# ---- block 1 ----
Figure 1. Metal 1 (block 1).
Drawn at 4 px/µm. Supply wires on this layer in gray. Cells faint in the background.
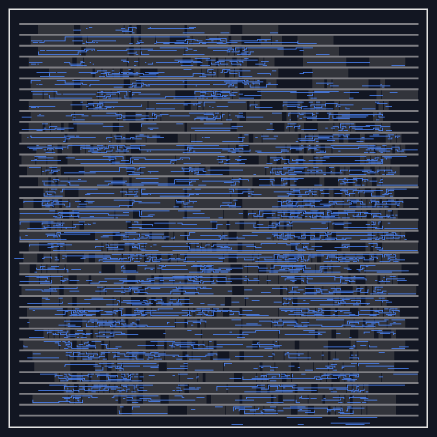
Figure 2. M2 wires (block 1).
Drawn at 4 px/µm.
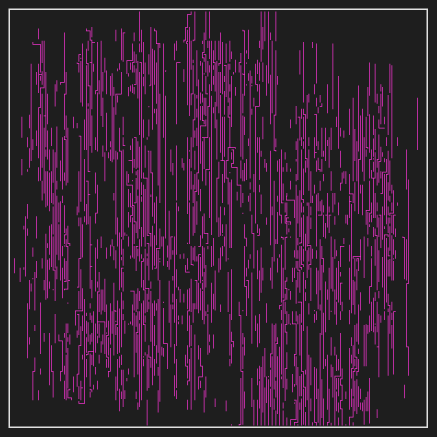
<file path="config.mk">
export PLATFORM = sky130hd
export DESIGN_NAME = hand_display_seq_flat
export DESIGN_NICKNAME = d
export VERILOG_FILES = /design/src/rtl/card_pkg.sv /design/src/rtl/hand_display_seq_if.sv /design/src/rtl/digit_scanner.sv /design/src/rtl/hand_display_seq.sv /design/src/flat_wrapper.sv
export SDC_FILE = /design/constraint.sdc
export NUM_CORES = 1
export LEC_CHECK = 0
export ABC_AREA = 1
export CAP_MARGIN = 20
export CORE_MARGIN = 2
export CORE_UTILIZATION = 58
export DETAILED_ROUTE_END_ITERATION = 6
export PLACE_DENSITY = 0.78
export REMOVE_ABC_BUFFERS = 1
export SLEW_MARGIN = 20
export SYNTH_ARGS = -nofsm -noshare
export SYNTH_HDL_FRONTEND = slang
export SYNTH_SLANG_ARGS = --single-unit
</file>
<file path="constraint.sdc">
create_clock -name clk -period 2.5 [get_ports clk]
set_clock_uncertainty 0.1 [all_clocks]
set_input_delay 0.75 -clock clk [delete_from_list [all_inputs] [get_ports clk]]
set_output_delay 0.75 -clock clk [all_outputs]
set_load 0.1 [all_outputs]
</file>
<file path="src/rtl/card_pkg.sv">
// Shared card/display constants and sequencer state type for the hand display.
package card_pkg;
  localparam int unsigned NUM_CARDS = 52;
  localparam int unsigned CARD_W    = 6;
  localparam int unsigned DIGIT_W   = 5;
  localparam logic [DIGIT_W-1:0] BLANK_CODE = 5'd24;

  typedef enum logic [1:0] {
    IDLE,
    SHOW,
    BLANK
  } seq_state_e;
endpackage

</file>
<file path="src/rtl/hand_display_seq_if.sv">
// Card push handshake between game logic (master) and the hand sequencer (slave).
interface hand_display_seq_if;
  import card_pkg::*;

  logic              push_valid;
  logic [CARD_W-1:0] push_card;
  logic              push_ready;

  modport master (output push_valid, push_card, input  push_ready);
  modport slave  (input  push_valid, push_card, output push_ready);
endinterface

</file>
<file path="src/rtl/digit_scanner.sv">
// Four-anode scan: free-running slot counter, registered anode decode and digit mux.
module digit_scanner
  import card_pkg::*;
#(
  parameter int unsigned SCAN_CYCLES = 100_000
) (
  input  logic               clk,
  input  logic               rst_n,
  input  logic               clr,
  input  logic               en,
  input  logic [DIGIT_W-1:0] dig1,
  input  logic [DIGIT_W-1:0] dig2,
  input  logic [DIGIT_W-1:0] dig3,
  input  logic [DIGIT_W-1:0] dig4,
  output logic [DIGIT_W-1:0] seg_code,
  output logic [3:0]         an
);
  localparam int unsigned SW = $clog2(SCAN_CYCLES + 1);

  logic [SW-1:0] scan_cnt;
  logic [1:0]    dig_sel;
  logic [1:0]    sel_q;
  logic          on_q;

  always_ff @(posedge clk or negedge rst_n) begin
    if (!rst_n) begin
      scan_cnt <= '0;
      dig_sel  <= '0;
      sel_q    <= '0;
      on_q     <= 1'b0;
      an       <= '1;
    end else if (clr) begin
      scan_cnt <= '0;
      dig_sel  <= '0;
      sel_q    <= '0;
      on_q     <= 1'b0;
      an       <= '1;
    end else begin
      if (scan_cnt == SW'(SCAN_CYCLES - 1)) begin
        scan_cnt <= '0;
        dig_sel  <= dig_sel + 2'd1;
      end else begin
        scan_cnt <= scan_cnt + SW'(1);
      end
      sel_q <= dig_sel;
      on_q  <= en;
      an    <= en ? ~(4'b0001 << dig_sel) : '1;
    end
  end

  // Mux select is registered alongside the anodes, so the live converter digits
  // always land on the anode that is currently lit.
  always_comb begin
    seg_code = BLANK_CODE;
    if (on_q) begin
      case (sel_q)
        2'd0:    seg_code = dig1;
        2'd1:    seg_code = dig2;
        2'd2:    seg_code = dig3;
        default: seg_code = dig4;
      endcase
    end
  end
endmodule

</file>
<file path="src/rtl/hand_display_seq.sv">
// Player-hand display sequencer: stores pushed cards, rotates them through the converter, scans digits.
// Optional macro HAND_DISPLAY_BLANK_EN inserts a blanked gap before each card change.
module hand_display_seq
  import card_pkg::*;
#(
  parameter int unsigned MAX_CARDS    = 8,
  parameter int unsigned DWELL_CYCLES = 100_000_000,
  parameter int unsigned SCAN_CYCLES  = 100_000,
  parameter int unsigned BLANK_CYCLES = 10_000_000,
  localparam int unsigned CW = $clog2(MAX_CARDS + 1)
) (
  input  logic                clk,
  input  logic                rst_n,
  input  logic                clr,
  hand_display_seq_if.slave   push,
  input  logic                pause,
  output logic [CARD_W-1:0]   card_out,
  input  logic [DIGIT_W-1:0]  dig1,
  input  logic [DIGIT_W-1:0]  dig2,
  input  logic [DIGIT_W-1:0]  dig3,
  input  logic [DIGIT_W-1:0]  dig4,
  output logic [DIGIT_W-1:0]  seg_code,
  output logic [3:0]          an,
  output logic [CW-1:0]       count,
  output logic                err
);
  localparam int unsigned IW = $clog2(MAX_CARDS);
  localparam int unsigned DW = $clog2(DWELL_CYCLES + 1);

  seq_state_e        state, state_nxt;
  logic [IW-1:0]     idx, idx_nxt;
  logic [DW-1:0]     dwell, dwell_nxt;
  logic [CARD_W-1:0] slot [MAX_CARDS];
  logic              take, store, bad;

`ifdef HAND_DISPLAY_BLANK_EN
  localparam int unsigned BW = $clog2(BLANK_CYCLES + 1);
  logic [BW-1:0] blk, blk_nxt;
`endif

  assign push.push_ready = (count < CW'(MAX_CARDS)) & ~clr;
  assign take  = push.push_valid & push.push_ready;
  assign store = take & (push.push_card < CARD_W'(NUM_CARDS));
  assign bad   = take & ~store;

  always_comb begin
    state_nxt = state;
    idx_nxt   = idx;
    dwell_nxt = dwell;
`ifdef HAND_DISPLAY_BLANK_EN
    blk_nxt   = blk;
`endif
    if (clr) begin
      state_nxt = IDLE;
      idx_nxt   = '0;
      dwell_nxt = '0;
`ifdef HAND_DISPLAY_BLANK_EN
      blk_nxt   = '0;
`endif
    end else begin
      case (state)
        IDLE: if (store) state_nxt = SHOW;
        SHOW: if (!pause) begin
          if (dwell == DW'(DWELL_CYCLES - 1)) begin
            dwell_nxt = '0;
            idx_nxt   = ((CW'(idx) + CW'(1)) >= count) ? '0 : idx + IW'(1);
`ifdef HAND_DISPLAY_BLANK_EN
            state_nxt = BLANK;
`endif
          end else begin
            dwell_nxt = dwell + DW'(1);
          end
        end
`ifdef HAND_DISPLAY_BLANK_EN
        BLANK: if (!pause) begin
          if (blk == BW'(BLANK_CYCLES - 1)) begin
            blk_nxt   = '0;
            state_nxt = SHOW;
          end else begin
            blk_nxt = blk + BW'(1);
          end
        end
`endif
        default: state_nxt = IDLE;
      endcase
    end
  end

  always_ff @(posedge clk or negedge rst_n) begin
    if (!rst_n) begin
      state    <= IDLE;
      idx      <= '0;
      dwell    <= '0;
      count    <= '0;
      err      <= 1'b0;
      card_out <= '0;
`ifdef HAND_DISPLAY_BLANK_EN
      blk      <= '0;
`endif
    end else begin
      state <= state_nxt;
      idx   <= idx_nxt;
      dwell <= dwell_nxt;
      err   <= bad;
`ifdef HAND_DISPLAY_BLANK_EN
      blk   <= blk_nxt;
`endif
      if (clr) begin
        count    <= '0;
        card_out <= '0;
      end else begin
        if (store) count <= count + CW'(1);
        // New cards land at slot[count] > idx, so only idx moves change card_out.
        if (state != IDLE) card_out <= slot[idx];
      end
    end
  end

  always_ff @(posedge clk) begin
    if (store) slot[count[IW-1:0]] <= push.push_card;
  end

  digit_scanner #(
    .SCAN_CYCLES (SCAN_CYCLES)
  ) u_scan (
    .clk      (clk),
    .rst_n    (rst_n),
    .clr      (clr),
    .en       (state == SHOW),
    .dig1     (dig1),
    .dig2     (dig2),
    .dig3     (dig3),
    .dig4     (dig4),
    .seg_code (seg_code),
    .an       (an)
  );
endmodule

</file>
<file path="src/flat_wrapper.sv">
// flat-port wrapper written by rule: the top's interface ports become plain ports
module hand_display_seq_flat import card_pkg::*;
#(
  parameter int unsigned MAX_CARDS    = 8,
  parameter int unsigned DWELL_CYCLES = 100_000_000,
  parameter int unsigned SCAN_CYCLES  = 100_000,
  parameter int unsigned BLANK_CYCLES = 10_000_000,
  localparam int unsigned CW = $clog2(MAX_CARDS + 1)
)
  (clk, rst_n, clr, pause, card_out, dig1, dig2, dig3, dig4, seg_code, an, count, err, push_push_valid, push_push_card, push_push_ready);
  hand_display_seq_if push_i ();
  input  logic clk;
  input  logic rst_n;
  input  logic clr;
  input  logic pause;
  output logic [CARD_W-1:0] card_out;
  input  logic [DIGIT_W-1:0] dig1;
  input  logic [DIGIT_W-1:0] dig2;
  input  logic [DIGIT_W-1:0] dig3;
  input  logic [DIGIT_W-1:0] dig4;
  output logic [DIGIT_W-1:0] seg_code;
  output logic [3:0] an;
  output logic [CW-1:0] count;
  output logic err;
  input wire logic [$bits(push_i.push_valid)-1:0] push_push_valid;
  input wire logic [$bits(push_i.push_card)-1:0] push_push_card;
  output wire logic [$bits(push_i.push_ready)-1:0] push_push_ready;
  assign push_i.push_valid = push_push_valid;
  assign push_i.push_card = push_push_card;
  assign push_push_ready = push_i.push_ready;
  hand_display_seq #(.MAX_CARDS(MAX_CARDS), .DWELL_CYCLES(DWELL_CYCLES), .SCAN_CYCLES(SCAN_CYCLES), .BLANK_CYCLES(BLANK_CYCLES)) u_core (.clk(clk), .rst_n(rst_n), .clr(clr), .push(push_i), .pause(pause), .card_out(card_out), .dig1(dig1), .dig2(dig2), .dig3(dig3), .dig4(dig4), .seg_code(seg_code), .an(an), .count(count), .err(err));
endmodule
</file>
==> summary.txt <==
yosys + openroad results -> synthesized flop and latch total=116, Final Setup Violations=5, run status=finished with violations, core utilization before placement=59.5%, post-synthesis compound-gate area fraction=6.84%, number of distinct library cells after synthesis=40, Largest logic family=simple AND/OR/NAND/NOR gates, clock period minus final worst setup slack=around 2.7 ns, relative contribution of sequential cells to total power=41.2%, number of I/O pins=52, flop2flop setup slack=0.49 ns, failing checks=setup timing, number of rows in the core area=36, setup ws final=-0.168 ns, cell-internal power=0.00365 W, number of standard cells reported by yosys=675, sort of element at the end of the critical path=primary output
## Picture notes: Figure 1
main direction: horizontal
longest straight run: 31.1 µm
nets with wire on the layer: 765
share of all routed wire: 41%
wire length on this layer: 5650 µm
via total after detailed routing: 4933
total length of routed wires: 13800 µm

## Picture notes: Figure 2
nets with wire on the layer: 665
share of all routed wire: 51%
longest straight run: 35.5 µm
wire length on this layer: 7080 µm
main direction: vertical

==> critical path: stages <==
cell and delay, ns:
sky130_fd_sc_hd__clkdlybuf4s50_1 0.43, sky130_fd_sc_hd__a22o_1 0.21, sky130_fd_sc_hd__a21oi_2 0.13, sky130_fd_sc_hd__nand3_2 0.10
sky130_fd_sc_hd__buf_12 0.18
==> layer usage <==
| layer | track usage, % | vias up |
|---|---|---|
| met3 | 6.02 | 32 |
| li1 | - | 2404 |
| met2 | 47.7 | 144 |
| met5 | 0 | - |
| met1 | 32.7 | 2353 |
| met4 | 12.5 | 0 |
==> state kept, by name (all words and copies together), names as in the netlist <==
signal	cells
u_core.slot	48
u_core.dwell	27
u_core.u_scan.scan_cnt	17
u_core.card_out	6
u_core.count	4
u_core.u_scan.an	4
u_core.idx	3
u_core.u_scan.dig_sel	2
u_core.u_scan.sel_q	2
u_core.err	1
u_core.state	1
u_core.u_scan.on_q	1
==> power groups by stage <==
stage	clock, W	sequential (W)	combinational (W)
6_report	0.00234	0.00206	0.000600
5_1_grt	0.00245	0.00206	0.000653
4_1_cts	0.00237	0.00206	0.000600
3_5_place_dp	0	0.00209	0.000596
3_3_place_gp	0	0.00209	0.000576
2_1_floorplan	0	0.00221	0.000215

# ---- block 2 ----
Figure 3. Metal 1 (block 2).
Drawn at 4 px/µm. Supply wires on this layer in gray. Cells faint in the background.
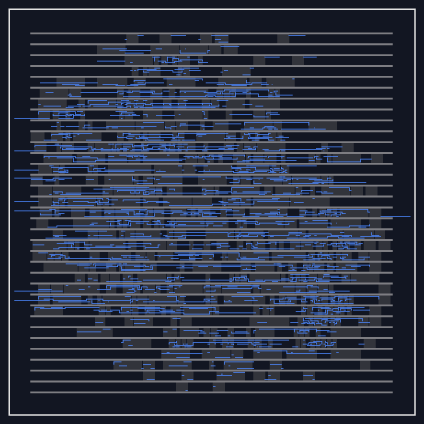
Figure 4. M2 wires (block 2).
Drawn at 4 px/µm.
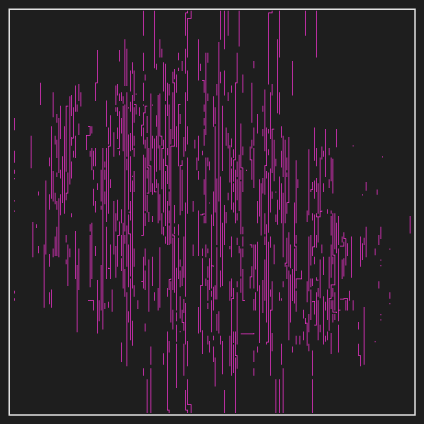
### config.mk
export PLATFORM = sky130hd
export DESIGN_NAME = demux_rx
export DESIGN_NICKNAME = d
export VERILOG_FILES = /design/src/rtl/demux_rx.sv
export SDC_FILE = /design/constraint.sdc
export NUM_CORES = 1
export LEC_CHECK = 0
export ABC_AREA = 1
export ABC_CLOCK_PERIOD_IN_PS = 1400
export CORE_MARGIN = 5
export CORE_UTILIZATION = 34
export DETAILED_ROUTE_END_ITERATION = 7
export PLACE_DENSITY = 0.63
export SLEW_MARGIN = 20
export SYNTH_ARGS = -nofsm -noshare
export SYNTH_HDL_FRONTEND = slang
export SYNTH_SLANG_ARGS = --single-unit
### constraint.sdc
create_clock -name clk_4f -period 1.4 [get_ports clk_4f]
set_input_delay 0.28 -clock clk_4f [delete_from_list [all_inputs] [get_ports clk_4f]]
set_output_delay 0.28 -clock clk_4f [all_outputs]
set_load 0.005 [all_outputs]
### src/rtl/demux_rx.sv
// demux_rx: receive-side 1:4 byte demultiplexer.
// Spreads a serialized byte stream round-robin over four lanes. Byte n of a
// burst goes to lane n mod 4. Each completed 4-byte group is presented as one
// registered frame. A burst that ends part-way through a frame is reported
// and counted, and its filled lanes are flushed when FLUSH_PARTIAL is set.
module demux_rx #(
  parameter int BW            = 8,
  parameter int FLUSH_PARTIAL = 1,
  parameter int CNT_W         = 8
) (
  input  logic             clk_4f,
  input  logic             reset,
  input  logic [BW-1:0]    Entrada,
  input  logic             validEntrada,
  output logic [BW-1:0]    Salida0,
  output logic [BW-1:0]    Salida1,
  output logic [BW-1:0]    Salida2,
  output logic [BW-1:0]    Salida3,
  output logic             validsalida0,
  output logic             validsalida1,
  output logic             validsalida2,
  output logic             validsalida3,
  output logic             frame_valid,
  output logic             partial_err,
  output logic [CNT_W-1:0] partial_cnt
);

  // Two-state controller. IDLE means no burst is active. FILL means a burst
  // is active and ptr selects the lane that the next byte will land in.
  localparam logic ST_IDLE = 1'b0;
  localparam logic ST_FILL = 1'b1;

  localparam logic [1:0] LAST_LANE = 2'd3;

  logic             state_q, state_d;
  logic [1:0]       ptr_q, ptr_d;

  // Lanes 0..2 wait in hold registers. Lane 3 never needs one, because the
  // byte that completes a frame goes straight to its output register.
  logic [BW-1:0]    hold_q [3];
  logic [BW-1:0]    hold_d [3];

  // Registered lane outputs and strobes.
  logic [BW-1:0]    sal_q [4];
  logic [BW-1:0]    sal_d [4];
  logic [3:0]       val_q, val_d;
  logic             fv_q, fv_d;
  logic             pe_q, pe_d;
  logic [CNT_W-1:0] cnt_q, cnt_d;

  // Per-lane values used when a burst ends mid-frame. A lane keeps its held
  // byte only if it was filled before the gap, i.e. its index is below ptr.
  logic [2:0]       keep_lane;
  logic [BW-1:0]    flush_byte [3];

  genvar gi;
  generate
    for (gi = 0; gi < 3; gi++) begin : g_flush
      assign keep_lane[gi]  = (ptr_q > 2'(gi));
      assign flush_byte[gi] = keep_lane[gi] ? hold_q[gi] : '0;
    end
  endgenerate

  // Next-state logic: collect bytes, emit full frames, handle burst ends.
  always_comb begin
    state_d = state_q;
    ptr_d   = ptr_q;
    hold_d  = hold_q;
    sal_d   = sal_q;
    val_d   = '0;
    fv_d    = 1'b0;
    pe_d    = 1'b0;
    cnt_d   = cnt_q;

    case (state_q)
      ST_IDLE: begin
        // A new burst always starts on lane 0.
        if (validEntrada) begin
          hold_d[0] = Entrada;
          ptr_d     = 2'd1;
          state_d   = ST_FILL;
        end
      end

      default: begin
        if (validEntrada) begin
          if (ptr_q == LAST_LANE) begin
            // The fourth byte completes the frame. Present all lanes now and
            // stay in FILL, so that the next frame can follow with no gap.
            for (int k = 0; k < 3; k++) begin
              sal_d[k] = hold_q[k];
            end
            sal_d[3] = Entrada;
            val_d    = 4'hF;
            fv_d     = 1'b1;
            ptr_d    = 2'd0;
          end else begin
            for (int k = 0; k < 3; k++) begin
              if (ptr_q == 2'(k)) begin
                hold_d[k] = Entrada;
              end
            end
            ptr_d = ptr_q + 2'd1;
          end
        end else begin
          // A gap ends the burst. When bytes are still pending, the burst
          // ended mid-frame: report it, and optionally flush what was filled.
          if (ptr_q != 2'd0) begin
            pe_d = 1'b1;
            if (cnt_q != {CNT_W{1'b1}}) begin
              cnt_d = cnt_q + 1'b1;
            end
            if (FLUSH_PARTIAL != 0) begin
              for (int k = 0; k < 3; k++) begin
                sal_d[k] = flush_byte[k];
                val_d[k] = keep_lane[k];
              end
              sal_d[3] = '0;
              val_d[3] = 1'b0;
            end
          end
          ptr_d   = 2'd0;
          state_d = ST_IDLE;
        end
      end
    endcase
  end

  // Control state, hold registers and saturating counter. Reset clears all of
  // them, so a frame in progress is dropped without a partial report.
  always_ff @(posedge clk_4f) begin
    if (reset) begin
      state_q <= ST_IDLE;
      ptr_q   <= 2'd0;
      for (int k = 0; k < 3; k++) begin
        hold_q[k] <= '0;
      end
      cnt_q   <= '0;
    end else begin
      state_q <= state_d;
      ptr_q   <= ptr_d;
      hold_q  <= hold_d;
      cnt_q   <= cnt_d;
    end
  end

  // Output registers. Strobes last one cycle. Lane data is held until the
  // next frame or flush overwrites it.
  always_ff @(posedge clk_4f) begin
    if (reset) begin
      for (int k = 0; k < 4; k++) begin
        sal_q[k] <= '0;
      end
      val_q <= '0;
      fv_q  <= 1'b0;
      pe_q  <= 1'b0;
    end else begin
      sal_q <= sal_d;
      val_q <= val_d;
      fv_q  <= fv_d;
      pe_q  <= pe_d;
    end
  end

  assign Salida0      = sal_q[0];
  assign Salida1      = sal_q[1];
  assign Salida2      = sal_q[2];
  assign Salida3      = sal_q[3];
  assign validsalida0 = val_q[0];
  assign validsalida1 = val_q[1];
  assign validsalida2 = val_q[2];
  assign validsalida3 = val_q[3];
  assign frame_valid  = fv_q;
  assign partial_err  = pe_q;
  assign partial_cnt  = cnt_q;

endmodule

==> summary.txt <==
yosys + openroad results -> run status=finished with violations, failing checks=setup timing, CP top delay family=buffers and inverters, setup ws final=-0.0740 ns, Largest logic family=simple AND/OR/NAND/NOR gates, number of clock sinks=72, Worst Max-Slew Pin Slew=0.424 ns, post-synthesis compound-gate area fraction=17.5%, sum of negative setup slack=-0.539 ns, global-route wire length before repair=12400 µm, relative contribution of sequential cells to total power=between 50% and 60%, overall power consumption=0.00422 W, maxcap violations=0, Top cell excl fill/tap=sky130_fd_sc_hd__dfxtp_1, DRT met1 WL=3500 µm, antenna diode instance count=0, Final Setup Violations=19, 1st-iter DRT viols=96, Hold Path Class=reg2reg, Cell Pwr Density=about 950 mW/mm², WHS Endpoint=Salida0[5], synthesized flop and latch total=~72, average wire per cell in the routed design=about 14 µm
About Figure 3:
longest straight run: 35.4 µm
share of all routed wire: 44%
nets with wire on the layer: 439
main direction: horizontal
wire length on this layer: 3500 µm
met1 layer usage reported by global route: 18.8%
via total after detailed routing: 2746
total length of routed wires: 7870 µm

About Figure 4:
main direction: vertical
longest straight run: 45.2 µm
wire length on this layer: 3850 µm
nets with wire on the layer: 406
share of all routed wire: 49%

[registers in the layout, indices dropped and copies added, names as in the netlist]
| signal | count |
|---|---|
| Salida2 | 8 |
| state_q | 1 |
| Salida0 | 8 |
| val_q | 3 |
| frame_valid | 1 |
| ptr_q | 2 |
| hold_q | 24 |
| partial_err | 1 |
| partial_cnt | 8 |
| Salida3 | 8 |
| Salida1 | 8 |
[timing repair]
item                                    in CTS  in global routing
endpoints found under the setup margin     110                 65
gates cloned                                 3                  3
gates resized                               98                 89
pin swaps                                    6                 10
setup buffers                                7                  3
[cell type report]
class                   count  area, µm²
clock buffers              11        141
clock inverters             5       56.3
fillers                   732       3680
inverters                  52        203
multi-input cells         224       1380
flip-flops and latches     72       1470
well taps                 105        131
repair buffers            112       1070
[stage by stage]
stage / hold WS, ns / instance area [µm²] / setup slack (ns) / util [%]
finish: 0.445 / 4450 / -0.0740 / 54.7
global route: 0.466 / 4450 / -0.111 / 54.7
CTS: 0.448 / 4150 / -0.0994 / 51.1
detailed placement: 0.439 / 3770 / -0.401 / 46.4
global placement: 0.434 / 3770 / -0.337 / 46.4
floorplan: 0.424 / 2820 / 0.0235 / -

# ---- block 3 ----
Figure 5. Metal 1 (block 3).
Drawn at 2 px/µm. Supply wires on this layer in gray. Cells faint in the background.
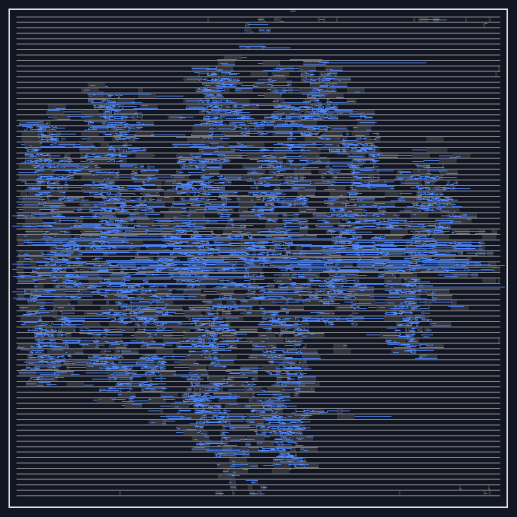
Figure 6. M2 wires (block 3).
Drawn at 2 px/µm.
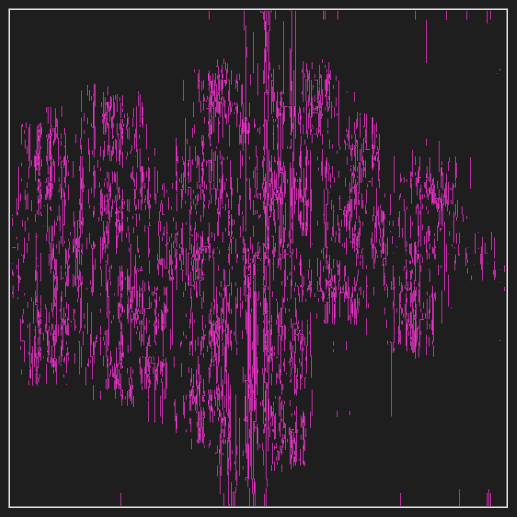
$ cat src/rtl/switch_debounce_reader.sv
// Debounced N-channel switch reader: 2-flop sync, per-channel debounce, masked all-closed flag.
// Optional sticky drop-out flags are enabled by defining SWREAD_DROP_LATCH_EN.
module switch_debounce_reader #(
  parameter int N_SW      = 20,
  parameter int DB_CYCLES = 50000
) (
  input  logic            clk,
  input  logic            rst_n,
  input  logic [N_SW-1:0] in,
  input  logic [N_SW-1:0] mask,
  input  logic            clr_drop,
  output logic [N_SW-1:0] sw_state,
  output logic            out,
  output logic            led,
  output logic            change,
  output logic [N_SW-1:0] drop
);

  localparam int CNT_W = ($clog2(DB_CYCLES) > 1) ? $clog2(DB_CYCLES) : 1;
  localparam logic [CNT_W-1:0] CNT_MAX = CNT_W'(DB_CYCLES - 1);

  logic [N_SW-1:0]  s1, s2, upd;
  logic [CNT_W-1:0] cnt     [N_SW];
  logic [CNT_W-1:0] cnt_nxt [N_SW];
  logic             all_closed;

  // A channel updates only after DB_CYCLES consecutive mismatching samples.
  always_comb begin
    for (int i = 0; i < N_SW; i++) begin
      upd[i]     = 1'b0;
      cnt_nxt[i] = '0;
      if (s2[i] != sw_state[i]) begin
        if (cnt[i] == CNT_MAX) upd[i] = 1'b1;
        else                   cnt_nxt[i] = cnt[i] + 1'b1;
      end
    end
  end

  always_ff @(posedge clk or negedge rst_n) begin
    if (!rst_n) begin
      s1       <= '0;
      s2       <= '0;
      sw_state <= '0;
      change   <= 1'b0;
      for (int i = 0; i < N_SW; i++) cnt[i] <= '0;
    end else begin
      s1       <= in;
      s2       <= s1;
      sw_state <= (sw_state & ~upd) | (s2 & upd);
      change   <= |(upd & mask);
      for (int i = 0; i < N_SW; i++) cnt[i] <= cnt_nxt[i];
    end
  end

  assign all_closed = (&(sw_state | ~mask)) & (|mask);
  assign out        = all_closed;
  assign led        = all_closed;

`ifdef SWREAD_DROP_LATCH_EN
  // A falling update on an enabled channel while everything was closed marks a drop-out.
  logic [N_SW-1:0] drop_set;
  assign drop_set = upd & sw_state & mask & {N_SW{all_closed}};

  always_ff @(posedge clk or negedge rst_n) begin
    if (!rst_n) drop <= '0;
    else        drop <= (clr_drop ? '0 : drop) | drop_set;
  end
`else
  logic unused_clr_drop;
  assign unused_clr_drop = clr_drop;
  assign drop            = '0;
`endif

endmodule

$ cat config.mk
export PLATFORM = sky130hd
export DESIGN_NAME = switch_debounce_reader
export DESIGN_NICKNAME = d
export VERILOG_FILES = /design/src/rtl/switch_debounce_reader.sv
export SDC_FILE = /design/constraint.sdc
export NUM_CORES = 1
export LEC_CHECK = 0
export CAP_MARGIN = 20
export CORE_MARGIN = 3
export CORE_UTILIZATION = 30
export DETAILED_ROUTE_END_ITERATION = 7
export SLEW_MARGIN = 20
export SYNTH_ARGS = -nofsm -noshare
export SYNTH_HDL_FRONTEND = slang
export SYNTH_SLANG_ARGS = --single-unit
$ cat constraint.sdc
create_clock -name clk -period 1.9 [get_ports clk]
set_input_delay 0.38 -clock clk [delete_from_list [all_inputs] [get_ports clk]]
set_output_delay 0.38 -clock clk [all_outputs]
set_load 0.05 [all_outputs]
==> summary.txt <==
yosys + openroad results -> run status=finished with violations, failing checks=setup timing, endpoint of the worst setup timing path=led, CP max FO=2, #MultiIn Comb=1252, number of buffers created by CTS=44, maxcap violations=0, required time reported for the critical path endpoint=1.52 ns, relative contribution of sequential cells to total power=46.5%, setup ws final=-0.457 ns, Final Setup Violations=2, multi-input gate share of the layout cell area=36.8%, clock period minus final worst setup slack=between 2 and 2.5 ns, total number of sequential cells=approximately 380, critical path startpoint=mask[10], GRT Overall Usage=12.8%, filler cell count in the final layout=5755, Hold Path Class=in2reg
Notes on Figure 5 above:
nets with wire on the layer: 1792
share of all routed wire: 47%

Notes on Figure 6 above:
longest straight run: 100 µm
nets with wire on the layer: 1604
wire length on this layer: 17300 µm

[cell usage after synthesis, drive strengths merged]
library cell  instances
nor2b                 1
o22ai                15
nand4                37
and4                  1
nor4bb               40
or3                   8
dfrtp               381
buf                  41
a21oi                 4
nand2               109
inv                  32
o221ai                1
or2                   4
xor2                163
nor4                 27
nor3                 30
xnor2               134
nor2                330
nor4b                20
and3                 94
conb                  1
ha                   20
o21ai                 3
mux2                 20
and2                  9
a221oi                3
nand3               159
[critical path: stages]
cell and delay, ns:
sky130_fd_sc_hd__clkdlybuf4s50_1 0.44, sky130_fd_sc_hd__nor4_2 0.24, sky130_fd_sc_hd__buf_4 0.19, sky130_fd_sc_hd__and3_1 0.15, sky130_fd_sc_hd__nand3_1 0.06, sky130_fd_sc_hd__nand4_1 0.17, sky130_fd_sc_hd__nor4_4 0.05, sky130_fd_sc_hd__buf_6 0.15
sky130_fd_sc_hd__buf_12 0.14
[worst min path at each step]
stage | cells past startpoint | startpoint | end
floorplan | 0 | rst_n | asynchronous set/reset pin
global placement | 1 | rst_n | s1[3]
detailed placement | 1 | rst_n | s1[3]
CTS | 1 | in[13] | s1[13]
global route | 1 | in[18] | s1[18]
finish | 1 | in[13] | s1[13]

# ---- block 4 ----
===== config.mk =====
export PLATFORM = sky130hd
export DESIGN_NAME = axi_r_tap_forwarder_flat
export DESIGN_NICKNAME = d
export VERILOG_FILES = /design/src/rtl/axi_r_tap_forwarder_if.sv /design/src/rtl/axi_r_tap_forwarder.sv /design/src/flat_wrapper.sv
export SDC_FILE = /design/constraint.sdc
export NUM_CORES = 2
export LEC_CHECK = 0
export CELL_PAD_IN_SITES_DETAIL_PLACEMENT = 0
export CELL_PAD_IN_SITES_GLOBAL_PLACEMENT = 1
export CORE_UTILIZATION = 47
export DETAILED_ROUTE_END_ITERATION = 16
export PLACE_DENSITY_LB_ADDON = 0.1
export SETUP_SLACK_MARGIN = 0.02
export SLEW_MARGIN = 20
export SYNTH_ARGS = -nofsm -noshare
export SYNTH_HDL_FRONTEND = slang
export SYNTH_SLANG_ARGS = --single-unit

===== constraint.sdc =====
create_clock -name clk -period 4.59 [get_ports clk]
set_clock_uncertainty 0.1 [all_clocks]
set_input_delay 0.459 -clock clk [delete_from_list [all_inputs] [get_ports clk]]
set_output_delay 0.459 -clock clk [all_outputs]
set_load 0.03 [all_outputs]

===== src/rtl/axi_r_tap_forwarder_if.sv =====
// AXI read-data (R) channel bundle. "master" is the side that produces R beats,
// "slave" is the side that consumes them and drives rready.
interface axi_r_tap_forwarder_if #(
   parameter int DATA_WIDTH = 128,
   parameter int ID_WIDTH   = 32,
   parameter int USER_WIDTH = 64
);
   logic [ID_WIDTH-1:0]   rid;
   logic [DATA_WIDTH-1:0] rdata;
   logic [1:0]            rresp;
   logic                  rlast;
   logic [USER_WIDTH-1:0] ruser;
   logic                  rvalid;
   logic                  rready;

   modport master (
      output rid, rdata, rresp, rlast, ruser, rvalid,
      input  rready
   );

   modport slave (
      input  rid, rdata, rresp, rlast, ruser, rvalid,
      output rready
   );
endinterface


===== src/rtl/axi_r_tap_forwarder.sv =====
// R-channel skid slice from downstream (axim) to upstream (axis) that also copies
// every forwarded beat into a tap FIFO streamed out one burst at a time.
module axi_r_tap_forwarder #(
   parameter int DATA_WIDTH = 128,
   parameter int ID_WIDTH   = 32,
   parameter int USER_WIDTH = 64,
   parameter int FIFO_DEPTH = 16
) (
   input  logic                  clk,
   input  logic                  resetn,
   input  logic                  ready,
   output logic                  valid,
   output logic                  in_progress,
   output logic [DATA_WIDTH-1:0] data,
   axi_r_tap_forwarder_if.slave  axim,
   axi_r_tap_forwarder_if.master axis
);

   localparam int BEAT_W = ID_WIDTH + DATA_WIDTH + 2 + 1 + USER_WIDTH;
   localparam int TAP_W  = DATA_WIDTH + 1;
   localparam int AW     = $clog2(FIFO_DEPTH);
   localparam logic [AW:0] FULL_COUNT = (AW+1)'(FIFO_DEPTH);

   typedef enum logic {IDLE, STREAM} state_e;

   logic [BEAT_W-1:0] in_beat;
   logic [BEAT_W-1:0] main_q, main_d, skid_q, skid_d;
   logic              main_valid_q, main_valid_d, skid_valid_q, skid_valid_d;
   logic              rready_q, rready_d;
   logic              accept, drain;

   logic [TAP_W-1:0]  mem_q [FIFO_DEPTH];
   logic [AW-1:0]     wr_ptr_q, wr_ptr_d, rd_ptr_q, rd_ptr_d;
   logic [AW:0]       count_q, count_d;
   logic              fifo_full_q, fifo_full_d;
   logic              fifo_empty, pop;
   logic [TAP_W-1:0]  head;

   state_e            state_q, state_d;

   assign in_beat = {axim.rid, axim.rdata, axim.rresp, axim.rlast, axim.ruser};
   assign {axis.rid, axis.rdata, axis.rresp, axis.rlast, axis.ruser} = main_q;
   assign axis.rvalid = main_valid_q;
   assign axim.rready = rready_q;

   assign accept = axim.rvalid && rready_q;
   assign drain  = main_valid_q && axis.rready;

   assign fifo_empty  = (count_q == '0);
   assign head        = mem_q[rd_ptr_q];
   assign valid       = !fifo_empty;
   assign data        = fifo_empty ? '0 : head[TAP_W-1:1];
   assign pop         = valid && ready;
   assign in_progress = (state_q == STREAM) || valid;

   // Skid never fills while main is empty, so a draining main always takes skid first.
   always_comb begin
      main_d       = main_q;
      main_valid_d = main_valid_q;
      skid_d       = skid_q;
      skid_valid_d = skid_valid_q;
      if (drain || !main_valid_q) begin
         if (skid_valid_q) begin
            main_d       = skid_q;
            main_valid_d = 1'b1;
            skid_valid_d = 1'b0;
         end else if (accept) begin
            main_d       = in_beat;
            main_valid_d = 1'b1;
         end else begin
            main_valid_d = 1'b0;
         end
      end else if (accept) begin
         skid_d       = in_beat;
         skid_valid_d = 1'b1;
      end
   end

   always_comb begin
      wr_ptr_d = wr_ptr_q;
      rd_ptr_d = rd_ptr_q;
      count_d  = count_q;
      if (accept) wr_ptr_d = wr_ptr_q + AW'(1);
      if (pop)    rd_ptr_d = rd_ptr_q + AW'(1);
      case ({accept, pop})
         2'b10:   count_d = count_q + (AW+1)'(1);
         2'b01:   count_d = count_q - (AW+1)'(1);
         default: count_d = count_q;
      endcase
      fifo_full_d = (count_d == FULL_COUNT);
      // Registered so it reads 0 in reset and never depends on this cycle's handshakes.
      rready_d    = !skid_valid_d && !fifo_full_d;
   end

   always_comb begin
      state_d = state_q;
      case (state_q)
         IDLE:    if (pop && !head[0]) state_d = STREAM;
         STREAM:  if (pop && head[0])  state_d = IDLE;
         default: state_d = IDLE;
      endcase
   end

   always_ff @(posedge clk or negedge resetn) begin
      if (!resetn) begin
         main_q       <= '0;
         main_valid_q <= 1'b0;
         skid_q       <= '0;
         skid_valid_q <= 1'b0;
         rready_q     <= 1'b0;
         wr_ptr_q     <= '0;
         rd_ptr_q     <= '0;
         count_q      <= '0;
         fifo_full_q  <= 1'b0;
         state_q      <= IDLE;
      end else begin
         main_q       <= main_d;
         main_valid_q <= main_valid_d;
         skid_q       <= skid_d;
         skid_valid_q <= skid_valid_d;
         rready_q     <= rready_d;
         wr_ptr_q     <= wr_ptr_d;
         rd_ptr_q     <= rd_ptr_d;
         count_q      <= count_d;
         fifo_full_q  <= fifo_full_d;
         state_q      <= state_d;
      end
   end

   // Storage carries no reset; the head is masked off whenever the FIFO is empty.
   always_ff @(posedge clk) begin
      if (accept) mem_q[wr_ptr_q] <= {axim.rdata, axim.rlast};
   end

endmodule


===== src/flat_wrapper.sv =====
// flat-port wrapper written by rule: the top's interface ports become plain ports
module axi_r_tap_forwarder_flat 
#(
   parameter int DATA_WIDTH = 128,
   parameter int ID_WIDTH   = 32,
   parameter int USER_WIDTH = 64,
   parameter int FIFO_DEPTH = 16
)
  (clk, resetn, ready, valid, in_progress, data, axim_rid, axim_rdata, axim_rresp, axim_rlast, axim_ruser, axim_rvalid, axim_rready, axis_rid, axis_rdata, axis_rresp, axis_rlast, axis_ruser, axis_rvalid, axis_rready);
  axi_r_tap_forwarder_if #(.DATA_WIDTH(DATA_WIDTH), .ID_WIDTH(ID_WIDTH), .USER_WIDTH(USER_WIDTH)) axim_i ();
  axi_r_tap_forwarder_if #(.DATA_WIDTH(DATA_WIDTH), .ID_WIDTH(ID_WIDTH), .USER_WIDTH(USER_WIDTH)) axis_i ();
  input  logic clk;
  input  logic resetn;
  input  logic ready;
  output logic valid;
  output logic in_progress;
  output logic [DATA_WIDTH-1:0] data;
  input wire logic [$bits(axim_i.rid)-1:0] axim_rid;
  input wire logic [$bits(axim_i.rdata)-1:0] axim_rdata;
  input wire logic [$bits(axim_i.rresp)-1:0] axim_rresp;
  input wire logic [$bits(axim_i.rlast)-1:0] axim_rlast;
  input wire logic [$bits(axim_i.ruser)-1:0] axim_ruser;
  input wire logic [$bits(axim_i.rvalid)-1:0] axim_rvalid;
  output wire logic [$bits(axim_i.rready)-1:0] axim_rready;
  output wire logic [$bits(axis_i.rid)-1:0] axis_rid;
  output wire logic [$bits(axis_i.rdata)-1:0] axis_rdata;
  output wire logic [$bits(axis_i.rresp)-1:0] axis_rresp;
  output wire logic [$bits(axis_i.rlast)-1:0] axis_rlast;
  output wire logic [$bits(axis_i.ruser)-1:0] axis_ruser;
  output wire logic [$bits(axis_i.rvalid)-1:0] axis_rvalid;
  input wire logic [$bits(axis_i.rready)-1:0] axis_rready;
  assign axim_i.rid = axim_rid;
  assign axim_i.rdata = axim_rdata;
  assign axim_i.rresp = axim_rresp;
  assign axim_i.rlast = axim_rlast;
  assign axim_i.ruser = axim_ruser;
  assign axim_i.rvalid = axim_rvalid;
  assign axim_rready = axim_i.rready;
  assign axis_rid = axis_i.rid;
  assign axis_rdata = axis_i.rdata;
  assign axis_rresp = axis_i.rresp;
  assign axis_rlast = axis_i.rlast;
  assign axis_ruser = axis_i.ruser;
  assign axis_rvalid = axis_i.rvalid;
  assign axis_i.rready = axis_rready;
  axi_r_tap_forwarder #(.DATA_WIDTH(DATA_WIDTH), .ID_WIDTH(ID_WIDTH), .USER_WIDTH(USER_WIDTH), .FIFO_DEPTH(FIFO_DEPTH)) u_core (.clk(clk), .resetn(resetn), .ready(ready), .valid(valid), .in_progress(in_progress), .data(data), .axim(axim_i), .axis(axis_i));
endmodule

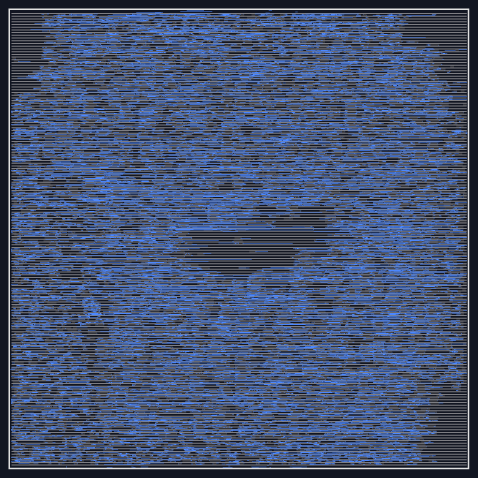
Figure 7: block 4, metal 1.
Drawn at 1 px/µm. Supply wires on this layer in gray. Cells faint in the background.
nets with wire on the layer: 5260
longest straight run: 115 µm
wire length on this layer: 100 mm

==> summary.txt <==
yosys + openroad results -> run status=completed, clock root buffer master=sky130_fd_sc_hd__clkbuf_16, flop2flop setup slack=1.23 ns, Placed Cells=7763, number of distinct library cells after synthesis=41, WHS Endpoint=u_core.skid_q[42], CP arrival=3.90 ns, Fmax achieved=224 MHz, overflow left after global routing=0, Final Hold Violation Tally=0, final RePlAce weighted congestion=~0.73, post-route standard cell area excluding fillers=0.117 mm², cell type contributing the most total cell area after synthesis=sky130_fd_sc_hd__edfxtp_1, post-synthesis compound-gate area fraction=1.29%, worst voltage drop across the vdd grid=0.426 mV, number of buffers created by CTS=approximately 290
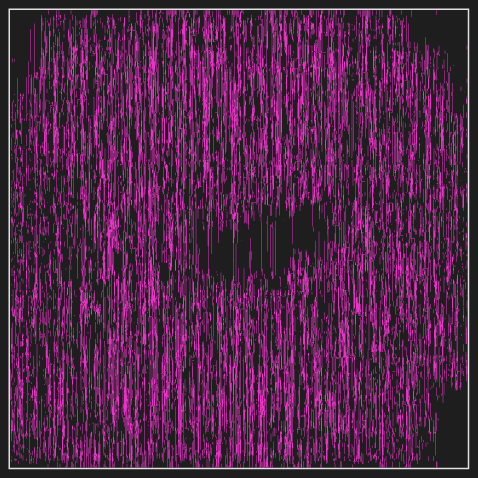
Figure 8: block 4, M2 wires.
Drawn at 1 px/µm.
nets with wire on the layer: 5061
main direction: vertical
longest straight run: 173 µm

state kept, by name (all words and copies together), names as in the netlist, named ones only:
signal               count
u_core.mem_q          2064
u_core.main_q          227
u_core.skid_q          227
u_core.count_q           5
u_core.rd_ptr_q          4
u_core.wr_ptr_q          4
u_core.axim.rready       1
u_core.axis.rvalid       1
u_core.skid_valid_q      1
worst max-delay path: cells and delay by family, from the launching register on:
kind | cells | cell delay (ns)
muxes | 2 | 1.07
DFF | 1 | 0.57
buffers and inverters | 3 | 1.10
and+or+nand+nor | 1 | 0.18
final cells by class:
cell class	count	area share, %
Antenna cell	4	0.00852
Clock buffer	379	6.64
Clock inverter	115	0.848
Inverter	7	0.0224
Multi-Input combinational cell	1768	19.4
Sequential cell	2535	62.8
Tap cell	2688	2.86
Timing Repair Buffer	774	7.37
per-layer routing:
metal  wire [µm]  global-route usage, %
met4        5690                   6.12
met3       15500                   4.98
met5         223                      0
met1      100000                   31.9
met2      116000                   36.5
power by group:
group / internal (W) / switching [W] / leakage [nW]
Sequential: 0.0287 / 0.00167 / 24.3
Clock: 0.0129 / 0.00876 / 4.33
Combinational: 0.0133 / 0.0153 / 11.0

# ---- block 5 ----
**src/rtl/first_nios2_system_cpu_mul_seq_pkg.sv**
```systemverilog
// Shared types and sizes for the 32x32 multiply sequencer.
// Latency: n/a (declarations only).
// Backpressure: n/a.
package first_nios2_system_cpu_mul_seq_pkg;

    localparam int DATA_W  = 32;
    localparam int NIB_W   = 4;
    localparam int NIBBLES = 8;
    localparam int IDX_W   = 3;

    localparam logic [IDX_W-1:0] LAST_K = IDX_W'(NIBBLES - 1);

    typedef enum logic [1:0] {
        IDLE  = 2'd0,
        RUN   = 2'd1,
        DRAIN = 2'd2,
        DONE  = 2'd3
    } state_e;

endpackage

```
**src/rtl/first_nios2_system_cpu_mul_seq_if.sv**
```systemverilog
// M-stage request/response and multiplier-cell signals of the multiply sequencer.
// Latency: n/a (wiring only).
// Backpressure: M_mul_busy blocks new starts; the cell has no flow control.
interface first_nios2_system_cpu_mul_seq_if;
    import first_nios2_system_cpu_mul_seq_pkg::*;

    logic [DATA_W-1:0] M_mul_src1;
    logic [DATA_W-1:0] M_mul_src2;
    logic              M_mul_start;
    logic              M_mul_busy;
    logic              M_mul_done;
    logic [DATA_W-1:0] M_mul_result;
    logic [DATA_W-1:0] M_mul_cell_src1;
    logic [NIB_W-1:0]  M_mul_cell_src2;
    logic [DATA_W-1:0] M_mul_cell_result;

    // M stage plus multiplier cell, as seen from outside the sequencer
    modport master (
        output M_mul_src1, M_mul_src2, M_mul_start, M_mul_cell_result,
        input  M_mul_busy, M_mul_done, M_mul_result, M_mul_cell_src1, M_mul_cell_src2
    );

    modport slave (
        input  M_mul_src1, M_mul_src2, M_mul_start, M_mul_cell_result,
        output M_mul_busy, M_mul_done, M_mul_result, M_mul_cell_src1, M_mul_cell_src2
    );

endinterface

```
**src/rtl/first_nios2_system_cpu_mul_seq_acc.sv**
```systemverilog
// Shift-accumulate of 32x4 partial products into the low product word.
// Latency: acc updates on the edge after acc_en; acc_sum is combinational.
// Backpressure: none; acc_clr has priority over acc_en.
module first_nios2_system_cpu_mul_seq_acc
    import first_nios2_system_cpu_mul_seq_pkg::*;
(
    input  logic              clk,
    input  logic              reset_n,
    input  logic [DATA_W-1:0] cell_result,
    input  logic [IDX_W-1:0]  idx,
    input  logic              acc_en,
    input  logic              acc_clr,
    output logic [DATA_W-1:0] acc,
    output logic [DATA_W-1:0] acc_sum
);

    // Shift by 4*idx; bits pushed past bit 31 belong to the discarded high word
    assign acc_sum = acc + (cell_result << {idx, 2'b00});

    always_ff @(posedge clk or negedge reset_n) begin
        if (!reset_n) begin
            acc <= '0;
        end else if (acc_clr) begin
            acc <= '0;
        end else if (acc_en) begin
            acc <= acc_sum;
        end
    end

endmodule

```
**src/rtl/first_nios2_system_cpu_mul_seq.sv**
```systemverilog
// Nibble-serial 32x32 multiply sequencer feeding a registered 32x4 cell; low word result.
// Latency: 10 cycles start-to-done, or 3..10 with MUL_SEQ_EARLY_EXIT_EN defined.
// Backpressure: M_mul_busy high in RUN/DRAIN; starts while busy are dropped.
module first_nios2_system_cpu_mul_seq
    import first_nios2_system_cpu_mul_seq_pkg::*;
(
    input  logic                             clk,
    input  logic                             reset_n,
    first_nios2_system_cpu_mul_seq_if.slave  mul
);

    state_e            state;
    logic [IDX_W-1:0]  k;
    logic [IDX_W-1:0]  k_nxt;
    logic [IDX_W-1:0]  ridx;
    logic [DATA_W-1:0] src2_q;
    logic [DATA_W-1:0] acc;
    logic [DATA_W-1:0] acc_sum;
    logic              start_ok;
    logic              acc_en;
    logic              last_nib;

    assign k_nxt    = k + 1'b1;
    assign start_ok = mul.M_mul_start && ((state == IDLE) || (state == DONE));
    // The cell output lags issue by one cycle, so nothing retires in the first RUN cycle
    assign acc_en   = ((state == RUN) && (k != '0)) || (state == DRAIN);

`ifdef MUL_SEQ_EARLY_EXIT_EN
    logic [5:0] rem_sh;
    assign rem_sh   = {1'b0, k, 2'b00} + 6'd4;
    assign last_nib = (k == LAST_K) || ((src2_q >> rem_sh) == '0);
`else
    assign last_nib = (k == LAST_K);
`endif

    first_nios2_system_cpu_mul_seq_acc u_acc (
        .clk         (clk),
        .reset_n     (reset_n),
        .cell_result (mul.M_mul_cell_result),
        .idx         (ridx),
        .acc_en      (acc_en),
        .acc_clr     (start_ok),
        .acc         (acc),
        .acc_sum     (acc_sum)
    );

    always_ff @(posedge clk or negedge reset_n) begin
        if (!reset_n) begin
            state               <= IDLE;
            k                   <= '0;
            ridx                <= '0;
            src2_q              <= '0;
            mul.M_mul_busy      <= 1'b0;
            mul.M_mul_done      <= 1'b0;
            mul.M_mul_result    <= '0;
            mul.M_mul_cell_src1 <= '0;
            mul.M_mul_cell_src2 <= '0;
        end else begin
            mul.M_mul_done <= 1'b0;
            case (state)
                IDLE, DONE: begin
                    if (start_ok) begin
                        state               <= RUN;
                        k                   <= '0;
                        src2_q              <= mul.M_mul_src2;
                        mul.M_mul_busy      <= 1'b1;
                        mul.M_mul_cell_src1 <= mul.M_mul_src1;
                        mul.M_mul_cell_src2 <= mul.M_mul_src2[NIB_W-1:0];
                    end else begin
                        state <= IDLE;
                    end
                end
                RUN: begin
                    ridx <= k;
                    k    <= k_nxt;
                    if (last_nib) begin
                        state               <= DRAIN;
                        mul.M_mul_cell_src1 <= '0;
                        mul.M_mul_cell_src2 <= '0;
                    end else begin
                        mul.M_mul_cell_src2 <= src2_q[{k_nxt, 2'b00} +: NIB_W];
                    end
                end
                DRAIN: begin
                    state            <= DONE;
                    mul.M_mul_busy   <= 1'b0;
                    mul.M_mul_done   <= 1'b1;
                    mul.M_mul_result <= acc_sum;
                end
                default: begin
                    state <= IDLE;
                end
            endcase
        end
    end

endmodule

```
**src/flat_wrapper.sv**
```systemverilog
// flat-port wrapper written by rule: the top's interface ports become plain ports
module first_nios2_system_cpu_mul_seq_flat import first_nios2_system_cpu_mul_seq_pkg::*;
  (clk, reset_n, mul_M_mul_src1, mul_M_mul_src2, mul_M_mul_start, mul_M_mul_cell_result, mul_M_mul_busy, mul_M_mul_done, mul_M_mul_result, mul_M_mul_cell_src1, mul_M_mul_cell_src2);
  first_nios2_system_cpu_mul_seq_if mul_i ();
  input  logic clk;
  input  logic reset_n;
  input wire logic [$bits(mul_i.M_mul_src1)-1:0] mul_M_mul_src1;
  input wire logic [$bits(mul_i.M_mul_src2)-1:0] mul_M_mul_src2;
  input wire logic [$bits(mul_i.M_mul_start)-1:0] mul_M_mul_start;
  input wire logic [$bits(mul_i.M_mul_cell_result)-1:0] mul_M_mul_cell_result;
  output wire logic [$bits(mul_i.M_mul_busy)-1:0] mul_M_mul_busy;
  output wire logic [$bits(mul_i.M_mul_done)-1:0] mul_M_mul_done;
  output wire logic [$bits(mul_i.M_mul_result)-1:0] mul_M_mul_result;
  output wire logic [$bits(mul_i.M_mul_cell_src1)-1:0] mul_M_mul_cell_src1;
  output wire logic [$bits(mul_i.M_mul_cell_src2)-1:0] mul_M_mul_cell_src2;
  assign mul_i.M_mul_src1 = mul_M_mul_src1;
  assign mul_i.M_mul_src2 = mul_M_mul_src2;
  assign mul_i.M_mul_start = mul_M_mul_start;
  assign mul_i.M_mul_cell_result = mul_M_mul_cell_result;
  assign mul_M_mul_busy = mul_i.M_mul_busy;
  assign mul_M_mul_done = mul_i.M_mul_done;
  assign mul_M_mul_result = mul_i.M_mul_result;
  assign mul_M_mul_cell_src1 = mul_i.M_mul_cell_src1;
  assign mul_M_mul_cell_src2 = mul_i.M_mul_cell_src2;
  first_nios2_system_cpu_mul_seq u_core (.clk(clk), .reset_n(reset_n), .mul(mul_i));
endmodule
```
**config.mk**
```make
export PLATFORM = sky130hd
export DESIGN_NAME = first_nios2_system_cpu_mul_seq_flat
export DESIGN_NICKNAME = d
export VERILOG_FILES = /design/src/rtl/first_nios2_system_cpu_mul_seq_pkg.sv /design/src/rtl/first_nios2_system_cpu_mul_seq_if.sv /design/src/rtl/first_nios2_system_cpu_mul_seq_acc.sv /design/src/rtl/first_nios2_system_cpu_mul_seq.sv /design/src/flat_wrapper.sv
export SDC_FILE = /design/constraint.sdc
export NUM_CORES = 1
export LEC_CHECK = 0
export CORE_MARGIN = 5
export CORE_UTILIZATION = 50
export CTS_BUF_LIST = sky130_fd_sc_hd__clkbuf_16
export DETAILED_ROUTE_END_ITERATION = 10
export DONT_BUFFER_PORTS = 1
export PLACE_DENSITY = 0.68
export SYNTH_ARGS = -nofsm -noshare
export SYNTH_HDL_FRONTEND = slang
export SYNTH_SLANG_ARGS = --single-unit
export TNS_END_PERCENT = 30
```
**constraint.sdc**
```tcl
create_clock -name clk -period 6.8 [get_ports clk]
set_clock_uncertainty 0.1 [all_clocks]
set_input_delay 1.36 -clock clk [delete_from_list [all_inputs] [get_ports clk]]
set_output_delay 1.36 -clock clk [all_outputs]
set_load 0.02 [all_outputs]
```
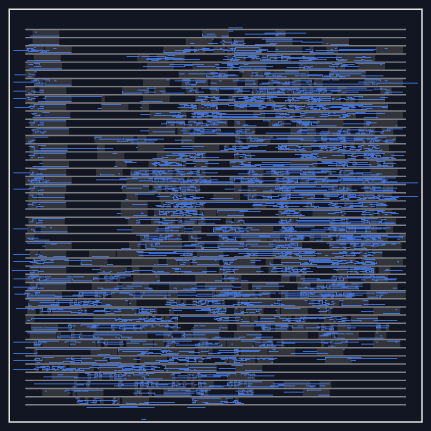
Figure 9: block 5, metal 1.
Drawn at 3 px/µm. Supply wires on this layer in gray. Cells faint in the background.
main direction: horizontal
nets with wire on the layer: 852
longest straight run: 55.7 µm
wire length on this layer: 8800 µm
share of all routed wire: 44%

==> summary.txt <==
yosys + openroad results -> run status=completed, final hold slack=0.375 ns, critical path startpoint=u_core.ridx[1], final RePlAce weighted congestion=0.864, clock group total power=roughly 0.00085 W, Clk pwr share=14.4%, slowest stage cell, crit path=sky130_fd_sc_hd__dfrtp_1, ratio of final minimum period to clock period=65.2%, Finished Core Util=54.9%, worst voltage drop across the vdd grid=0.254 mV, critical path type=reg2reg, DRC Markers=0, area fraction in full adders, half adders and majority gates=5.83%, static power due to leakage=3.90 nW, grt peak-use layer=met2, number of warnings in the stage logs=30, post-synthesis compound-gate area fraction=18.6%, net switching power figure=0.00272 W
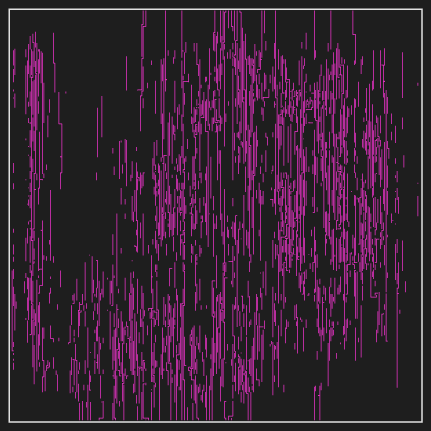
Figure 10: block 5, M2 wires.
Drawn at 3 px/µm.
nets with wire on the layer: 777
wire length on this layer: 9150 µm
main direction: vertical
share of all routed wire: 45%
total length of routed wires: 20200 µm
via total after detailed routing: 6092
met2 track demand over resource: 33.7%

[cells in the final DEF (no fill, tap or decap), types with 9 or more instances in the layout]
| cell type | n |
|---|---|
| sky130_fd_sc_hd__nand2_1 | 138 |
| sky130_fd_sc_hd__a21oi_1 | 57 |
| sky130_fd_sc_hd__nor2_1 | 27 |
| sky130_fd_sc_hd__nor2b_1 | 14 |
| sky130_fd_sc_hd__dfrtp_1 | 142 |
| sky130_fd_sc_hd__a21o_1 | 9 |
| sky130_fd_sc_hd__xor2_1 | 12 |
| sky130_fd_sc_hd__xnor2_1 | 18 |
| sky130_fd_sc_hd__inv_1 | 17 |
| sky130_fd_sc_hd__o21ai_0 | 36 |
| sky130_fd_sc_hd__mux2_2 | 42 |
| sky130_fd_sc_hd__mux2i_1 | 35 |
| sky130_fd_sc_hd__nand3_1 | 10 |
| sky130_fd_sc_hd__mux4_2 | 9 |
| sky130_fd_sc_hd__a22o_1 | 62 |
| sky130_fd_sc_hd__ha_1 | 35 |
| sky130_fd_sc_hd__clkbuf_16 | 17 |
[per-layer routing]
metal | part of all wire [%] | wire length [µm]
met5 | 0 | 0
met4 | 2.2 | 454
met3 | 8.9 | 1800
met2 | 45 | 9150
met1 | 44 | 8800

# ---- block 6 ----
==> src/rtl/cdma_ctrl.sv <==
// Frame sequencer for the CDMA spreader: seed load, chip-rate pacing and per-bit handshake.
// Optional one-bit all-ones preamble after the seed load is enabled by defining CDMA_CTRL_PREAMBLE_EN.
module cdma_ctrl #(
  parameter int CLK_DIV        = 2,
  parameter int CHIPS_PER_BIT  = 15,
  parameter int BITS_PER_FRAME = 8
) (
  input  logic                              clk_i,
  input  logic                              set_i,
  input  logic                              start_i,
  input  logic                              abort_i,
  input  logic [3:0]                        seed_i,
  input  logic                              bit_i,
  input  logic                              bit_valid_i,
  output logic                              bit_ready_o,
  output logic [3:0]                        seed_o,
  output logic                              seed_load_o,
  output logic                              chip_en_o,
  output logic                              bit_o,
  output logic [$clog2(CHIPS_PER_BIT)-1:0]  chip_idx_o,
  output logic [$clog2(BITS_PER_FRAME)-1:0] bit_idx_o,
  output logic                              busy_o,
  output logic                              frame_done_o,
  output logic                              led_o
);

  localparam int DW = (CLK_DIV > 1) ? $clog2(CLK_DIV) : 1;
  localparam int CW = $clog2(CHIPS_PER_BIT);
  localparam int BW = $clog2(BITS_PER_FRAME);

  localparam logic [DW-1:0] DIV_LAST  = DW'(CLK_DIV - 1);
  localparam logic [CW-1:0] CHIP_LAST = CW'(CHIPS_PER_BIT - 1);
  localparam logic [BW-1:0] BIT_LAST  = BW'(BITS_PER_FRAME - 1);
  localparam logic [DW-1:0] DIV_ONE   = DW'(1);
  localparam logic [CW-1:0] CHIP_ONE  = CW'(1);
  localparam logic [BW-1:0] BIT_ONE   = BW'(1);

  typedef enum logic [2:0] {
    S_IDLE  = 3'd0,
    S_LOAD  = 3'd1,
`ifdef CDMA_CTRL_PREAMBLE_EN
    S_PRE   = 3'd2,
`endif
    S_FETCH = 3'd3,
    S_RUN   = 3'd4,
    S_DONE  = 3'd5
  } state_e;

  state_e          state_q, state_d;
  logic [DW-1:0]   div_q, div_d;
  logic [CW-1:0]   chip_q, chip_d;
  logic [BW-1:0]   bit_idx_q, bit_idx_d;
  logic            bit_q, bit_d;
  logic [3:0]      seed_q, seed_d;
  logic            led_q, led_d;

  logic            seed_load;
  logic            bit_ready;
  logic            chip_en;
  logic            frame_done;

  always_ff @(posedge clk_i) begin
    if (set_i) begin
      state_q   <= S_IDLE;
      div_q     <= '0;
      chip_q    <= '0;
      bit_idx_q <= '0;
      bit_q     <= 1'b0;
      seed_q    <= '0;
      led_q     <= 1'b0;
    end else begin
      state_q   <= state_d;
      div_q     <= div_d;
      chip_q    <= chip_d;
      bit_idx_q <= bit_idx_d;
      bit_q     <= bit_d;
      seed_q    <= seed_d;
      led_q     <= led_d;
    end
  end

  // Bit handshake: bit_ready_o is high only in FETCH (and not while aborting);
  // a bit transfers on any cycle with bit_valid_i && bit_ready_o, and valid never waits on ready.
  always_comb begin
    state_d    = state_q;
    div_d      = div_q;
    chip_d     = chip_q;
    bit_idx_d  = bit_idx_q;
    bit_d      = bit_q;
    seed_d     = seed_q;
    led_d      = led_q;
    seed_load  = 1'b0;
    bit_ready  = 1'b0;
    chip_en    = 1'b0;
    frame_done = 1'b0;

    unique case (state_q)
      S_IDLE: begin
        if (start_i && !abort_i) begin
          seed_d    = seed_i;
          bit_idx_d = '0;
          state_d   = S_LOAD;
        end
      end
      S_LOAD: begin
        seed_load = 1'b1;
`ifdef CDMA_CTRL_PREAMBLE_EN
        bit_d   = 1'b1;
        div_d   = '0;
        chip_d  = '0;
        state_d = S_PRE;
`else
        state_d = S_FETCH;
`endif
      end
      S_FETCH: begin
        bit_ready = 1'b1;
        if (bit_valid_i) begin
          bit_d   = bit_i;
          div_d   = '0;
          chip_d  = '0;
          state_d = S_RUN;
        end
      end
`ifdef CDMA_CTRL_PREAMBLE_EN
      S_RUN, S_PRE: begin
`else
      S_RUN: begin
`endif
        if (div_q == DIV_LAST) begin
          chip_en = 1'b1;
          div_d   = '0;
          if (chip_q == CHIP_LAST) begin
            chip_d = '0;
`ifdef CDMA_CTRL_PREAMBLE_EN
            if (state_q == S_PRE) state_d = S_FETCH;
            else
`endif
            if (bit_idx_q == BIT_LAST) begin
              state_d = S_DONE;
            end else begin
              bit_idx_d = bit_idx_q + BIT_ONE;
              state_d   = S_FETCH;
            end
          end else begin
            chip_d = chip_q + CHIP_ONE;
          end
        end else begin
          div_d = div_q + DIV_ONE;
        end
      end
      S_DONE: begin
        frame_done = 1'b1;
        led_d      = ~led_q;
        state_d    = S_IDLE;
      end
      default: state_d = S_IDLE;
    endcase

    // Abort cancels the frame outright: no strobes this cycle and every datapath register holds.
    if (abort_i && (state_q != S_IDLE)) begin
      state_d    = S_IDLE;
      div_d      = div_q;
      chip_d     = chip_q;
      bit_idx_d  = bit_idx_q;
      bit_d      = bit_q;
      led_d      = led_q;
      seed_load  = 1'b0;
      bit_ready  = 1'b0;
      chip_en    = 1'b0;
      frame_done = 1'b0;
    end
  end

  assign bit_ready_o  = bit_ready;
  assign seed_o       = seed_q;
  assign seed_load_o  = seed_load;
  assign chip_en_o    = chip_en;
  assign bit_o        = bit_q;
  assign chip_idx_o   = chip_q;
  assign bit_idx_o    = bit_idx_q;
  assign busy_o       = (state_q != S_IDLE);
  assign frame_done_o = frame_done;
  assign led_o        = led_q;

endmodule

==> config.mk <==
export PLATFORM = sky130hd
export DESIGN_NAME = cdma_ctrl
export DESIGN_NICKNAME = d
export VERILOG_FILES = /design/src/rtl/cdma_ctrl.sv
export SDC_FILE = /design/constraint.sdc
export NUM_CORES = 1
export LEC_CHECK = 0
export ABC_CLOCK_PERIOD_IN_PS = 2300
export CORE_UTILIZATION = 45
export CTS_CLUSTER_DIAMETER = 80
export DETAILED_ROUTE_END_ITERATION = 16
export PLACE_DENSITY = 0.77
export SYNTH_ARGS = -nofsm -noshare
export SYNTH_HDL_FRONTEND = slang
export SYNTH_SLANG_ARGS = --single-unit
==> constraint.sdc <==
create_clock -name clk_i -period 2.3 [get_ports clk_i]
set_clock_uncertainty 0.15 [all_clocks]
set_input_delay 0.46 -clock clk_i [delete_from_list [all_inputs] [get_ports clk_i]]
set_output_delay 0.46 -clock clk_i [all_outputs]
set_load 0.02 [all_outputs]
==> summary.txt <==
yosys + openroad results -> Final Setup Violations=0, Reg2Reg Depth=5, 1st-iter DRT viols=20, worst reg2reg path startpoint=state_q[0], endpoint of the lowest-slack register-to-register path=chip_idx_o[2], number of warnings in the stage logs=27, run status=completed, Top cell excl fill/tap=sky130_fd_sc_hd__clkdlybuf4s50_1, GRT Overall Usage=20.0%, Cell Pwr Density=446 mW/mm², most popular library cell in the synthesized design by count=sky130_fd_sc_hd__dfxtp_1, Core Box Area=0.00194 mm², Post-synth mux share=4.32%, count of warnings emitted by yosys=0, Post-Place Worst Slack=-0.261 ns, share of final-layout standard cells stronger than drive strength 1=12.5%, antenna violations before repair=0, CTS HTree Levels=1, largest net degree at the start of global routing=12, cell type contributing the most total cell area after synthesis=sky130_fd_sc_hd__dfxtp_1, number of distinct library cells after synthesis=32, max-slew headroom at the worst pin=between 70% and 80%, critical-path cell list=clkdlybuf4s50_1 > buf_4 > nor3b_1 > clkdlybuf4s15_1, Mapped Cells=approximately 110
==> worst max-delay path, delay by kind of cell <==
family	cells	cell delay, ns
buffers and inverters	3	0.98
and+or+nand+nor	1	0.17
==> cell type report <==
class | instances | area (µm²)
clock buffer | 3 | 22.5
clock inverter | 1 | 5.00
fill | 180 | 652
inverter | 2 | 7.51
multi-input combinational | 84 | 543
sequential | 17 | 342
tap | 27 | 33.8
timing repair buffer | 37 | 337
==> flip-flops by register name (all words and copies together) (netlist names) <==
| signal | count |
|---|---|
| state_q | 3 |
| seed_o | 4 |
| bit_idx_o | 3 |
| div_q | 1 |
| chip_idx_o | 4 |
| bit_o | 1 |
| led_o | 1 |
==> how the worst max path moves through the flow <==
stage / from / end / slack [ns]
finish: abort_i / seed_load_o / 0.08
global route: abort_i / seed_load_o / 0.02
CTS: abort_i / bit_ready_o / 0.02
floorplan: state_q[1] / bit_ready_o / 0.18
detailed placement: abort_i / bit_ready_o / -0.26
global placement: abort_i / bit_ready_o / -0.25
==> layer usage <==
metal | share of wire (%) | routed length [µm] | GRT usage, %
met4 | 1.6 | 32 | 6.86
met3 | 4.1 | 81 | 4.23
met2 | 44 | 876 | 28.2
met1 | 50 | 1010 | 29.7
met5 | 0 | 0 | 0
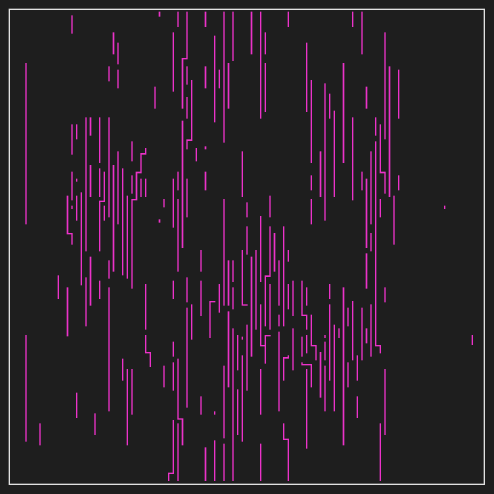
Figure 11: block 6, M2 wires.
Drawn at 10 px/µm.
main direction: vertical
wire length on this layer: 877 µm
share of all routed wire: 44%


# ---- block 7 ----
### config.mk
export PLATFORM = sky130hd
export DESIGN_NAME = ufm_wb_ctrl_flat
export DESIGN_NICKNAME = d
export VERILOG_FILES = /design/src/rtl/ufm_wb_ctrl_if.sv /design/src/rtl/ufm_wb_ctrl.sv /design/src/flat_wrapper.sv
export SDC_FILE = /design/constraint.sdc
export NUM_CORES = 1
export LEC_CHECK = 0
export CAP_MARGIN = 20
export CORE_UTILIZATION = 52
export CTS_BUF_LIST = sky130_fd_sc_hd__clkbuf_8
export DETAILED_ROUTE_END_ITERATION = 16
export GPL_TIMING_DRIVEN = 0
export PLACE_DENSITY_LB_ADDON = 0.1
export SYNTH_ARGS = -nofsm -noshare
export SYNTH_HDL_FRONTEND = slang
export SYNTH_SLANG_ARGS = --single-unit
### constraint.sdc
create_clock -name clk_i -period 3.85 [get_ports clk_i]
set_input_delay 0.77 -clock clk_i [delete_from_list [all_inputs] [get_ports clk_i]]
set_output_delay 0.77 -clock clk_i [all_outputs]
set_load 0.02 [all_outputs]
### src/rtl/ufm_wb_ctrl_if.sv
// Wishbone master bus between ufm_wb_ctrl and the MachXO2 EFB.
// The controller takes the master modport and the EFB side takes the slave modport.
interface ufm_wb_ctrl_if;
  logic       wb_cyc_o;
  logic       wb_stb_o;
  logic       wb_we_o;
  logic [7:0] wb_adr_o;
  logic [7:0] wb_dat_o;
  logic [7:0] wb_dat_i;
  logic       wb_ack_i;

  modport master (
    output wb_cyc_o, wb_stb_o, wb_we_o, wb_adr_o, wb_dat_o,
    input  wb_dat_i, wb_ack_i
  );

  modport slave (
    input  wb_cyc_o, wb_stb_o, wb_we_o, wb_adr_o, wb_dat_o,
    output wb_dat_i, wb_ack_i
  );
endinterface

### src/rtl/ufm_wb_ctrl.sv
// UFM page read/program/erase engine: issues EFB configuration-port frames over Wishbone
// and moves the 16-byte page payload through DPRAM port A.
module ufm_wb_ctrl #(
  parameter logic [7:0]  EFB_BASE    = 8'h70,
  parameter logic [15:0] POLL_LIMIT  = 16'd50000,
  parameter logic [7:0]  ACK_TIMEOUT = 8'd255
) (
  input  logic        clk_i,
  input  logic        resetn_i,
  input  logic [2:0]  cmd,
  input  logic [10:0] ufm_page,
  input  logic        GO,
  output logic        BUSY,
  output logic        ERR,
  ufm_wb_ctrl_if.master wb,
  output logic        mem_we,
  output logic        mem_ce,
  output logic [3:0]  mem_addr,
  output logic [7:0]  mem_wr_data,
  input  logic [7:0]  mem_rd_data
);

  typedef enum logic [3:0] {
    S_IDLE, S_ACC, S_ENABLE, S_SETADDR, S_RDPAGE, S_WRPAGE,
    S_ERASE, S_POLL, S_DISABLE, S_BYPASS, S_DONE
  } state_t;

  state_t      state_q, state_d, ret_q, ret_d, phase;
  logic [2:0]  cmd_q, cmd_d;
  logic [10:0] page_q, page_d;
  logic        err_q, err_d;
  logic [4:0]  fcnt_q, fcnt_d;
  logic [3:0]  bidx_q, bidx_d, bidx_inc;
  logic [15:0] pcnt_q, pcnt_d;
  logic [7:0]  tcnt_q, tcnt_d;
  logic [7:0]  adr_q, adr_d, dat_q, dat_d, rx_q, rx_d, stat_q, stat_d;
  logic        we_q, we_d;
  logic        wr_mem_q, wr_mem_d;
  logic        fetch_q, fetch_d;
  logic        body_done_q, body_done_d;

  logic [4:0]  ntx, nrx, txidx, rxidx;
  logic        step_open, step_tx, step_rx, frame_end, wr_data_step, cmd_legal;

  function automatic logic [7:0] op_byte(input state_t ph, input logic [4:0] idx,
                                         input logic [10:0] pg);
    logic [7:0] b;
    b = 8'h00;
    case (ph)
      S_ENABLE:  if (idx == 5'd0) b = 8'h74; else if (idx == 5'd1) b = 8'h08;
      S_SETADDR: case (idx)
                   5'd0:    b = 8'hB4;
                   5'd4:    b = 8'h40;
                   5'd6:    b = {5'b0, pg[10:8]};
                   5'd7:    b = pg[7:0];
                   default: b = 8'h00;
                 endcase
      S_RDPAGE:  if (idx == 5'd0) b = 8'hCA; else if (idx == 5'd1) b = 8'h10;
                 else if (idx == 5'd3) b = 8'h01;
      S_WRPAGE:  if (idx == 5'd0) b = 8'hC9; else if (idx == 5'd3) b = 8'h01;
      S_ERASE:   if (idx == 5'd0) b = 8'hCB;
      S_POLL:    if (idx == 5'd0) b = 8'h3C;
      S_DISABLE: if (idx == 5'd0) b = 8'h26;
      S_BYPASS:  b = 8'hFF;
      default:   b = 8'h00;
    endcase
    return b;
  endfunction

  // Frame geometry is taken from the issuing state, also while ACC is running its access.
  always_comb begin
    phase = (state_q == S_ACC) ? ret_q : state_q;
    ntx   = '0;
    nrx   = '0;
    case (phase)
      S_ENABLE:  ntx = 5'd4;
      S_SETADDR: ntx = 5'd8;
      S_RDPAGE:  begin ntx = 5'd4; nrx = 5'd16; end
      S_WRPAGE:  ntx = 5'd20;
      S_ERASE:   ntx = 5'd4;
      S_POLL:    begin ntx = 5'd4; nrx = 5'd4; end
      S_DISABLE: ntx = 5'd3;
      S_BYPASS:  ntx = 5'd4;
      default:   ntx = '0;
    endcase
    txidx        = fcnt_q - 5'd1;
    rxidx        = fcnt_q - ntx - 5'd1;
    step_open    = (fcnt_q == 5'd0);
    step_tx      = (fcnt_q >= 5'd1) && (fcnt_q <= ntx);
    step_rx      = (fcnt_q > ntx) && (fcnt_q <= ntx + nrx);
    frame_end    = (fcnt_q == ntx + nrx + 5'd2);
    wr_data_step = (phase == S_WRPAGE) && step_tx && (txidx >= 5'd4);
    cmd_legal    = (cmd_q == 3'd1) || (cmd_q == 3'd2) || (cmd_q == 3'd3);
    bidx_inc     = (bidx_q == 4'hF) ? bidx_q : bidx_q + 4'd1;
  end

  always_ff @(posedge clk_i) begin
    if (!resetn_i) begin
      state_q     <= S_IDLE;
      ret_q       <= S_IDLE;
      cmd_q       <= '0;
      page_q      <= '0;
      err_q       <= 1'b0;
      fcnt_q      <= '0;
      bidx_q      <= '0;
      pcnt_q      <= '0;
      tcnt_q      <= '0;
      adr_q       <= '0;
      dat_q       <= '0;
      we_q        <= 1'b0;
      rx_q        <= '0;
      stat_q      <= '0;
      wr_mem_q    <= 1'b0;
      fetch_q     <= 1'b0;
      body_done_q <= 1'b0;
    end else begin
      state_q     <= state_d;
      ret_q       <= ret_d;
      cmd_q       <= cmd_d;
      page_q      <= page_d;
      err_q       <= err_d;
      fcnt_q      <= fcnt_d;
      bidx_q      <= bidx_d;
      pcnt_q      <= pcnt_d;
      tcnt_q      <= tcnt_d;
      adr_q       <= adr_d;
      dat_q       <= dat_d;
      we_q        <= we_d;
      rx_q        <= rx_d;
      stat_q      <= stat_d;
      wr_mem_q    <= wr_mem_d;
      fetch_q     <= fetch_d;
      body_done_q <= body_done_d;
    end
  end

  always_comb begin
    state_d     = state_q;
    ret_d       = ret_q;
    cmd_d       = cmd_q;
    page_d      = page_q;
    err_d       = err_q;
    fcnt_d      = fcnt_q;
    bidx_d      = bidx_q;
    pcnt_d      = pcnt_q;
    tcnt_d      = tcnt_q;
    adr_d       = adr_q;
    dat_d       = dat_q;
    we_d        = we_q;
    rx_d        = rx_q;
    stat_d      = stat_q;
    wr_mem_d    = 1'b0;
    fetch_d     = fetch_q;
    body_done_d = body_done_q;
    if (wr_mem_q) bidx_d = bidx_inc;

    case (state_q)
      S_IDLE, S_DONE: begin
        state_d = S_IDLE;
        if (GO) begin
          cmd_d       = cmd;
          page_d      = ufm_page;
          err_d       = 1'b0;
          bidx_d      = '0;
          fcnt_d      = '0;
          fetch_d     = 1'b0;
          body_done_d = 1'b0;
          state_d     = S_ENABLE;
        end
      end

      S_ACC: begin
        if (wb.wb_ack_i) begin
          fcnt_d  = fcnt_q + 5'd1;
          state_d = ret_q;
          if (!we_q && ret_q == S_RDPAGE) begin
            rx_d     = wb.wb_dat_i;
            wr_mem_d = 1'b1;
          end
          if (!we_q && ret_q == S_POLL && rxidx == 5'd2) stat_d = wb.wb_dat_i;
          if (wr_data_step) bidx_d = bidx_inc;
        end else if (tcnt_q >= ACK_TIMEOUT - 8'd1) begin
          // A dead bus during close-out would otherwise loop forever; give up there.
          err_d   = 1'b1;
          fcnt_d  = '0;
          fetch_d = 1'b0;
          state_d = (ret_q == S_DISABLE || ret_q == S_BYPASS) ? S_DONE : S_DISABLE;
        end else begin
          tcnt_d = tcnt_q + 8'd1;
        end
      end

      default: begin
        if (state_q == S_ENABLE && step_open && !cmd_legal) begin
          err_d   = 1'b1;
          state_d = S_DONE;
        end else if (frame_end) begin
          fcnt_d = '0;
          case (state_q)
            S_ENABLE: begin state_d = S_POLL; pcnt_d = '0; end
            S_SETADDR: state_d = (cmd_q == 3'd1) ? S_RDPAGE : S_WRPAGE;
            S_RDPAGE:  state_d = S_DISABLE;
            S_WRPAGE, S_ERASE: begin
              body_done_d = 1'b1;
              pcnt_d      = '0;
              state_d     = S_POLL;
            end
            S_POLL: begin
              pcnt_d = (pcnt_q == 16'hFFFF) ? pcnt_q : pcnt_q + 16'd1;
              if (stat_q[5]) begin
                err_d   = 1'b1;
                state_d = S_DISABLE;
              end else if (stat_q[4]) begin
                if (pcnt_q >= POLL_LIMIT - 16'd1) begin
                  err_d   = 1'b1;
                  state_d = S_DISABLE;
                end else begin
                  state_d = S_POLL;
                end
              end else if (body_done_q) begin
                state_d = S_DISABLE;
              end else begin
                state_d = (cmd_q == 3'd3) ? S_ERASE : S_SETADDR;
              end
            end
            S_DISABLE: state_d = S_BYPASS;
            S_BYPASS:  state_d = S_DONE;
            default:   state_d = S_IDLE;
          endcase
        end else if (wr_data_step && !fetch_q) begin
          // DPRAM read launched this cycle; the byte is captured next cycle before ACC.
          fetch_d = 1'b1;
        end else begin
          fetch_d = 1'b0;
          tcnt_d  = '0;
          ret_d   = state_q;
          state_d = S_ACC;
          if (step_open) begin
            adr_d = EFB_BASE;
            we_d  = 1'b1;
            dat_d = 8'h80;
          end else if (step_tx) begin
            adr_d = EFB_BASE + 8'd1;
            we_d  = 1'b1;
            dat_d = wr_data_step ? mem_rd_data : op_byte(state_q, txidx, page_q);
          end else if (step_rx) begin
            adr_d = EFB_BASE + 8'd3;
            we_d  = 1'b0;
            dat_d = 8'h00;
          end else begin
            adr_d = EFB_BASE;
            we_d  = 1'b1;
            dat_d = 8'h00;
          end
        end
      end
    endcase
  end

  always_comb begin
    BUSY         = !(state_q == S_IDLE || state_q == S_DONE);
    ERR          = err_q;
    wb.wb_cyc_o  = (state_q == S_ACC);
    wb.wb_stb_o  = (state_q == S_ACC);
    wb.wb_we_o   = (state_q == S_ACC) && we_q;
    wb.wb_adr_o  = (state_q == S_ACC) ? adr_q : '0;
    wb.wb_dat_o  = (state_q == S_ACC) ? dat_q : '0;
    mem_ce       = wr_mem_q || (state_q == S_WRPAGE && wr_data_step && !fetch_q);
    mem_we       = wr_mem_q;
    mem_addr     = mem_ce ? bidx_q : '0;
    mem_wr_data  = wr_mem_q ? rx_q : '0;
  end

endmodule

### src/flat_wrapper.sv
// flat-port wrapper written by rule: the top's interface ports become plain ports
module ufm_wb_ctrl_flat 
#(
  parameter logic [7:0]  EFB_BASE    = 8'h70,
  parameter logic [15:0] POLL_LIMIT  = 16'd50000,
  parameter logic [7:0]  ACK_TIMEOUT = 8'd255
)
  (clk_i, resetn_i, cmd, ufm_page, GO, BUSY, ERR, mem_we, mem_ce, mem_addr, mem_wr_data, mem_rd_data, wb_wb_cyc_o, wb_wb_stb_o, wb_wb_we_o, wb_wb_adr_o, wb_wb_dat_o, wb_wb_dat_i, wb_wb_ack_i);
  ufm_wb_ctrl_if wb_i ();
  input  logic clk_i;
  input  logic resetn_i;
  input  logic [2:0] cmd;
  input  logic [10:0] ufm_page;
  input  logic GO;
  output logic BUSY;
  output logic ERR;
  output logic mem_we;
  output logic mem_ce;
  output logic [3:0] mem_addr;
  output logic [7:0] mem_wr_data;
  input  logic [7:0] mem_rd_data;
  output wire logic [$bits(wb_i.wb_cyc_o)-1:0] wb_wb_cyc_o;
  output wire logic [$bits(wb_i.wb_stb_o)-1:0] wb_wb_stb_o;
  output wire logic [$bits(wb_i.wb_we_o)-1:0] wb_wb_we_o;
  output wire logic [$bits(wb_i.wb_adr_o)-1:0] wb_wb_adr_o;
  output wire logic [$bits(wb_i.wb_dat_o)-1:0] wb_wb_dat_o;
  input wire logic [$bits(wb_i.wb_dat_i)-1:0] wb_wb_dat_i;
  input wire logic [$bits(wb_i.wb_ack_i)-1:0] wb_wb_ack_i;
  assign wb_wb_cyc_o = wb_i.wb_cyc_o;
  assign wb_wb_stb_o = wb_i.wb_stb_o;
  assign wb_wb_we_o = wb_i.wb_we_o;
  assign wb_wb_adr_o = wb_i.wb_adr_o;
  assign wb_wb_dat_o = wb_i.wb_dat_o;
  assign wb_i.wb_dat_i = wb_wb_dat_i;
  assign wb_i.wb_ack_i = wb_wb_ack_i;
  ufm_wb_ctrl #(.EFB_BASE(EFB_BASE), .POLL_LIMIT(POLL_LIMIT), .ACK_TIMEOUT(ACK_TIMEOUT)) u_core (.clk_i(clk_i), .resetn_i(resetn_i), .cmd(cmd), .ufm_page(ufm_page), .GO(GO), .BUSY(BUSY), .ERR(ERR), .wb(wb_i), .mem_we(mem_we), .mem_ce(mem_ce), .mem_addr(mem_addr), .mem_wr_data(mem_wr_data), .mem_rd_data(mem_rd_data));
endmodule
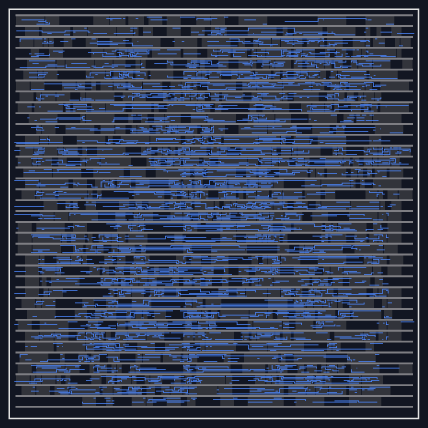
Figure 12: block 7, metal 1.
Drawn at 4 px/µm. Supply wires on this layer in gray. Cells faint in the background.
main direction: horizontal
longest straight run: 35.0 µm
via total after detailed routing: 5369
total length of routed wires: 16300 µm
met1 layer usage reported by global route: 42.6%

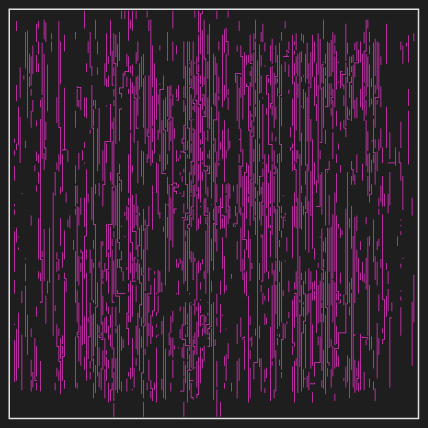
Figure 13: block 7, M2 wires.
Drawn at 4 px/µm.
nets with wire on the layer: 684
share of all routed wire: 46%

cells by family after synthesis:
| family | share of synthesized area, % |
|---|---|
| buf+inv | 5.47 |
| simple gates | 28.8 |
| fa+ha+maj | 5.93 |
| xor+xnor | 3.59 |
| other cells | 0.0722 |
| compound gates | 18.0 |
| flops | 31.2 |
| mux | 6.99 |
power breakdown:
| group | internal, W | switching [W] | total [W] |
|---|---|---|---|
| sequential | 0.000924 | 0.0000738 | 0.000998 |
| clock | 0.000260 | 0.000356 | 0.000615 |
| combinational | 0.000751 | 0.00101 | 0.00177 |
layer usage:
metal  wire [µm]  up-vias  global-route usage [%]
met5           0        -                       0
met4         549        0                    14.0
met3        1200       45                    3.56
met2        7480      253                    51.4
met1        7050     2525                    42.6
li1            -     2546                       -
state kept, by name, indices dropped and copies added, names as in the netlist:
name and count:
u_core.pcnt_q 16, u_core.ERR 1, u_core.fcnt_q 5, u_core.dat_q 8
u_core.page_q 11, u_core.we_q 1, u_core.mem_we 1, u_core.cmd_q 3
u_core.state_q 4, u_core.ret_q 4, u_core.fetch_q 1, u_core.body_done_q 1
u_core.rx_q 8, u_core.bidx_q 4, u_core.adr_q 3, u_core.tcnt_q 8
u_core.stat_q 2
==> summary.txt <==
yosys + openroad results -> Area Overhead vs Synth=32.7%, endpoint of the worst setup timing path=mem_ce, Final Setup Violations=9, run status=finished with violations, synthesized chip area reported by yosys=0.00519 mm², failing checks=setup timing, total of buffers placed on input and output ports=65, clock period minus final worst setup slack=between 3 and 4 ns, CP top delay family=AND-OR/OR-AND gates, final-layout clock-cell area share=2.76%, Setup crit start kind=flip-flop, GRT Overall Usage=31.7%, overall power consumption=0.00338 W, Hold Path Class=reg2reg, logic area=between 0.003 and 0.004 mm², setup ws final=-0.0748 ns, list of most frequent post-synthesis cells=sky130_fd_sc_hd__nor2_1, sky130_fd_sc_hd__dfxtp_1, sky130_fd_sc_hd__a21oi_1, sky130_fd_sc_hd__mux2i_1, sky130_fd_sc_hd__nand2_1, Core Box Area=~0.01 mm², share of final layout cell area taken by non-clock buffers=17.0%, later-pin clock latency in the skew report=approximately 0.37 ns

# ---- block 8 ----
--- config.mk ---
export PLATFORM = sky130hd
export DESIGN_NAME = lsu_writeback
export DESIGN_NICKNAME = d
export VERILOG_FILES = /design/src/rtl/lsu_pkg.sv /design/src/rtl/lsu_load_align.sv /design/src/rtl/lsu_writeback.sv
export SDC_FILE = /design/constraint.sdc
export NUM_CORES = 1
export LEC_CHECK = 0
export CAP_MARGIN = 30
export CORE_ASPECT_RATIO = 1.75
export CORE_MARGIN = 1
export CORE_UTILIZATION = 47
export CTS_BUF_LIST = sky130_fd_sc_hd__clkbuf_4
export DETAILED_ROUTE_END_ITERATION = 8
export GPL_ROUTABILITY_DRIVEN = 0
export PLACE_DENSITY = 0.83
export SKIP_CTS_REPAIR_TIMING = 1
export SYNTH_ARGS = -nofsm -noshare
export SYNTH_HDL_FRONTEND = slang
export SYNTH_SLANG_ARGS = --single-unit
--- constraint.sdc ---
create_clock -name clk_i -period 5.35 [get_ports clk_i]
set_input_delay 1.07 -clock clk_i [delete_from_list [all_inputs] [get_ports clk_i]]
set_output_delay 1.07 -clock clk_i [all_outputs]
set_load 0.02 [all_outputs]
--- src/rtl/lsu_pkg.sv ---
// -----------------------------------------------------------------------------
// lsu_pkg
// Shared definitions for the load/store unit.
//   - RV32I funct3 width/sign codes
//   - byte-strobe constants
//   - FSM state encoding
//   - helpers for request legality, alignment and store lane preparation
// -----------------------------------------------------------------------------
package lsu_pkg;

    localparam logic [2:0] F3_B  = 3'b000;
    localparam logic [2:0] F3_H  = 3'b001;
    localparam logic [2:0] F3_W  = 3'b010;
    localparam logic [2:0] F3_BU = 3'b100;
    localparam logic [2:0] F3_HU = 3'b101;

    localparam logic [3:0] STRB_NONE    = 4'b0000;
    localparam logic [3:0] STRB_BYTE    = 4'b0001;
    localparam logic [3:0] STRB_HALF_LO = 4'b0011;
    localparam logic [3:0] STRB_HALF_HI = 4'b1100;
    localparam logic [3:0] STRB_WORD    = 4'b1111;

    typedef enum logic [1:0] {
        IDLE      = 2'd0,
        ACCESS    = 2'd1,
        WRITEBACK = 2'd2
    } lsu_state_t;

    // Stores only have signed-width encodings; the unsigned variants exist
    // for loads only.
    function automatic logic funct3Legal(input logic isStore, input logic [2:0] funct3);
        logic legal;
        case (funct3)
            F3_B, F3_H, F3_W: legal = 1'b1;
            F3_BU, F3_HU:     legal = !isStore;
            default:          legal = 1'b0;
        endcase
        return legal;
    endfunction

    // Byte accesses can never be misaligned; halfwords need an even address,
    // words need a word-aligned address.
    function automatic logic isMisaligned(input logic [2:0] funct3, input logic [1:0] offset);
        logic mis;
        case (funct3)
            F3_H, F3_HU: mis = offset[0];
            F3_W:        mis = |offset;
            default:     mis = 1'b0;
        endcase
        return mis;
    endfunction

    // Byte enables for a store; the offset is already known to be aligned.
    function automatic logic [3:0] storeStrobe(input logic [2:0] funct3, input logic [1:0] offset);
        logic [3:0] strb;
        case (funct3)
            F3_B:    strb = STRB_BYTE << offset;
            F3_H:    strb = offset[1] ? STRB_HALF_HI : STRB_HALF_LO;
            F3_W:    strb = STRB_WORD;
            default: strb = STRB_NONE;
        endcase
        return strb;
    endfunction

    // Store data is replicated across every lane so the strobes alone decide
    // which bytes the memory actually writes.
    function automatic logic [31:0] storeLanes(input logic [2:0] funct3, input logic [31:0] wdata);
        logic [31:0] lanes;
        case (funct3)
            F3_B:    lanes = {4{wdata[7:0]}};
            F3_H:    lanes = {2{wdata[15:0]}};
            default: lanes = wdata;
        endcase
        return lanes;
    endfunction

endpackage

--- src/rtl/lsu_load_align.sv ---
// -----------------------------------------------------------------------------
// lsu_load_align
// Combinational load-data formatter: picks the addressed byte or halfword out
// of the returned memory word and sign- or zero-extends it to 32 bits.
// Ports:
//   rdata_i  [31:0]  word returned by memory
//   addr_i   [1:0]   byte offset of the load within the word
//   funct3_i [2:0]   RV32I load width/sign code
//   data_o   [31:0]  aligned, extended register value
// -----------------------------------------------------------------------------
module lsu_load_align
    import lsu_pkg::*;
(
    input  logic [31:0] rdata_i,
    input  logic [1:0]  addr_i,
    input  logic [2:0]  funct3_i,
    output logic [31:0] data_o
);

    logic [7:0]  byteSel;
    logic [15:0] halfSel;

    // Lane selection: the byte lane follows the full offset, the halfword lane
    // only needs offset bit 1 since halfword loads are already known aligned.
    always_comb begin
        byteSel = rdata_i[7:0];
        case (addr_i)
            2'd0:    byteSel = rdata_i[7:0];
            2'd1:    byteSel = rdata_i[15:8];
            2'd2:    byteSel = rdata_i[23:16];
            default: byteSel = rdata_i[31:24];
        endcase
        halfSel = addr_i[1] ? rdata_i[31:16] : rdata_i[15:0];
    end

    // Extension: signed codes replicate the top bit of the selected lane,
    // unsigned codes pad with zeros, words pass straight through.
    always_comb begin
        data_o = rdata_i;
        case (funct3_i)
            F3_B:    data_o = {{24{byteSel[7]}}, byteSel};
            F3_BU:   data_o = {24'h000000, byteSel};
            F3_H:    data_o = {{16{halfSel[15]}}, halfSel};
            F3_HU:   data_o = {16'h0000, halfSel};
            default: data_o = rdata_i;
        endcase
    end

endmodule

--- src/rtl/lsu_writeback.sv ---
// -----------------------------------------------------------------------------
// lsu_writeback
// Load/store unit sitting between execute and data memory. Takes one request
// at a time, runs a word-addressed memory access with byte strobes, and for
// loads produces the register-file write port.
// Parameters:
//   TIMEOUT  ACCESS cycles without mem_ack_i before the access is aborted
//   CNT_W    width of the timeout counter
// Ports:
//   clk_i, reset_i                      clock, async active-high reset
//   req_valid_i / req_ready_o           request handshake
//   req_is_store_i, req_funct3_i,
//   req_addr_i, req_wdata_i, req_rd_i   request fields
//   mem_req_o, mem_we_o, mem_addr_o,
//   mem_wdata_o, mem_wstrb_o            memory command (held until ack)
//   mem_ack_i, mem_rdata_i              memory response
//   wb_en_o, wb_reg_num_o, wb_data_o    register-file write port
//   err_misaligned_o, err_illegal_o,
//   err_timeout_o                       single-cycle error pulses
//   busy_o                              unit is not idle
// -----------------------------------------------------------------------------
module lsu_writeback
    import lsu_pkg::*;
#(
    parameter int TIMEOUT = 255,
    parameter int CNT_W   = 8
) (
    input  logic        clk_i,
    input  logic        reset_i,
    input  logic        req_valid_i,
    output logic        req_ready_o,
    input  logic        req_is_store_i,
    input  logic [2:0]  req_funct3_i,
    input  logic [31:0] req_addr_i,
    input  logic [31:0] req_wdata_i,
    input  logic [4:0]  req_rd_i,
    output logic        mem_req_o,
    output logic        mem_we_o,
    output logic [31:0] mem_addr_o,
    output logic [31:0] mem_wdata_o,
    output logic [3:0]  mem_wstrb_o,
    input  logic        mem_ack_i,
    input  logic [31:0] mem_rdata_i,
    output logic        wb_en_o,
    output logic [4:0]  wb_reg_num_o,
    output logic [31:0] wb_data_o,
    output logic        err_misaligned_o,
    output logic        err_illegal_o,
    output logic        err_timeout_o,
    output logic        busy_o
);

    lsu_state_t       state_q, state_d;
    logic [CNT_W-1:0] timeoutCnt_q, timeoutCnt_d;

    logic [31:0] addr_q;
    logic [1:0]  byteOff_q;
    logic [2:0]  funct3_q;
    logic [4:0]  rd_q;
    logic        we_q;
    logic [31:0] wdata_q;
    logic [3:0]  strb_q;
    logic [31:0] wbData_q;
    logic [4:0]  wbRegNum_q;
    logic        errIllegal_q;
    logic        errMisaligned_q;

    logic        reqAccepted;
    logic        reqIllegal;
    logic        reqMisaligned;
    logic        reqGood;
    logic        timeoutHit;
    logic [31:0] alignedData;

    lsu_load_align u_align (
        .rdata_i  (mem_rdata_i),
        .addr_i   (byteOff_q),
        .funct3_i (funct3_q),
        .data_o   (alignedData)
    );

    // Request screening. Legality is checked before alignment, so an illegal
    // code never also reports a misalignment. The timeout fires on the ACCESS
    // cycle in which the count of ack-less cycles reaches TIMEOUT; an ack in
    // that same cycle masks it.
    always_comb begin
        reqAccepted   = req_valid_i && (state_q == IDLE);
        reqIllegal    = !funct3Legal(req_is_store_i, req_funct3_i);
        reqMisaligned = isMisaligned(req_funct3_i, req_addr_i[1:0]);
        reqGood       = reqAccepted && !reqIllegal && !reqMisaligned;
        timeoutHit    = (state_q == ACCESS) && !mem_ack_i &&
                        (timeoutCnt_q == CNT_W'(TIMEOUT - 1));
    end

    // Next-state logic. The counter is cleared whenever an access starts or
    // ends so every access gets the full TIMEOUT budget.
    always_comb begin
        state_d      = state_q;
        timeoutCnt_d = timeoutCnt_q;
        case (state_q)
            IDLE: begin
                if (reqGood) begin
                    state_d      = ACCESS;
                    timeoutCnt_d = '0;
                end
            end
            ACCESS: begin
                if (mem_ack_i) begin
                    state_d      = we_q ? IDLE : WRITEBACK;
                    timeoutCnt_d = '0;
                end else if (timeoutHit) begin
                    state_d      = IDLE;
                    timeoutCnt_d = '0;
                end else begin
                    timeoutCnt_d = timeoutCnt_q + 1'b1;
                end
            end
            WRITEBACK: begin
                state_d = IDLE;
            end
            default: begin
                state_d      = IDLE;
                timeoutCnt_d = '0;
            end
        endcase
    end

    // State and counter registers.
    always_ff @(posedge clk_i or posedge reset_i) begin
        if (reset_i) begin
            state_q      <= IDLE;
            timeoutCnt_q <= '0;
        end else begin
            state_q      <= state_d;
            timeoutCnt_q <= timeoutCnt_d;
        end
    end

    // Request capture, load-result capture and the registered error pulses.
    // Store lanes and strobes are prepared at acceptance so the bus is stable
    // for the whole access; loads carry zero strobes. The writeback register
    // number and data only change when a load completes, so they keep their
    // values after the wb_en pulse.
    always_ff @(posedge clk_i or posedge reset_i) begin
        if (reset_i) begin
            addr_q          <= '0;
            byteOff_q       <= '0;
            funct3_q        <= '0;
            rd_q            <= '0;
            we_q            <= 1'b0;
            wdata_q         <= '0;
            strb_q          <= '0;
            wbData_q        <= '0;
            wbRegNum_q      <= '0;
            errIllegal_q    <= 1'b0;
            errMisaligned_q <= 1'b0;
        end else begin
            errIllegal_q    <= reqAccepted && reqIllegal;
            errMisaligned_q <= reqAccepted && !reqIllegal && reqMisaligned;
            if (reqGood) begin
                addr_q    <= {req_addr_i[31:2], 2'b00};
                byteOff_q <= req_addr_i[1:0];
                funct3_q  <= req_funct3_i;
                rd_q      <= req_rd_i;
                we_q      <= req_is_store_i;
                wdata_q   <= req_is_store_i ? storeLanes(req_funct3_i, req_wdata_i) : 32'h0;
                strb_q    <= req_is_store_i ? storeStrobe(req_funct3_i, req_addr_i[1:0]) : STRB_NONE;
            end
            if ((state_q == ACCESS) && mem_ack_i && !we_q) begin
                wbData_q   <= alignedData;
                wbRegNum_q <= rd_q;
            end
        end
    end

    // Output decode. Bus control is derived from the state so an asynchronous
    // reset drops mem_req immediately; a load to x0 completes its access but
    // never raises wb_en.
    always_comb begin
        req_ready_o      = (state_q == IDLE);
        busy_o           = (state_q != IDLE);
        mem_req_o        = (state_q == ACCESS);
        mem_we_o         = (state_q == ACCESS) && we_q;
        mem_addr_o       = addr_q;
        mem_wdata_o      = wdata_q;
        mem_wstrb_o      = (state_q == ACCESS) ? strb_q : STRB_NONE;
        wb_en_o          = (state_q == WRITEBACK) && (rd_q != 5'd0);
        wb_reg_num_o     = wbRegNum_q;
        wb_data_o        = wbData_q;
        err_illegal_o    = errIllegal_q;
        err_misaligned_o = errMisaligned_q;
        err_timeout_o    = timeoutHit;
    end

endmodule

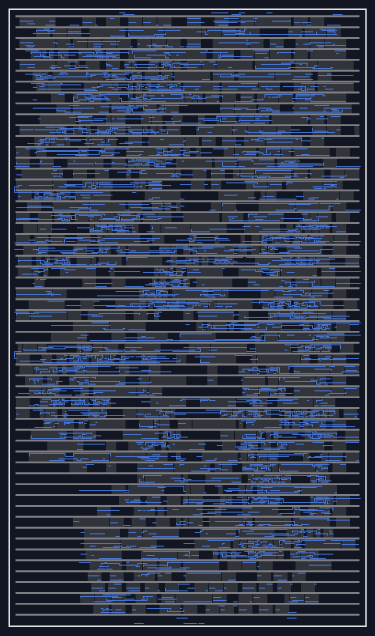
Figure 14: block 8, metal 1.
Drawn at 4 px/µm. Supply wires on this layer in gray. Cells faint in the background.
wire length on this layer: 6290 µm
main direction: horizontal
longest straight run: 43.7 µm
share of all routed wire: 36%

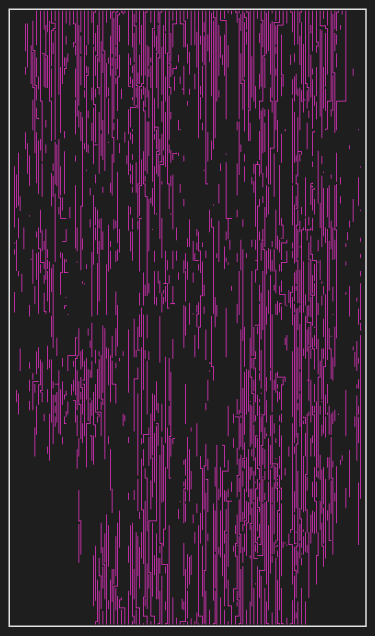
Figure 15: block 8, M2 wires.
Drawn at 4 px/µm.
main direction: vertical
share of all routed wire: 54%
nets with wire on the layer: 776

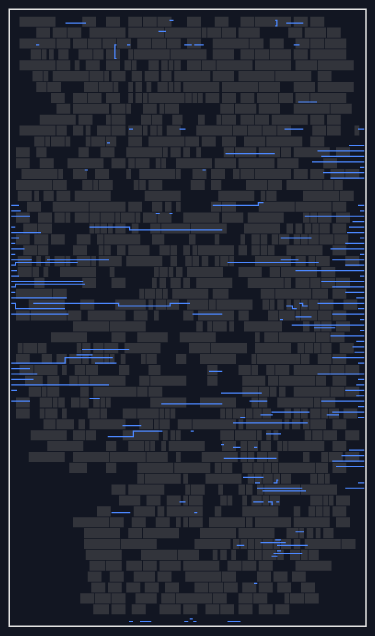
Figure 16: block 8, signal wires on met3.
Drawn at 4 px/µm. Cells faint in the background.
nets with wire on the layer: 123
longest straight run: 24.1 µm
main direction: horizontal
wire length on this layer: 887 µm

==> summary.txt <==
yosys + openroad results -> relative contribution of sequential cells to total power=38.9%, Clk pwr share=17.9%, P_comb=between 0.0015 and 0.002 W, number of cells on the worst hold path=2, overall power consumption=around 0.0038 W, post-synthesis compound-gate area fraction=17.1%, GRT Overall Usage=26.3%, antenna diode instance count=1, number of I/O pins=222, CTS HTree Levels=4, max-slew headroom at the worst pin=40.3%, total of buffers placed on input and output ports=219, post-route standard cell area excluding fillers=about 0.0088 mm², iteration count of the initial detailed-routing pass=5, run status=completed
==> flip-flops by register name, summed over array words and instances (netlist names) <==
signal / cells
strb_q: 4
timeoutCnt_q: 8
rd_q: 5
wb_data_o: 32
mem_addr_o: 30
err_misaligned_o: 1
byteOff_q: 2
err_illegal_o: 1
funct3_q: 3
mem_wdata_o: 32
state_q: 2
wb_reg_num_o: 5
we_q: 1
==> path summary, 6_finish.rpt <==
kind                                 start         endpoint  slack (ns)
min reg2reg                wb_reg_num_o[2]  wb_reg_num_o[2]        0.48
max reg2reg                   byteOff_q[1]    wb_data_o[20]        3.17
min in group asynchronous          reset_i    wb_data_o[27]        0.88
min                        wb_reg_num_o[2]  wb_reg_num_o[2]        0.48
max                              mem_ack_i    err_timeout_o        1.54
max in group asynchronous          reset_i   mem_addr_o[21]        3.44
==> worst max-delay path, cell delays in order <==
cell	delay (ns)
sky130_fd_sc_hd__clkdlybuf4s50_1	0.45
sky130_fd_sc_hd__nor3b_1	0.29
sky130_fd_sc_hd__nor4b_1	0.28
sky130_fd_sc_hd__clkdlybuf4s50_1	0.66
==> per-layer routing <==
layer	track usage, %	wire length (µm)
met4	13.3	710
met1	29.8	6290
met2	45.2	9380
met3	6.17	886
met5	0	0

# ---- block 9 ----
Figure 17. Metal 1 (block 9).
Drawn at 6 px/µm. Supply wires on this layer in gray. Cells faint in the background.
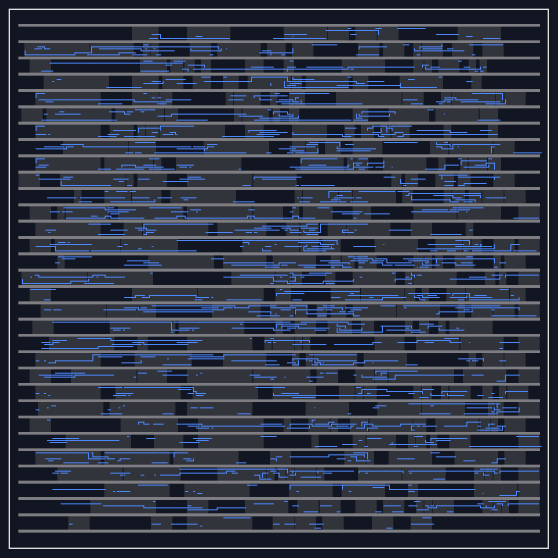
Figure 18. M2 wires (block 9).
Drawn at 6 px/µm.
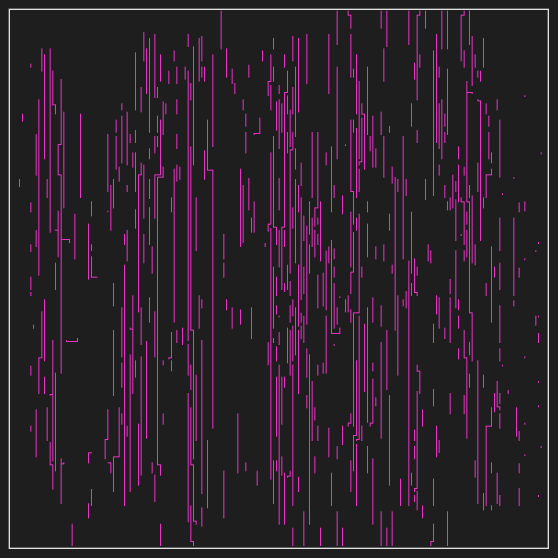
`src/rtl/alu_op_scheduler.sv`:
```
// Command FIFO and one-at-a-time issue sequencer for the shared multi-cycle ALU.
// A divide-by-zero command never reaches the ALU: it flushes the queue and halts until err_clr_i.
module alu_op_scheduler #(
    parameter int unsigned DEPTH = 4
) (
    input  logic                     clk,
    input  logic                     rst,
    input  logic                     req_valid_i,
    input  logic [3:0]               req_op_i,
    input  logic [3:0]               req_a_i,
    input  logic [3:0]               req_b_i,
    output logic                     req_ready_o,
    output logic [3:0]               alu_op_o,
    output logic [3:0]               alu_a_o,
    output logic [3:0]               alu_b_o,
    input  logic                     alu_busy_i,
    input  logic [7:0]               alu_result_i,
    output logic [7:0]               result_o,
    output logic [3:0]               result_op_o,
    output logic                     result_valid_o,
    output logic                     err_o,
    input  logic                     err_clr_i,
    output logic [$clog2(DEPTH):0]   level_o,
    output logic [7:0]               done_count_o
);
    localparam int unsigned AW = $clog2(DEPTH);
    localparam int unsigned LW = AW + 1;
    localparam logic [3:0]  OP_DIV = 4'b0001;

    typedef enum logic [1:0] {IDLE, ISSUE, WAIT, HALT} state_t;
    typedef struct packed {
        logic [3:0] op;
        logic [3:0] a;
        logic [3:0] b;
    } cmd_t;

    state_t        state_q, state_d;
    cmd_t          mem_q [DEPTH];
    cmd_t          head;
    logic [AW-1:0] wr_ptr_q, wr_ptr_d, rd_ptr_q, rd_ptr_d;
    logic [LW-1:0] level_q, level_d;
    logic [3:0]    op_q, op_d;
    logic [3:0]    alu_op_q, alu_op_d, alu_a_q, alu_a_d, alu_b_q, alu_b_d;
    logic [7:0]    result_q, result_d, done_q, done_d;
    logic [3:0]    result_op_q, result_op_d;
    logic          result_valid_q, result_valid_d, err_q, err_d;
    logic          push, pop, flush;

    assign head        = mem_q[rd_ptr_q];
    assign req_ready_o = (level_q != LW'(DEPTH)) && (state_q != HALT);
    assign push        = req_valid_i && req_ready_o && $onehot(req_op_i);

    always_comb begin
        state_d        = state_q;
        wr_ptr_d       = wr_ptr_q;
        rd_ptr_d       = rd_ptr_q;
        level_d        = level_q;
        op_d           = op_q;
        alu_op_d       = '0;
        alu_a_d        = alu_a_q;
        alu_b_d        = alu_b_q;
        result_d       = result_q;
        result_op_d    = result_op_q;
        result_valid_d = 1'b0;
        err_d          = err_q;
        done_d         = done_q;
        pop            = 1'b0;
        flush          = 1'b0;

        if (push) wr_ptr_d = wr_ptr_q + AW'(1);

        case (state_q)
            IDLE: begin
                if (level_q != '0) begin
                    pop      = 1'b1;
                    rd_ptr_d = rd_ptr_q + AW'(1);
                    if (head.op == OP_DIV && head.b == '0) begin
                        err_d   = 1'b1;
                        flush   = 1'b1;
                        state_d = HALT;
                    end else begin
                        op_d     = head.op;
                        alu_op_d = head.op;
                        alu_a_d  = head.a;
                        alu_b_d  = head.b;
                        state_d  = ISSUE;
                    end
                end
            end
            ISSUE: state_d = WAIT;
            WAIT: begin
                if (!alu_busy_i) begin
                    result_d       = alu_result_i;
                    result_op_d    = op_q;
                    result_valid_d = 1'b1;
                    done_d         = done_q + 8'd1;
                    state_d        = IDLE;
                end
            end
            HALT: begin
                if (err_clr_i) begin
                    err_d   = 1'b0;
                    state_d = IDLE;
                end
            end
            default: state_d = IDLE;
        endcase

        // A flush discards everything, including a push landing in the same cycle.
        if (flush) begin
            wr_ptr_d = '0;
            rd_ptr_d = '0;
            level_d  = '0;
        end else begin
            level_d = level_q + LW'(push) - LW'(pop);
        end
    end

    always_ff @(posedge clk) begin
        if (rst) begin
            state_q        <= IDLE;
            wr_ptr_q       <= '0;
            rd_ptr_q       <= '0;
            level_q        <= '0;
            op_q           <= '0;
            alu_op_q       <= '0;
            alu_a_q        <= '0;
            alu_b_q        <= '0;
            result_q       <= '0;
            result_op_q    <= '0;
            result_valid_q <= 1'b0;
            err_q          <= 1'b0;
            done_q         <= '0;
        end else begin
            state_q        <= state_d;
            wr_ptr_q       <= wr_ptr_d;
            rd_ptr_q       <= rd_ptr_d;
            level_q        <= level_d;
            op_q           <= op_d;
            alu_op_q       <= alu_op_d;
            alu_a_q        <= alu_a_d;
            alu_b_q        <= alu_b_d;
            result_q       <= result_d;
            result_op_q    <= result_op_d;
            result_valid_q <= result_valid_d;
            err_q          <= err_d;
            done_q         <= done_d;
        end
    end

    always_ff @(posedge clk) begin
        if (push) mem_q[wr_ptr_q] <= {req_op_i, req_a_i, req_b_i};
    end

    assign alu_op_o       = alu_op_q;
    assign alu_a_o        = alu_a_q;
    assign alu_b_o        = alu_b_q;
    assign result_o       = result_q;
    assign result_op_o    = result_op_q;
    assign result_valid_o = result_valid_q;
    assign err_o          = err_q;
    assign level_o        = level_q;
    assign done_count_o   = done_q;
endmodule

```
`config.mk`:
```
export PLATFORM = sky130hd
export DESIGN_NAME = alu_op_scheduler
export DESIGN_NICKNAME = d
export VERILOG_FILES = /design/src/rtl/alu_op_scheduler.sv
export SDC_FILE = /design/constraint.sdc
export NUM_CORES = 1
export LEC_CHECK = 0
export CORE_UTILIZATION = 50
export DETAILED_ROUTE_END_ITERATION = 10
export GPL_TIMING_DRIVEN = 1
export PLACE_DENSITY_LB_ADDON = 0.05
export SLEW_MARGIN = 25
export SYNTH_ARGS = -nofsm -noshare
export SYNTH_HDL_FRONTEND = slang
export SYNTH_SLANG_ARGS = --single-unit
export TNS_END_PERCENT = 50
```
`constraint.sdc`:
```
create_clock -name clk -period 10.6 [get_ports clk]
set_input_delay 1.06 -clock clk [delete_from_list [all_inputs] [get_ports clk]]
set_output_delay 1.06 -clock clk [all_outputs]
set_load 0.05 [all_outputs]
```
==> summary.txt <==
yosys + openroad results -> run status=completed, worst clock skew=0.00859 ns, critical-path cell list=clkdlybuf4s50_1 > inv_1 > fa_1 > inv_1 > ha_1 > ha_1 > nand4bb_1 > a221oi_1 > inv_1 > ha_1 > inv_1 > ha_1 > inv_1 > fa_1 > xor2_1 > xnor2_1 > nor3_1, Repair and plain buffers=63, area fraction in full adders, half adders and majority gates=3.98%, die outline width=89.6 µm, Resize count post-CTS=0, clock period minus final worst setup slack=4.67 ns, core utilization before placement=52.3%, Largest logic family=simple AND/OR/NAND/NOR gates, synthesized chip area reported by yosys=0.00384 mm², iteration count of the initial detailed-routing pass=4, later-pin clock latency in the skew report=approximately 0.35 ns, metal2 WL=~3200 µm, Avg Cell Area, Syn=roughly 13 µm², antenna diode instance count=0, share of final-layout standard cells stronger than drive strength 1=just under 8%, Clock transition at path regs=0.09 ns, number of I/O pins=63, filler cell count in the final layout=567
Notes on Figure 17 above:
nets with wire on the layer: 337
longest straight run: 26.7 µm
share of all routed wire: 46%
wire length on this layer: 3040 µm
main direction: horizontal

Notes on Figure 18 above:
nets with wire on the layer: 325
main direction: vertical
share of all routed wire: 49%

[logic make-up (layout without fill, tap and decap cells)]
group	count (synthesis)	after routing
AOI/OAI and AO/OA	37	37
xor gates and xnor gates	9	9
adders and majority gates	11	11
buffers and inverters	27	92
DFF	97	97
muxes	20	20
and+or+nand+nor	89	89
[per-stage QoR]
stage                     area (µm²)  utilization, %  hold WS (ns)  total power (W)  setup WS [ns]
after floorplan                 3840               -         0.427         0.000766           6.37
after global placement          4530            61.8         0.435         0.000871           5.66
after detailed placement        4540            61.9         0.442         0.000875           5.50
after CTS                       4760            64.9         0.450          0.00113           5.88
after global routing            4760            64.9         0.473          0.00118           5.62
final                           4760            64.9         0.448          0.00112           5.93
[worst min path at each step]
| stage | endpoint | slack [ns] | depth (start not counted) | startpoint |
|---|---|---|---|---|
| after floorplan | result_op_o[1] | 0.43 | 2 | op_q[1] |
| after global placement | result_op_o[3] | 0.44 | 2 | op_q[3] |
| after detailed placement | result_op_o[3] | 0.44 | 2 | op_q[3] |
| after CTS | result_op_o[3] | 0.45 | 2 | op_q[3] |
| after global routing | result_op_o[3] | 0.47 | 2 | op_q[3] |
| final | result_op_o[3] | 0.45 | 2 | op_q[3] |

# ---- block 10 ----
Figure 19. Metal 1 (block 10).
Drawn at 6 px/µm. Supply wires on this layer in gray. Cells faint in the background.
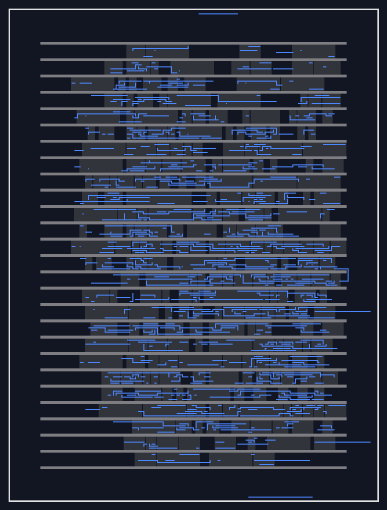
Figure 20. M2 wires (block 10).
Drawn at 6 px/µm.
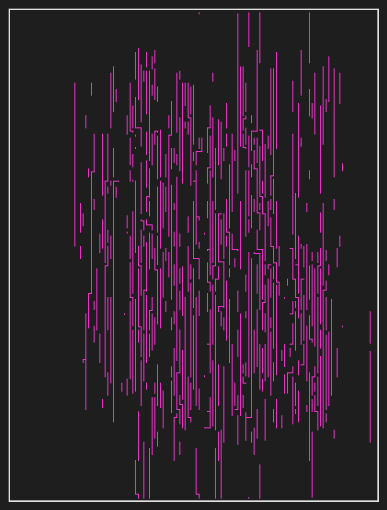
## config.mk

```make
export PLATFORM = sky130hd
export DESIGN_NAME = sata_link_seq
export DESIGN_NICKNAME = d
export VERILOG_FILES = /design/src/rtl/sata_link_seq.sv
export SDC_FILE = /design/constraint.sdc
export NUM_CORES = 1
export LEC_CHECK = 0
export ABC_AREA = 0
export ABC_CLOCK_PERIOD_IN_PS = 3700
export CAP_MARGIN = 5
export CORE_ASPECT_RATIO = 1.4
export CORE_MARGIN = 5
export CORE_UTILIZATION = 57
export DETAILED_ROUTE_END_ITERATION = 8
export PLACE_DENSITY = 0.91
export SYNTH_ARGS = -nofsm -noshare
export SYNTH_HDL_FRONTEND = slang
export SYNTH_SLANG_ARGS = --single-unit
export TNS_END_PERCENT = 10
```

## constraint.sdc

```tcl
create_clock -name clk -period 3.7 [get_ports clk]
set_input_delay 0.74 -clock clk [delete_from_list [all_inputs] [get_ports clk]]
set_output_delay 0.74 -clock clk [all_outputs]
set_load 0.01 [all_outputs]
```

## src/rtl/sata_link_seq.sv

```systemverilog
// sata_link_seq: per-port SATA PHY bring-up sequencer with timed phyreset, StartComm, link timeout/retry,
// backoff and debounced link-loss recovery; all status outputs are registered.
module sata_link_seq #(
    parameter int unsigned C_RST_CYCLES = 64,
    parameter int unsigned C_LINK_TMO   = 750000,
    parameter int unsigned C_BACKOFF    = 75000,
    parameter int unsigned C_MAX_RETRY  = 7,
    parameter int unsigned C_DEBOUNCE   = 16,
    parameter int unsigned C_TMR_W      = 20
) (
    input  logic       clk,
    input  logic       rst_n,
    input  logic       enable,
    input  logic       restart,
    input  logic       plllock,
    input  logic       linkup,
    input  logic       CommInit,
    output logic       phyreset,
    output logic       StartComm,
    output logic       link_ready,
    output logic       link_fail,
    output logic [3:0] retry_cnt,
    output logic [2:0] seq_state,
    output logic       comm_seen
);
    typedef enum logic [2:0] {
        S_IDLE     = 3'd0,
        S_PLLWAIT  = 3'd1,
        S_RESET    = 3'd2,
        S_START    = 3'd3,
        S_WAITLINK = 3'd4,
        S_READY    = 3'd5,
        S_BACKOFF  = 3'd6,
        S_FAIL     = 3'd7
    } state_t;

    localparam int unsigned L_DBW = $clog2(C_DEBOUNCE + 1);
    localparam logic [C_TMR_W-1:0] L_RST_LD = C_TMR_W'(C_RST_CYCLES - 1);
    localparam logic [C_TMR_W-1:0] L_TMO_LD = C_TMR_W'(C_LINK_TMO - 1);
    localparam logic [C_TMR_W-1:0] L_BO_LD  = C_TMR_W'(C_BACKOFF - 1);

    state_t             r_state, w_next;
    logic [C_TMR_W-1:0] r_timer, w_tload;
    logic [L_DBW-1:0]   r_dbc;
    logic [3:0]         r_retry, w_retry_inc;
    logic               r_phyreset, r_startcomm, r_ready, r_fail, r_comm;
    logic               w_phyreset, w_startcomm, w_ready, w_fail;
    logic               w_tmo, w_dbc_hit, w_restart, w_enter, w_timeout_step;

    // Timers are loaded with N-1 so each timed state lasts exactly N cycles.
    assign w_tmo       = r_timer == '0;
    assign w_retry_inc = (r_retry == 4'd15) ? r_retry : r_retry + 4'd1;
    assign w_dbc_hit   = !linkup && r_dbc == L_DBW'(C_DEBOUNCE - 1);

    always_comb begin
        w_next = r_state;
        case (r_state)
            S_IDLE:     w_next = enable ? S_PLLWAIT : S_IDLE;
            S_PLLWAIT:  w_next = plllock ? S_RESET : S_PLLWAIT;
            S_RESET:    w_next = w_tmo ? S_START : S_RESET;
            S_START:    w_next = S_WAITLINK;
            S_WAITLINK: w_next = linkup ? S_READY : !w_tmo ? S_WAITLINK :
                                 (w_retry_inc == 4'(C_MAX_RETRY)) ? S_FAIL : S_BACKOFF;
            S_READY:    w_next = w_dbc_hit ? S_RESET : S_READY;
            S_BACKOFF:  w_next = w_tmo ? S_RESET : S_BACKOFF;
            default:    w_next = S_FAIL;
        endcase
        if (restart && r_state != S_IDLE)
            w_next = S_RESET;
        if (!plllock && r_state != S_IDLE && r_state != S_FAIL)
            w_next = S_PLLWAIT;
        if (!enable)
            w_next = S_IDLE;
    end

    // A restart from inside RESET counts as a fresh entry (timer reload, comm_seen clear).
    assign w_restart      = restart && r_state != S_IDLE && w_next == S_RESET;
    assign w_enter        = w_next != r_state || w_restart;
    assign w_timeout_step = r_state == S_WAITLINK && (w_next == S_FAIL || w_next == S_BACKOFF);

    always_comb begin
        w_phyreset  = w_next == S_IDLE || w_next == S_PLLWAIT || w_next == S_RESET || w_next == S_FAIL;
        w_startcomm = w_next == S_START;
        w_ready     = w_next == S_READY;
        w_fail      = w_next == S_FAIL;
        w_tload     = w_next == S_RESET ? L_RST_LD : w_next == S_WAITLINK ? L_TMO_LD :
                      w_next == S_BACKOFF ? L_BO_LD : '0;
    end

    always_ff @(posedge clk) begin
        if (!rst_n) begin
            r_state     <= S_IDLE;
            r_timer     <= '0;
            r_dbc       <= '0;
            r_retry     <= '0;
            r_comm      <= 1'b0;
            r_phyreset  <= 1'b1;
            r_startcomm <= 1'b0;
            r_ready     <= 1'b0;
            r_fail      <= 1'b0;
        end else begin
            r_state     <= w_next;
            r_timer     <= w_enter ? w_tload : w_tmo ? r_timer : r_timer - 1'b1;
            r_dbc       <= (r_state == S_READY && !linkup) ? r_dbc + 1'b1 : '0;
            r_retry     <= (w_next == S_IDLE || w_next == S_READY || w_restart) ? 4'd0 :
                           w_timeout_step ? w_retry_inc : r_retry;
            r_comm      <= (w_enter && w_next == S_RESET) ? 1'b0 : r_comm | CommInit;
            r_phyreset  <= w_phyreset;
            r_startcomm <= w_startcomm;
            r_ready     <= w_ready;
            r_fail      <= w_fail;
        end
    end

    assign phyreset   = r_phyreset;
    assign StartComm  = r_startcomm;
    assign link_ready = r_ready;
    assign link_fail  = r_fail;
    assign retry_cnt  = r_retry;
    assign seq_state  = r_state;
    assign comm_seen  = r_comm;
endmodule
```

==> summary.txt <==
yosys + openroad results -> worst path bufs/invs=0, CTS HTree Levels=2, placed wire-length estimate after detailed placement=3340 µm, run status=completed, flop2flop setup slack=around 0.23 ns, CP max FO=16, CP arrival=3.64 ns, Finished Core Util=68.1%, most prevalent standard cell on the critical path=sky130_fd_sc_hd__or4_4, critical path type=reg2reg, Hold Path Class=reg2reg, area fraction in full adders, half adders and majority gates=about 2.4%, worst voltage drop across the vdd grid=0.446 mV, leading cell types by total area after synthesis=sky130_fd_sc_hd__dfxtp_1, sky130_fd_sc_hd__nor2_1, sky130_fd_sc_hd__xnor2_1, Setup crit start kind=flip-flop, Area Overhead vs Synth=17.4%, worst clock skew=0.0107 ns, number of distinct library cells after synthesis=50, DRT met1 WL=~1900 µm
## Picture notes: Figure 19
share of all routed wire: 41%
wire length on this layer: 1940 µm
main direction: horizontal
nets with wire on the layer: 265
met1 layer usage reported by global route: 24.3%
via total after detailed routing: 1848

## Picture notes: Figure 20
main direction: vertical
nets with wire on the layer: 240
wire length on this layer: 2570 µm
share of all routed wire: 54%
longest straight run: 40.1 µm
total length of routed wires: 4720 µm
met2 track demand over resource: 37.5%

-- state kept, by name, indices dropped and copies added (netlist names) --
register	cells
link_ready	1
retry_cnt	4
r_timer	20
phyreset	1
comm_seen	1
StartComm	1
seq_state	3
r_dbc	5
link_fail	1
-- final cells by class --
type	count	share of cell area, %
sequential	37	30.1
tap	42	2.14
inverter	11	1.68
multi-input combinational	192	51.3
timing repair buffer	24	9.16
clock inverter	3	2.80
clock buffer	5	2.80
-- metrics by stage --
| step | std cells | worst slack (ns) | hold WS (ns) | area, µm² |
|---|---|---|---|---|
| finish | 314 | 0.235 | 0.456 | 2460 |
| global route | 314 | 0.130 | 0.491 | 2460 |
| CTS | 314 | 0.257 | 0.467 | 2450 |
| detailed placement | 306 | 0.195 | 0.447 | 2310 |
| global placement | 306 | 0.309 | 0.432 | 2310 |
| floorplan | 252 | 0.607 | 0.418 | 2090 |
-- power by group --
group,internal (W),switching [W]
registers,0.000445,0.0000493
clock network,0.000271,0.000155
logic,0.000273,0.000286
total,0.000989,0.000491

# ---- block 11 ----
Figure 21. Congestion heat map (block 11).
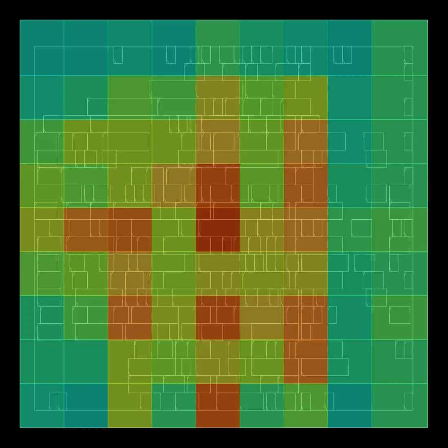
Figure 22. Signal wires on met3 (block 11).
Drawn at 10 px/µm. Cells faint in the background.
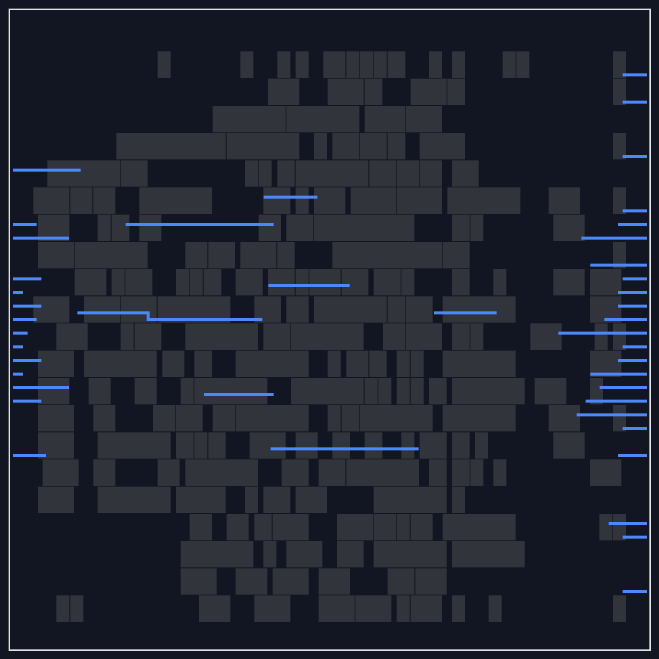
`src/rtl/irq_sched_pkg.sv`:
```
// Shared types and constants for the eight-source interrupt scheduler.
package irq_sched_pkg;

  localparam int NSRC = 8;
  localparam int ID_W = 3;
  localparam logic [31:0] VEC_BASE = 32'h0000_0100;

  typedef enum logic [1:0] {
    ST_IDLE,
    ST_REQ,
    ST_SERVICE
  } state_e;

  // Vector word for a source; the sum wraps modulo 2^32.
  function automatic logic [31:0] vec_of(input logic [ID_W-1:0] id);
    return VEC_BASE + {27'd0, id, 2'b00};
  endfunction

endpackage

```
`src/rtl/irq_pri_enc.sv`:
```
// Fixed-priority encoder: the highest set index of the eligible vector wins.
module irq_pri_enc
  import irq_sched_pkg::*;
(
  input  logic [NSRC-1:0] eligible,
  output logic [ID_W-1:0] id,
  output logic            valid
);

  always_comb begin
    id    = '0;
    valid = 1'b0;
    for (int i = 0; i < NSRC; i++) begin
      if (eligible[i]) begin
        id    = ID_W'(i);
        valid = 1'b1;
      end
    end
  end

endmodule

```
`src/rtl/irq_sched.sv`:
```
// Interrupt scheduler: edge capture into pending, fixed-priority pick, and
// request/ack/eoi handshake driving the vector onto the operand path.
module irq_sched
  import irq_sched_pkg::*;
(
  input  logic            clk,
  input  logic            rst,
  input  logic [NSRC-1:0] irq,
  input  logic [NSRC-1:0] irq_mask,
  input  logic            int_en,
  input  logic            int_ack,
  input  logic            eoi,
  output logic            int_req,
  output logic [ID_W-1:0] int_id,
  output logic [31:0]     int_vec,
  output logic            vec_sel,
  output logic [NSRC-1:0] pending,
  output logic [NSRC-1:0] in_service,
  output logic            busy
);

  state_e          state_q, state_d;
  logic [NSRC-1:0] irq_prev_q;
  logic [NSRC-1:0] pending_q, pending_d;
  logic [NSRC-1:0] in_service_q, in_service_d;
  logic [ID_W-1:0] id_q, id_d;
  logic [31:0]     vec_q, vec_d;
  logic [NSRC-1:0] rise;
  logic [NSRC-1:0] clr;
  logic [NSRC-1:0] eligible;
  logic [ID_W-1:0] win_id;
  logic            win_vld;

  assign rise     = irq & ~irq_prev_q;
  assign eligible = pending_q & irq_mask;

  irq_pri_enc u_pri_enc (
    .eligible (eligible),
    .id       (win_id),
    .valid    (win_vld)
  );

  always_comb begin
    state_d      = state_q;
    clr          = '0;
    in_service_d = in_service_q;
    id_d         = id_q;
    vec_d        = vec_q;
    unique case (state_q)
      ST_IDLE: begin
        if (int_en && win_vld) begin
          id_d    = win_id;
          vec_d   = vec_of(win_id);
          state_d = ST_REQ;
        end
      end
      ST_REQ: begin
        // Acknowledge beats a same-cycle drop of the global enable.
        if (int_ack) begin
          clr          = NSRC'(1) << id_q;
          in_service_d = NSRC'(1) << id_q;
          state_d      = ST_SERVICE;
        end else if (!int_en) begin
          state_d = ST_IDLE;
        end
      end
      ST_SERVICE: begin
        if (eoi) begin
          in_service_d = '0;
          state_d      = ST_IDLE;
        end
      end
      default: state_d = ST_IDLE;
    endcase
    // A new rise on the bit being acknowledged must survive the clear.
    pending_d = (pending_q & ~clr) | rise;
  end

  always_ff @(posedge clk) begin
    if (rst) begin
      state_q      <= ST_IDLE;
      irq_prev_q   <= '0;
      pending_q    <= '0;
      in_service_q <= '0;
      id_q         <= '0;
      vec_q        <= '0;
    end else begin
      state_q      <= state_d;
      irq_prev_q   <= irq;
      pending_q    <= pending_d;
      in_service_q <= in_service_d;
      id_q         <= id_d;
      vec_q        <= vec_d;
    end
  end

  assign int_req    = (state_q == ST_REQ);
  assign vec_sel    = (state_q == ST_REQ);
  assign busy       = (state_q != ST_IDLE);
  assign int_id     = id_q;
  assign int_vec    = vec_q;
  assign pending    = pending_q;
  assign in_service = in_service_q;

endmodule

```
`config.mk`:
```
export PLATFORM = sky130hd
export DESIGN_NAME = irq_sched
export DESIGN_NICKNAME = d
export VERILOG_FILES = /design/src/rtl/irq_sched_pkg.sv /design/src/rtl/irq_pri_enc.sv /design/src/rtl/irq_sched.sv
export SDC_FILE = /design/constraint.sdc
export NUM_CORES = 1
export LEC_CHECK = 0
export ABC_CLOCK_PERIOD_IN_PS = 1650
export CAP_MARGIN = 20
export CORE_MARGIN = 2
export CORE_UTILIZATION = 39
export CTS_CLUSTER_DIAMETER = 60
export DETAILED_ROUTE_END_ITERATION = 8
export PLACE_DENSITY = 0.83
export SLEW_MARGIN = 10
export SYNTH_ARGS = -nofsm -noshare
export SYNTH_HDL_FRONTEND = slang
export SYNTH_SLANG_ARGS = --single-unit
```
`constraint.sdc`:
```
create_clock -name clk -period 1.65 [get_ports clk]
set_input_delay 0.4125 -clock clk [delete_from_list [all_inputs] [get_ports clk]]
set_output_delay 0.4125 -clock clk [all_outputs]
set_load 0.02 [all_outputs]
```
==> summary.txt <==
yosys + openroad results -> Post-Place Worst Slack=-0.309 ns, largest net degree at the start of global routing=31, number of cells on the worst hold path=2, share of final-layout standard cells stronger than drive strength 1=about 15%, Hold Path Class=reg2reg, number of nets with antenna violations after detailed routing=0, overflow left after global routing=0, Core Box Area=~0.0034 mm², power share of the combinational group=between 20% and 30%, die outline width=63.9 µm, WHS Endpoint=in_service[6], post-route standard cell area excluding fillers=0.00196 mm², run status=completed, number of hold buffers added after CTS=0, Reg2Reg Depth=5, ratio of final minimum period to clock period=98.3%, total length of routed wires=2950 µm, setup repair after global routing missed its margin=false, Worst path max stage delay=around 0.47 ns, required time reported for the critical path endpoint=1.87 ns, count of warnings emitted by yosys=0
About Figure 21:
met1 layer usage reported by global route: 18.6%
Finished Core Util: 57.9%
met2 track demand over resource: 24.7%

About Figure 22:
nets with wire on the layer: 40
longest straight run: 14.5 µm

==> tightest hold or removal path: stages, from the launching register on <==
cell and delay (ns):
sky130_fd_sc_hd__dfxtp_1 0.32, sky130_fd_sc_hd__nand2_1 0.05, sky130_fd_sc_hd__a21oi_1 0.05
==> cell families after synthesis <==
kind of cell | count (synthesis) | synth area share (%)
and+or+nand+nor | 63 | 23.8
buffers and inverters | 35 | 17.9
AOI/OAI and AO/OA | 30 | 15.2
DFF | 30 | 42.9
other | 1 | 0.268
==> final cells by class <==
type	count	area, µm²	area share, %
Clock buffer	6	51.3	2.61
Clock inverter	2	60.1	3.06
Tap cell	46	57.6	2.93
Multi-Input combinational cell	121	651	33.2
Timing Repair Buffer	61	542	27.6
Sequential cell	30	601	30.6
==> per-layer routing <==
metal | vias to the layer above | part of all wire, % | track usage [%]
met2 | 47 | 49 | 24.7
met1 | 538 | 44 | 18.6
li1 | 591 | - | -
met4 | 0 | 1.2 | 4.89
met3 | 6 | 6.5 | 5.46
met5 | - | 0 | 0
==> sequential cells by signal, indices dropped and copies added (netlist names) <==
register and cells:
in_service 8, irq_prev_q 8, pending 8, int_id 2, int_vec 2, state_q 2

# ---- block 12 ----
$ cat config.mk
export PLATFORM = sky130hd
export DESIGN_NAME = i2c_responder
export DESIGN_NICKNAME = d
export VERILOG_FILES = /design/src/rtl/i2c_resp_pkg.sv /design/src/rtl/i2c_resp_sync.sv /design/src/rtl/i2c_responder.sv
export SDC_FILE = /design/constraint.sdc
export NUM_CORES = 1
export LEC_CHECK = 0
export CAP_MARGIN = 40
export CORE_ASPECT_RATIO = 0.6
export CORE_MARGIN = 2
export CORE_UTILIZATION = 33
export DETAILED_ROUTE_END_ITERATION = 10
export GPL_TIMING_DRIVEN = 0
export SLEW_MARGIN = 15
export SYNTH_ARGS = -nofsm -noshare
export SYNTH_HDL_FRONTEND = slang
export SYNTH_HIERARCHICAL = 1
export SYNTH_SLANG_ARGS = --single-unit
$ cat constraint.sdc
create_clock -name clk_i -period 2.2 [get_ports clk_i]
set_input_delay 0.44 -clock clk_i [delete_from_list [all_inputs] [get_ports clk_i]]
set_output_delay 0.44 -clock clk_i [all_outputs]
set_load 0.1 [all_outputs]
$ cat src/rtl/i2c_resp_pkg.sv
// Shared widths and FSM state encoding for the I2C responder.
package i2c_resp_pkg;

    localparam int I2C_ADDR_WIDTH = 7;
    localparam int I2C_DATA_WIDTH = 8;

    typedef enum logic [2:0] {
        ST_IDLE     = 3'd0,
        ST_ADDR     = 3'd1,
        ST_ADDR_ACK = 3'd2,
        ST_WR_DATA  = 3'd3,
        ST_WR_ACK   = 3'd4,
        ST_RD_DATA  = 3'd5,
        ST_RD_ACK   = 3'd6,
        ST_IGNORE   = 3'd7
    } state_e;

endpackage

$ cat src/rtl/i2c_resp_sync.sv
// Synchronizes SCL/SDA into clk_i and flags SCL edges plus START/STOP conditions.
module i2c_resp_sync #(
    parameter int SYNC_STAGES = 2
) (
    input  logic clk_i,
    input  logic rst_i,
    input  logic scl_i,
    input  logic sda_i,
    output logic sda_s_o,
    output logic scl_rise_o,
    output logic scl_fall_o,
    output logic start_o,
    output logic stop_o
);

    logic [SYNC_STAGES-1:0] scl_sync_q;
    logic [SYNC_STAGES-1:0] sda_sync_q;
    logic                   scl_prev_q;
    logic                   sda_prev_q;
    logic                   scl_s;
    logic                   sda_s;

    // Presetting to 1 matches an idle bus, so leaving reset creates no edges.
    always_ff @(posedge clk_i) begin
        if (rst_i) begin
            scl_sync_q <= '1;
            sda_sync_q <= '1;
            scl_prev_q <= 1'b1;
            sda_prev_q <= 1'b1;
        end else begin
            scl_sync_q <= {scl_sync_q[SYNC_STAGES-2:0], scl_i};
            sda_sync_q <= {sda_sync_q[SYNC_STAGES-2:0], sda_i};
            scl_prev_q <= scl_s;
            sda_prev_q <= sda_s;
        end
    end

    assign scl_s      = scl_sync_q[SYNC_STAGES-1];
    assign sda_s      = sda_sync_q[SYNC_STAGES-1];
    assign sda_s_o    = sda_s;
    assign scl_rise_o = scl_s & ~scl_prev_q;
    assign scl_fall_o = ~scl_s & scl_prev_q;
    assign start_o    = scl_s & scl_prev_q & sda_prev_q & ~sda_s;
    assign stop_o     = scl_s & scl_prev_q & ~sda_prev_q & sda_s;

endmodule

$ cat src/rtl/i2c_responder.sv
// I2C target: answers one 7-bit address, streams write bytes out and read bytes in.
module i2c_responder
    import i2c_resp_pkg::*;
#(
    parameter logic [I2C_ADDR_WIDTH-1:0] SLAVE_ADDR  = 7'h22,
    parameter int                        SYNC_STAGES = 2
) (
    input  logic                      clk_i,
    input  logic                      rst_i,
    input  logic                      scl_i,
    input  logic                      sda_i,
    output logic                      sda_o,
    output logic [I2C_DATA_WIDTH-1:0] wr_data_o,
    output logic                      wr_valid_o,
    output logic                      rd_req_o,
    input  logic [I2C_DATA_WIDTH-1:0] rd_data_i,
    output logic                      start_o,
    output logic                      stop_o,
    output logic                      busy_o
);

    logic sda_s, scl_rise, scl_fall, start_det, stop_det;

    i2c_resp_sync #(.SYNC_STAGES(SYNC_STAGES)) u_sync (
        .clk_i      (clk_i),
        .rst_i      (rst_i),
        .scl_i      (scl_i),
        .sda_i      (sda_i),
        .sda_s_o    (sda_s),
        .scl_rise_o (scl_rise),
        .scl_fall_o (scl_fall),
        .start_o    (start_det),
        .stop_o     (stop_det)
    );

    state_e                    state_q, state_d;
    logic [2:0]                cnt_q, cnt_d;
    logic [I2C_DATA_WIDTH-1:0] rx_q, rx_d, rx_next;
    logic [I2C_DATA_WIDTH-1:0] tx_q, tx_d;
    logic [I2C_DATA_WIDTH-1:0] wr_data_q, wr_data_d;
    logic                      sda_q, sda_d;
    logic                      rw_q, rw_d;
    logic                      wr_valid_q, wr_valid_d;
    logic                      rd_req_q, rd_req_d;
    logic                      rd_load_q;
    logic                      busy_q, busy_d;
    logic                      start_q, stop_q;

    assign rx_next = {rx_q[I2C_DATA_WIDTH-2:0], sda_s};

    // In the ACK states cnt_q==0 waits for the fall that starts our drive, 1 for the fall that ends it.
    always_comb begin
        state_d    = state_q;
        cnt_d      = cnt_q;
        rx_d       = rx_q;
        tx_d       = tx_q;
        sda_d      = sda_q;
        rw_d       = rw_q;
        wr_data_d  = wr_data_q;
        wr_valid_d = 1'b0;
        rd_req_d   = 1'b0;
        busy_d     = busy_q;

        if (rd_load_q) begin
            tx_d = rd_data_i;
        end

        if (stop_det) begin
            state_d = ST_IDLE;
            cnt_d   = 3'd0;
            sda_d   = 1'b1;
            busy_d  = 1'b0;
        end else if (start_det) begin
            state_d = ST_ADDR;
            cnt_d   = 3'd0;
            rx_d    = '0;
            sda_d   = 1'b1;
            busy_d  = 1'b1;
        end else begin
            case (state_q)
                ST_ADDR: begin
                    if (scl_rise) begin
                        rx_d  = rx_next;
                        cnt_d = cnt_q + 3'd1;
                        if (cnt_q == 3'd7) begin
                            cnt_d   = 3'd0;
                            rw_d    = sda_s;
                            state_d = (rx_next[7:1] == SLAVE_ADDR) ? ST_ADDR_ACK : ST_IGNORE;
                        end
                    end
                end
                ST_ADDR_ACK, ST_WR_ACK: begin
                    if (scl_fall) begin
                        if (cnt_q == 3'd0) begin
                            sda_d = 1'b0;
                            cnt_d = 3'd1;
                        end else begin
                            cnt_d = 3'd0;
                            if (state_q == ST_ADDR_ACK && rw_q) begin
                                state_d = ST_RD_DATA;
                                sda_d   = tx_q[7];
                                tx_d    = {tx_q[6:0], 1'b0};
                            end else begin
                                state_d = ST_WR_DATA;
                                sda_d   = 1'b1;
                            end
                        end
                    end else if (scl_rise && state_q == ST_ADDR_ACK && rw_q && cnt_q == 3'd1) begin
                        rd_req_d = 1'b1;
                    end
                end
                ST_WR_DATA: begin
                    if (scl_rise) begin
                        rx_d  = rx_next;
                        cnt_d = cnt_q + 3'd1;
                        if (cnt_q == 3'd7) begin
                            cnt_d      = 3'd0;
                            wr_data_d  = rx_next;
                            wr_valid_d = 1'b1;
                            state_d    = ST_WR_ACK;
                        end
                    end
                end
                ST_RD_DATA: begin
                    if (scl_fall) begin
                        if (cnt_q == 3'd7) begin
                            cnt_d   = 3'd0;
                            sda_d   = 1'b1;
                            state_d = ST_RD_ACK;
                        end else begin
                            cnt_d = cnt_q + 3'd1;
                            sda_d = tx_q[7];
                            tx_d  = {tx_q[6:0], 1'b0};
                        end
                    end
                end
                ST_RD_ACK: begin
                    if (cnt_q == 3'd0 && scl_rise) begin
                        if (!sda_s) begin
                            rd_req_d = 1'b1;
                            cnt_d    = 3'd1;
                        end else begin
                            state_d = ST_IGNORE;
                        end
                    end else if (cnt_q == 3'd1 && scl_fall) begin
                        cnt_d   = 3'd0;
                        state_d = ST_RD_DATA;
                        sda_d   = tx_q[7];
                        tx_d    = {tx_q[6:0], 1'b0};
                    end
                end
                default: begin
                    sda_d = 1'b1;
                end
            endcase
        end
    end

    always_ff @(posedge clk_i) begin
        if (rst_i) begin
            state_q    <= ST_IDLE;
            cnt_q      <= 3'd0;
            rx_q       <= '0;
            tx_q       <= '0;
            wr_data_q  <= '0;
            sda_q      <= 1'b1;
            rw_q       <= 1'b0;
            wr_valid_q <= 1'b0;
            rd_req_q   <= 1'b0;
            rd_load_q  <= 1'b0;
            busy_q     <= 1'b0;
            start_q    <= 1'b0;
            stop_q     <= 1'b0;
        end else begin
            state_q    <= state_d;
            cnt_q      <= cnt_d;
            rx_q       <= rx_d;
            tx_q       <= tx_d;
            wr_data_q  <= wr_data_d;
            sda_q      <= sda_d;
            rw_q       <= rw_d;
            wr_valid_q <= wr_valid_d;
            rd_req_q   <= rd_req_d;
            rd_load_q  <= rd_req_q;
            busy_q     <= busy_d;
            start_q    <= start_det;
            stop_q     <= stop_det;
        end
    end

    assign sda_o      = sda_q;
    assign wr_data_o  = wr_data_q;
    assign wr_valid_o = wr_valid_q;
    assign rd_req_o   = rd_req_q;
    assign start_o    = start_q;
    assign stop_o     = stop_q;
    assign busy_o     = busy_q;

endmodule

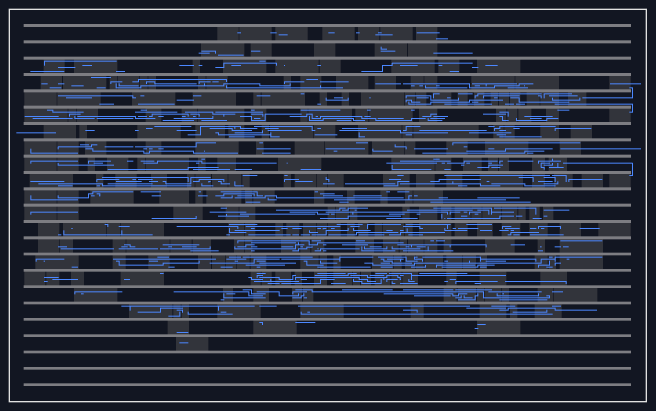
Figure 23: block 12, metal 1.
Drawn at 6 px/µm. Supply wires on this layer in gray. Cells faint in the background.
share of all routed wire: 55%
main direction: horizontal
longest straight run: 41.9 µm
nets with wire on the layer: 271
met1 layer usage reported by global route: 24.5%
total length of routed wires: 4870 µm
via total after detailed routing: 1840

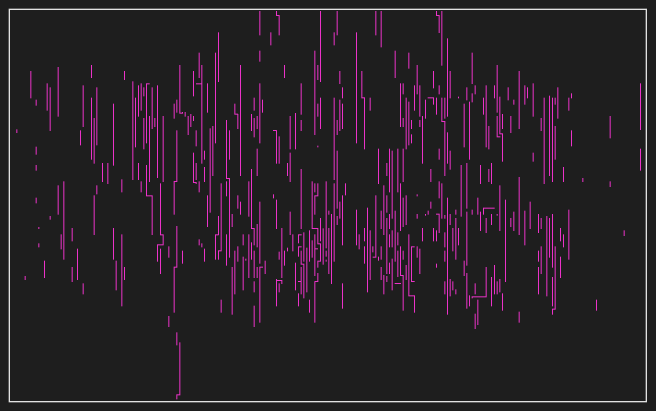
Figure 24: block 12, M2 wires.
Drawn at 6 px/µm.
nets with wire on the layer: 227
share of all routed wire: 37%
longest straight run: 19.4 µm
wire length on this layer: 1820 µm
main direction: vertical
met2 track demand over resource: 19.4%

==> summary.txt <==
yosys + openroad results -> Post-CTS Setup Bufs=0, later-pin clock latency in the skew report=~0.3 ns, worst reg2reg path startpoint=u_sync/scl_sync_q[1], synthesized chip area reported by yosys=0.00206 mm², number of distinct library cells after synthesis=around 48, Repair and plain buffers=50, setup repair after global routing missed its margin=false, max-slew headroom at the worst pin=around two thirds, WHS Endpoint=u_sync/sda_sync_q[1], post-route standard cell area excluding fillers=0.00278 mm², ratio of final minimum period to clock period=90.9%, CP max FO=5, cell type contributing the most total cell area after synthesis=sky130_fd_sc_hd__dfxtp_1, final-layout clock-cell area share=4.37%, iteration count of the initial detailed-routing pass=4, flop2flop setup slack=0.20 ns, path length in cells of the critical path=6, run status=completed, CP arrival=2.23 ns, number of standard cells reported by yosys=231, count of inserted tapcells=84, Placed Cells=roughly 350, sum of negative setup slack=0 ns, commonest non-fill, non-tap cells in the layout=sky130_fd_sc_hd__dfxtp_1, sky130_fd_sc_hd__nor2_1, sky130_fd_sc_hd__clkdlybuf4s50_1, Reg2Reg Depth=6, area used by sequential logic in the layout=861 µm²
[logic make-up (layout without fill, tap and decap cells)]
| family | after synthesis | count (layout) | synth area share (%) |
|---|---|---|---|
| buffers and inverters | 17 | 65 | 4.14 |
| AND-OR/OR-AND | 48 | 48 | 17.4 |
| flip-flops | 43 | 43 | 41.8 |
| multiplexers | 10 | 10 | 4.87 |
| adder cells (fa/ha/maj) | 4 | 4 | 2.43 |
| AND/OR/NAND/NOR | 109 | 109 | 29.3 |
[where the power goes]
| part | switching, W | internal, W |
|---|---|---|
| clock network | 0.000291 | 0.000374 |
| registers | 0.00000691 | 0.000788 |
| logic | 0.0000688 | 0.0000500 |
[per-layer routing]
metal	up-vias	global-route usage (%)	part of all wire [%]
li1	944	-	-
met1	835	24.5	55
met2	58	19.4	37
met3	3	3.97	7.6
met4	0	3.45	0.43
met5	-	0	0
[flip-flops by register name, indices dropped and copies added (netlist names)]
signal,flops
tx_q,8
wr_data_o,8
rx_q,7
cnt_q,3
state_q,3
u_sync/scl_sync_q,2
u_sync/sda_sync_q,2
busy_o,1
rd_load_q,1
rd_req_o,1
rw_q,1
sda_o,1
start_o,1
stop_o,1
u_sync/scl_prev_q,1
u_sync/sda_prev_q,1
wr_valid_o,1

# ---- block 13 ----
Figure 25. Metal 1 (block 13).
Drawn at 3 px/µm. Supply wires on this layer in gray. Cells faint in the background.
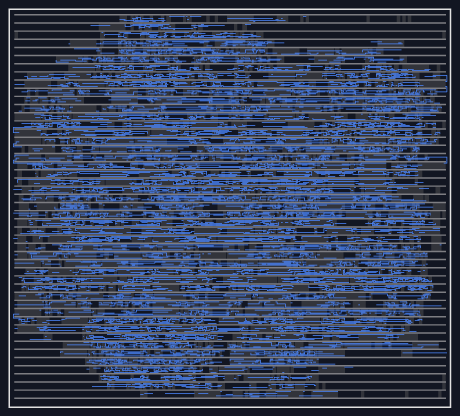
Figure 26. M2 wires (block 13).
Drawn at 3 px/µm.
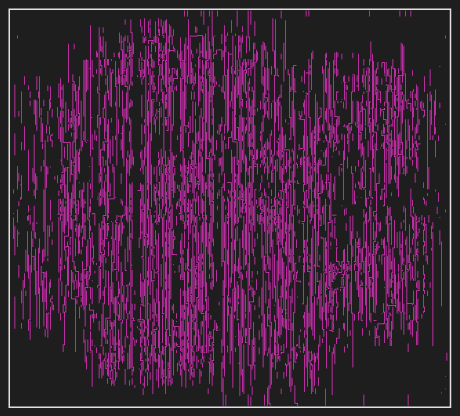
Figure 27. Signal wires on met3 (block 13).
Drawn at 4 px/µm. Cells faint in the background.
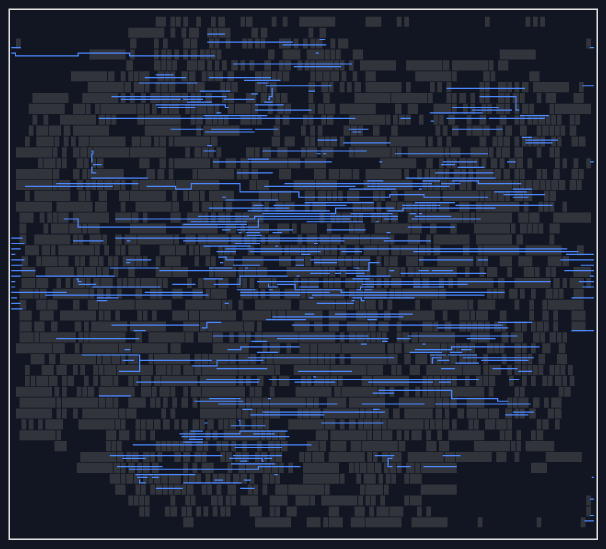
--- src/rtl/apb_timer_array.sv ---
// apb_timer_array: NUM_CH independent CNT_W-bit up/down timers on one
// zero-wait-state APB slave, each with prescaler, auto-reload and irq.
//
// Ports:
//   pclk, presetn          clock, async active-low reset
//   psel, penable, pwrite  APB control
//   paddr, pwdata          APB address (ch = paddr[ADDR_W-1:4]) / write data
//   prdata, pready,        APB read data, completion, error
//   pslverr
//   irq[NUM_CH], irq_any   per-channel interrupt and their OR
module apb_timer_array #(
    parameter int NUM_CH = 4,
    parameter int CNT_W  = 8,
    parameter int ADDR_W = 8
) (
    input  logic              pclk,
    input  logic              presetn,
    input  logic              psel,
    input  logic              penable,
    input  logic              pwrite,
    input  logic [ADDR_W-1:0] paddr,
    input  logic [31:0]       pwdata,
    output logic [31:0]       prdata,
    output logic              pready,
    output logic              pslverr,
    output logic [NUM_CH-1:0] irq,
    output logic              irq_any
);
    localparam int CH_W = ADDR_W - 4;
    localparam logic [CNT_W-1:0] CNT_MAX = '1;

    logic              access;
    logic              wr_ok;
    logic [CH_W-1:0]   ch_idx;
    logic [1:0]        reg_off;
    logic [NUM_CH-1:0] ch_sel;
    logic              ch_hit;
    logic [31:0]       rdata;
    logic              unused_bits;

    logic [NUM_CH-1:0] en, dir, arl;
    logic [NUM_CH-1:0] ovf, udf, ovf_ie, udf_ie;
    logic [2:0]        div [NUM_CH];
    logic [6:0]        psc [NUM_CH];
    logic [CNT_W-1:0]  tdr [NUM_CH];
    logic [CNT_W-1:0]  cnt [NUM_CH];

    logic [NUM_CH-1:0] tcr_wr, tdr_wr, tsr_wr;
    logic [NUM_CH-1:0] load, tick;
    logic [NUM_CH-1:0] ovf_set, udf_set;
    logic [6:0]        psc_mask [NUM_CH];
    logic [CNT_W-1:0]  cnt_nxt [NUM_CH];

    assign access      = psel & penable;
    assign ch_idx      = paddr[ADDR_W-1:4];
    assign reg_off     = paddr[3:2];
    assign unused_bits = ^{paddr[1:0], pwdata};

    always_comb begin
        for (int i = 0; i < NUM_CH; i++) begin
            ch_sel[i] = (ch_idx == CH_W'(i));
        end
    end

    assign ch_hit = |ch_sel;
    assign wr_ok  = access & pwrite & ch_hit;

    always_comb begin
        for (int i = 0; i < NUM_CH; i++) begin
            tcr_wr[i]   = wr_ok & ch_sel[i] & (reg_off == 2'd0);
            tdr_wr[i]   = wr_ok & ch_sel[i] & (reg_off == 2'd1);
            tsr_wr[i]   = wr_ok & ch_sel[i] & (reg_off == 2'd3);
            load[i]     = tcr_wr[i] & pwdata[2];
            // Low DIV bits of the prescaler all ones => tick.
            psc_mask[i] = 7'h7F >> (3'd7 - div[i]);
            tick[i]     = en[i] & ~load[i]
                        & ((psc[i] & psc_mask[i]) == psc_mask[i]);
            cnt_nxt[i]  = cnt[i];
            ovf_set[i]  = 1'b0;
            udf_set[i]  = 1'b0;
            if (load[i]) begin
                cnt_nxt[i] = tdr[i];
            end else if (tick[i]) begin
                if (!dir[i]) begin
                    if (cnt[i] == CNT_MAX) begin
                        cnt_nxt[i] = arl[i] ? tdr[i] : '0;
                        ovf_set[i] = 1'b1;
                    end else begin
                        cnt_nxt[i] = cnt[i] + CNT_W'(1);
                    end
                end else begin
                    if (cnt[i] == '0) begin
                        cnt_nxt[i] = arl[i] ? tdr[i] : CNT_MAX;
                        udf_set[i] = 1'b1;
                    end else begin
                        cnt_nxt[i] = cnt[i] - CNT_W'(1);
                    end
                end
            end
        end
    end

    always_ff @(posedge pclk or negedge presetn) begin
        if (!presetn) begin
            en     <= '0;
            dir    <= '0;
            arl    <= '0;
            ovf    <= '0;
            udf    <= '0;
            ovf_ie <= '0;
            udf_ie <= '0;
            for (int i = 0; i < NUM_CH; i++) begin
                div[i] <= '0;
                psc[i] <= '0;
                tdr[i] <= '0;
                cnt[i] <= '0;
            end
        end else begin
            for (int i = 0; i < NUM_CH; i++) begin
                if (tcr_wr[i]) begin
                    en[i]  <= pwdata[0];
                    dir[i] <= pwdata[1];
                    arl[i] <= pwdata[3];
                    div[i] <= pwdata[6:4];
                end
                if (tdr_wr[i]) begin
                    tdr[i] <= pwdata[CNT_W-1:0];
                end
                if (tsr_wr[i]) begin
                    ovf_ie[i] <= pwdata[8];
                    udf_ie[i] <= pwdata[9];
                end
                if (!en[i] || load[i] ||
                    (tcr_wr[i] && pwdata[6:4] != div[i])) begin
                    psc[i] <= '0;
                end else begin
                    psc[i] <= psc[i] + 7'd1;
                end
                cnt[i] <= cnt_nxt[i];
                // Hardware set wins over a same-cycle W1C.
                ovf[i] <= (ovf[i] & ~(tsr_wr[i] & pwdata[0])) | ovf_set[i];
                udf[i] <= (udf[i] & ~(tsr_wr[i] & pwdata[1])) | udf_set[i];
            end
        end
    end

    always_comb begin
        rdata = '0;
        for (int i = 0; i < NUM_CH; i++) begin
            if (ch_sel[i]) begin
                case (reg_off)
                    2'd0: rdata[6:0] = {div[i], arl[i], 1'b0, dir[i], en[i]};
                    2'd1: rdata[CNT_W-1:0] = tdr[i];
                    2'd2: rdata[CNT_W-1:0] = cnt[i];
                    default: rdata[9:0] = {udf_ie[i], ovf_ie[i], 6'b0,
                                           udf[i], ovf[i]};
                endcase
            end
        end
    end

    // Bus outputs are forced low while reset is held.
    assign pready  = presetn & access;
    assign prdata  = (presetn & access & ch_hit) ? rdata : '0;
    assign pslverr = presetn & access
                   & (~ch_hit | (pwrite & (reg_off == 2'd2)));

    assign irq     = (ovf & ovf_ie) | (udf & udf_ie);
    assign irq_any = |irq;

endmodule

--- config.mk ---
export PLATFORM = sky130hd
export DESIGN_NAME = apb_timer_array
export DESIGN_NICKNAME = d
export VERILOG_FILES = /design/src/rtl/apb_timer_array.sv
export SDC_FILE = /design/constraint.sdc
export NUM_CORES = 1
export LEC_CHECK = 0
export ABC_AREA = 1
export CAP_MARGIN = 30
export CORE_ASPECT_RATIO = 0.9
export CORE_UTILIZATION = 50
export DETAILED_ROUTE_END_ITERATION = 8
export PLACE_DENSITY = 0.74
export SETUP_SLACK_MARGIN = 0.02
export SLEW_MARGIN = 20
export SYNTH_ARGS = -nofsm -noshare
export SYNTH_HDL_FRONTEND = slang
export SYNTH_SLANG_ARGS = --single-unit
--- constraint.sdc ---
create_clock -name pclk -period 2.35 [get_ports pclk]
set_input_delay 0.47 -clock pclk [delete_from_list [all_inputs] [get_ports pclk]]
set_output_delay 0.47 -clock pclk [all_outputs]
set_load 0.01 [all_outputs]
==> summary.txt <==
yosys + openroad results -> run status=completed, logic area=0.00553 mm², Core Box Area=0.0184 mm², share of final layout cell area taken by non-clock buffers=a little under an eighth, CP max FO=8, worst reg2reg path startpoint=cnt[1], antenna violations before repair=1, iteration count of the initial detailed-routing pass=7, slowest stage cell, crit path=sky130_fd_sc_hd__clkbuf_4, maximum count of clock buffers along a single path=2, #MultiIn Comb=1090, synthesized flop and latch total=132, Fmax achieved=about 430 MHz, maxcap violations=0, Post-CTS Setup Bufs=2, sort of element at the end of the critical path=primary output, required time reported for the critical path endpoint=1.88 ns, max-slew headroom at the worst pin=between 40% and 50%, DRC Markers=0, number of clock sinks=132, Final Max Slew Viols=0
About Figure 25:
longest straight run: 39.1 µm
nets with wire on the layer: 1425
met1 layer usage reported by global route: 46.9%
total length of routed wires: 32000 µm

About Figure 26:
share of all routed wire: 44%
wire length on this layer: 13900 µm
main direction: vertical

About Figure 27:
wire length on this layer: 3790 µm
main direction: horizontal
nets with wire on the layer: 238

-- metal layers --
layer	wire length, µm	share of wire, %	track usage, %
met1	13500	42	46.9
met2	13900	44	50.5
met3	3790	12	10.7
met4	779	2.4	11.1
met5	9	0.028	0
-- critical path, delay by kind of cell --
kind / cells / cell delay, ns
buffers and inverters: 5 / 0.70
AOI/OAI and AO/OA: 2 / 0.25
and+or+nand+nor: 2 / 0.22
adders and majority gates: 1 / 0.18
-- cell families after synthesis --
group	synth area share (%)
fa+ha+maj	2.79
flops	35.1
buf+inv	9.11
other cells	0.0398
xor+xnor	3.72
simple gates	35.2
compound gates	14.0
-- worst max-delay path by stage --
stage,to,slack [ns],cells after the start
5_1_grt,prdata[6],0.001,10
2_1_floorplan,prdata[4],0.17,8
3_5_place_dp,prdata[5],-0.86,9
4_1_cts,prdata[7],0.03,11
6_report,prdata[4],0.05,10
3_3_place_gp,prdata[4],-0.83,9
-- sequential cells by signal, summed over array words and instances (netlist names) --
| register | cells |
|---|---|
| psc | 28 |
| div | 12 |
| udf_ie | 4 |
| cnt | 32 |
| ovf_ie | 4 |
| udf | 4 |
| en | 4 |
| tdr | 32 |
| dir | 4 |
| arl | 4 |
| ovf | 4 |

# ---- block 14 ----
<file path="src/rtl/edge_point_fifo.sv">
// Edge-point extractor: tracks pixel (x, y), thresholds each pixel and queues
// edge coordinates in a first-word fall-through FIFO for the Hough voting stage.
module edge_point_fifo #(
  parameter int THRESH = 128,
  parameter int DEPTH  = 16,
  parameter int ADDR_W = 4
) (
  input  logic              nReset,
  input  logic              Clk,
  input  logic [7:0]        Pixel,
  input  logic              Line,
  input  logic              Frame,
  input  logic [7:0]        Width,
  output logic              PointValid,
  output logic [7:0]        PointX,
  output logic [7:0]        PointY,
  input  logic              PointReady,
  output logic [ADDR_W:0]   Count,
  output logic              Overflow,
  output logic              FrameDone
);

  localparam logic [ADDR_W:0]   FULL_CNT = (ADDR_W+1)'(DEPTH);
  localparam logic [ADDR_W:0]   CNT_ONE  = (ADDR_W+1)'(1);
  localparam logic [ADDR_W-1:0] PTR_ONE  = ADDR_W'(1);

  logic [7:0]              x_q, x_d, y_q, y_d;
  logic [DEPTH-1:0][15:0]  mem_q, mem_d;
  logic [ADDR_W-1:0]       wr_ptr_q, wr_ptr_d, rd_ptr_q, rd_ptr_d;
  logic [ADDR_W:0]         count_q, count_d;
  logic [15:0]             head_q, head_d;
  logic                    overflow_q, overflow_d;
  logic                    frame_done_q, frame_done_d;
  logic                    edge_pt, pop, push, drop, full;

  always_comb begin
    edge_pt = (Pixel >= 8'(THRESH)) && ((Width == 8'd0) || (x_q < Width));
    full    = (count_q == FULL_CNT);
    pop     = (count_q != '0) && PointReady;
    // A pop on the same edge frees the slot, so a full FIFO still accepts.
    push    = edge_pt && (!full || pop);
    drop    = edge_pt && full && !pop;

    x_d = x_q + 8'd1;
    y_d = y_q;
    if (Frame) begin
      x_d = 8'd0;
      y_d = 8'd0;
    end else if (Line) begin
      x_d = 8'd0;
      y_d = y_q + 8'd1;
    end

    mem_d    = mem_q;
    wr_ptr_d = wr_ptr_q;
    if (push) begin
      mem_d[wr_ptr_q] = {x_q, y_q};
      wr_ptr_d        = wr_ptr_q + PTR_ONE;
    end
    rd_ptr_d = pop ? rd_ptr_q + PTR_ONE : rd_ptr_q;

    count_d = count_q;
    case ({push, pop})
      2'b10:   count_d = count_q + CNT_ONE;
      2'b01:   count_d = count_q - CNT_ONE;
      default: count_d = count_q;
    endcase

    // Next head comes straight from the push when it lands in the head slot.
    head_d = head_q;
    if (count_d != '0)
      head_d = (push && (rd_ptr_d == wr_ptr_q)) ? {x_q, y_q} : mem_q[rd_ptr_d];

    overflow_d   = Frame ? drop : (overflow_q | drop);
    frame_done_d = Frame;
  end

  always_ff @(posedge Clk or negedge nReset) begin
    if (!nReset) begin
      x_q          <= '0;
      y_q          <= '0;
      mem_q        <= '0;
      wr_ptr_q     <= '0;
      rd_ptr_q     <= '0;
      count_q      <= '0;
      head_q       <= '0;
      overflow_q   <= 1'b0;
      frame_done_q <= 1'b0;
    end else begin
      x_q          <= x_d;
      y_q          <= y_d;
      mem_q        <= mem_d;
      wr_ptr_q     <= wr_ptr_d;
      rd_ptr_q     <= rd_ptr_d;
      count_q      <= count_d;
      head_q       <= head_d;
      overflow_q   <= overflow_d;
      frame_done_q <= frame_done_d;
    end
  end

  assign PointValid = (count_q != '0);
  assign PointX     = head_q[15:8];
  assign PointY     = head_q[7:0];
  assign Count      = count_q;
  assign Overflow   = overflow_q;
  assign FrameDone  = frame_done_q;

endmodule

</file>
<file path="config.mk">
export PLATFORM = sky130hd
export DESIGN_NAME = edge_point_fifo
export DESIGN_NICKNAME = d
export VERILOG_FILES = /design/src/rtl/edge_point_fifo.sv
export SDC_FILE = /design/constraint.sdc
export NUM_CORES = 1
export LEC_CHECK = 0
export CAP_MARGIN = 20
export CORE_ASPECT_RATIO = 0.6
export CORE_MARGIN = 4
export CORE_UTILIZATION = 53
export CTS_CLUSTER_SIZE = 24
export DETAILED_ROUTE_END_ITERATION = 16
export PLACE_DENSITY = 0.73
export SLEW_MARGIN = 5
export SYNTH_ARGS = -nofsm -noshare
export SYNTH_HDL_FRONTEND = slang
export SYNTH_SLANG_ARGS = --single-unit
</file>
<file path="constraint.sdc">
create_clock -name Clk -period 4.1 [get_ports Clk]
set_input_delay 0.615 -clock Clk [delete_from_list [all_inputs] [get_ports Clk]]
set_output_delay 0.615 -clock Clk [all_outputs]
set_load 0.02 [all_outputs]
</file>
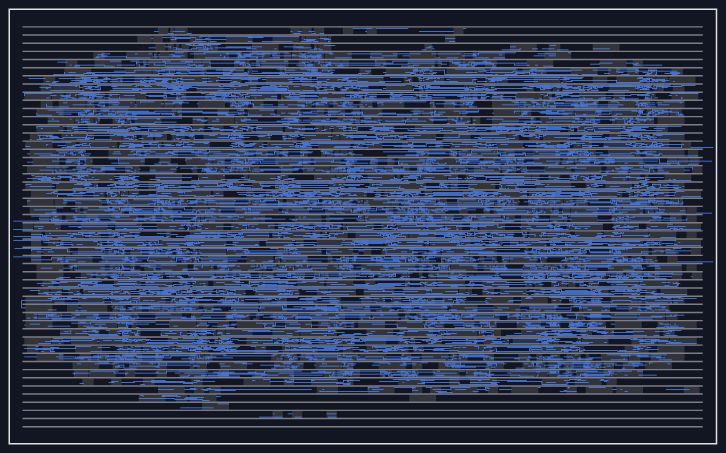
Figure 28: block 14, metal 1.
Drawn at 3 px/µm. Supply wires on this layer in gray. Cells faint in the background.
longest straight run: 45.5 µm
main direction: horizontal
nets with wire on the layer: 1421
wire length on this layer: 21.5 mm
share of all routed wire: 46%

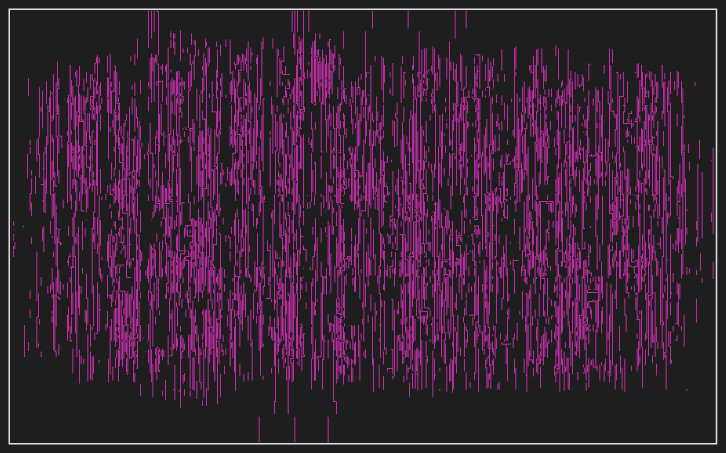
Figure 29: block 14, M2 wires.
Drawn at 3 px/µm.
wire length on this layer: 19800 µm
nets with wire on the layer: 1305

==> summary.txt <==
yosys + openroad results -> run status=completed, Core Box Area=0.0302 mm², flip-flop cell with the highest count after synthesis=sky130_fd_sc_hd__dfrtp_1, Post-synth mux share=24.7%, clock period minus final worst setup slack=3.89 ns, flop2flop setup slack=0.41 ns, setup repair after global routing missed its margin=false, worst clock skew=0.0202 ns, post-synthesis compound-gate area fraction=between 10% and 20%, critical path type=in2reg, most prevalent standard cell on the critical path=sky130_fd_sc_hd__ha_1, Setup crit start kind=input pin, Clock transition at path regs=0.07 ns, logic area=roughly 0.0082 mm², die outline area=0.0340 mm², placed wire-length estimate after detailed placement=30300 µm, asr flop ratio synth=100%, Top cell excl fill/tap=sky130_fd_sc_hd__dfrtp_1, CP top delay family=AND-OR/OR-AND gates, static power due to leakage=approximately 8.4 nW, post-placement cell area=0.0174 mm², CP arrival=4.38 ns, CP max FO=15
==> power breakdown <==
part	switching, W	internal [W]	total, W
Clock	0.00118	0.00150	0.00267
Sequential	0.000496	0.00343	0.00393
Combinational	0.00360	0.00244	0.00604
==> routing by layer <==
metal / global-route usage [%] / part of all wire, % / up-vias
li1: - / - / 5530
met1: 40.9 / 46 / 6422
met2: 40.7 / 43 / 537
met3: 5.81 / 8.9 / 93
met4: 7.47 / 2.4 / 4
met5: 0 / 0.058 / -
==> sequential cells by signal (all words and copies together), names as in the netlist <==
name	count
Overflow	1
rd_ptr_q	4
head_q	16
mem_q	256
FrameDone	1
x_q	8
Count	5
y_q	8
wr_ptr_q	4
==> cell usage after synthesis, drive strengths merged, types with 17 or more instances <==
| library cell | number | area [µm²] |
|---|---|---|
| nor2 | 51 | 191 |
| o22ai | 48 | 300 |
| a31oi | 17 | 121 |
| nand2 | 76 | 288 |
| nand3 | 19 | 95.1 |
| a21oi | 44 | 220 |
| o21ai | 90 | 462 |
| ha | 17 | 213 |
| mux2i | 110 | 1100 |
| nor3 | 48 | 240 |
| a211oi | 50 | 375 |
| mux2 | 260 | 2930 |
| dfrtp | 303 | 7580 |
| buf | 53 | 279 |
| clkbuf | 90 | 338 |

# ---- block 15 ----
==> src/rtl/code_lock_ctrl.sv <==
// Keypad code lock: buffers CODE_LEN digits, checks against a stored code, unlocks or counts failures into a timed lockout.
// Latency: last digit strobe at t, result visible at t+2; no backpressure, keys outside IDLE/ENTRY/UNLOCKED are dropped.
module code_lock_ctrl #(
  parameter int CODE_LEN    = 4,
  parameter int DIGIT_W     = 4,
  parameter int MAX_TRIES   = 3,
  parameter int TIMEOUT_CYC = 12000000,
  parameter int LOCKOUT_CYC = 120000000,
  parameter int BLINK_HALF  = 6000000,
  parameter logic [DIGIT_W-1:0]          RELOCK_KEY = 4'hF,
  parameter logic [CODE_LEN*DIGIT_W-1:0] RESET_CODE = 16'h4321
) (
  input  logic                                hwclk,
  input  logic                                rst_n,
  input  logic                                key_valid,
  input  logic [DIGIT_W-1:0]                  key_digit,
  input  logic                                code_wr,
  input  logic [CODE_LEN*DIGIT_W-1:0]         code_in,
  output logic                                unlocked,
  output logic                                fail_pulse,
  output logic                                locked_out,
  output logic                                blink_led,
  output logic [$clog2(CODE_LEN+1)-1:0]       digit_count,
  output logic [$clog2(MAX_TRIES+1)-1:0]      tries_left
);

  localparam int CODE_W  = CODE_LEN * DIGIT_W;
  localparam int DC_W    = $clog2(CODE_LEN + 1);
  localparam int TR_W    = $clog2(MAX_TRIES + 1);
  localparam int TMR_MAX = (TIMEOUT_CYC > LOCKOUT_CYC) ? TIMEOUT_CYC : LOCKOUT_CYC;
  localparam int TMR_W   = $clog2(TMR_MAX + 1);
  localparam int BL_W    = $clog2(BLINK_HALF + 1);

  typedef enum logic [2:0] {
    S_IDLE, S_ENTRY, S_CHECK, S_UNLOCKED, S_FAIL, S_LOCKOUT
  } state_t;

  state_t              state;
  logic [CODE_W-1:0]   code_reg;
  logic [CODE_W-1:0]   code_buf;
  logic [TMR_W-1:0]    tmr;
  logic [BL_W-1:0]     blink_cnt;
  logic [CODE_W-1:0]   buf_shift;
  logic                key_is_relock;

  // Digits shift in from the top, so after CODE_LEN keys the first one sits at index 0.
  assign buf_shift     = {key_digit, code_buf[CODE_W-1:DIGIT_W]};
  assign key_is_relock = (key_digit == RELOCK_KEY);

  always_ff @(posedge hwclk or negedge rst_n) begin
    if (!rst_n) begin
      state       <= S_IDLE;
      code_reg    <= RESET_CODE;
      code_buf    <= '0;
      tmr         <= '0;
      blink_cnt   <= '0;
      unlocked    <= 1'b0;
      fail_pulse  <= 1'b0;
      locked_out  <= 1'b0;
      blink_led   <= 1'b0;
      digit_count <= '0;
      tries_left  <= TR_W'(MAX_TRIES);
    end else begin
      fail_pulse <= 1'b0;
      case (state)
        S_IDLE: begin
          if (key_valid && !key_is_relock) begin
            code_buf    <= buf_shift;
            digit_count <= DC_W'(1);
            tmr         <= '0;
            state       <= S_ENTRY;
          end
        end
        S_ENTRY: begin
          if (key_valid) begin
            if (key_is_relock) begin
              code_buf    <= '0;
              digit_count <= '0;
              state       <= S_IDLE;
            end else begin
              code_buf    <= buf_shift;
              digit_count <= digit_count + 1'b1;
              tmr         <= '0;
              if (digit_count == DC_W'(CODE_LEN - 1)) state <= S_CHECK;
            end
          end else if (tmr == TMR_W'(TIMEOUT_CYC - 1)) begin
            code_buf    <= '0;
            digit_count <= '0;
            state       <= S_IDLE;
          end else begin
            tmr <= tmr + 1'b1;
          end
        end
        S_CHECK: begin
          digit_count <= '0;
          code_buf    <= '0;
          tmr         <= '0;
          blink_cnt   <= '0;
          blink_led   <= 1'b1;
          if (code_buf == code_reg) begin
            unlocked   <= 1'b1;
            tries_left <= TR_W'(MAX_TRIES);
            state      <= S_UNLOCKED;
          end else if (tries_left > TR_W'(1)) begin
            tries_left <= tries_left - 1'b1;
            fail_pulse <= 1'b1;
            state      <= S_FAIL;
          end else begin
            tries_left <= '0;
            locked_out <= 1'b1;
            state      <= S_LOCKOUT;
          end
        end
        S_UNLOCKED: begin
          if (code_wr) code_reg <= code_in;
          if ((key_valid && key_is_relock) ||
              (!key_valid && tmr == TMR_W'(TIMEOUT_CYC - 1))) begin
            unlocked  <= 1'b0;
            blink_led <= 1'b0;
            state     <= S_IDLE;
          end else if (key_valid) begin
            tmr <= '0;
          end else begin
            tmr <= tmr + 1'b1;
          end
        end
        S_FAIL: begin
          // One lit half-period, one dark half-period, then back to IDLE.
          if (blink_cnt == BL_W'(BLINK_HALF - 1)) begin
            blink_cnt <= '0;
            if (blink_led) blink_led <= 1'b0;
            else           state     <= S_IDLE;
          end else begin
            blink_cnt <= blink_cnt + 1'b1;
          end
        end
        S_LOCKOUT: begin
          if (tmr == TMR_W'(LOCKOUT_CYC - 1)) begin
            tries_left <= TR_W'(MAX_TRIES);
            locked_out <= 1'b0;
            blink_led  <= 1'b0;
            blink_cnt  <= '0;
            state      <= S_IDLE;
          end else begin
            tmr <= tmr + 1'b1;
            if (blink_cnt == BL_W'(BLINK_HALF - 1)) begin
              blink_cnt <= '0;
              blink_led <= ~blink_led;
            end else begin
              blink_cnt <= blink_cnt + 1'b1;
            end
          end
        end
        default: state <= S_IDLE;
      endcase
    end
  end

endmodule

==> config.mk <==
export PLATFORM = sky130hd
export DESIGN_NAME = code_lock_ctrl
export DESIGN_NICKNAME = d
export VERILOG_FILES = /design/src/rtl/code_lock_ctrl.sv
export SDC_FILE = /design/constraint.sdc
export NUM_CORES = 1
export LEC_CHECK = 0
export CAP_MARGIN = 20
export CORE_MARGIN = 10
export CORE_UTILIZATION = 59
export CTS_CLUSTER_DIAMETER = 120
export DETAILED_ROUTE_END_ITERATION = 6
export PLACE_DENSITY = 0.8
export SLEW_MARGIN = 15
export SYNTH_ARGS = -nofsm -noshare
export SYNTH_HDL_FRONTEND = slang
export SYNTH_SLANG_ARGS = --single-unit
==> constraint.sdc <==
create_clock -name hwclk -period 3.1 [get_ports hwclk]
set_clock_uncertainty 0.2 [all_clocks]
set_input_delay 0.62 -clock hwclk [delete_from_list [all_inputs] [get_ports hwclk]]
set_output_delay 0.62 -clock hwclk [all_outputs]
set_load 0.05 [all_outputs]
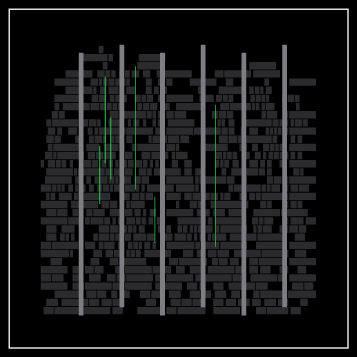
Figure 30: block 15, the metal 4 layer.
Drawn at 3 px/µm. Supply wires on this layer in gray. Cells faint in the background.
wire length on this layer: 171 µm
nets with wire on the layer: 5
main direction: vertical
share of all routed wire: 1.4%
longest straight run: 46.9 µm
total length of routed wires: 12100 µm
via total after detailed routing: 4253

==> summary.txt <==
yosys + openroad results -> run status=completed, Cell Pwr Density=about 730 mW/mm², maximum count of clock buffers along a single path=2, Yosys top cell area share=43.2%, final RePlAce weighted congestion=0.904, met3 Resource Use GR=~3.4%, Worst Max-Slew Pin Slew=0.869 ns, Final Setup Violations=0, met2 track demand over resource=30.8%, Mapped Cells=516, most flop-heavy register=tmr, metal2 WL=5910 µm, antenna violations before repair=0, max FFs per register=27, number of rows in the core area=33, net switching power figure=about 0.0016 W, count of nets after finishing=582, static power due to leakage=approximately 2.3 nW, Vias/cell=roughly 6.4, most popular library cell in the synthesized design by count=sky130_fd_sc_hd__dfrtp_1, Setup crit start kind=flip-flop, power share of the combinational group=38.5%, sum of negative setup slack=0 ns, synthesized flop and latch total=between 90 and 100, detailed-routed wire length on met3=660 µm, met1 layer usage reported by global route=25.4%, Post-Place Worst Slack=between 0.2 and 0.25 ns
-- how the worst max path moves through the flow --
stage	slack, ns	start	cells after the start	to
2_1_floorplan	0.59	state[2]	10	tmr[10]
3_3_place_gp	0.34	key_digit[2]	7	tmr[8]
3_5_place_dp	0.25	key_digit[1]	7	tmr[3]
4_1_cts	0.28	tmr[0]	7	blink_cnt[9]
5_1_grt	0.07	tmr[0]	7	blink_cnt[6]
6_report	0.29	tmr[0]	7	blink_cnt[9]
-- kinds of logic after synthesis --
group | share of synthesized area (%)
adders and majority gates | 1.49
DFF | 46.8
and+or+nand+nor | 21.8
xor gates and xnor gates | 3.47
buffers and inverters | 2.88
AOI/OAI and AO/OA | 19.1
muxes | 4.42
-- stage by stage --
step	cells	utilization, %
3_5_place_dp	646	66.7
6_report	662	68.9
5_1_grt	662	68.9
3_3_place_gp	646	66.7
2_1_floorplan	516	-
4_1_cts	662	68.9
-- layout make-up --
type,count,area [µm²]
Tap cell,105,131
Sequential cell,94,2360
Inverter,11,41.3
Clock inverter,7,55.1
Multi-Input combinational cell,390,2540
Timing Repair Buffer,46,435
Fill cell,630,2570
Clock buffer,9,124

# ---- block 16 ----
Figure 31. Metal 1 (block 16).
Drawn at 3 px/µm. Supply wires on this layer in gray. Cells faint in the background.
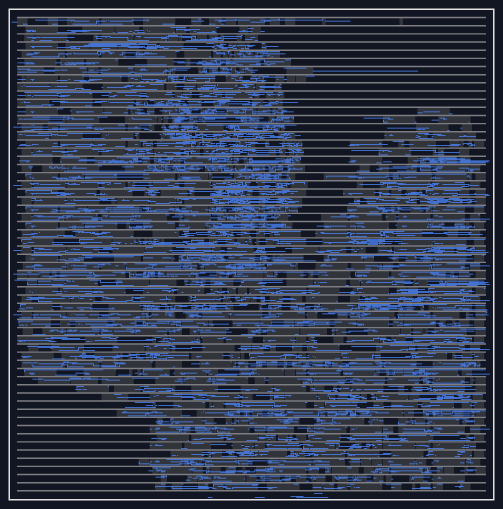
File: config.mk
export PLATFORM = sky130hd
export DESIGN_NAME = axi_read_slv
export DESIGN_NICKNAME = d
export VERILOG_FILES = /design/src/rtl/axi_read_slv_pkg.sv /design/src/rtl/axi_read_slv_fifo.sv /design/src/rtl/axi_read_slv.sv
export SDC_FILE = /design/constraint.sdc
export NUM_CORES = 1
export LEC_CHECK = 0
export CAP_MARGIN = 20
export CORE_AREA = 2 2 159 161
export CTS_CLUSTER_SIZE = 28
export DETAILED_ROUTE_END_ITERATION = 7
export DIE_AREA = 0 0 161 163
export GPL_TIMING_DRIVEN = 1
export HOLD_SLACK_MARGIN = 0.1
export PLACE_DENSITY = 0.82
export RECOVER_POWER = 25
export SLEW_MARGIN = 5
export SYNTH_ARGS = -nofsm -noshare
export SYNTH_HDL_FRONTEND = slang
export SYNTH_SLANG_ARGS = --single-unit
File: constraint.sdc
create_clock -name clk -period 4.92 [get_ports clk]
set_input_delay 0.984 -clock clk [delete_from_list [all_inputs] [get_ports clk]]
set_output_delay 0.984 -clock clk [all_outputs]
set_load 0.005 [all_outputs]
File: src/rtl/axi_read_slv_pkg.sv
// Shared encodings, state type and default widths for the AXI read slave.
// burstErr() decides up front whether a request is answered with SLVERR beats only.
package axi_read_slv_pkg;

  localparam int DEF_ARID_WIDTH   = 4;
  localparam int DEF_ARADDR_WIDTH = 10;
  localparam int DEF_RDATA_WIDTH  = 64;
  localparam int DEF_AR_DEPTH     = 4;

  // Widest beat the 64-bit SRAM word can serve is 8 bytes.
  localparam logic [2:0] MAX_SIZE = 3'd3;

  typedef enum logic [1:0] {
    BURST_FIXED = 2'b00,
    BURST_INCR  = 2'b01,
    BURST_WRAP  = 2'b10,
    BURST_RSVD  = 2'b11
  } burst_e;

  typedef enum logic [1:0] {
    RESP_OKAY   = 2'b00,
    RESP_EXOKAY = 2'b01,
    RESP_SLVERR = 2'b10,
    RESP_DECERR = 2'b11
  } resp_e;

  typedef enum logic {
    ST_IDLE,
    ST_BURST
  } state_e;

  function automatic logic burstErr(input logic [1:0] burst, input logic [7:0] len,
                                    input logic [2:0] size, input logic wrapEn);
    logic err;
    err = (size > MAX_SIZE) || (burst == BURST_RSVD);
    if (burst == BURST_WRAP) begin
      err = err || !wrapEn ||
            !((len == 8'd1) || (len == 8'd3) || (len == 8'd7) || (len == 8'd15));
    end
    return err;
  endfunction

endpackage

File: src/rtl/axi_read_slv_fifo.sv
// Synchronous show-ahead FIFO; the head entry is visible on rdata_o whenever count_o is non-zero.
// Pushes into a full FIFO and pops from an empty one are ignored.
module axi_read_slv_fifo #(
  parameter  int WIDTH = 8,
  parameter  int DEPTH = 2,
  localparam int CW    = $clog2(DEPTH + 1)
) (
  input  logic             clk,
  input  logic             rst_n,
  input  logic             push_i,
  input  logic [WIDTH-1:0] wdata_i,
  input  logic             pop_i,
  output logic [WIDTH-1:0] rdata_o,
  output logic [CW-1:0]    count_o
);

  localparam int PW = (DEPTH > 1) ? $clog2(DEPTH) : 1;

  logic [WIDTH-1:0] mem_q [DEPTH];
  logic [PW-1:0]    wrPtr_q, rdPtr_q;
  logic [CW-1:0]    count_q;
  logic             doPush, doPop;

  function automatic logic [PW-1:0] ptrNext(input logic [PW-1:0] p);
    return (p == PW'(DEPTH - 1)) ? '0 : p + PW'(1);
  endfunction

  assign doPop   = pop_i && (count_q != '0);
  assign doPush  = push_i && (count_q != CW'(DEPTH));
  assign rdata_o = mem_q[rdPtr_q];
  assign count_o = count_q;

  always_ff @(posedge clk or negedge rst_n) begin
    if (!rst_n) begin
      wrPtr_q <= '0;
      rdPtr_q <= '0;
      count_q <= '0;
    end else begin
      if (doPush) wrPtr_q <= ptrNext(wrPtr_q);
      if (doPop)  rdPtr_q <= ptrNext(rdPtr_q);
      case ({doPush, doPop})
        2'b10:   count_q <= count_q + CW'(1);
        2'b01:   count_q <= count_q - CW'(1);
        default: count_q <= count_q;
      endcase
    end
  end

  // Storage needs no reset: nothing is read until the count says it was written.
  always_ff @(posedge clk) begin
    if (doPush) mem_q[wrPtr_q] <= wdata_i;
  end

endmodule

File: src/rtl/axi_read_slv.sv
// AXI4 read-only slave in front of a 1-cycle-latency SRAM: AR queue, burst FSM, 2-entry R stage.
// Define AXI_READ_SLV_WRAP_EN to support WRAP bursts; otherwise WRAP is answered with SLVERR.
module axi_read_slv
  import axi_read_slv_pkg::*;
#(
  parameter int ARID_WIDTH   = DEF_ARID_WIDTH,
  parameter int ARADDR_WIDTH = DEF_ARADDR_WIDTH,
  parameter int RDATA_WIDTH  = DEF_RDATA_WIDTH,
  parameter int AR_DEPTH     = DEF_AR_DEPTH
) (
  input  logic                    clk,
  input  logic                    rst_n,
  input  logic [ARID_WIDTH-1:0]   ARID,
  input  logic [ARADDR_WIDTH-1:0] ARADDR,
  input  logic [7:0]              ARLEN,
  input  logic [2:0]              ARSIZE,
  input  logic [1:0]              ARBURST,
  input  logic                    ARVALID,
  output logic                    ARREADY,
  output logic [ARID_WIDTH-1:0]   RID,
  output logic [RDATA_WIDTH-1:0]  RDATA,
  output logic [1:0]              RRESP,
  output logic                    RLAST,
  output logic                    RVALID,
  input  logic                    RREADY,
  output logic                    mem_rd_en,
  output logic [ARADDR_WIDTH-4:0] mem_rd_addr,
  input  logic [RDATA_WIDTH-1:0]  mem_rd_data
);

`ifdef AXI_READ_SLV_WRAP_EN
  localparam logic WRAP_EN = 1'b1;
`else
  localparam logic WRAP_EN = 1'b0;
`endif

  localparam int AW   = ARADDR_WIDTH;
  localparam int ARCW = $clog2(AR_DEPTH + 1);
  localparam int OUTD = 2;
  localparam int OCW  = $clog2(OUTD + 1);

  typedef struct packed {
    logic [ARID_WIDTH-1:0] id;
    logic [AW-1:0]         addr;
    logic [7:0]            len;
    logic [2:0]            size;
    logic [1:0]            burst;
  } ar_t;

  typedef struct packed {
    logic [ARID_WIDTH-1:0]  id;
    logic [1:0]             resp;
    logic                   last;
    logic [RDATA_WIDTH-1:0] data;
  } rbeat_t;

  typedef struct packed {
    logic [ARID_WIDTH-1:0] id;
    logic                  err;
    logic                  last;
  } meta_t;

  ar_t             arIn, arHead;
  logic [ARCW-1:0] arCount;
  logic            arFull, arEmpty, arPush, arPop, arReadyEn_q;

  state_e                state_q, state_d;
  logic [ARID_WIDTH-1:0] id_q;
  logic [AW-1:0]         addr_q, nextAddr, step, wrapMask;
  logic [7:0]            len_q, beat_q;
  logic [2:0]            size_q;
  logic [1:0]            burst_q;
  logic                  err_q, load, issue, lastBeat, canIssue;

  logic       infl_q;
  meta_t      inflMeta_q;
  rbeat_t     outIn, outHead;
  logic [OCW-1:0] outCount;
  logic [2:0]     occ;
  logic           outPop;

  assign arIn    = '{id: ARID, addr: ARADDR, len: ARLEN, size: ARSIZE, burst: ARBURST};
  assign arFull  = (arCount == ARCW'(AR_DEPTH));
  assign arEmpty = (arCount == '0);
  assign ARREADY = arReadyEn_q & ~arFull;
  assign arPush  = ARVALID & ARREADY;

  axi_read_slv_fifo #(.WIDTH($bits(ar_t)), .DEPTH(AR_DEPTH)) u_ar_q (
    .clk     (clk),
    .rst_n   (rst_n),
    .push_i  (arPush),
    .wdata_i (arIn),
    .pop_i   (arPop),
    .rdata_o (arHead),
    .count_o (arCount)
  );

  // Keeps ARREADY low while in reset and lets it rise on the first clock afterwards.
  always_ff @(posedge clk or negedge rst_n) begin
    if (!rst_n) arReadyEn_q <= 1'b0;
    else        arReadyEn_q <= 1'b1;
  end

  // A beat may issue only if the R stage still has room once this cycle's pop and the read in flight land.
  assign outPop   = RVALID & RREADY;
  assign occ      = 3'(outCount) + 3'(infl_q) - 3'(outPop);
  assign canIssue = (occ < 3'(OUTD));
  assign lastBeat = (beat_q == len_q);

  always_comb begin
    step     = AW'(1) << size_q;
    wrapMask = ((AW'(len_q) + AW'(1)) << size_q) - AW'(1);
    unique case (burst_q)
      BURST_FIXED: nextAddr = addr_q;
      BURST_WRAP:  nextAddr = (addr_q & ~wrapMask) | ((addr_q + step) & wrapMask);
      default:     nextAddr = addr_q + step;
    endcase
  end

  always_comb begin
    state_d = state_q;
    arPop   = 1'b0;
    load    = 1'b0;
    issue   = 1'b0;
    unique case (state_q)
      ST_IDLE: begin
        if (!arEmpty) begin
          arPop   = 1'b1;
          load    = 1'b1;
          state_d = ST_BURST;
        end
      end
      ST_BURST: begin
        if (canIssue) begin
          issue = 1'b1;
          if (lastBeat) begin
            if (!arEmpty) begin
              arPop = 1'b1;
              load  = 1'b1;
            end else begin
              state_d = ST_IDLE;
            end
          end
        end
      end
      default: state_d = ST_IDLE;
    endcase
  end

  always_ff @(posedge clk or negedge rst_n) begin
    if (!rst_n) begin
      state_q    <= ST_IDLE;
      id_q       <= '0;
      addr_q     <= '0;
      len_q      <= '0;
      size_q     <= '0;
      burst_q    <= '0;
      err_q      <= 1'b0;
      beat_q     <= '0;
      infl_q     <= 1'b0;
      inflMeta_q <= '0;
    end else begin
      state_q <= state_d;
      if (load) begin
        id_q    <= arHead.id;
        addr_q  <= arHead.addr;
        len_q   <= arHead.len;
        size_q  <= arHead.size;
        burst_q <= arHead.burst;
        err_q   <= burstErr(arHead.burst, arHead.len, arHead.size, WRAP_EN);
        beat_q  <= '0;
      end else if (issue) begin
        addr_q <= nextAddr;
        beat_q <= beat_q + 8'd1;
      end
      infl_q     <= issue;
      inflMeta_q <= '{id: id_q, err: err_q, last: lastBeat};
    end
  end

  // Error beats take the same one-cycle slot as SRAM reads so ordering and credit stay uniform.
  assign mem_rd_en   = issue & ~err_q;
  assign mem_rd_addr = addr_q[AW-1:3];

  always_comb begin
    outIn.id   = inflMeta_q.id;
    outIn.resp = inflMeta_q.err ? RESP_SLVERR : RESP_OKAY;
    outIn.last = inflMeta_q.last;
    outIn.data = inflMeta_q.err ? '0 : mem_rd_data;
  end

  axi_read_slv_fifo #(.WIDTH($bits(rbeat_t)), .DEPTH(OUTD)) u_out_q (
    .clk     (clk),
    .rst_n   (rst_n),
    .push_i  (infl_q),
    .wdata_i (outIn),
    .pop_i   (outPop),
    .rdata_o (outHead),
    .count_o (outCount)
  );

  assign RVALID = (outCount != '0);
  assign RID    = RVALID ? outHead.id   : '0;
  assign RRESP  = RVALID ? outHead.resp : '0;
  assign RLAST  = RVALID ? outHead.last : 1'b0;
  assign RDATA  = RVALID ? outHead.data : '0;

endmodule
==> summary.txt <==
yosys + openroad results -> Area Overhead vs Synth=22.0%, number of I/O pins=about 180, iteration count of the initial detailed-routing pass=5, synthesized chip area reported by yosys=around 0.014 mm², net switching power figure=0.00272 W, Final Max Slew Viols=108, failing checks=capacitance limit, slew limit, worst path bufs/invs=2, list of most frequent post-synthesis cells=sky130_fd_sc_hd__edfxtp_1, sky130_fd_sc_hd__nor2_1, sky130_fd_sc_hd__mux2i_1, sky130_fd_sc_hd__nand2_1, sky130_fd_sc_hd__nor2b_1, maxcap violations=2, run status=finished with violations, startpoint of the tightest hold check path=id_q[1], CTS HTree Levels=1, Core Box Area=approximately 0.025 mm², die span in y=163 µm
## Picture notes: Figure 31
longest straight run: 44.6 µm
main direction: horizontal
share of all routed wire: 42%

## placed cells by master, fill, tap and decap left out, drive strengths merged, types with 3 or more instances in the layout
cell type	Yosys	layout
dfrtp	56	56
bufinv	0	3
and3	7	7
nor2b	68	68
mux2i	78	78
fa	3	3
nand4	5	5
a21o	6	6
a21oi	22	22
clkinv	2	15
clkbuf	35	38
xnor2	19	19
o21bai	4	4
nor3	7	7
o21ai	26	26
nand2b	9	9
nor2	105	105
dlygate4sd3	0	27
nand2	76	76
nand3	10	10
nand3b	4	4
o31ai	3	3
nor4	4	4
and2	4	4
and4b	3	3
o21a	3	3
ha	19	19
clkdlybuf4s50	0	146
edfxtp	248	248
a211oi	6	6
xor2	18	18
a31oi	6	6
inv	19	21
o211ai	7	7
buf	27	15
mux4	27	27
a2bb2oi	3	3
## metal layers
| layer | share of wire (%) | routed length, µm | track usage, % | vias up |
|---|---|---|---|---|
| li1 | - | - | - | 3854 |
| met1 | 42 | 11700 | 28.9 | 4102 |
| met2 | 50 | 13900 | 35.1 | 290 |
| met3 | 5.4 | 1490 | 2.85 | 31 |
| met4 | 1.9 | 520 | 4.91 | 0 |
| met5 | 0 | 0 | 0 | - |

# ---- block 17 ----
File: config.mk
export PLATFORM = sky130hd
export DESIGN_NAME = writeback_unit
export DESIGN_NICKNAME = d
export VERILOG_FILES = /design/src/rtl/writeback_unit.sv
export SDC_FILE = /design/constraint.sdc
export NUM_CORES = 1
export LEC_CHECK = 0
export CAP_MARGIN = 10
export CORE_MARGIN = 2
export CORE_UTILIZATION = 57
export DETAILED_ROUTE_END_ITERATION = 6
export PLACE_DENSITY = 0.9
export SLEW_MARGIN = 10
export SYNTH_ARGS = -nofsm -noshare
export SYNTH_HDL_FRONTEND = slang
export SYNTH_SLANG_ARGS = --single-unit
File: constraint.sdc
create_clock -name clk -period 7.02 [get_ports clk]
set_clock_uncertainty 0.05 [all_clocks]
set_input_delay 2.106 -clock clk [delete_from_list [all_inputs] [get_ports clk]]
set_output_delay 2.106 -clock clk [all_outputs]
set_load 0.005 [all_outputs]
File: src/rtl/writeback_unit.sv
// Registered writeback stage: formats load data and merges a queued alternate
// result source onto the single register-file write port (pipeline has priority).
module writeback_unit #(
    parameter int unsigned XLEN      = 32,
    parameter int unsigned RADDR_W   = 5,
    parameter int unsigned ALT_DEPTH = 4,
    parameter logic [5:0]  INSTR_LB  = 6'd1,
    parameter logic [5:0]  INSTR_LH  = 6'd2,
    parameter logic [5:0]  INSTR_LW  = 6'd3,
    parameter logic [5:0]  INSTR_LBU = 6'd4,
    parameter logic [5:0]  INSTR_LHU = 6'd5
) (
    input  logic               clk,
    input  logic               rst_n,
    input  logic               rd_valid_in,
    input  logic [RADDR_W-1:0] rd_addr_in,
    input  logic [XLEN-1:0]    rd_value_in,
    input  logic [XLEN-1:0]    mem_data_in,
    input  logic [1:0]         mem_addr_lo_in,
    input  logic [5:0]         instr_id_in,
    input  logic               alt_valid_in,
    output logic               alt_ready_out,
    input  logic [RADDR_W-1:0] alt_rd_addr_in,
    input  logic [XLEN-1:0]    alt_rd_value_in,
    input  logic [RADDR_W-1:0] pend_addr_in,
    output logic               pend_hit_out,
    output logic               stall_req_out,
    output logic               wr_en_out,
    output logic [RADDR_W-1:0] rd_addr_out,
    output logic [XLEN-1:0]    rd_value_out
);

    localparam int unsigned PTR_W = $clog2(ALT_DEPTH);

    logic [RADDR_W-1:0] ent_addr  [ALT_DEPTH];
    logic [XLEN-1:0]    ent_value [ALT_DEPTH];
    logic [ALT_DEPTH-1:0] ent_valid;
    logic [PTR_W-1:0]   head, tail;
    logic [PTR_W:0]     count;

    logic pw, full, empty, accept, pop, head_valid, acc_valid;
    logic [7:0]      ld_byte;
    logic [15:0]     ld_half;
    logic [XLEN-1:0] fmt_value;

    assign pw         = rd_valid_in && (rd_addr_in != '0);
    assign full       = (count == (PTR_W+1)'(ALT_DEPTH));
    assign empty      = (count == '0);
    assign head_valid = ent_valid[head];
    assign accept     = alt_valid_in && !full;
    // Invalid heads need no write port, so they may pop under a pipeline write.
    assign pop        = !empty && (!pw || !head_valid);
    assign acc_valid  = (alt_rd_addr_in != '0) && !(pw && (alt_rd_addr_in == rd_addr_in));

    assign alt_ready_out = !full;
    assign stall_req_out = full;

    always_comb begin
        pend_hit_out = 1'b0;
        for (int unsigned i = 0; i < ALT_DEPTH; i++) begin
            if (ent_valid[i] && (ent_addr[i] == pend_addr_in))
                pend_hit_out = 1'b1;
        end
        if (pend_addr_in == '0)
            pend_hit_out = 1'b0;
    end

    always_comb begin
        case (mem_addr_lo_in)
            2'd0:    ld_byte = mem_data_in[7:0];
            2'd1:    ld_byte = mem_data_in[15:8];
            2'd2:    ld_byte = mem_data_in[23:16];
            default: ld_byte = mem_data_in[31:24];
        endcase
        ld_half = mem_addr_lo_in[1] ? mem_data_in[31:16] : mem_data_in[15:0];
        case (instr_id_in)
            INSTR_LB:  fmt_value = {{(XLEN-8){ld_byte[7]}}, ld_byte};
            INSTR_LBU: fmt_value = {{(XLEN-8){1'b0}}, ld_byte};
            INSTR_LH:  fmt_value = {{(XLEN-16){ld_half[15]}}, ld_half};
            INSTR_LHU: fmt_value = {{(XLEN-16){1'b0}}, ld_half};
            INSTR_LW:  fmt_value = mem_data_in;
            default:   fmt_value = rd_value_in;
        endcase
    end

    always_ff @(posedge clk or negedge rst_n) begin
        if (!rst_n) begin
            head      <= '0;
            tail      <= '0;
            count     <= '0;
            ent_valid <= '0;
        end else begin
            // A pipeline write is younger than anything queued: kill matching entries.
            for (int unsigned i = 0; i < ALT_DEPTH; i++) begin
                if (pw && (ent_addr[i] == rd_addr_in))
                    ent_valid[i] <= 1'b0;
            end
            if (pop) begin
                ent_valid[head] <= 1'b0;
                head            <= head + 1'b1;
            end
            if (accept) begin
                ent_addr[tail]  <= alt_rd_addr_in;
                ent_value[tail] <= alt_rd_value_in;
                ent_valid[tail] <= acc_valid;
                tail            <= tail + 1'b1;
            end
            if (accept && !pop)
                count <= count + 1'b1;
            else if (!accept && pop)
                count <= count - 1'b1;
        end
    end

    always_ff @(posedge clk or negedge rst_n) begin
        if (!rst_n) begin
            wr_en_out    <= 1'b0;
            rd_addr_out  <= '0;
            rd_value_out <= '0;
        end else if (pw) begin
            wr_en_out    <= 1'b1;
            rd_addr_out  <= rd_addr_in;
            rd_value_out <= fmt_value;
        end else if (pop && head_valid) begin
            wr_en_out    <= 1'b1;
            rd_addr_out  <= ent_addr[head];
            rd_value_out <= ent_value[head];
        end else begin
            wr_en_out    <= 1'b0;
        end
    end

endmodule

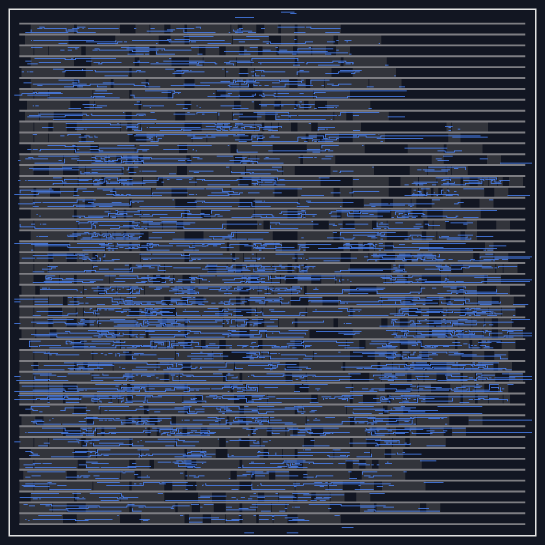
Figure 32: block 17, metal 1.
Drawn at 4 px/µm. Supply wires on this layer in gray. Cells faint in the background.
longest straight run: 47.4 µm
wire length on this layer: 9250 µm

==> summary.txt <==
yosys + openroad results -> clock root buffer master=sky130_fd_sc_hd__clkbuf_16, number of standard cells reported by yosys=595, run status=completed, synthesized flop and latch total=197, flop2flop setup slack=3.99 ns, critical path type=in2out, Core Box Area=0.0158 mm², share of final-layout standard cells stronger than drive strength 1=13.4%, Final Hold Violation Tally=0, WHS Endpoint=count[2], CTS HTree Levels=4, grt peak-use layer=met2, worst voltage drop across the vdd grid=0.292 mV, total of buffers placed on input and output ports=163, slowest stage cell, crit path=sky130_fd_sc_hd__clkdlybuf4s50_1, metal2 WL=12100 µm, Hold Path Class=reg2reg
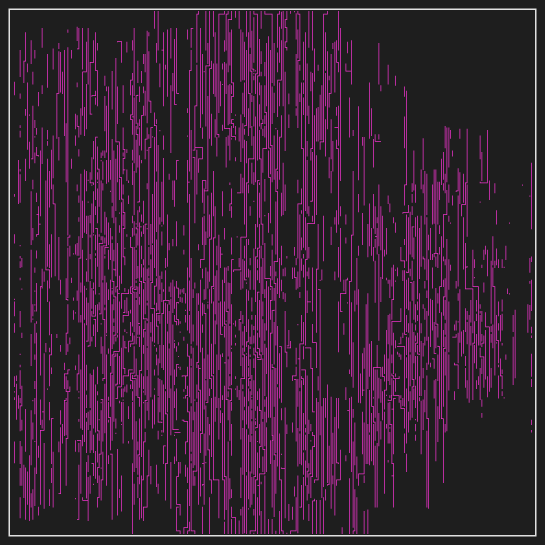
Figure 33: block 17, M2 wires.
Drawn at 4 px/µm.
longest straight run: 47.9 µm
main direction: vertical
wire length on this layer: 12100 µm

-- worst register-to-register path, cell delays in order (launching register included) --
cell,delay (ns)
sky130_fd_sc_hd__dfrtp_1,0.33
sky130_fd_sc_hd__buf_4,0.55
sky130_fd_sc_hd__mux4_2,0.47
sky130_fd_sc_hd__nand2b_2,0.53
sky130_fd_sc_hd__buf_4,0.51
sky130_fd_sc_hd__mux2i_1,0.32
sky130_fd_sc_hd__o22ai_1,0.12
-- layout make-up --
class | count | area, µm² | share of cell area, %
clock buffers | 20 | 447 | 3.89
inverters | 8 | 30.0 | 0.261
flip-flops and latches | 197 | 5670 | 49.3
multi-input cells | 346 | 3310 | 28.8
clock inverters | 12 | 100 | 0.871
repair buffers | 168 | 1660 | 14.5
well taps | 216 | 270 | 2.35
-- cell families (layout without fill, tap and decap cells) --
group / count (synthesis) / in the layout
and+or+nand+nor: 69 / 69
muxes: 89 / 89
DFF: 197 / 197
buffers and inverters: 52 / 208
xor gates and xnor gates: 51 / 51
AOI/OAI and AO/OA: 127 / 127
adders and majority gates: 10 / 10

# ---- block 18 ----
Figure 34. Metal 1 (block 18).
Drawn at 4 px/µm. Supply wires on this layer in gray. Cells faint in the background.
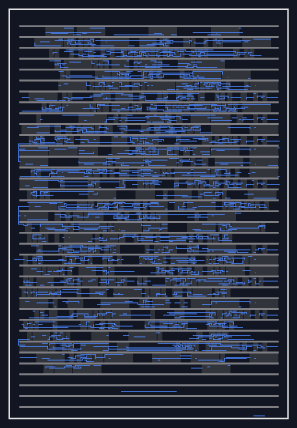
--- config.mk ---
export PLATFORM = sky130hd
export DESIGN_NAME = tdc_hw_accum
export DESIGN_NICKNAME = d
export VERILOG_FILES = /design/src/rtl/tdc_pkg.sv /design/src/rtl/tdc_minmax_sum.sv /design/src/rtl/tdc_hw_accum.sv
export SDC_FILE = /design/constraint.sdc
export NUM_CORES = 1
export LEC_CHECK = 0
export ABC_AREA = 1
export CAP_MARGIN = 20
export CORE_ASPECT_RATIO = 1.5
export CORE_MARGIN = 2
export CORE_UTILIZATION = 55
export CTS_BUF_LIST = sky130_fd_sc_hd__clkbuf_4 sky130_fd_sc_hd__clkbuf_8 sky130_fd_sc_hd__clkbuf_16
export CTS_CLUSTER_DIAMETER = 100
export DETAILED_ROUTE_END_ITERATION = 8
export DONT_BUFFER_PORTS = 1
export MAX_ROUTING_LAYER = met4
export PLACE_DENSITY = 0.73
export SYNTH_ARGS = -nofsm -noshare
export SYNTH_HDL_FRONTEND = slang
export SYNTH_HIERARCHICAL = 1
export SYNTH_SLANG_ARGS = --single-unit
--- constraint.sdc ---
create_clock -name clk_capture -period 2 [get_ports clk_capture]
set_input_delay 0.3 -clock clk_capture [delete_from_list [all_inputs] [get_ports clk_capture]]
set_output_delay 0.3 -clock clk_capture [all_outputs]
set_load 0.02 [all_outputs]
--- src/rtl/tdc_pkg.sv ---
// tdc_pkg: shared types and width helper for the TDC block family.
// Holds the accumulator FSM state type and the Hamming-weight width function
// used by the TDC top, the pop-count and the burst accumulator.
package tdc_pkg;
   typedef enum logic [1:0] {IDLE, SETTLE, ACCUM, DONE} tdc_accum_state_t;
   function automatic int hw_width(input int n);
      return $clog2(n) + 1;
   endfunction
endpackage

--- src/rtl/tdc_minmax_sum.sv ---
// tdc_minmax_sum: per-sample sum/min/max/range-error datapath for one burst.
// Ports:
//   clk_capture, rst    capture clock, synchronous active-high reset
//   clr                 zero the running accumulators (burst start)
//   en                  this cycle's sample is part of the burst
//   first               this is the first sample of the burst (loads min/max)
//   sample              Hamming weight sample
//   sum_nxt, min_nxt,   running values including this cycle's sample; the
//   max_nxt, err_nxt    owner captures them on the last sample edge
module tdc_minmax_sum import tdc_pkg::*; #(
   parameter int N = 64,
   parameter int LOG2_SAMPLES = 4,
   localparam int HW_W = hw_width(N),
   localparam int SUM_W = HW_W + LOG2_SAMPLES
) (
   input  logic             clk_capture,
   input  logic             rst,
   input  logic             clr,
   input  logic             en,
   input  logic             first,
   input  logic [HW_W-1:0]  sample,
   output logic [SUM_W-1:0] sum_nxt,
   output logic [HW_W-1:0]  min_nxt,
   output logic [HW_W-1:0]  max_nxt,
   output logic             err_nxt
);
   logic [SUM_W-1:0] sum;
   logic [HW_W-1:0] mn, mx;
   logic err;
   // sample only reaches the outputs through en-gated selects, so an
   // undriven hw_in outside the sampling window cannot leak into results
   always_comb begin
      sum_nxt = en ? sum + SUM_W'(sample) : sum;
      min_nxt = (en && (first || sample < mn)) ? sample : mn;
      max_nxt = (en && (first || sample > mx)) ? sample : mx;
      err_nxt = err || (en && sample > HW_W'(N));
   end
   always_ff @(posedge clk_capture) begin
      if (rst || clr) {sum, mn, mx, err} <= '0;
      else {sum, mn, mx, err} <= {sum_nxt, min_nxt, max_nxt, err_nxt};
   end
endmodule

--- src/rtl/tdc_hw_accum.sv ---
// tdc_hw_accum: runs one TDC measurement burst and returns sum/mean/min/max/err.
// Ports:
//   clk_capture, rst    capture clock, synchronous active-high reset
//   start               burst request, honoured only while idle
//   hw_in               Hamming weight from the TDC top level
//   tdc_en              registered enable to the TDC
//   busy                settling or accumulating
//   res_valid/res_ready result handshake
//   res_sum, res_mean,  registered burst results, held until the next burst
//   res_min, res_max,   completes
//   res_err
module tdc_hw_accum import tdc_pkg::*; #(
   parameter int N = 64,
   parameter int LOG2_SAMPLES = 4,
   parameter int SETTLE_CYCLES = 3,
   localparam int HW_W = hw_width(N),
   localparam int SUM_W = HW_W + LOG2_SAMPLES
) (
   input  logic             clk_capture,
   input  logic             rst,
   input  logic             start,
   input  logic [HW_W-1:0]  hw_in,
   output logic             tdc_en,
   output logic             busy,
   output logic             res_valid,
   input  logic             res_ready,
   output logic [SUM_W-1:0] res_sum,
   output logic [HW_W-1:0]  res_mean,
   output logic [HW_W-1:0]  res_min,
   output logic [HW_W-1:0]  res_max,
   output logic             res_err
);
   localparam int CNT_W = LOG2_SAMPLES + 1;
   localparam int SET_W = SETTLE_CYCLES > 1 ? $clog2(SETTLE_CYCLES) : 1;
   localparam logic [CNT_W-1:0] SAMP_LAST = CNT_W'((1 << LOG2_SAMPLES) - 1);
   localparam logic [SET_W-1:0] SET_LAST = SET_W'(SETTLE_CYCLES > 0 ? SETTLE_CYCLES - 1 : 0);
   tdc_accum_state_t state;
   logic [CNT_W-1:0] samp_cnt;
   logic [SET_W-1:0] set_cnt;
   logic clr, en, first, last;
   logic [SUM_W-1:0] sum_nxt;
   logic [HW_W-1:0] min_nxt, max_nxt;
   logic err_nxt;
   assign busy = state == SETTLE || state == ACCUM;
   assign clr = state == IDLE && start;
   assign en = state == ACCUM;
   assign first = samp_cnt == '0;
   assign last = samp_cnt == SAMP_LAST;
   tdc_minmax_sum #(.N(N), .LOG2_SAMPLES(LOG2_SAMPLES)) u_dp (
      .clk_capture(clk_capture),
      .rst(rst),
      .clr(clr),
      .en(en),
      .first(first),
      .sample(hw_in),
      .sum_nxt(sum_nxt),
      .min_nxt(min_nxt),
      .max_nxt(max_nxt),
      .err_nxt(err_nxt)
   );
   // results are captured from the datapath's next values on the last sample
   // edge, so they are valid in the same cycle res_valid rises and survive
   // the accumulator clear of the following burst
   always_ff @(posedge clk_capture) begin
      if (rst) begin
         state <= IDLE;
         tdc_en <= 1'b0;
         res_valid <= 1'b0;
         samp_cnt <= '0;
         set_cnt <= '0;
         {res_sum, res_mean, res_min, res_max, res_err} <= '0;
      end else begin
         case (state)
            IDLE: if (start) begin
               state <= SETTLE_CYCLES == 0 ? ACCUM : SETTLE;
               tdc_en <= 1'b1;
               samp_cnt <= '0;
               set_cnt <= '0;
            end
            SETTLE: begin
               set_cnt <= set_cnt + 1'b1;
               if (set_cnt == SET_LAST) state <= ACCUM;
            end
            ACCUM: begin
               samp_cnt <= samp_cnt + 1'b1;
               if (last) begin
                  state <= DONE;
                  tdc_en <= 1'b0;
                  res_valid <= 1'b1;
                  res_sum <= sum_nxt;
                  res_mean <= sum_nxt[SUM_W-1:LOG2_SAMPLES];
                  res_min <= min_nxt;
                  res_max <= max_nxt;
                  res_err <= err_nxt;
               end
            end
            DONE: if (res_ready) begin
               state <= IDLE;
               res_valid <= 1'b0;
            end
            default: state <= IDLE;
         endcase
      end
   end
endmodule

==> summary.txt <==
yosys + openroad results -> Vias/cell=4.97, run status=completed, worst clock skew=between 0.008 and 0.009 ns, WHS Endpoint=set_cnt[1], sum of negative setup slack=0 ns, Clk pwr share=around a quarter, met3 Resource Use GR=4.44%, power share of the combinational group=between 40% and 50%, number of standard cells in the layout, taps in and fillers out=575, cell type contributing the most total cell area after synthesis=sky130_fd_sc_hd__dfxtp_1, number of rows in the core area=35, Post-Syn Nets=543, CP top delay family=adder cells, core utilization before placement=57.0%, synthesized flop and latch total=63, detailed-routed wire length on met3=~280 µm, Final Max Slew Viols=0, Hold Path Class=in2reg, Core Box Area=0.00617 mm², iteration count of the initial detailed-routing pass=5, number of global-route vias before repair=2752, logic area=approximately 0.0018 mm², CP max FO=3, worst voltage drop across the vdd grid=0.923 mV, flip-flop cell with the highest count after synthesis=sky130_fd_sc_hd__dfxtp_1, maximum count of clock buffers along a single path=2, Yosys top cell area share=approximately 36%, Fmax achieved=540 MHz, worst path bufs/invs=2
## Picture notes: Figure 34
share of all routed wire: 46%
longest straight run: 34.0 µm
met1 layer usage reported by global route: 22.9%
via total after detailed routing: 2855
total length of routed wires: 6730 µm

[synth_stat cells, types with 2 or more instances]
cell,instances
sky130_fd_sc_hd__o21ai_2,2
sky130_fd_sc_hd__clkbuf_2,2
sky130_fd_sc_hd__nor2_1,86
sky130_fd_sc_hd__or2_2,3
sky130_fd_sc_hd__inv_1,74
sky130_fd_sc_hd__a21oi_2,2
sky130_fd_sc_hd__nand2_4,7
sky130_fd_sc_hd__nor2_2,2
sky130_fd_sc_hd__dfxtp_1,63
sky130_fd_sc_hd__nand2_1,111
sky130_fd_sc_hd__nand3b_1,5
sky130_fd_sc_hd__o21ai_0,31
sky130_fd_sc_hd__nand3_1,25
sky130_fd_sc_hd__buf_6,5
sky130_fd_sc_hd__ha_1,28
sky130_fd_sc_hd__inv_2,2
sky130_fd_sc_hd__buf_4,7
sky130_fd_sc_hd__a21oi_1,24
sky130_fd_sc_hd__clkbuf_1,3
sky130_fd_sc_hd__buf_2,2
sky130_fd_sc_hd__nand2_2,4
sky130_fd_sc_hd__nand4_1,2

# ---- block 19 ----
Figure 35. Metal 1 (block 19).
Drawn at 4 px/µm. Supply wires on this layer in gray. Cells faint in the background.
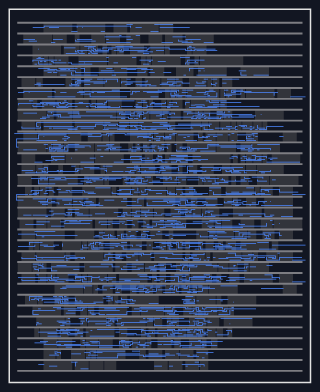
Figure 36. M2 wires (block 19).
Drawn at 4 px/µm.
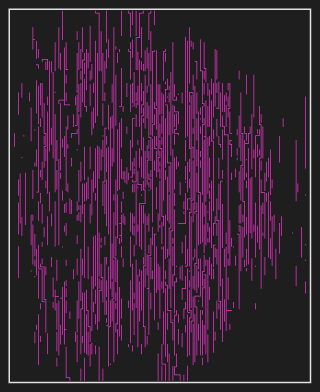
File: config.mk
export PLATFORM = sky130hd
export DESIGN_NAME = btle_rx_pdu_reader
export DESIGN_NICKNAME = d
export VERILOG_FILES = /design/src/rtl/btle_rx_pdu_reader.sv
export SDC_FILE = /design/constraint.sdc
export NUM_CORES = 1
export LEC_CHECK = 0
export CAP_MARGIN = 20
export CORE_ASPECT_RATIO = 1.25
export CORE_MARGIN = 1.5
export CORE_UTILIZATION = 56
export CTS_CLUSTER_SIZE = 25
export DETAILED_ROUTE_END_ITERATION = 8
export MAX_ROUTING_LAYER = met4
export PLACE_DENSITY = 0.87
export SETUP_SLACK_MARGIN = 0.4
export SLEW_MARGIN = 5
export SYNTH_ARGS = -nofsm -noshare
export SYNTH_HDL_FRONTEND = slang
export SYNTH_SLANG_ARGS = --single-unit
export TNS_END_PERCENT = 20
File: constraint.sdc
create_clock -name clk -period 3.5 [get_ports clk]
set_input_delay 0.35 -clock clk [delete_from_list [all_inputs] [get_ports clk]]
set_output_delay 0.35 -clock clk [all_outputs]
set_load 0.03 [all_outputs]
File: src/rtl/btle_rx_pdu_reader.sv
// Streams a status octet plus the RX PDU octets read from PHY memory after each decode_end.
// Optional feature macro: BTLE_RX_PDU_READER_CRC_DROP_EN (suppress frames with a bad CRC).
module btle_rx_pdu_reader #(
    parameter int unsigned MEM_ADDR_BIT_WIDTH = 6,
    parameter int unsigned PDU_HEADER_OCTETS  = 2,
    parameter int unsigned DROP_CNT_BIT_WIDTH = 8
) (
    input  logic                          clk,
    input  logic                          rst,
    input  logic                          rx_decode_end,
    input  logic                          rx_crc_ok,
    input  logic [6:0]                    rx_payload_length,
    output logic [MEM_ADDR_BIT_WIDTH-1:0] rx_pdu_octet_mem_addr,
    input  logic [7:0]                    rx_pdu_octet_mem_data,
    output logic [7:0]                    m_data,
    output logic                          m_valid,
    output logic                          m_last,
    input  logic                          m_ready,
    output logic                          busy,
    output logic [DROP_CNT_BIT_WIDTH-1:0] drop_count
);

    localparam int unsigned W     = MEM_ADDR_BIT_WIDTH;
    localparam int unsigned D     = DROP_CNT_BIT_WIDTH;
    localparam int unsigned CW    = W + 1;
    localparam int unsigned DEPTH = 1 << W;
    localparam logic [CW-1:0] ONE = CW'(1);
    localparam logic [CW-1:0] TWO = CW'(2);

    typedef enum logic [1:0] {StIdle, StStatus, StStream} state_e;

    state_e        state_q;
    logic [CW-1:0] n_q;      // octets to read from memory
    logic [CW-1:0] iss_q;    // reads issued so far, including the one presented this cycle
    logic [CW-1:0] ld_q;     // memory octets loaded into the output register
    logic          req_q;    // address presented this cycle is a real read
    logic          pend_q;   // read data for last cycle's address arrives this cycle
    logic [7:0]    fifo_q [2];
    logic [1:0]    cnt_q;

    logic [7:0]    len_sum;
    logic          snap_trunc;
    logic [CW-1:0] snap_n;
    logic          start, ignore, out_accept, out_free, load, req_d;
    logic [7:0]    src_data;
    logic [7:0]    fifo_d [2];
    logic [1:0]    cnt_d;

    assign len_sum    = {1'b0, rx_payload_length} + 8'(PDU_HEADER_OCTETS);
    assign snap_trunc = {24'b0, len_sum} > DEPTH;
    assign snap_n     = snap_trunc ? CW'(DEPTH) : CW'(len_sum);

`ifdef BTLE_RX_PDU_READER_CRC_DROP_EN
    assign start = (state_q == StIdle) && rx_decode_end && rx_crc_ok;
`else
    assign start = (state_q == StIdle) && rx_decode_end;
`endif
    assign ignore     = rx_decode_end && (state_q != StIdle);
    assign out_accept = m_valid && m_ready;
    assign out_free   = !m_valid || m_ready;
    assign src_data   = (cnt_q != 2'd0) ? fifo_q[0] : rx_pdu_octet_mem_data;
    assign load       = (state_q != StIdle) && out_free && (ld_q != n_q) &&
                        ((cnt_q != 2'd0) || pend_q);

    // Prefetch FIFO: arriving read data is pushed unless it bypasses straight to the output.
    // Reads are throttled so buffered + in-flight octets never exceed two.
    always_comb begin
        fifo_d = fifo_q;
        cnt_d  = cnt_q;
        if (load && cnt_q != 2'd0) begin
            fifo_d[0] = fifo_q[1];
            cnt_d     = cnt_q - 2'd1;
        end
        if (pend_q && !(load && cnt_q == 2'd0)) begin
            fifo_d[cnt_d[0]] = rx_pdu_octet_mem_data;
            cnt_d            = cnt_d + 2'd1;
        end
        req_d = (iss_q != n_q) && ((3'(cnt_d) + 3'(req_q)) <= 3'd1);
    end

    always_ff @(posedge clk) begin
        if (rst) begin
            state_q               <= StIdle;
            n_q                   <= '0;
            iss_q                 <= '0;
            ld_q                  <= '0;
            req_q                 <= 1'b0;
            pend_q                <= 1'b0;
            fifo_q[0]             <= '0;
            fifo_q[1]             <= '0;
            cnt_q                 <= '0;
            rx_pdu_octet_mem_addr <= '0;
            m_data                <= '0;
            m_valid               <= 1'b0;
            m_last                <= 1'b0;
            busy                  <= 1'b0;
            drop_count            <= '0;
        end else begin
            if (ignore && drop_count != {D{1'b1}}) begin
                drop_count <= drop_count + D'(1);
            end
            fifo_q[0] <= fifo_d[0];
            fifo_q[1] <= fifo_d[1];
            cnt_q     <= cnt_d;
            pend_q    <= req_q;
            case (state_q)
                StIdle: begin
                    if (start) begin
                        // Address 0 is already on the bus while idle, so that read counts now.
                        state_q               <= StStatus;
                        busy                  <= 1'b1;
                        m_valid               <= 1'b1;
                        m_data                <= {rx_crc_ok, snap_trunc, 6'b0};
                        m_last                <= (snap_n == '0);
                        n_q                   <= snap_n;
                        ld_q                  <= '0;
                        cnt_q                 <= '0;
                        pend_q                <= (snap_n != '0);
                        req_q                 <= (snap_n >= TWO);
                        rx_pdu_octet_mem_addr <= (snap_n >= TWO) ? W'(1) : '0;
                        iss_q                 <= (snap_n >= TWO) ? TWO :
                                                 ((snap_n != '0) ? ONE : '0);
                    end
                end
                StStatus, StStream: begin
                    if (out_accept && m_last) begin
                        state_q               <= StIdle;
                        busy                  <= 1'b0;
                        m_valid               <= 1'b0;
                        m_last                <= 1'b0;
                        req_q                 <= 1'b0;
                        pend_q                <= 1'b0;
                        cnt_q                 <= '0;
                        iss_q                 <= '0;
                        rx_pdu_octet_mem_addr <= '0;
                    end else begin
                        if (state_q == StStatus && out_accept) begin
                            state_q <= StStream;
                        end
                        if (load) begin
                            m_valid <= 1'b1;
                            m_data  <= src_data;
                            m_last  <= ((ld_q + ONE) == n_q);
                            ld_q    <= ld_q + ONE;
                        end else if (out_accept) begin
                            m_valid <= 1'b0;
                        end
                        if (req_d) begin
                            rx_pdu_octet_mem_addr <= iss_q[W-1:0];
                            iss_q                 <= iss_q + ONE;
                        end
                        req_q <= req_d;
                    end
                end
                default: state_q <= StIdle;
            endcase
        end
    end

endmodule

==> summary.txt <==
yosys + openroad results -> Top cell excl fill/tap=sky130_fd_sc_hd__dfxtp_1, Core Box Area=0.00621 mm², count of nets after finishing=509, number of buffers created by CTS=9, area used by sequential logic in the layout=approximately 0.0014 mm², met3 Resource Use GR=5.11%, Worst Max-Slew Pin Slew=a little over 0.7 ns, flip-flops with a built-in enable=0, count of warnings emitted by yosys=0, run status=completed, most popular library cell in the synthesized design by count=sky130_fd_sc_hd__dfxtp_1, Seq share, synth=37.6%, Area Overhead vs Synth=21.1%, critical path type=reg2reg, Yosys top cell area share=37.6%, ratio of final minimum period to clock period=82.9%, flop2flop setup slack=0.60 ns, final hold slack=0.417 ns, max-slew headroom at the worst pin=51.7%, logic area=0.00212 mm², number of standard cells reported by yosys=435, number of cells on the worst hold path=2, endpoint of the worst setup timing path=iss_q[0], maximum count of clock buffers along a single path=2, detailed-routed wire length on met3=426 µm, startpoint of the tightest hold check path=rst, Fmax achieved=345 MHz
## Picture notes: Figure 35
share of all routed wire: 40%
nets with wire on the layer: 468
main direction: horizontal
longest straight run: 21.6 µm
total length of routed wires: 9100 µm
via total after detailed routing: 3302

## Picture notes: Figure 36
longest straight run: 45.9 µm
share of all routed wire: 52%
wire length on this layer: 4770 µm
main direction: vertical
nets with wire on the layer: 429
met2 track demand over resource: 47.3%

-- final cells by class --
class / instances / area share, %
Tap cell: 85 / 2.42
Sequential cell: 68 / 31.0
Inverter: 13 / 1.11
Clock buffer: 11 / 3.45
Timing Repair Buffer: 54 / 11.6
Multi-Input combinational cell: 333 / 48.4
Clock inverter: 5 / 1.91
-- kinds of logic after synthesis --
kind of cell / count (synthesis) / share of synthesized area (%)
simple gates: 171 / 22.3
compound gates: 93 / 17.2
mux: 30 / 8.49
buf+inv: 34 / 3.80
xor+xnor: 29 / 7.22
flops: 68 / 37.6
fa+ha+maj: 10 / 3.45
-- through the flow --
stage / cells / setup WS [ns]
3_5_place_dp: 551 / 0.342
4_1_cts: 567 / 0.514
5_1_grt: 569 / 0.377
2_1_floorplan: 435 / 0.650
6_report: 569 / 0.599
3_3_place_gp: 551 / 0.454
-- power by group --
group          internal, W  switching (W)  total (W)
clock network     0.000441       0.000312   0.000753
registers         0.000831      0.0000518   0.000883
logic             0.000233       0.000352   0.000585

# ---- block 20 ----
### src/rtl/counter_rate_sequencer.sv
// Snapshots NUM_CH counters once per gate window and streams per-channel deltas over valid/ready.
// Define COUNTER_RATE_SEQUENCER_WINDOW_LEN_EN to add out_cycles (clk cycles spanned by each delta).
module counter_rate_sequencer #(
    parameter int NUM_CH   = 4,
    parameter int SZ_WIDTH = 32,
    parameter int CH_W     = 4,
    parameter int SEQ_W    = 16
) (
    input  logic                       clk,
    input  logic                       rst,
    input  logic                       enable,
    input  logic [31:0]                gate_cycles,
    input  logic [NUM_CH*SZ_WIDTH-1:0] cnt_in,
    output logic                       out_valid,
    input  logic                       out_ready,
    output logic [CH_W-1:0]            out_ch,
    output logic [SZ_WIDTH-1:0]        out_delta,
    output logic [SEQ_W-1:0]           out_seq,
    output logic                       out_last,
`ifdef COUNTER_RATE_SEQUENCER_WINDOW_LEN_EN
    output logic [31:0]                out_cycles,
`endif
    output logic                       busy,
    output logic                       overrun
);

    typedef enum logic [1:0] {
        S_IDLE  = 2'd0,
        S_PRIME = 2'd1,
        S_WAIT  = 2'd2,
        S_DRAIN = 2'd3
    } state_t;

    localparam logic [31:0]     MIN_GATE = 32'(NUM_CH + 1);
    localparam logic [CH_W-1:0] LAST_CH  = CH_W'(NUM_CH - 1);

    state_t                             state_q, state_d;
    logic [31:0]                        timer_q, timer_d;
    logic [CH_W-1:0]                    ch_q, ch_d;
    logic [SEQ_W-1:0]                   seq_q, seq_d;
    logic                               overrun_q, overrun_d;
    logic [SZ_WIDTH-1:0]                delta_q, delta_d;
    logic [NUM_CH-1:0][SZ_WIDTH-1:0]    base_q, base_d;
    logic [NUM_CH-1:0][SZ_WIDTH-1:0]    snap_q, snap_d;
    logic [31:0]                        reload_s;
    logic                               expire_s;
    logic                               xfer_s;
    logic [CH_W-1:0]                    ch_next_s;
    logic [SZ_WIDTH-1:0]                nxt_delta_s;
`ifdef COUNTER_RATE_SEQUENCER_WINDOW_LEN_EN
    logic [31:0]                        cyc_q;
    logic [31:0]                        snap_ts_q, snap_ts_d;
    logic [31:0]                        cycles_q, cycles_d;
    logic [NUM_CH-1:0][31:0]            base_ts_q, base_ts_d;
    logic [31:0]                        nxt_cycles_s;
`endif

    function automatic logic [SZ_WIDTH-1:0] chan(input logic [NUM_CH*SZ_WIDTH-1:0] bus, input int k);
        return bus[k*SZ_WIDTH +: SZ_WIDTH];
    endfunction

    // Short gate values are clamped so a full drain always fits inside one window.
    assign reload_s  = ((gate_cycles < MIN_GATE) ? MIN_GATE : gate_cycles) - 32'd1;
    assign expire_s  = (state_q != S_IDLE) && (timer_q == 32'd0);
    assign xfer_s    = (state_q == S_DRAIN) && out_ready;
    assign ch_next_s = ch_q + CH_W'(1);

    // Select the delta (and span) of the channel following the one being transferred
    always_comb begin
        nxt_delta_s = {SZ_WIDTH{1'b0}};
`ifdef COUNTER_RATE_SEQUENCER_WINDOW_LEN_EN
        nxt_cycles_s = 32'd0;
`endif
        for (int k = 0; k < NUM_CH; k++) begin
            nxt_delta_s = (CH_W'(k) == ch_next_s) ? (snap_q[k] - base_q[k]) : nxt_delta_s;
`ifdef COUNTER_RATE_SEQUENCER_WINDOW_LEN_EN
            nxt_cycles_s = (CH_W'(k) == ch_next_s) ? (snap_ts_q - base_ts_q[k]) : nxt_cycles_s;
`endif
        end
    end

    // Next-state logic for the sequencer FSM, timer and data registers
    always_comb begin
        state_d   = state_q;
        timer_d   = timer_q;
        ch_d      = ch_q;
        seq_d     = seq_q;
        overrun_d = overrun_q;
        delta_d   = delta_q;
        base_d    = base_q;
        snap_d    = snap_q;
`ifdef COUNTER_RATE_SEQUENCER_WINDOW_LEN_EN
        snap_ts_d = snap_ts_q;
        cycles_d  = cycles_q;
        base_ts_d = base_ts_q;
`endif
        if (state_q == S_IDLE) begin
            timer_d = timer_q;
        end else if (expire_s) begin
            timer_d = reload_s;
        end else begin
            timer_d = timer_q - 32'd1;
        end

        case (state_q)
            S_IDLE: begin
                if (enable) begin
                    for (int k = 0; k < NUM_CH; k++) begin
                        base_d[k] = chan(cnt_in, k);
`ifdef COUNTER_RATE_SEQUENCER_WINDOW_LEN_EN
                        base_ts_d[k] = cyc_q;
`endif
                    end
                    timer_d = reload_s;
                    state_d = S_PRIME;
                end else begin
                    state_d = S_IDLE;
                end
            end
            S_PRIME: begin
                state_d = enable ? S_WAIT : S_IDLE;
            end
            S_WAIT: begin
                if (!enable) begin
                    state_d = S_IDLE;
                end else if (expire_s) begin
                    for (int k = 0; k < NUM_CH; k++) begin
                        snap_d[k] = chan(cnt_in, k);
                    end
                    delta_d = chan(cnt_in, 0) - base_q[0];
`ifdef COUNTER_RATE_SEQUENCER_WINDOW_LEN_EN
                    snap_ts_d = cyc_q;
                    cycles_d  = cyc_q - base_ts_q[0];
`endif
                    ch_d    = {CH_W{1'b0}};
                    state_d = S_DRAIN;
                end else begin
                    state_d = S_WAIT;
                end
            end
            S_DRAIN: begin
                // A window that expires mid-drain is folded into the next one: no snapshot.
                overrun_d = expire_s ? 1'b1 : overrun_q;
                if (xfer_s) begin
                    for (int k = 0; k < NUM_CH; k++) begin
                        base_d[k] = (CH_W'(k) == ch_q) ? snap_q[k] : base_q[k];
`ifdef COUNTER_RATE_SEQUENCER_WINDOW_LEN_EN
                        base_ts_d[k] = (CH_W'(k) == ch_q) ? snap_ts_q : base_ts_q[k];
`endif
                    end
                    if (!enable) begin
                        state_d = S_IDLE;
                    end else if (ch_q == LAST_CH) begin
                        seq_d   = seq_q + SEQ_W'(1);
                        state_d = S_WAIT;
                    end else begin
                        ch_d    = ch_next_s;
                        delta_d = nxt_delta_s;
`ifdef COUNTER_RATE_SEQUENCER_WINDOW_LEN_EN
                        cycles_d = nxt_cycles_s;
`endif
                        state_d = S_DRAIN;
                    end
                end else begin
                    state_d = S_DRAIN;
                end
            end
            default: begin
                state_d = S_IDLE;
            end
        endcase
    end

    // State and datapath registers with synchronous active-low reset
    always_ff @(posedge clk) begin
        if (!rst) begin
            state_q   <= S_IDLE;
            timer_q   <= 32'd0;
            ch_q      <= {CH_W{1'b0}};
            seq_q     <= {SEQ_W{1'b0}};
            overrun_q <= 1'b0;
            delta_q   <= {SZ_WIDTH{1'b0}};
            base_q    <= {(NUM_CH*SZ_WIDTH){1'b0}};
            snap_q    <= {(NUM_CH*SZ_WIDTH){1'b0}};
        end else begin
            state_q   <= state_d;
            timer_q   <= timer_d;
            ch_q      <= ch_d;
            seq_q     <= seq_d;
            overrun_q <= overrun_d;
            delta_q   <= delta_d;
            base_q    <= base_d;
            snap_q    <= snap_d;
        end
    end

`ifdef COUNTER_RATE_SEQUENCER_WINDOW_LEN_EN
    // Free-running cycle stamp plus the per-channel timestamps that track base/snap
    always_ff @(posedge clk) begin
        if (!rst) begin
            cyc_q     <= 32'd0;
            snap_ts_q <= 32'd0;
            cycles_q  <= 32'd0;
            base_ts_q <= {(NUM_CH*32){1'b0}};
        end else begin
            cyc_q     <= cyc_q + 32'd1;
            snap_ts_q <= snap_ts_d;
            cycles_q  <= cycles_d;
            base_ts_q <= base_ts_d;
        end
    end

    assign out_cycles = cycles_q;
`endif

    assign out_valid = (state_q == S_DRAIN);
    assign out_last  = (state_q == S_DRAIN) && (ch_q == LAST_CH);
    assign out_ch    = ch_q;
    assign out_delta = delta_q;
    assign out_seq   = seq_q;
    assign busy      = (state_q != S_IDLE);
    assign overrun   = overrun_q;

endmodule

### config.mk
export PLATFORM = sky130hd
export DESIGN_NAME = counter_rate_sequencer
export DESIGN_NICKNAME = d
export VERILOG_FILES = /design/src/rtl/counter_rate_sequencer.sv
export SDC_FILE = /design/constraint.sdc
export NUM_CORES = 1
export LEC_CHECK = 0
export CORE_UTILIZATION = 50
export DETAILED_ROUTE_END_ITERATION = 7
export MAX_ROUTING_LAYER = met4
export PLACE_DENSITY = 0.86
export SYNTH_ARGS = -nofsm -noshare
export SYNTH_HDL_FRONTEND = slang
export SYNTH_SLANG_ARGS = --single-unit
### constraint.sdc
create_clock -name clk -period 3.2 [get_ports clk]
set_input_delay 0.32 -clock clk [delete_from_list [all_inputs] [get_ports clk]]
set_output_delay 0.32 -clock clk [all_outputs]
set_load 0.01 [all_outputs]
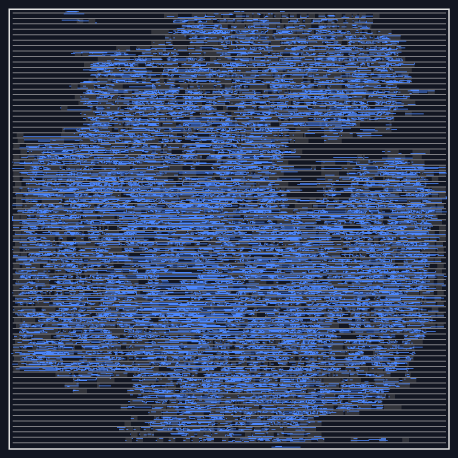
Figure 37: block 20, metal 1.
Drawn at 2 px/µm. Supply wires on this layer in gray. Cells faint in the background.
wire length on this layer: 32.2 mm
longest straight run: 55.7 µm
met1 layer usage reported by global route: 41.9%
total length of routed wires: 78400 µm

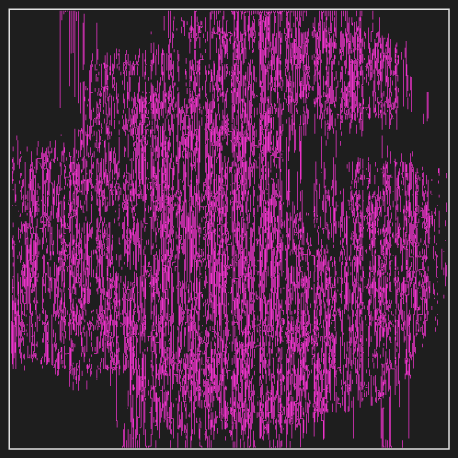
Figure 38: block 20, M2 wires.
Drawn at 2 px/µm.
longest straight run: 58.8 µm
wire length on this layer: 34.9 mm
met2 track demand over resource: 50.0%
via total after detailed routing: 24900

==> summary.txt <==
yosys + openroad results -> Yosys top cell area share=29.1%, met3 Resource Use GR=4.99%, post-route standard cell area excluding fillers=0.0291 mm², synthesized flop and latch total=343, worst voltage drop across the vdd grid=0.484 mV, run status=completed, post-placement cell area=around 0.027 mm², Final Max Slew Viols=0, required time reported for the critical path endpoint=3.65 ns, filler cell count in the final layout=just under 4000, number of hold buffers added after CTS=0, Seq share, synth=29.1%, CP arrival=3.58 ns, Fmax achieved=319 MHz, number of clock sinks=343, Resize count post-CTS=4, critical path type=reg2reg, number of nets with antenna violations after detailed routing=0, number of buffers created by CTS=~40, DRT met1 WL=between 30000 and 40000 µm
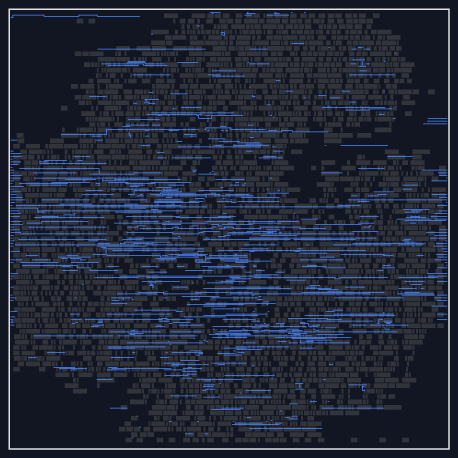
Figure 39: block 20, signal wires on met3.
Drawn at 2 px/µm. Cells faint in the background.
nets with wire on the layer: 480
longest straight run: 82.3 µm

## state kept, by name (all words and copies together) (netlist names)
register	cells
base_q	128
snap_q	128
out_delta	32
timer_q	32
out_seq	16
out_ch	4
state_q	2
overrun	1
## path summary, 6_finish.rpt
kind / start / to / cells after the start
max reg2reg: snap_q[64] / out_delta[30] / 13
min: cnt_in[81] / snap_q[81] / 3
max: snap_q[64] / out_delta[30] / 13
min reg2reg: snap_q[64] / snap_q[64] / 2
## power by group
part,total (W),internal (W),switching (W)
Sequential,0.00460,0.00447,0.000136
Clock,0.00465,0.00275,0.00191
Combinational,0.00304,0.00129,0.00174
## kinds of logic (layout without fill, tap and decap cells)
logic type	after synthesis	count (layout)	synth area share [%]
xor+xnor	195	195	7.28
compound gates	910	910	25.6
flops	343	343	29.1
mux	6	6	0.255
fa+ha+maj	168	168	9.08
other cells	0	5	0
simple gates	1236	1236	23.1
buf+inv	336	644	5.56
## final cells by class
class / count / share of cell area [%]
clock buffer: 59 / 4.10
sequential: 343 / 23.6
tap: 607 / 2.61
inverter: 168 / 2.20
multi-input combinational: 2515 / 54.1
timing repair buffer: 406 / 12.9
clock inverter: 11 / 0.413
antenna: 5 / 0.0430

# ---- block 21 ----
Figure 40. Metal 1 (block 21).
Drawn at 3 px/µm. Supply wires on this layer in gray. Cells faint in the background.
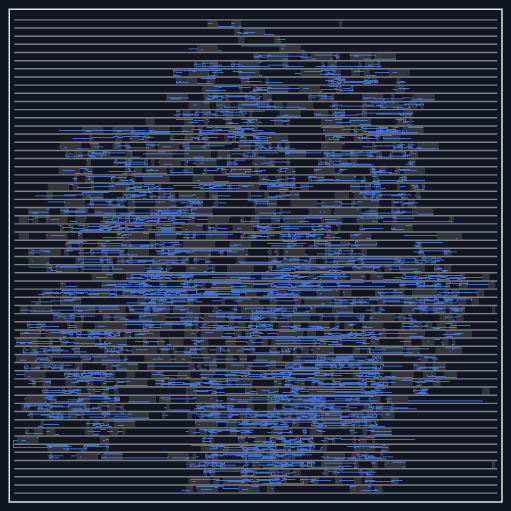
Figure 41. M2 wires (block 21).
Drawn at 3 px/µm.
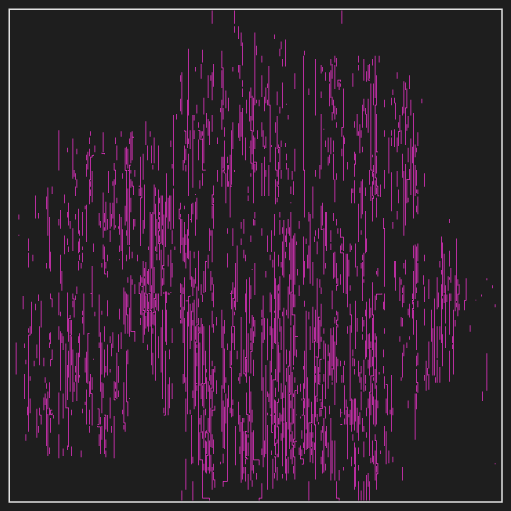
## src/rtl/lcd_gfx_sprite_ctrl.sv

```systemverilog
// lcd_gfx_sprite_ctrl: debounced 4-key sprite mover that redraws a 128x64 ST7920 GDRAM frame per move
module lcd_gfx_sprite_ctrl #(
    parameter int EN_HALF  = 2500,
    parameter int DEB_BITS = 20,
    parameter int BLK_W    = 2,
    parameter int BLK_H    = 16,
    parameter int STEP_X   = 1,
    parameter int STEP_Y   = 4,
    parameter int WRAP     = 1,
    parameter int REPEAT   = 0,
    parameter int X0       = 7,
    parameter int Y0       = 24
) (
    input  logic       clk,
    input  logic       rst,
    input  logic       up,
    input  logic       down,
    input  logic       left,
    input  logic       right,
    output logic       rs,
    output logic       rw,
    output logic       en,
    output logic [7:0] data,
    output logic       busy,
    output logic [3:0] pos_x,
    output logic [5:0] pos_y
);
    localparam int MAX_X = 16 - BLK_W;
    localparam int MAX_Y = 64 - BLK_H;
    localparam int CW    = (EN_HALF > 1) ? $clog2(EN_HALF) : 1;

    typedef enum logic [3:0] {IDLE, WAIT_KEY, FUNC0, ENTRY, DISP, FUNC1, SET_Y, SET_X, WRITE, DONE} state_t;

    state_t        state_q;
    logic [3:0]    s1_q, s2_q, db, db_prev_q, pend_q, pend_d, mv;
    logic [CW-1:0] ph_cnt_q;
    logic          phase_q, step, take, emit_q, rs_q, busy_q;
    logic [7:0]    data_q;
    logic [3:0]    pos_x_q, col_q;
    logic [5:0]    pos_y_q, row_q;

    // One step along an axis; opposing keys cancel, edges wrap or clamp.
    function automatic logic [6:0] move(input logic [6:0] p, input logic dec, input logic inc,
                                        input int st, input int mx);
        logic [6:0] s, m;
        s = 7'(st);
        m = 7'(mx);
        return (dec && !inc) ? ((p >= s) ? p - s : ((WRAP != 0) ? m : 7'd0)) :
               (inc && !dec) ? ((p + s <= m) ? p + s : ((WRAP != 0) ? 7'd0 : m)) : p;
    endfunction

    // Pixel byte for a GDRAM cell: solid inside the sprite rectangle.
    function automatic logic [7:0] pix(input logic [3:0] c, input logic [5:0] r,
                                       input logic [3:0] x, input logic [5:0] y);
        logic [6:0] c7, r7, x7, y7;
        c7 = {3'b000, c};
        r7 = {1'b0, r};
        x7 = {3'b000, x};
        y7 = {1'b0, y};
        return (c7 >= x7 && c7 < x7 + 7'(BLK_W) && r7 >= y7 && r7 < y7 + 7'(BLK_H)) ? 8'hFF : 8'h00;
    endfunction

    assign step   = !phase_q && (ph_cnt_q == CW'(EN_HALF - 1));
    assign mv     = pend_q | ((REPEAT != 0) ? db : 4'h0);
    assign take   = step && (state_q == WAIT_KEY) && (|mv);
    assign pend_d = (pend_q & ~{4{take}}) | (db & ~db_prev_q);

    assign rs    = rs_q;
    assign rw    = 1'b0;
    assign en    = phase_q & emit_q;
    assign data  = data_q;
    assign busy  = busy_q;
    assign pos_x = pos_x_q;
    assign pos_y = pos_y_q;

    // Two-flop synchroniser for the asynchronous keys (idle high).
    always_ff @(posedge clk) begin
        s1_q <= rst ? 4'hF : {right, left, down, up};
        s2_q <= rst ? 4'hF : s1_q;
    end

    genvar g;
    for (g = 0; g < 4; g++) begin : g_deb
        logic [DEB_BITS-1:0] cnt_q;
        assign db[g] = &cnt_q;
        // Saturating low-time counter; any high sample restarts it.
        always_ff @(posedge clk) begin
            if (rst || s2_q[g]) cnt_q <= '0;
            else if (!db[g]) cnt_q <= cnt_q + 1'b1;
        end
    end

    // Press edges latch into sticky pending bits until the FSM consumes them.
    always_ff @(posedge clk) begin
        db_prev_q <= rst ? 4'h0 : db;
        pend_q    <= rst ? 4'h0 : pend_d;
    end

    // LCD step clock: phase flips every EN_HALF clk.
    always_ff @(posedge clk) begin
        if (rst) begin
            ph_cnt_q <= '0;
            phase_q  <= 1'b0;
        end else if (ph_cnt_q == CW'(EN_HALF - 1)) begin
            ph_cnt_q <= '0;
            phase_q  <= ~phase_q;
        end else begin
            ph_cnt_q <= ph_cnt_q + 1'b1;
        end
    end

    // Frame sequencer: registers the byte for the state it enters on each step.
    always_ff @(posedge clk) begin
        if (rst) begin
            state_q <= IDLE;
            rs_q    <= 1'b0;
            data_q  <= 8'h00;
            emit_q  <= 1'b0;
            busy_q  <= 1'b1;
            pos_x_q <= 4'(X0);
            pos_y_q <= 6'(Y0);
            row_q   <= '0;
            col_q   <= '0;
        end else if (step) begin
            case (state_q)
                IDLE: begin
                    state_q <= FUNC0;
                    emit_q  <= 1'b1;
                    rs_q    <= 1'b0;
                    data_q  <= 8'h30;
                end
                WAIT_KEY: if (take) begin
                    state_q <= FUNC0;
                    emit_q  <= 1'b1;
                    rs_q    <= 1'b0;
                    data_q  <= 8'h30;
                    busy_q  <= 1'b1;
                    pos_x_q <= 4'(move({3'b000, pos_x_q}, mv[2], mv[3], STEP_X, MAX_X));
                    pos_y_q <= 6'(move({1'b0, pos_y_q}, mv[0], mv[1], STEP_Y, MAX_Y));
                end
                FUNC0: begin
                    state_q <= ENTRY;
                    data_q  <= 8'h06;
                end
                ENTRY: begin
                    state_q <= DISP;
                    data_q  <= 8'h0C;
                end
                DISP: begin
                    state_q <= FUNC1;
                    data_q  <= 8'h36;
                end
                FUNC1: begin
                    state_q <= SET_Y;
                    row_q   <= '0;
                    col_q   <= '0;
                    data_q  <= 8'h80;
                end
                SET_Y: begin
                    state_q <= SET_X;
                    data_q  <= {4'b1000, row_q[5], 3'b000};
                end
                SET_X: begin
                    state_q <= WRITE;
                    rs_q    <= 1'b1;
                    data_q  <= pix(4'd0, row_q, pos_x_q, pos_y_q);
                end
                WRITE: begin
                    if (col_q != 4'd15) begin
                        col_q  <= col_q + 4'd1;
                        data_q <= pix(col_q + 4'd1, row_q, pos_x_q, pos_y_q);
                    end else if (row_q != 6'd63) begin
                        state_q <= SET_Y;
                        rs_q    <= 1'b0;
                        col_q   <= '0;
                        row_q   <= row_q + 6'd1;
                        data_q  <= {3'b100, row_q[4:0] + 5'd1};
                    end else begin
                        state_q <= DONE;
                        emit_q  <= 1'b0;
                        rs_q    <= 1'b0;
                    end
                end
                DONE: begin
                    state_q <= WAIT_KEY;
                    busy_q  <= 1'b0;
                end
                default: state_q <= IDLE;
            endcase
        end
    end
endmodule

```

## config.mk

```make
export PLATFORM = sky130hd
export DESIGN_NAME = lcd_gfx_sprite_ctrl
export DESIGN_NICKNAME = d
export VERILOG_FILES = /design/src/rtl/lcd_gfx_sprite_ctrl.sv
export SDC_FILE = /design/constraint.sdc
export NUM_CORES = 1
export LEC_CHECK = 0
export CAP_MARGIN = 25
export CELL_PAD_IN_SITES_DETAIL_PLACEMENT = 1
export CELL_PAD_IN_SITES_GLOBAL_PLACEMENT = 1
export CORE_UTILIZATION = 28
export DETAILED_ROUTE_END_ITERATION = 12
export PLACE_DENSITY = 0.64
export SETUP_SLACK_MARGIN = 0.2
export SLEW_MARGIN = 20
export SYNTH_ARGS = -nofsm -noshare
export SYNTH_HDL_FRONTEND = slang
export SYNTH_SLANG_ARGS = --single-unit
```

## constraint.sdc

```tcl
create_clock -name clk -period 2.26 [get_ports clk]
set_clock_uncertainty 0.05 [all_clocks]
set_input_delay 0.452 -clock clk [delete_from_list [all_inputs] [get_ports clk]]
set_output_delay 0.452 -clock clk [all_outputs]
set_load 0.1 [all_outputs]
```

==> summary.txt <==
yosys + openroad results -> net switching power figure=0.00127 W, Final Setup Violations=0, WHS Endpoint=s2_q[1], setup repair after global routing missed its margin=true, list of most frequent post-synthesis cells=sky130_fd_sc_hd__dfxtp_1, sky130_fd_sc_hd__nor2_1, sky130_fd_sc_hd__nand2_1, sky130_fd_sc_hd__nand3_1, sky130_fd_sc_hd__xor2_1, Final Max Slew Viols=0, later-pin clock latency in the skew report=0.42 ns, Setup crit start kind=flip-flop, die span in y=164 µm, run status=completed, number of clock sinks=142, number of nets with antenna violations after detailed routing=0, worst reg2reg path startpoint=pos_y[5], CP max FO=5, Fmax achieved=459 MHz, Cell Pwr Density=a little under 600 mW/mm², endpoint of the worst setup timing path=data[4], required time reported for the critical path endpoint=2.56 ns, Mapped Cells=874, maxcap violations=0, Resize count post-CTS=22, grt peak-use layer=met2, power share of the combinational group=1.6%
## Picture notes: Figure 40
longest straight run: 52.4 µm
share of all routed wire: 49%
nets with wire on the layer: 928

## Picture notes: Figure 41
longest straight run: 44.0 µm
nets with wire on the layer: 868
met2 track demand over resource: 23.9%
via total after detailed routing: 6487
total length of routed wires: 19100 µm

## cell families (layout without fill, tap and decap cells)
kind of cell,after synthesis,after routing,share of synthesized area [%]
multiplexers,9,9,1.26
other,1,3,0.0512
adder cells (fa/ha/maj),39,39,6.66
AND-OR/OR-AND,152,152,13.5
flip-flops,142,142,38.8
AND/OR/NAND/NOR,397,397,27.5
XOR/XNOR,74,74,8.85
buffers and inverters,60,154,3.35
## critical path: stages, from the launching register on
cell,delay (ns)
sky130_fd_sc_hd__dfxtp_4,0.37
sky130_fd_sc_hd__inv_6,0.05
sky130_fd_sc_hd__ha_4,0.25
sky130_fd_sc_hd__inv_2,0.03
sky130_fd_sc_hd__ha_4,0.21
sky130_fd_sc_hd__a21oi_2,0.16
sky130_fd_sc_hd__o22ai_2,0.09
sky130_fd_sc_hd__nand3b_1,0.28
sky130_fd_sc_hd__buf_4,0.22
sky130_fd_sc_hd__o21ai_2,0.15
sky130_fd_sc_hd__a21oi_2,0.08
sky130_fd_sc_hd__a211oi_2,0.17
## sequential cells by signal, summed over array words and instances (netlist names), 6 cells and up
name / count
data: 8
ph_cnt_q: 12
g_deb.cnt_q: 80
row_q: 6

# ---- block 22 ----
Figure 42. Signal wires on met3 (block 22).
Drawn at 4 px/µm. Cells faint in the background.
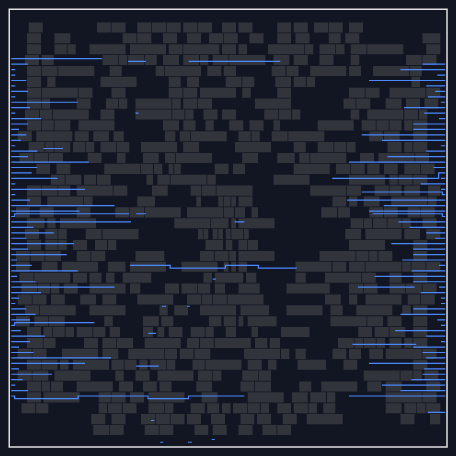
`config.mk`:
```
export PLATFORM = sky130hd
export DESIGN_NAME = wb_arbiter
export DESIGN_NICKNAME = d
export VERILOG_FILES = /design/src/rtl/wb_arbiter_pkg.sv /design/src/rtl/wb_arbiter_starve_ctr.sv /design/src/rtl/wb_arbiter.sv
export SDC_FILE = /design/constraint.sdc
export NUM_CORES = 1
export LEC_CHECK = 0
export ABC_CLOCK_PERIOD_IN_PS = 1600
export CAP_MARGIN = 20
export CORE_UTILIZATION = 36
export DETAILED_ROUTE_END_ITERATION = 7
export PLACE_DENSITY_LB_ADDON = 0.25
export SYNTH_ARGS = -nofsm -noshare
export SYNTH_HDL_FRONTEND = slang
export SYNTH_SLANG_ARGS = --single-unit
```
`constraint.sdc`:
```
create_clock -name clk -period 1.6 [get_ports clk]
set_input_delay 0.32 -clock clk [delete_from_list [all_inputs] [get_ports clk]]
set_output_delay 0.32 -clock clk [all_outputs]
set_load 0.01 [all_outputs]
```
`src/rtl/wb_arbiter_pkg.sv`:
```
// -----------------------------------------------------------------------------
// wb_arbiter_pkg
//   Shared definitions for the register-file write-back arbiter.
//   XLEN       : width of a result and of a register file entry
//   REG_ADDR_W : width of a register index
//   REG_ZERO   : index of the hard-wired zero register (never written)
//   wb_req_t   : one producer's request {valid, addr, data}
// -----------------------------------------------------------------------------
package wb_arbiter_pkg;

   localparam int XLEN       = 64;
   localparam int REG_ADDR_W = 5;

   localparam logic [REG_ADDR_W-1:0] REG_ZERO = 5'd0;

   typedef struct packed {
      logic                  valid;
      logic [REG_ADDR_W-1:0] addr;
      logic [XLEN-1:0]       data;
   } wb_req_t;

endpackage : wb_arbiter_pkg

```
`src/rtl/wb_arbiter_starve_ctr.sv`:
```
// -----------------------------------------------------------------------------
// wb_starve_ctr
//   Tracks how many consecutive edges port B has been held off and raises
//   boost once that reaches MaxWait, so B is guaranteed a grant.
//   Ports:
//     clk        in   clock, rising edge
//     rst_n      in   asynchronous active-low reset
//     b_valid_i  in   port B is presenting a result
//     b_ready_i  in   port B would be accepted this cycle
//     b_fire_i   in   port B transfers at this edge
//     boost_o    out  B has priority over A
// -----------------------------------------------------------------------------
module wb_starve_ctr #(
   parameter int MaxWait = 4
) (
   input  logic clk,
   input  logic rst_n,
   input  logic b_valid_i,
   input  logic b_ready_i,
   input  logic b_fire_i,
   output logic boost_o
);

   localparam logic [3:0] MAX_W = 4'(MaxWait);

   logic [3:0] cnt_q, cnt_d;
   logic       boost_q, boost_d;

   always_comb begin
      cnt_d   = cnt_q;
      boost_d = boost_q;
      if (b_fire_i) begin
         cnt_d   = 4'd0;
         boost_d = 1'b0;
      end else if (!b_valid_i) begin
         // A withdrawn request restarts the wait; boost is only released by
         // an actual B transfer.
         cnt_d = 4'd0;
      end else if (!b_ready_i) begin
         if (cnt_q != MAX_W) begin
            cnt_d = cnt_q + 4'd1;
         end
         if (cnt_d == MAX_W) begin
            boost_d = 1'b1;
         end
      end
   end

   always_ff @(posedge clk or negedge rst_n) begin
      if (!rst_n) begin
         cnt_q   <= 4'd0;
         boost_q <= 1'b0;
      end else begin
         cnt_q   <= cnt_d;
         boost_q <= boost_d;
      end
   end

   assign boost_o = boost_q;

endmodule : wb_starve_ctr

```
`src/rtl/wb_arbiter.sv`:
```
// -----------------------------------------------------------------------------
// wb_arbiter
//   Write-side master of the integer/FP register file. Merges a single-cycle
//   ALU producer (port A) and a multi-cycle FPU/divider producer (port B)
//   into one registered write per cycle. A has fixed priority; B is boosted
//   above A after MaxWait consecutive stalled edges.
//
//   Handshake (both ports): a transfer happens at a rising edge where
//   valid && ready. The producer keeps valid/addr/data stable until then.
//   ready is derived only from the boost state and the OTHER port's valid,
//   never from the port's own valid.
//
//   Optional feature, macro WB_BYPASS_EN: adds rs1/rs2 bypass ports that
//   forward the pending write during the cycle before the register file
//   captures it.
//
//   Ports:
//     clk, rst_n                 clock / asynchronous active-low reset
//     a_valid/a_ready/a_addr/a_data   port A handshake and payload
//     b_valid/b_ready/b_addr/b_data   port B handshake and payload
//     load, rd_addr, rd_i        register file write port (registered)
//     rs1_addr, rs2_addr         read addresses      (WB_BYPASS_EN only)
//     rs1_hit, rs2_hit, fwd_o    bypass match / data (WB_BYPASS_EN only)
// -----------------------------------------------------------------------------
module wb_arbiter
   import wb_arbiter_pkg::*;
#(
   parameter int Size    = 64,
   parameter int MaxWait = 4
) (
   input  logic                  clk,
   input  logic                  rst_n,
   input  logic                  a_valid,
   output logic                  a_ready,
   input  logic [REG_ADDR_W-1:0] a_addr,
   input  logic [Size-1:0]       a_data,
   input  logic                  b_valid,
   output logic                  b_ready,
   input  logic [REG_ADDR_W-1:0] b_addr,
   input  logic [Size-1:0]       b_data,
   output logic                  load,
   output logic [REG_ADDR_W-1:0] rd_addr,
   output logic [Size-1:0]       rd_i
`ifdef WB_BYPASS_EN
   ,
   input  logic [REG_ADDR_W-1:0] rs1_addr,
   input  logic [REG_ADDR_W-1:0] rs2_addr,
   output logic                  rs1_hit,
   output logic                  rs2_hit,
   output logic [Size-1:0]       fwd_o
`endif
);

   logic    boost;
   logic    a_fire, b_fire;
   wb_req_t req_a, req_b, win;

   logic                  load_q, load_d;
   logic [REG_ADDR_W-1:0] rd_addr_q, rd_addr_d;
   logic [Size-1:0]       rd_data_q, rd_data_d;

   // Readiness depends only on boost and the competing valid, so at most one
   // of the two ports can transfer in any cycle.
   always_comb begin
      a_ready = 1'b1;
      b_ready = 1'b0;
      if (boost) begin
         b_ready = 1'b1;
         a_ready = !b_valid;
      end else begin
         a_ready = 1'b1;
         b_ready = !a_valid;
      end
   end

   assign a_fire = a_valid && a_ready;
   assign b_fire = b_valid && b_ready;

   assign req_a = '{valid: a_fire, addr: a_addr, data: a_data};
   assign req_b = '{valid: b_fire, addr: b_addr, data: b_data};

   wb_starve_ctr #(
      .MaxWait (MaxWait)
   ) u_starve (
      .clk       (clk),
      .rst_n     (rst_n),
      .b_valid_i (b_valid),
      .b_ready_i (b_ready),
      .b_fire_i  (b_fire),
      .boost_o   (boost)
   );

   always_comb begin
      win       = b_fire ? req_b : req_a;
      load_d    = 1'b0;
      rd_addr_d = rd_addr_q;
      rd_data_d = rd_data_q;
      if (win.valid) begin
         // Writes to x0 still update address/data but never assert load.
         load_d    = (win.addr != REG_ZERO);
         rd_addr_d = win.addr;
         rd_data_d = win.data;
      end
   end

   always_ff @(posedge clk or negedge rst_n) begin
      if (!rst_n) begin
         load_q    <= 1'b0;
         rd_addr_q <= '0;
         rd_data_q <= '0;
      end else begin
         load_q    <= load_d;
         rd_addr_q <= rd_addr_d;
         rd_data_q <= rd_data_d;
      end
   end

   assign load    = load_q;
   assign rd_addr = rd_addr_q;
   assign rd_i    = rd_data_q;

`ifdef WB_BYPASS_EN
   assign rs1_hit = load_q && (rd_addr_q == rs1_addr) && (rs1_addr != REG_ZERO);
   assign rs2_hit = load_q && (rd_addr_q == rs2_addr) && (rs2_addr != REG_ZERO);
   assign fwd_o   = rd_data_q;
`endif

endmodule : wb_arbiter

```
==> summary.txt <==
yosys + openroad results -> global-route wire length before repair=between 15000 and 20000 µm, run status=completed, maximum count of clock buffers along a single path=2, DRC Markers=0, count of nets after finishing=a little over 700, met1 layer usage reported by global route=25.7%, Post-Syn Nets=503, cell type contributing the most total cell area after synthesis=sky130_fd_sc_hd__dfrtp_1, max-slew headroom at the worst pin=a little under three quarters, number of warnings in the stage logs=27, required time reported for the critical path endpoint=1.28 ns, Hold Path Class=in2async, Clock transition at path regs=0.06 ns, die span in y=~110 µm, Yosys top cell area share=45.5%, Seq share, synth=a little under half, flip-flops with a built-in enable=0, Cell Pwr Density=about 850 mW/mm²
Notes on Figure 42 above:
longest straight run: 29.7 µm
share of all routed wire: 9.5%

-- where the power goes --
group,total [W],internal (W),leakage (nW),switching [W]
Sequential,0.00218,0.00208,0.895,0.0000931
Clock,0.00200,0.00120,0.141,0.000800
Combinational,0.00158,0.000998,1.77,0.000582
Total,0.00576,0.00428,2.81,0.00147
-- layout make-up --
class	instances	area [µm²]	share of cell area, %
flip-flops and latches	75	1880	27.8
inverters	5	18.8	0.278
well taps	140	175	2.59
clock buffers	9	225	3.33
repair buffers	230	2340	34.6
clock inverters	7	68.8	1.02
multi-input cells	240	2050	30.4
-- kinds of logic (layout without fill, tap and decap cells) --
group	count (synthesis)	count (layout)	synth area share, %
mux	1	1	0.243
buf+inv	44	251	4.94
flops	75	75	45.5
compound gates	146	146	35.0
fa+ha+maj	2	2	0.606
xor+xnor	1	1	0.212
simple gates	90	90	13.5
-- stage by stage --
step	worst slack (ns)	total power, W	utilization (%)	instances	TNS, ns
after floorplan	0.112	0.00286	-	359	0
after global placement	-0.0876	0.00376	58.6	688	-0.0876
after detailed placement	-0.0940	0.00379	58.6	688	-0.0940
after CTS	0.00489	0.00585	61.3	705	0
after global routing	0.000323	0.00604	61.5	706	0
final	0.0378	0.00576	61.5	706	0

# ---- block 23 ----
Figure 43. Metal 1 (block 23).
Drawn at 3 px/µm. Supply wires on this layer in gray. Cells faint in the background.
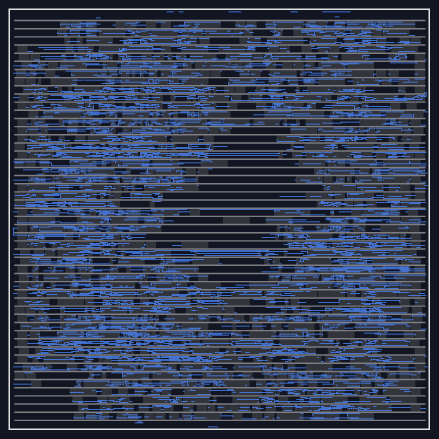
<file path="src/rtl/fetch_stage_if.sv">
`default_nettype none
// +--------------------------------------------------------------------------+
// | Module   : fetch_stage_if                                                |
// | Purpose  : Single-cycle instruction-memory handshake between the fetch   |
// |            stage (master) and the instruction memory (slave).            |
// | Signals  : imemAddr  - fetch address (PCF)                               |
// |            imemReq   - fetch request                                     |
// |            imemRdata - instruction word, valid when imemReady=1          |
// |            imemReady - word returned in the same cycle                   |
// | Revision : 1.0 - initial release                                         |
// +--------------------------------------------------------------------------+
interface fetch_stage_if #(
   parameter int XLEN = 32
) ();
   logic [XLEN-1:0] imemAddr;
   logic            imemReq;
   logic [31:0]     imemRdata;
   logic            imemReady;

   modport master (
      output imemAddr,
      output imemReq,
      input  imemRdata,
      input  imemReady
   );

   modport slave (
      input  imemAddr,
      input  imemReq,
      output imemRdata,
      output imemReady
   );
endinterface
`default_nettype wire

</file>
<file path="src/rtl/fetch_stage.sv">
`default_nettype none
// +--------------------------------------------------------------------------+
// | Module   : fetch_stage                                                   |
// | Purpose  : IF stage plus IF/ID pipeline register. Holds PCF, selects the |
// |            next PC from the EX redirect, talks to instruction memory and |
// |            delivers InstrD/PCD/PCPlus4D to decode.                       |
// | Ports    : clk, rst (async, active-high)                                 |
// |            stallF, stallD, flushD        - hazard unit controls          |
// |            PCSrcE, PCTargetE, ALUResultE - EX-stage redirect             |
// |            imem (fetch_stage_if.master)  - instruction memory handshake  |
// |            InstrD, PCD, PCPlus4D, validD - decode-stage outputs          |
// |            fetchWait                     - memory-wait state indicator   |
// |            fetchCount, bubbleCount       - performance counters          |
// | Revision : 1.0 - initial release                                         |
// +--------------------------------------------------------------------------+
module fetch_stage #(
   parameter int              XLEN      = 32,
   parameter logic [XLEN-1:0] RESET_PC  = '0,
   parameter logic [31:0]     NOP_INSTR = 32'h0000_0013
) (
   input  wire logic            clk,
   input  wire logic            rst,
   input  wire logic            stallF,
   input  wire logic            stallD,
   input  wire logic            flushD,
   input  wire logic [1:0]      PCSrcE,
   input  wire logic [XLEN-1:0] PCTargetE,
   input  wire logic [XLEN-1:0] ALUResultE,
   fetch_stage_if.master        imem,
   output logic [31:0]          InstrD,
   output logic [XLEN-1:0]      PCD,
   output logic [XLEN-1:0]      PCPlus4D,
   output logic                 validD,
   output logic                 fetchWait,
   output logic [31:0]          fetchCount,
   output logic [31:0]          bubbleCount
);

   typedef enum logic [0:0] {
      ST_FETCH = 1'b0,
      ST_WAIT  = 1'b1
   } state_t;

   localparam logic [XLEN-1:0] C_ALIGN_MASK = ~XLEN'(3);
   localparam logic [XLEN-1:0] C_FOUR       = XLEN'(4);

   state_t          state_q, state_d;
   logic [XLEN-1:0] pc_q, pc_d;
   logic [31:0]     instr_q, instr_d;
   logic [XLEN-1:0] pcd_q, pcd_d;
   logic [XLEN-1:0] pcp4_q, pcp4_d;
   logic            valid_q, valid_d;
   logic [31:0]     fcnt_q, fcnt_d;
   logic [31:0]     bcnt_q, bcnt_d;

   logic            redirect;
   logic [XLEN-1:0] target;
   logic [XLEN-1:0] pc_plus4;

   // 2'b11 is reserved and falls through as sequential fetch.
   assign redirect = (PCSrcE == 2'b01) || (PCSrcE == 2'b10);
   assign target   = ((PCSrcE == 2'b10) ? ALUResultE : PCTargetE) & C_ALIGN_MASK;
   assign pc_plus4 = pc_q + C_FOUR;

   assign imem.imemAddr = pc_q;
   assign imem.imemReq  = ~rst;

   // PC selection and wait-state tracking.
   always_comb begin
      pc_d    = pc_q;
      state_d = state_q;

      if (redirect) begin
         pc_d = target;
      end else if (!stallF && imem.imemReady) begin
         pc_d = pc_plus4;
      end

      case (state_q)
         ST_FETCH: begin
            if (!redirect && !stallF && !imem.imemReady) begin
               state_d = ST_WAIT;
            end
         end
         ST_WAIT: begin
            // A redirect abandons the outstanding word.
            if (imem.imemReady || redirect) begin
               state_d = ST_FETCH;
            end
         end
         default: state_d = ST_FETCH;
      endcase
   end

   // IF/ID register and counters.
   always_comb begin
      instr_d = instr_q;
      pcd_d   = pcd_q;
      pcp4_d  = pcp4_q;
      valid_d = valid_q;
      fcnt_d  = fcnt_q;
      bcnt_d  = bcnt_q;

      if (flushD) begin
         instr_d = NOP_INSTR;
         pcd_d   = '0;
         pcp4_d  = '0;
         valid_d = 1'b0;
      end else if (stallD) begin
         // hold everything
      end else if (imem.imemReady && !redirect) begin
         instr_d = imem.imemRdata;
         pcd_d   = pc_q;
         pcp4_d  = pc_plus4;
         valid_d = 1'b1;
         fcnt_d  = fcnt_q + 32'd1;
      end else begin
         instr_d = NOP_INSTR;
         pcd_d   = '0;
         pcp4_d  = '0;
         valid_d = 1'b0;
         // Only memory-induced bubbles are counted; redirect bubbles are not.
         if (!imem.imemReady) begin
            bcnt_d = bcnt_q + 32'd1;
         end
      end
   end

   always_ff @(posedge clk or posedge rst) begin
      if (rst) begin
         state_q <= ST_FETCH;
         pc_q    <= RESET_PC;
         instr_q <= NOP_INSTR;
         pcd_q   <= '0;
         pcp4_q  <= '0;
         valid_q <= 1'b0;
         fcnt_q  <= '0;
         bcnt_q  <= '0;
      end else begin
         state_q <= state_d;
         pc_q    <= pc_d;
         instr_q <= instr_d;
         pcd_q   <= pcd_d;
         pcp4_q  <= pcp4_d;
         valid_q <= valid_d;
         fcnt_q  <= fcnt_d;
         bcnt_q  <= bcnt_d;
      end
   end

   assign InstrD      = instr_q;
   assign PCD         = pcd_q;
   assign PCPlus4D    = pcp4_q;
   assign validD      = valid_q;
   assign fetchWait   = (state_q == ST_WAIT);
   assign fetchCount  = fcnt_q;
   assign bubbleCount = bcnt_q;

endmodule
`default_nettype wire
</file>
<file path="src/flat_wrapper.sv">
// flat-port wrapper written by rule: the top's interface ports become plain ports
module fetch_stage_flat 
#(
   parameter int              XLEN      = 32,
   parameter logic [XLEN-1:0] RESET_PC  = '0,
   parameter logic [31:0]     NOP_INSTR = 32'h0000_0013
)
  (clk, rst, stallF, stallD, flushD, PCSrcE, PCTargetE, ALUResultE, InstrD, PCD, PCPlus4D, validD, fetchWait, fetchCount, bubbleCount, imem_imemAddr, imem_imemReq, imem_imemRdata, imem_imemReady);
  fetch_stage_if #(.XLEN(XLEN)) imem_i ();
  input  wire logic clk;
  input  wire logic rst;
  input  wire logic stallF;
  input  wire logic stallD;
  input  wire logic flushD;
  input  wire logic [1:0] PCSrcE;
  input  wire logic [XLEN-1:0] PCTargetE;
  input  wire logic [XLEN-1:0] ALUResultE;
  output logic [31:0] InstrD;
  output logic [XLEN-1:0] PCD;
  output logic [XLEN-1:0] PCPlus4D;
  output logic validD;
  output logic fetchWait;
  output logic [31:0] fetchCount;
  output logic [31:0] bubbleCount;
  output wire logic [$bits(imem_i.imemAddr)-1:0] imem_imemAddr;
  output wire logic [$bits(imem_i.imemReq)-1:0] imem_imemReq;
  input wire logic [$bits(imem_i.imemRdata)-1:0] imem_imemRdata;
  input wire logic [$bits(imem_i.imemReady)-1:0] imem_imemReady;
  assign imem_imemAddr = imem_i.imemAddr;
  assign imem_imemReq = imem_i.imemReq;
  assign imem_i.imemRdata = imem_imemRdata;
  assign imem_i.imemReady = imem_imemReady;
  fetch_stage #(.XLEN(XLEN), .RESET_PC(RESET_PC), .NOP_INSTR(NOP_INSTR)) u_core (.clk(clk), .rst(rst), .stallF(stallF), .stallD(stallD), .flushD(flushD), .PCSrcE(PCSrcE), .PCTargetE(PCTargetE), .ALUResultE(ALUResultE), .imem(imem_i), .InstrD(InstrD), .PCD(PCD), .PCPlus4D(PCPlus4D), .validD(validD), .fetchWait(fetchWait), .fetchCount(fetchCount), .bubbleCount(bubbleCount));
endmodule
</file>
<file path="config.mk">
export PLATFORM = sky130hd
export DESIGN_NAME = fetch_stage_flat
export DESIGN_NICKNAME = d
export VERILOG_FILES = /design/src/rtl/fetch_stage_if.sv /design/src/rtl/fetch_stage.sv /design/src/flat_wrapper.sv
export SDC_FILE = /design/constraint.sdc
export NUM_CORES = 1
export LEC_CHECK = 0
export CORE_MARGIN = 1
export CORE_UTILIZATION = 46
export DETAILED_ROUTE_END_ITERATION = 6
export GPL_TIMING_DRIVEN = 0
export PLACE_DENSITY = 0.81
export SYNTH_ARGS = -nofsm -noshare
export SYNTH_HDL_FRONTEND = slang
export SYNTH_SLANG_ARGS = --single-unit
export TNS_END_PERCENT = 30
</file>
<file path="constraint.sdc">
create_clock -name clk -period 9 [get_ports clk]
set_input_delay 1.8 -clock clk [delete_from_list [all_inputs] [get_ports clk]]
set_output_delay 1.8 -clock clk [all_outputs]
set_load 0.05 [all_outputs]
</file>
==> summary.txt <==
yosys + openroad results -> run status=completed, Non-clock inverters=10, slowest stage cell, crit path=sky130_fd_sc_hd__clkdlybuf4s50_1, WHS Endpoint=u_core.bubbleCount[31], Top cell excl fill/tap=sky130_fd_sc_hd__clkdlybuf4s50_1, Finished Core Util=68.5%, clock root buffer master=sky130_fd_sc_hd__clkbuf_16, die outline width=140 µm, number of cells on the worst hold path=1, number of standard cells reported by yosys=roughly 800, #MultiIn Comb=roughly 550, Clk pwr share=32.2%, worst path bufs/invs=3, Worst path max stage delay=0.92 ns, most popular library cell in the synthesized design by count=sky130_fd_sc_hd__dfrtp_1, cell-internal power=0.00154 W, number of hold buffers added after CTS=0, Clock transition at path regs=0.07 ns, synthesized chip area reported by yosys=0.00870 mm²
Notes on Figure 43 above:
wire length on this layer: 10200 µm
main direction: horizontal
met1 layer usage reported by global route: 31.6%
total length of routed wires: 24300 µm
via total after detailed routing: 7232

-- power by group through the flow --
stage | combinational, W | sequential (W) | clock, W
after floorplan | 0.000180 | 0.00117 | 0
after global placement | 0.000595 | 0.000985 | 0
after detailed placement | 0.000603 | 0.000986 | 0
after global routing | 0.000636 | 0.000982 | 0.000790
final | 0.000602 | 0.000972 | 0.000747
after CTS | 0.000606 | 0.000971 | 0.000756
-- stage by stage --
step                      setup slack (ns)  hold WS, ns  instances  power [W]  area (µm²)
after detailed placement              3.41        0.469       1328    0.00159       11900
after global placement               -1.96        0.461       1327    0.00158       11900
final                                 3.45        0.477       1359    0.00232       12500
after global routing                  3.31        0.494       1359    0.00241       12500
after floorplan                       1.24        0.622        806    0.00135        8700
after CTS                             3.40        0.479       1359    0.00233       12500
-- layer usage --
layer | GRT usage, % | routed length, µm | up-vias | part of all wire [%]
met2 | 44.2 | 12100 | 268 | 50
met3 | 5.95 | 1470 | 33 | 6.1
met5 | 0 | 0 | - | 0
li1 | - | - | 3431 | -
met4 | 9.12 | 478 | 0 | 2.0
met1 | 31.6 | 10200 | 3500 | 42


## Gallery

Congestion heat map.
(a)
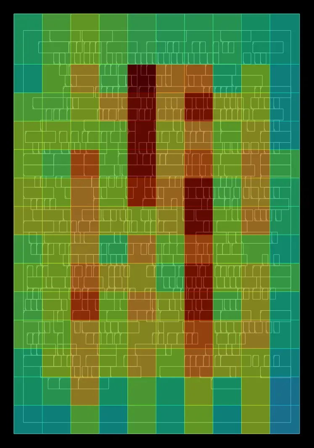
(b)
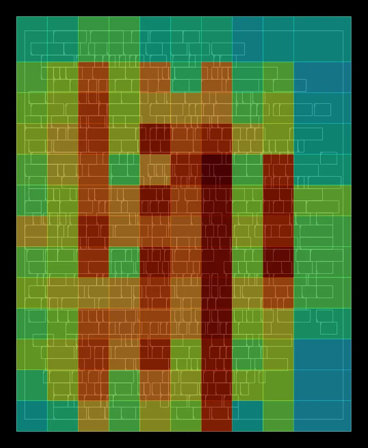
(c)
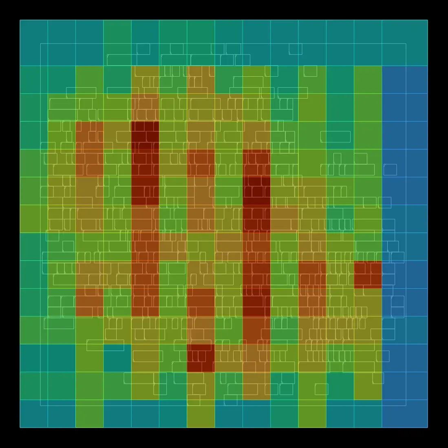
(d)
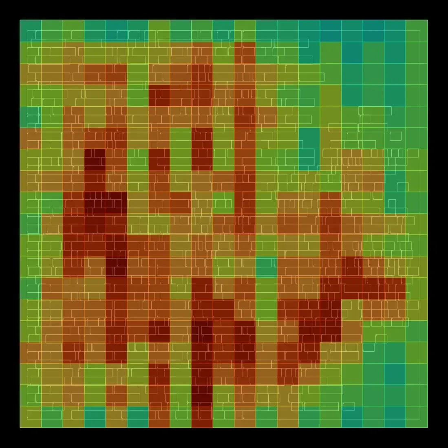
(e)
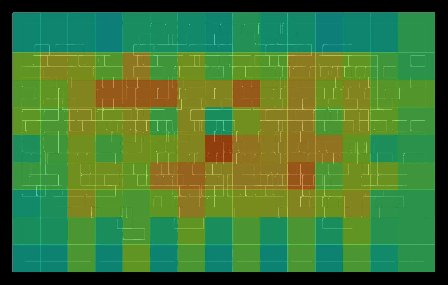
(f)
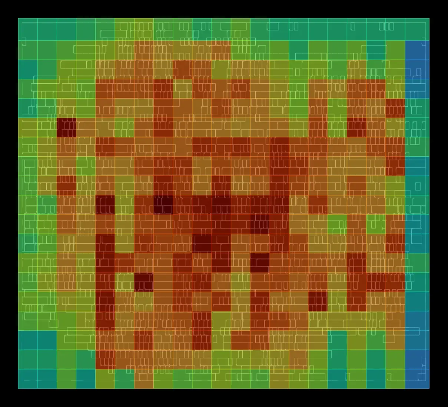
- most wire per cell: (d)
- lowest utilization: (e)
| picture | from |
|---|---|
| (b) | block 19 |
| (e) | block 12 |
| (d) | block 17 |
| (a) | block 18 |
| (c) | block 2 |
| (f) | block 13 |


==> layout pictures side by side <==
M2 wires.
panel A
Drawn at 8 px/µm.
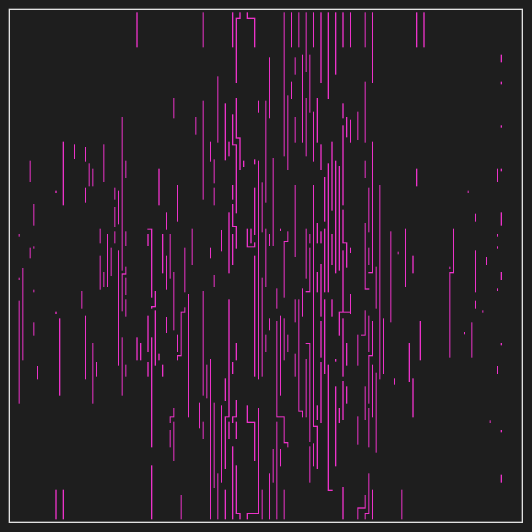
panel B
Drawn at 4 px/µm.
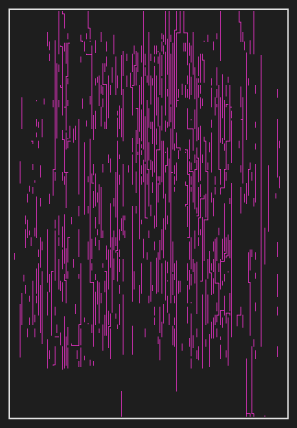
panel C
Drawn at 3 px/µm.
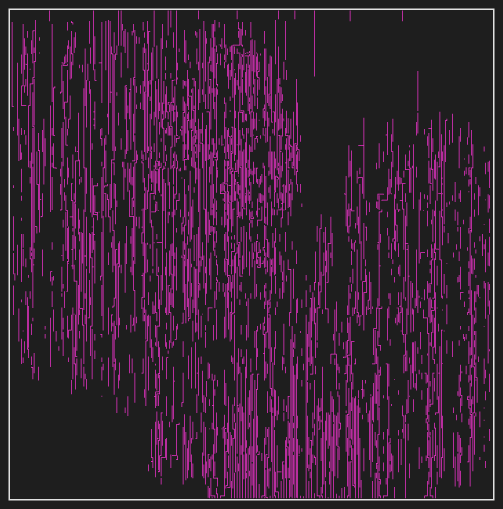
panel D
Drawn at 4 px/µm.
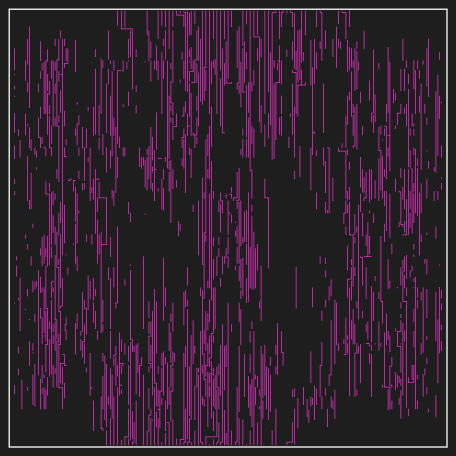
panel E
Drawn at 3 px/µm.
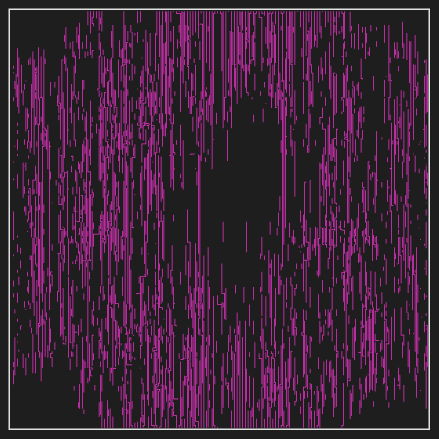
panel F
Drawn at 4 px/µm.
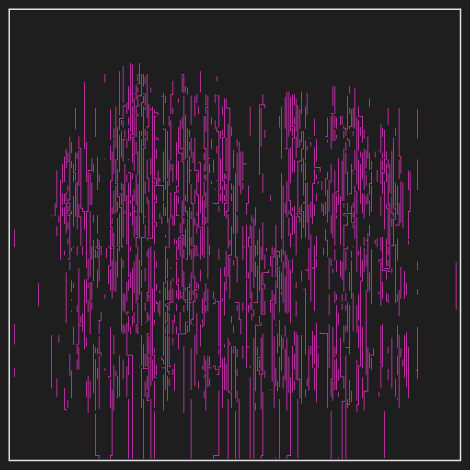
The one with the smallest die is panel A.
- block 22 = panel D
- block 16 = panel C
- block 11 = panel A
- block 23 = panel E
- block 18 = panel B
- block 15 = panel F

Power is estimated from default activity; no workload was simulated.
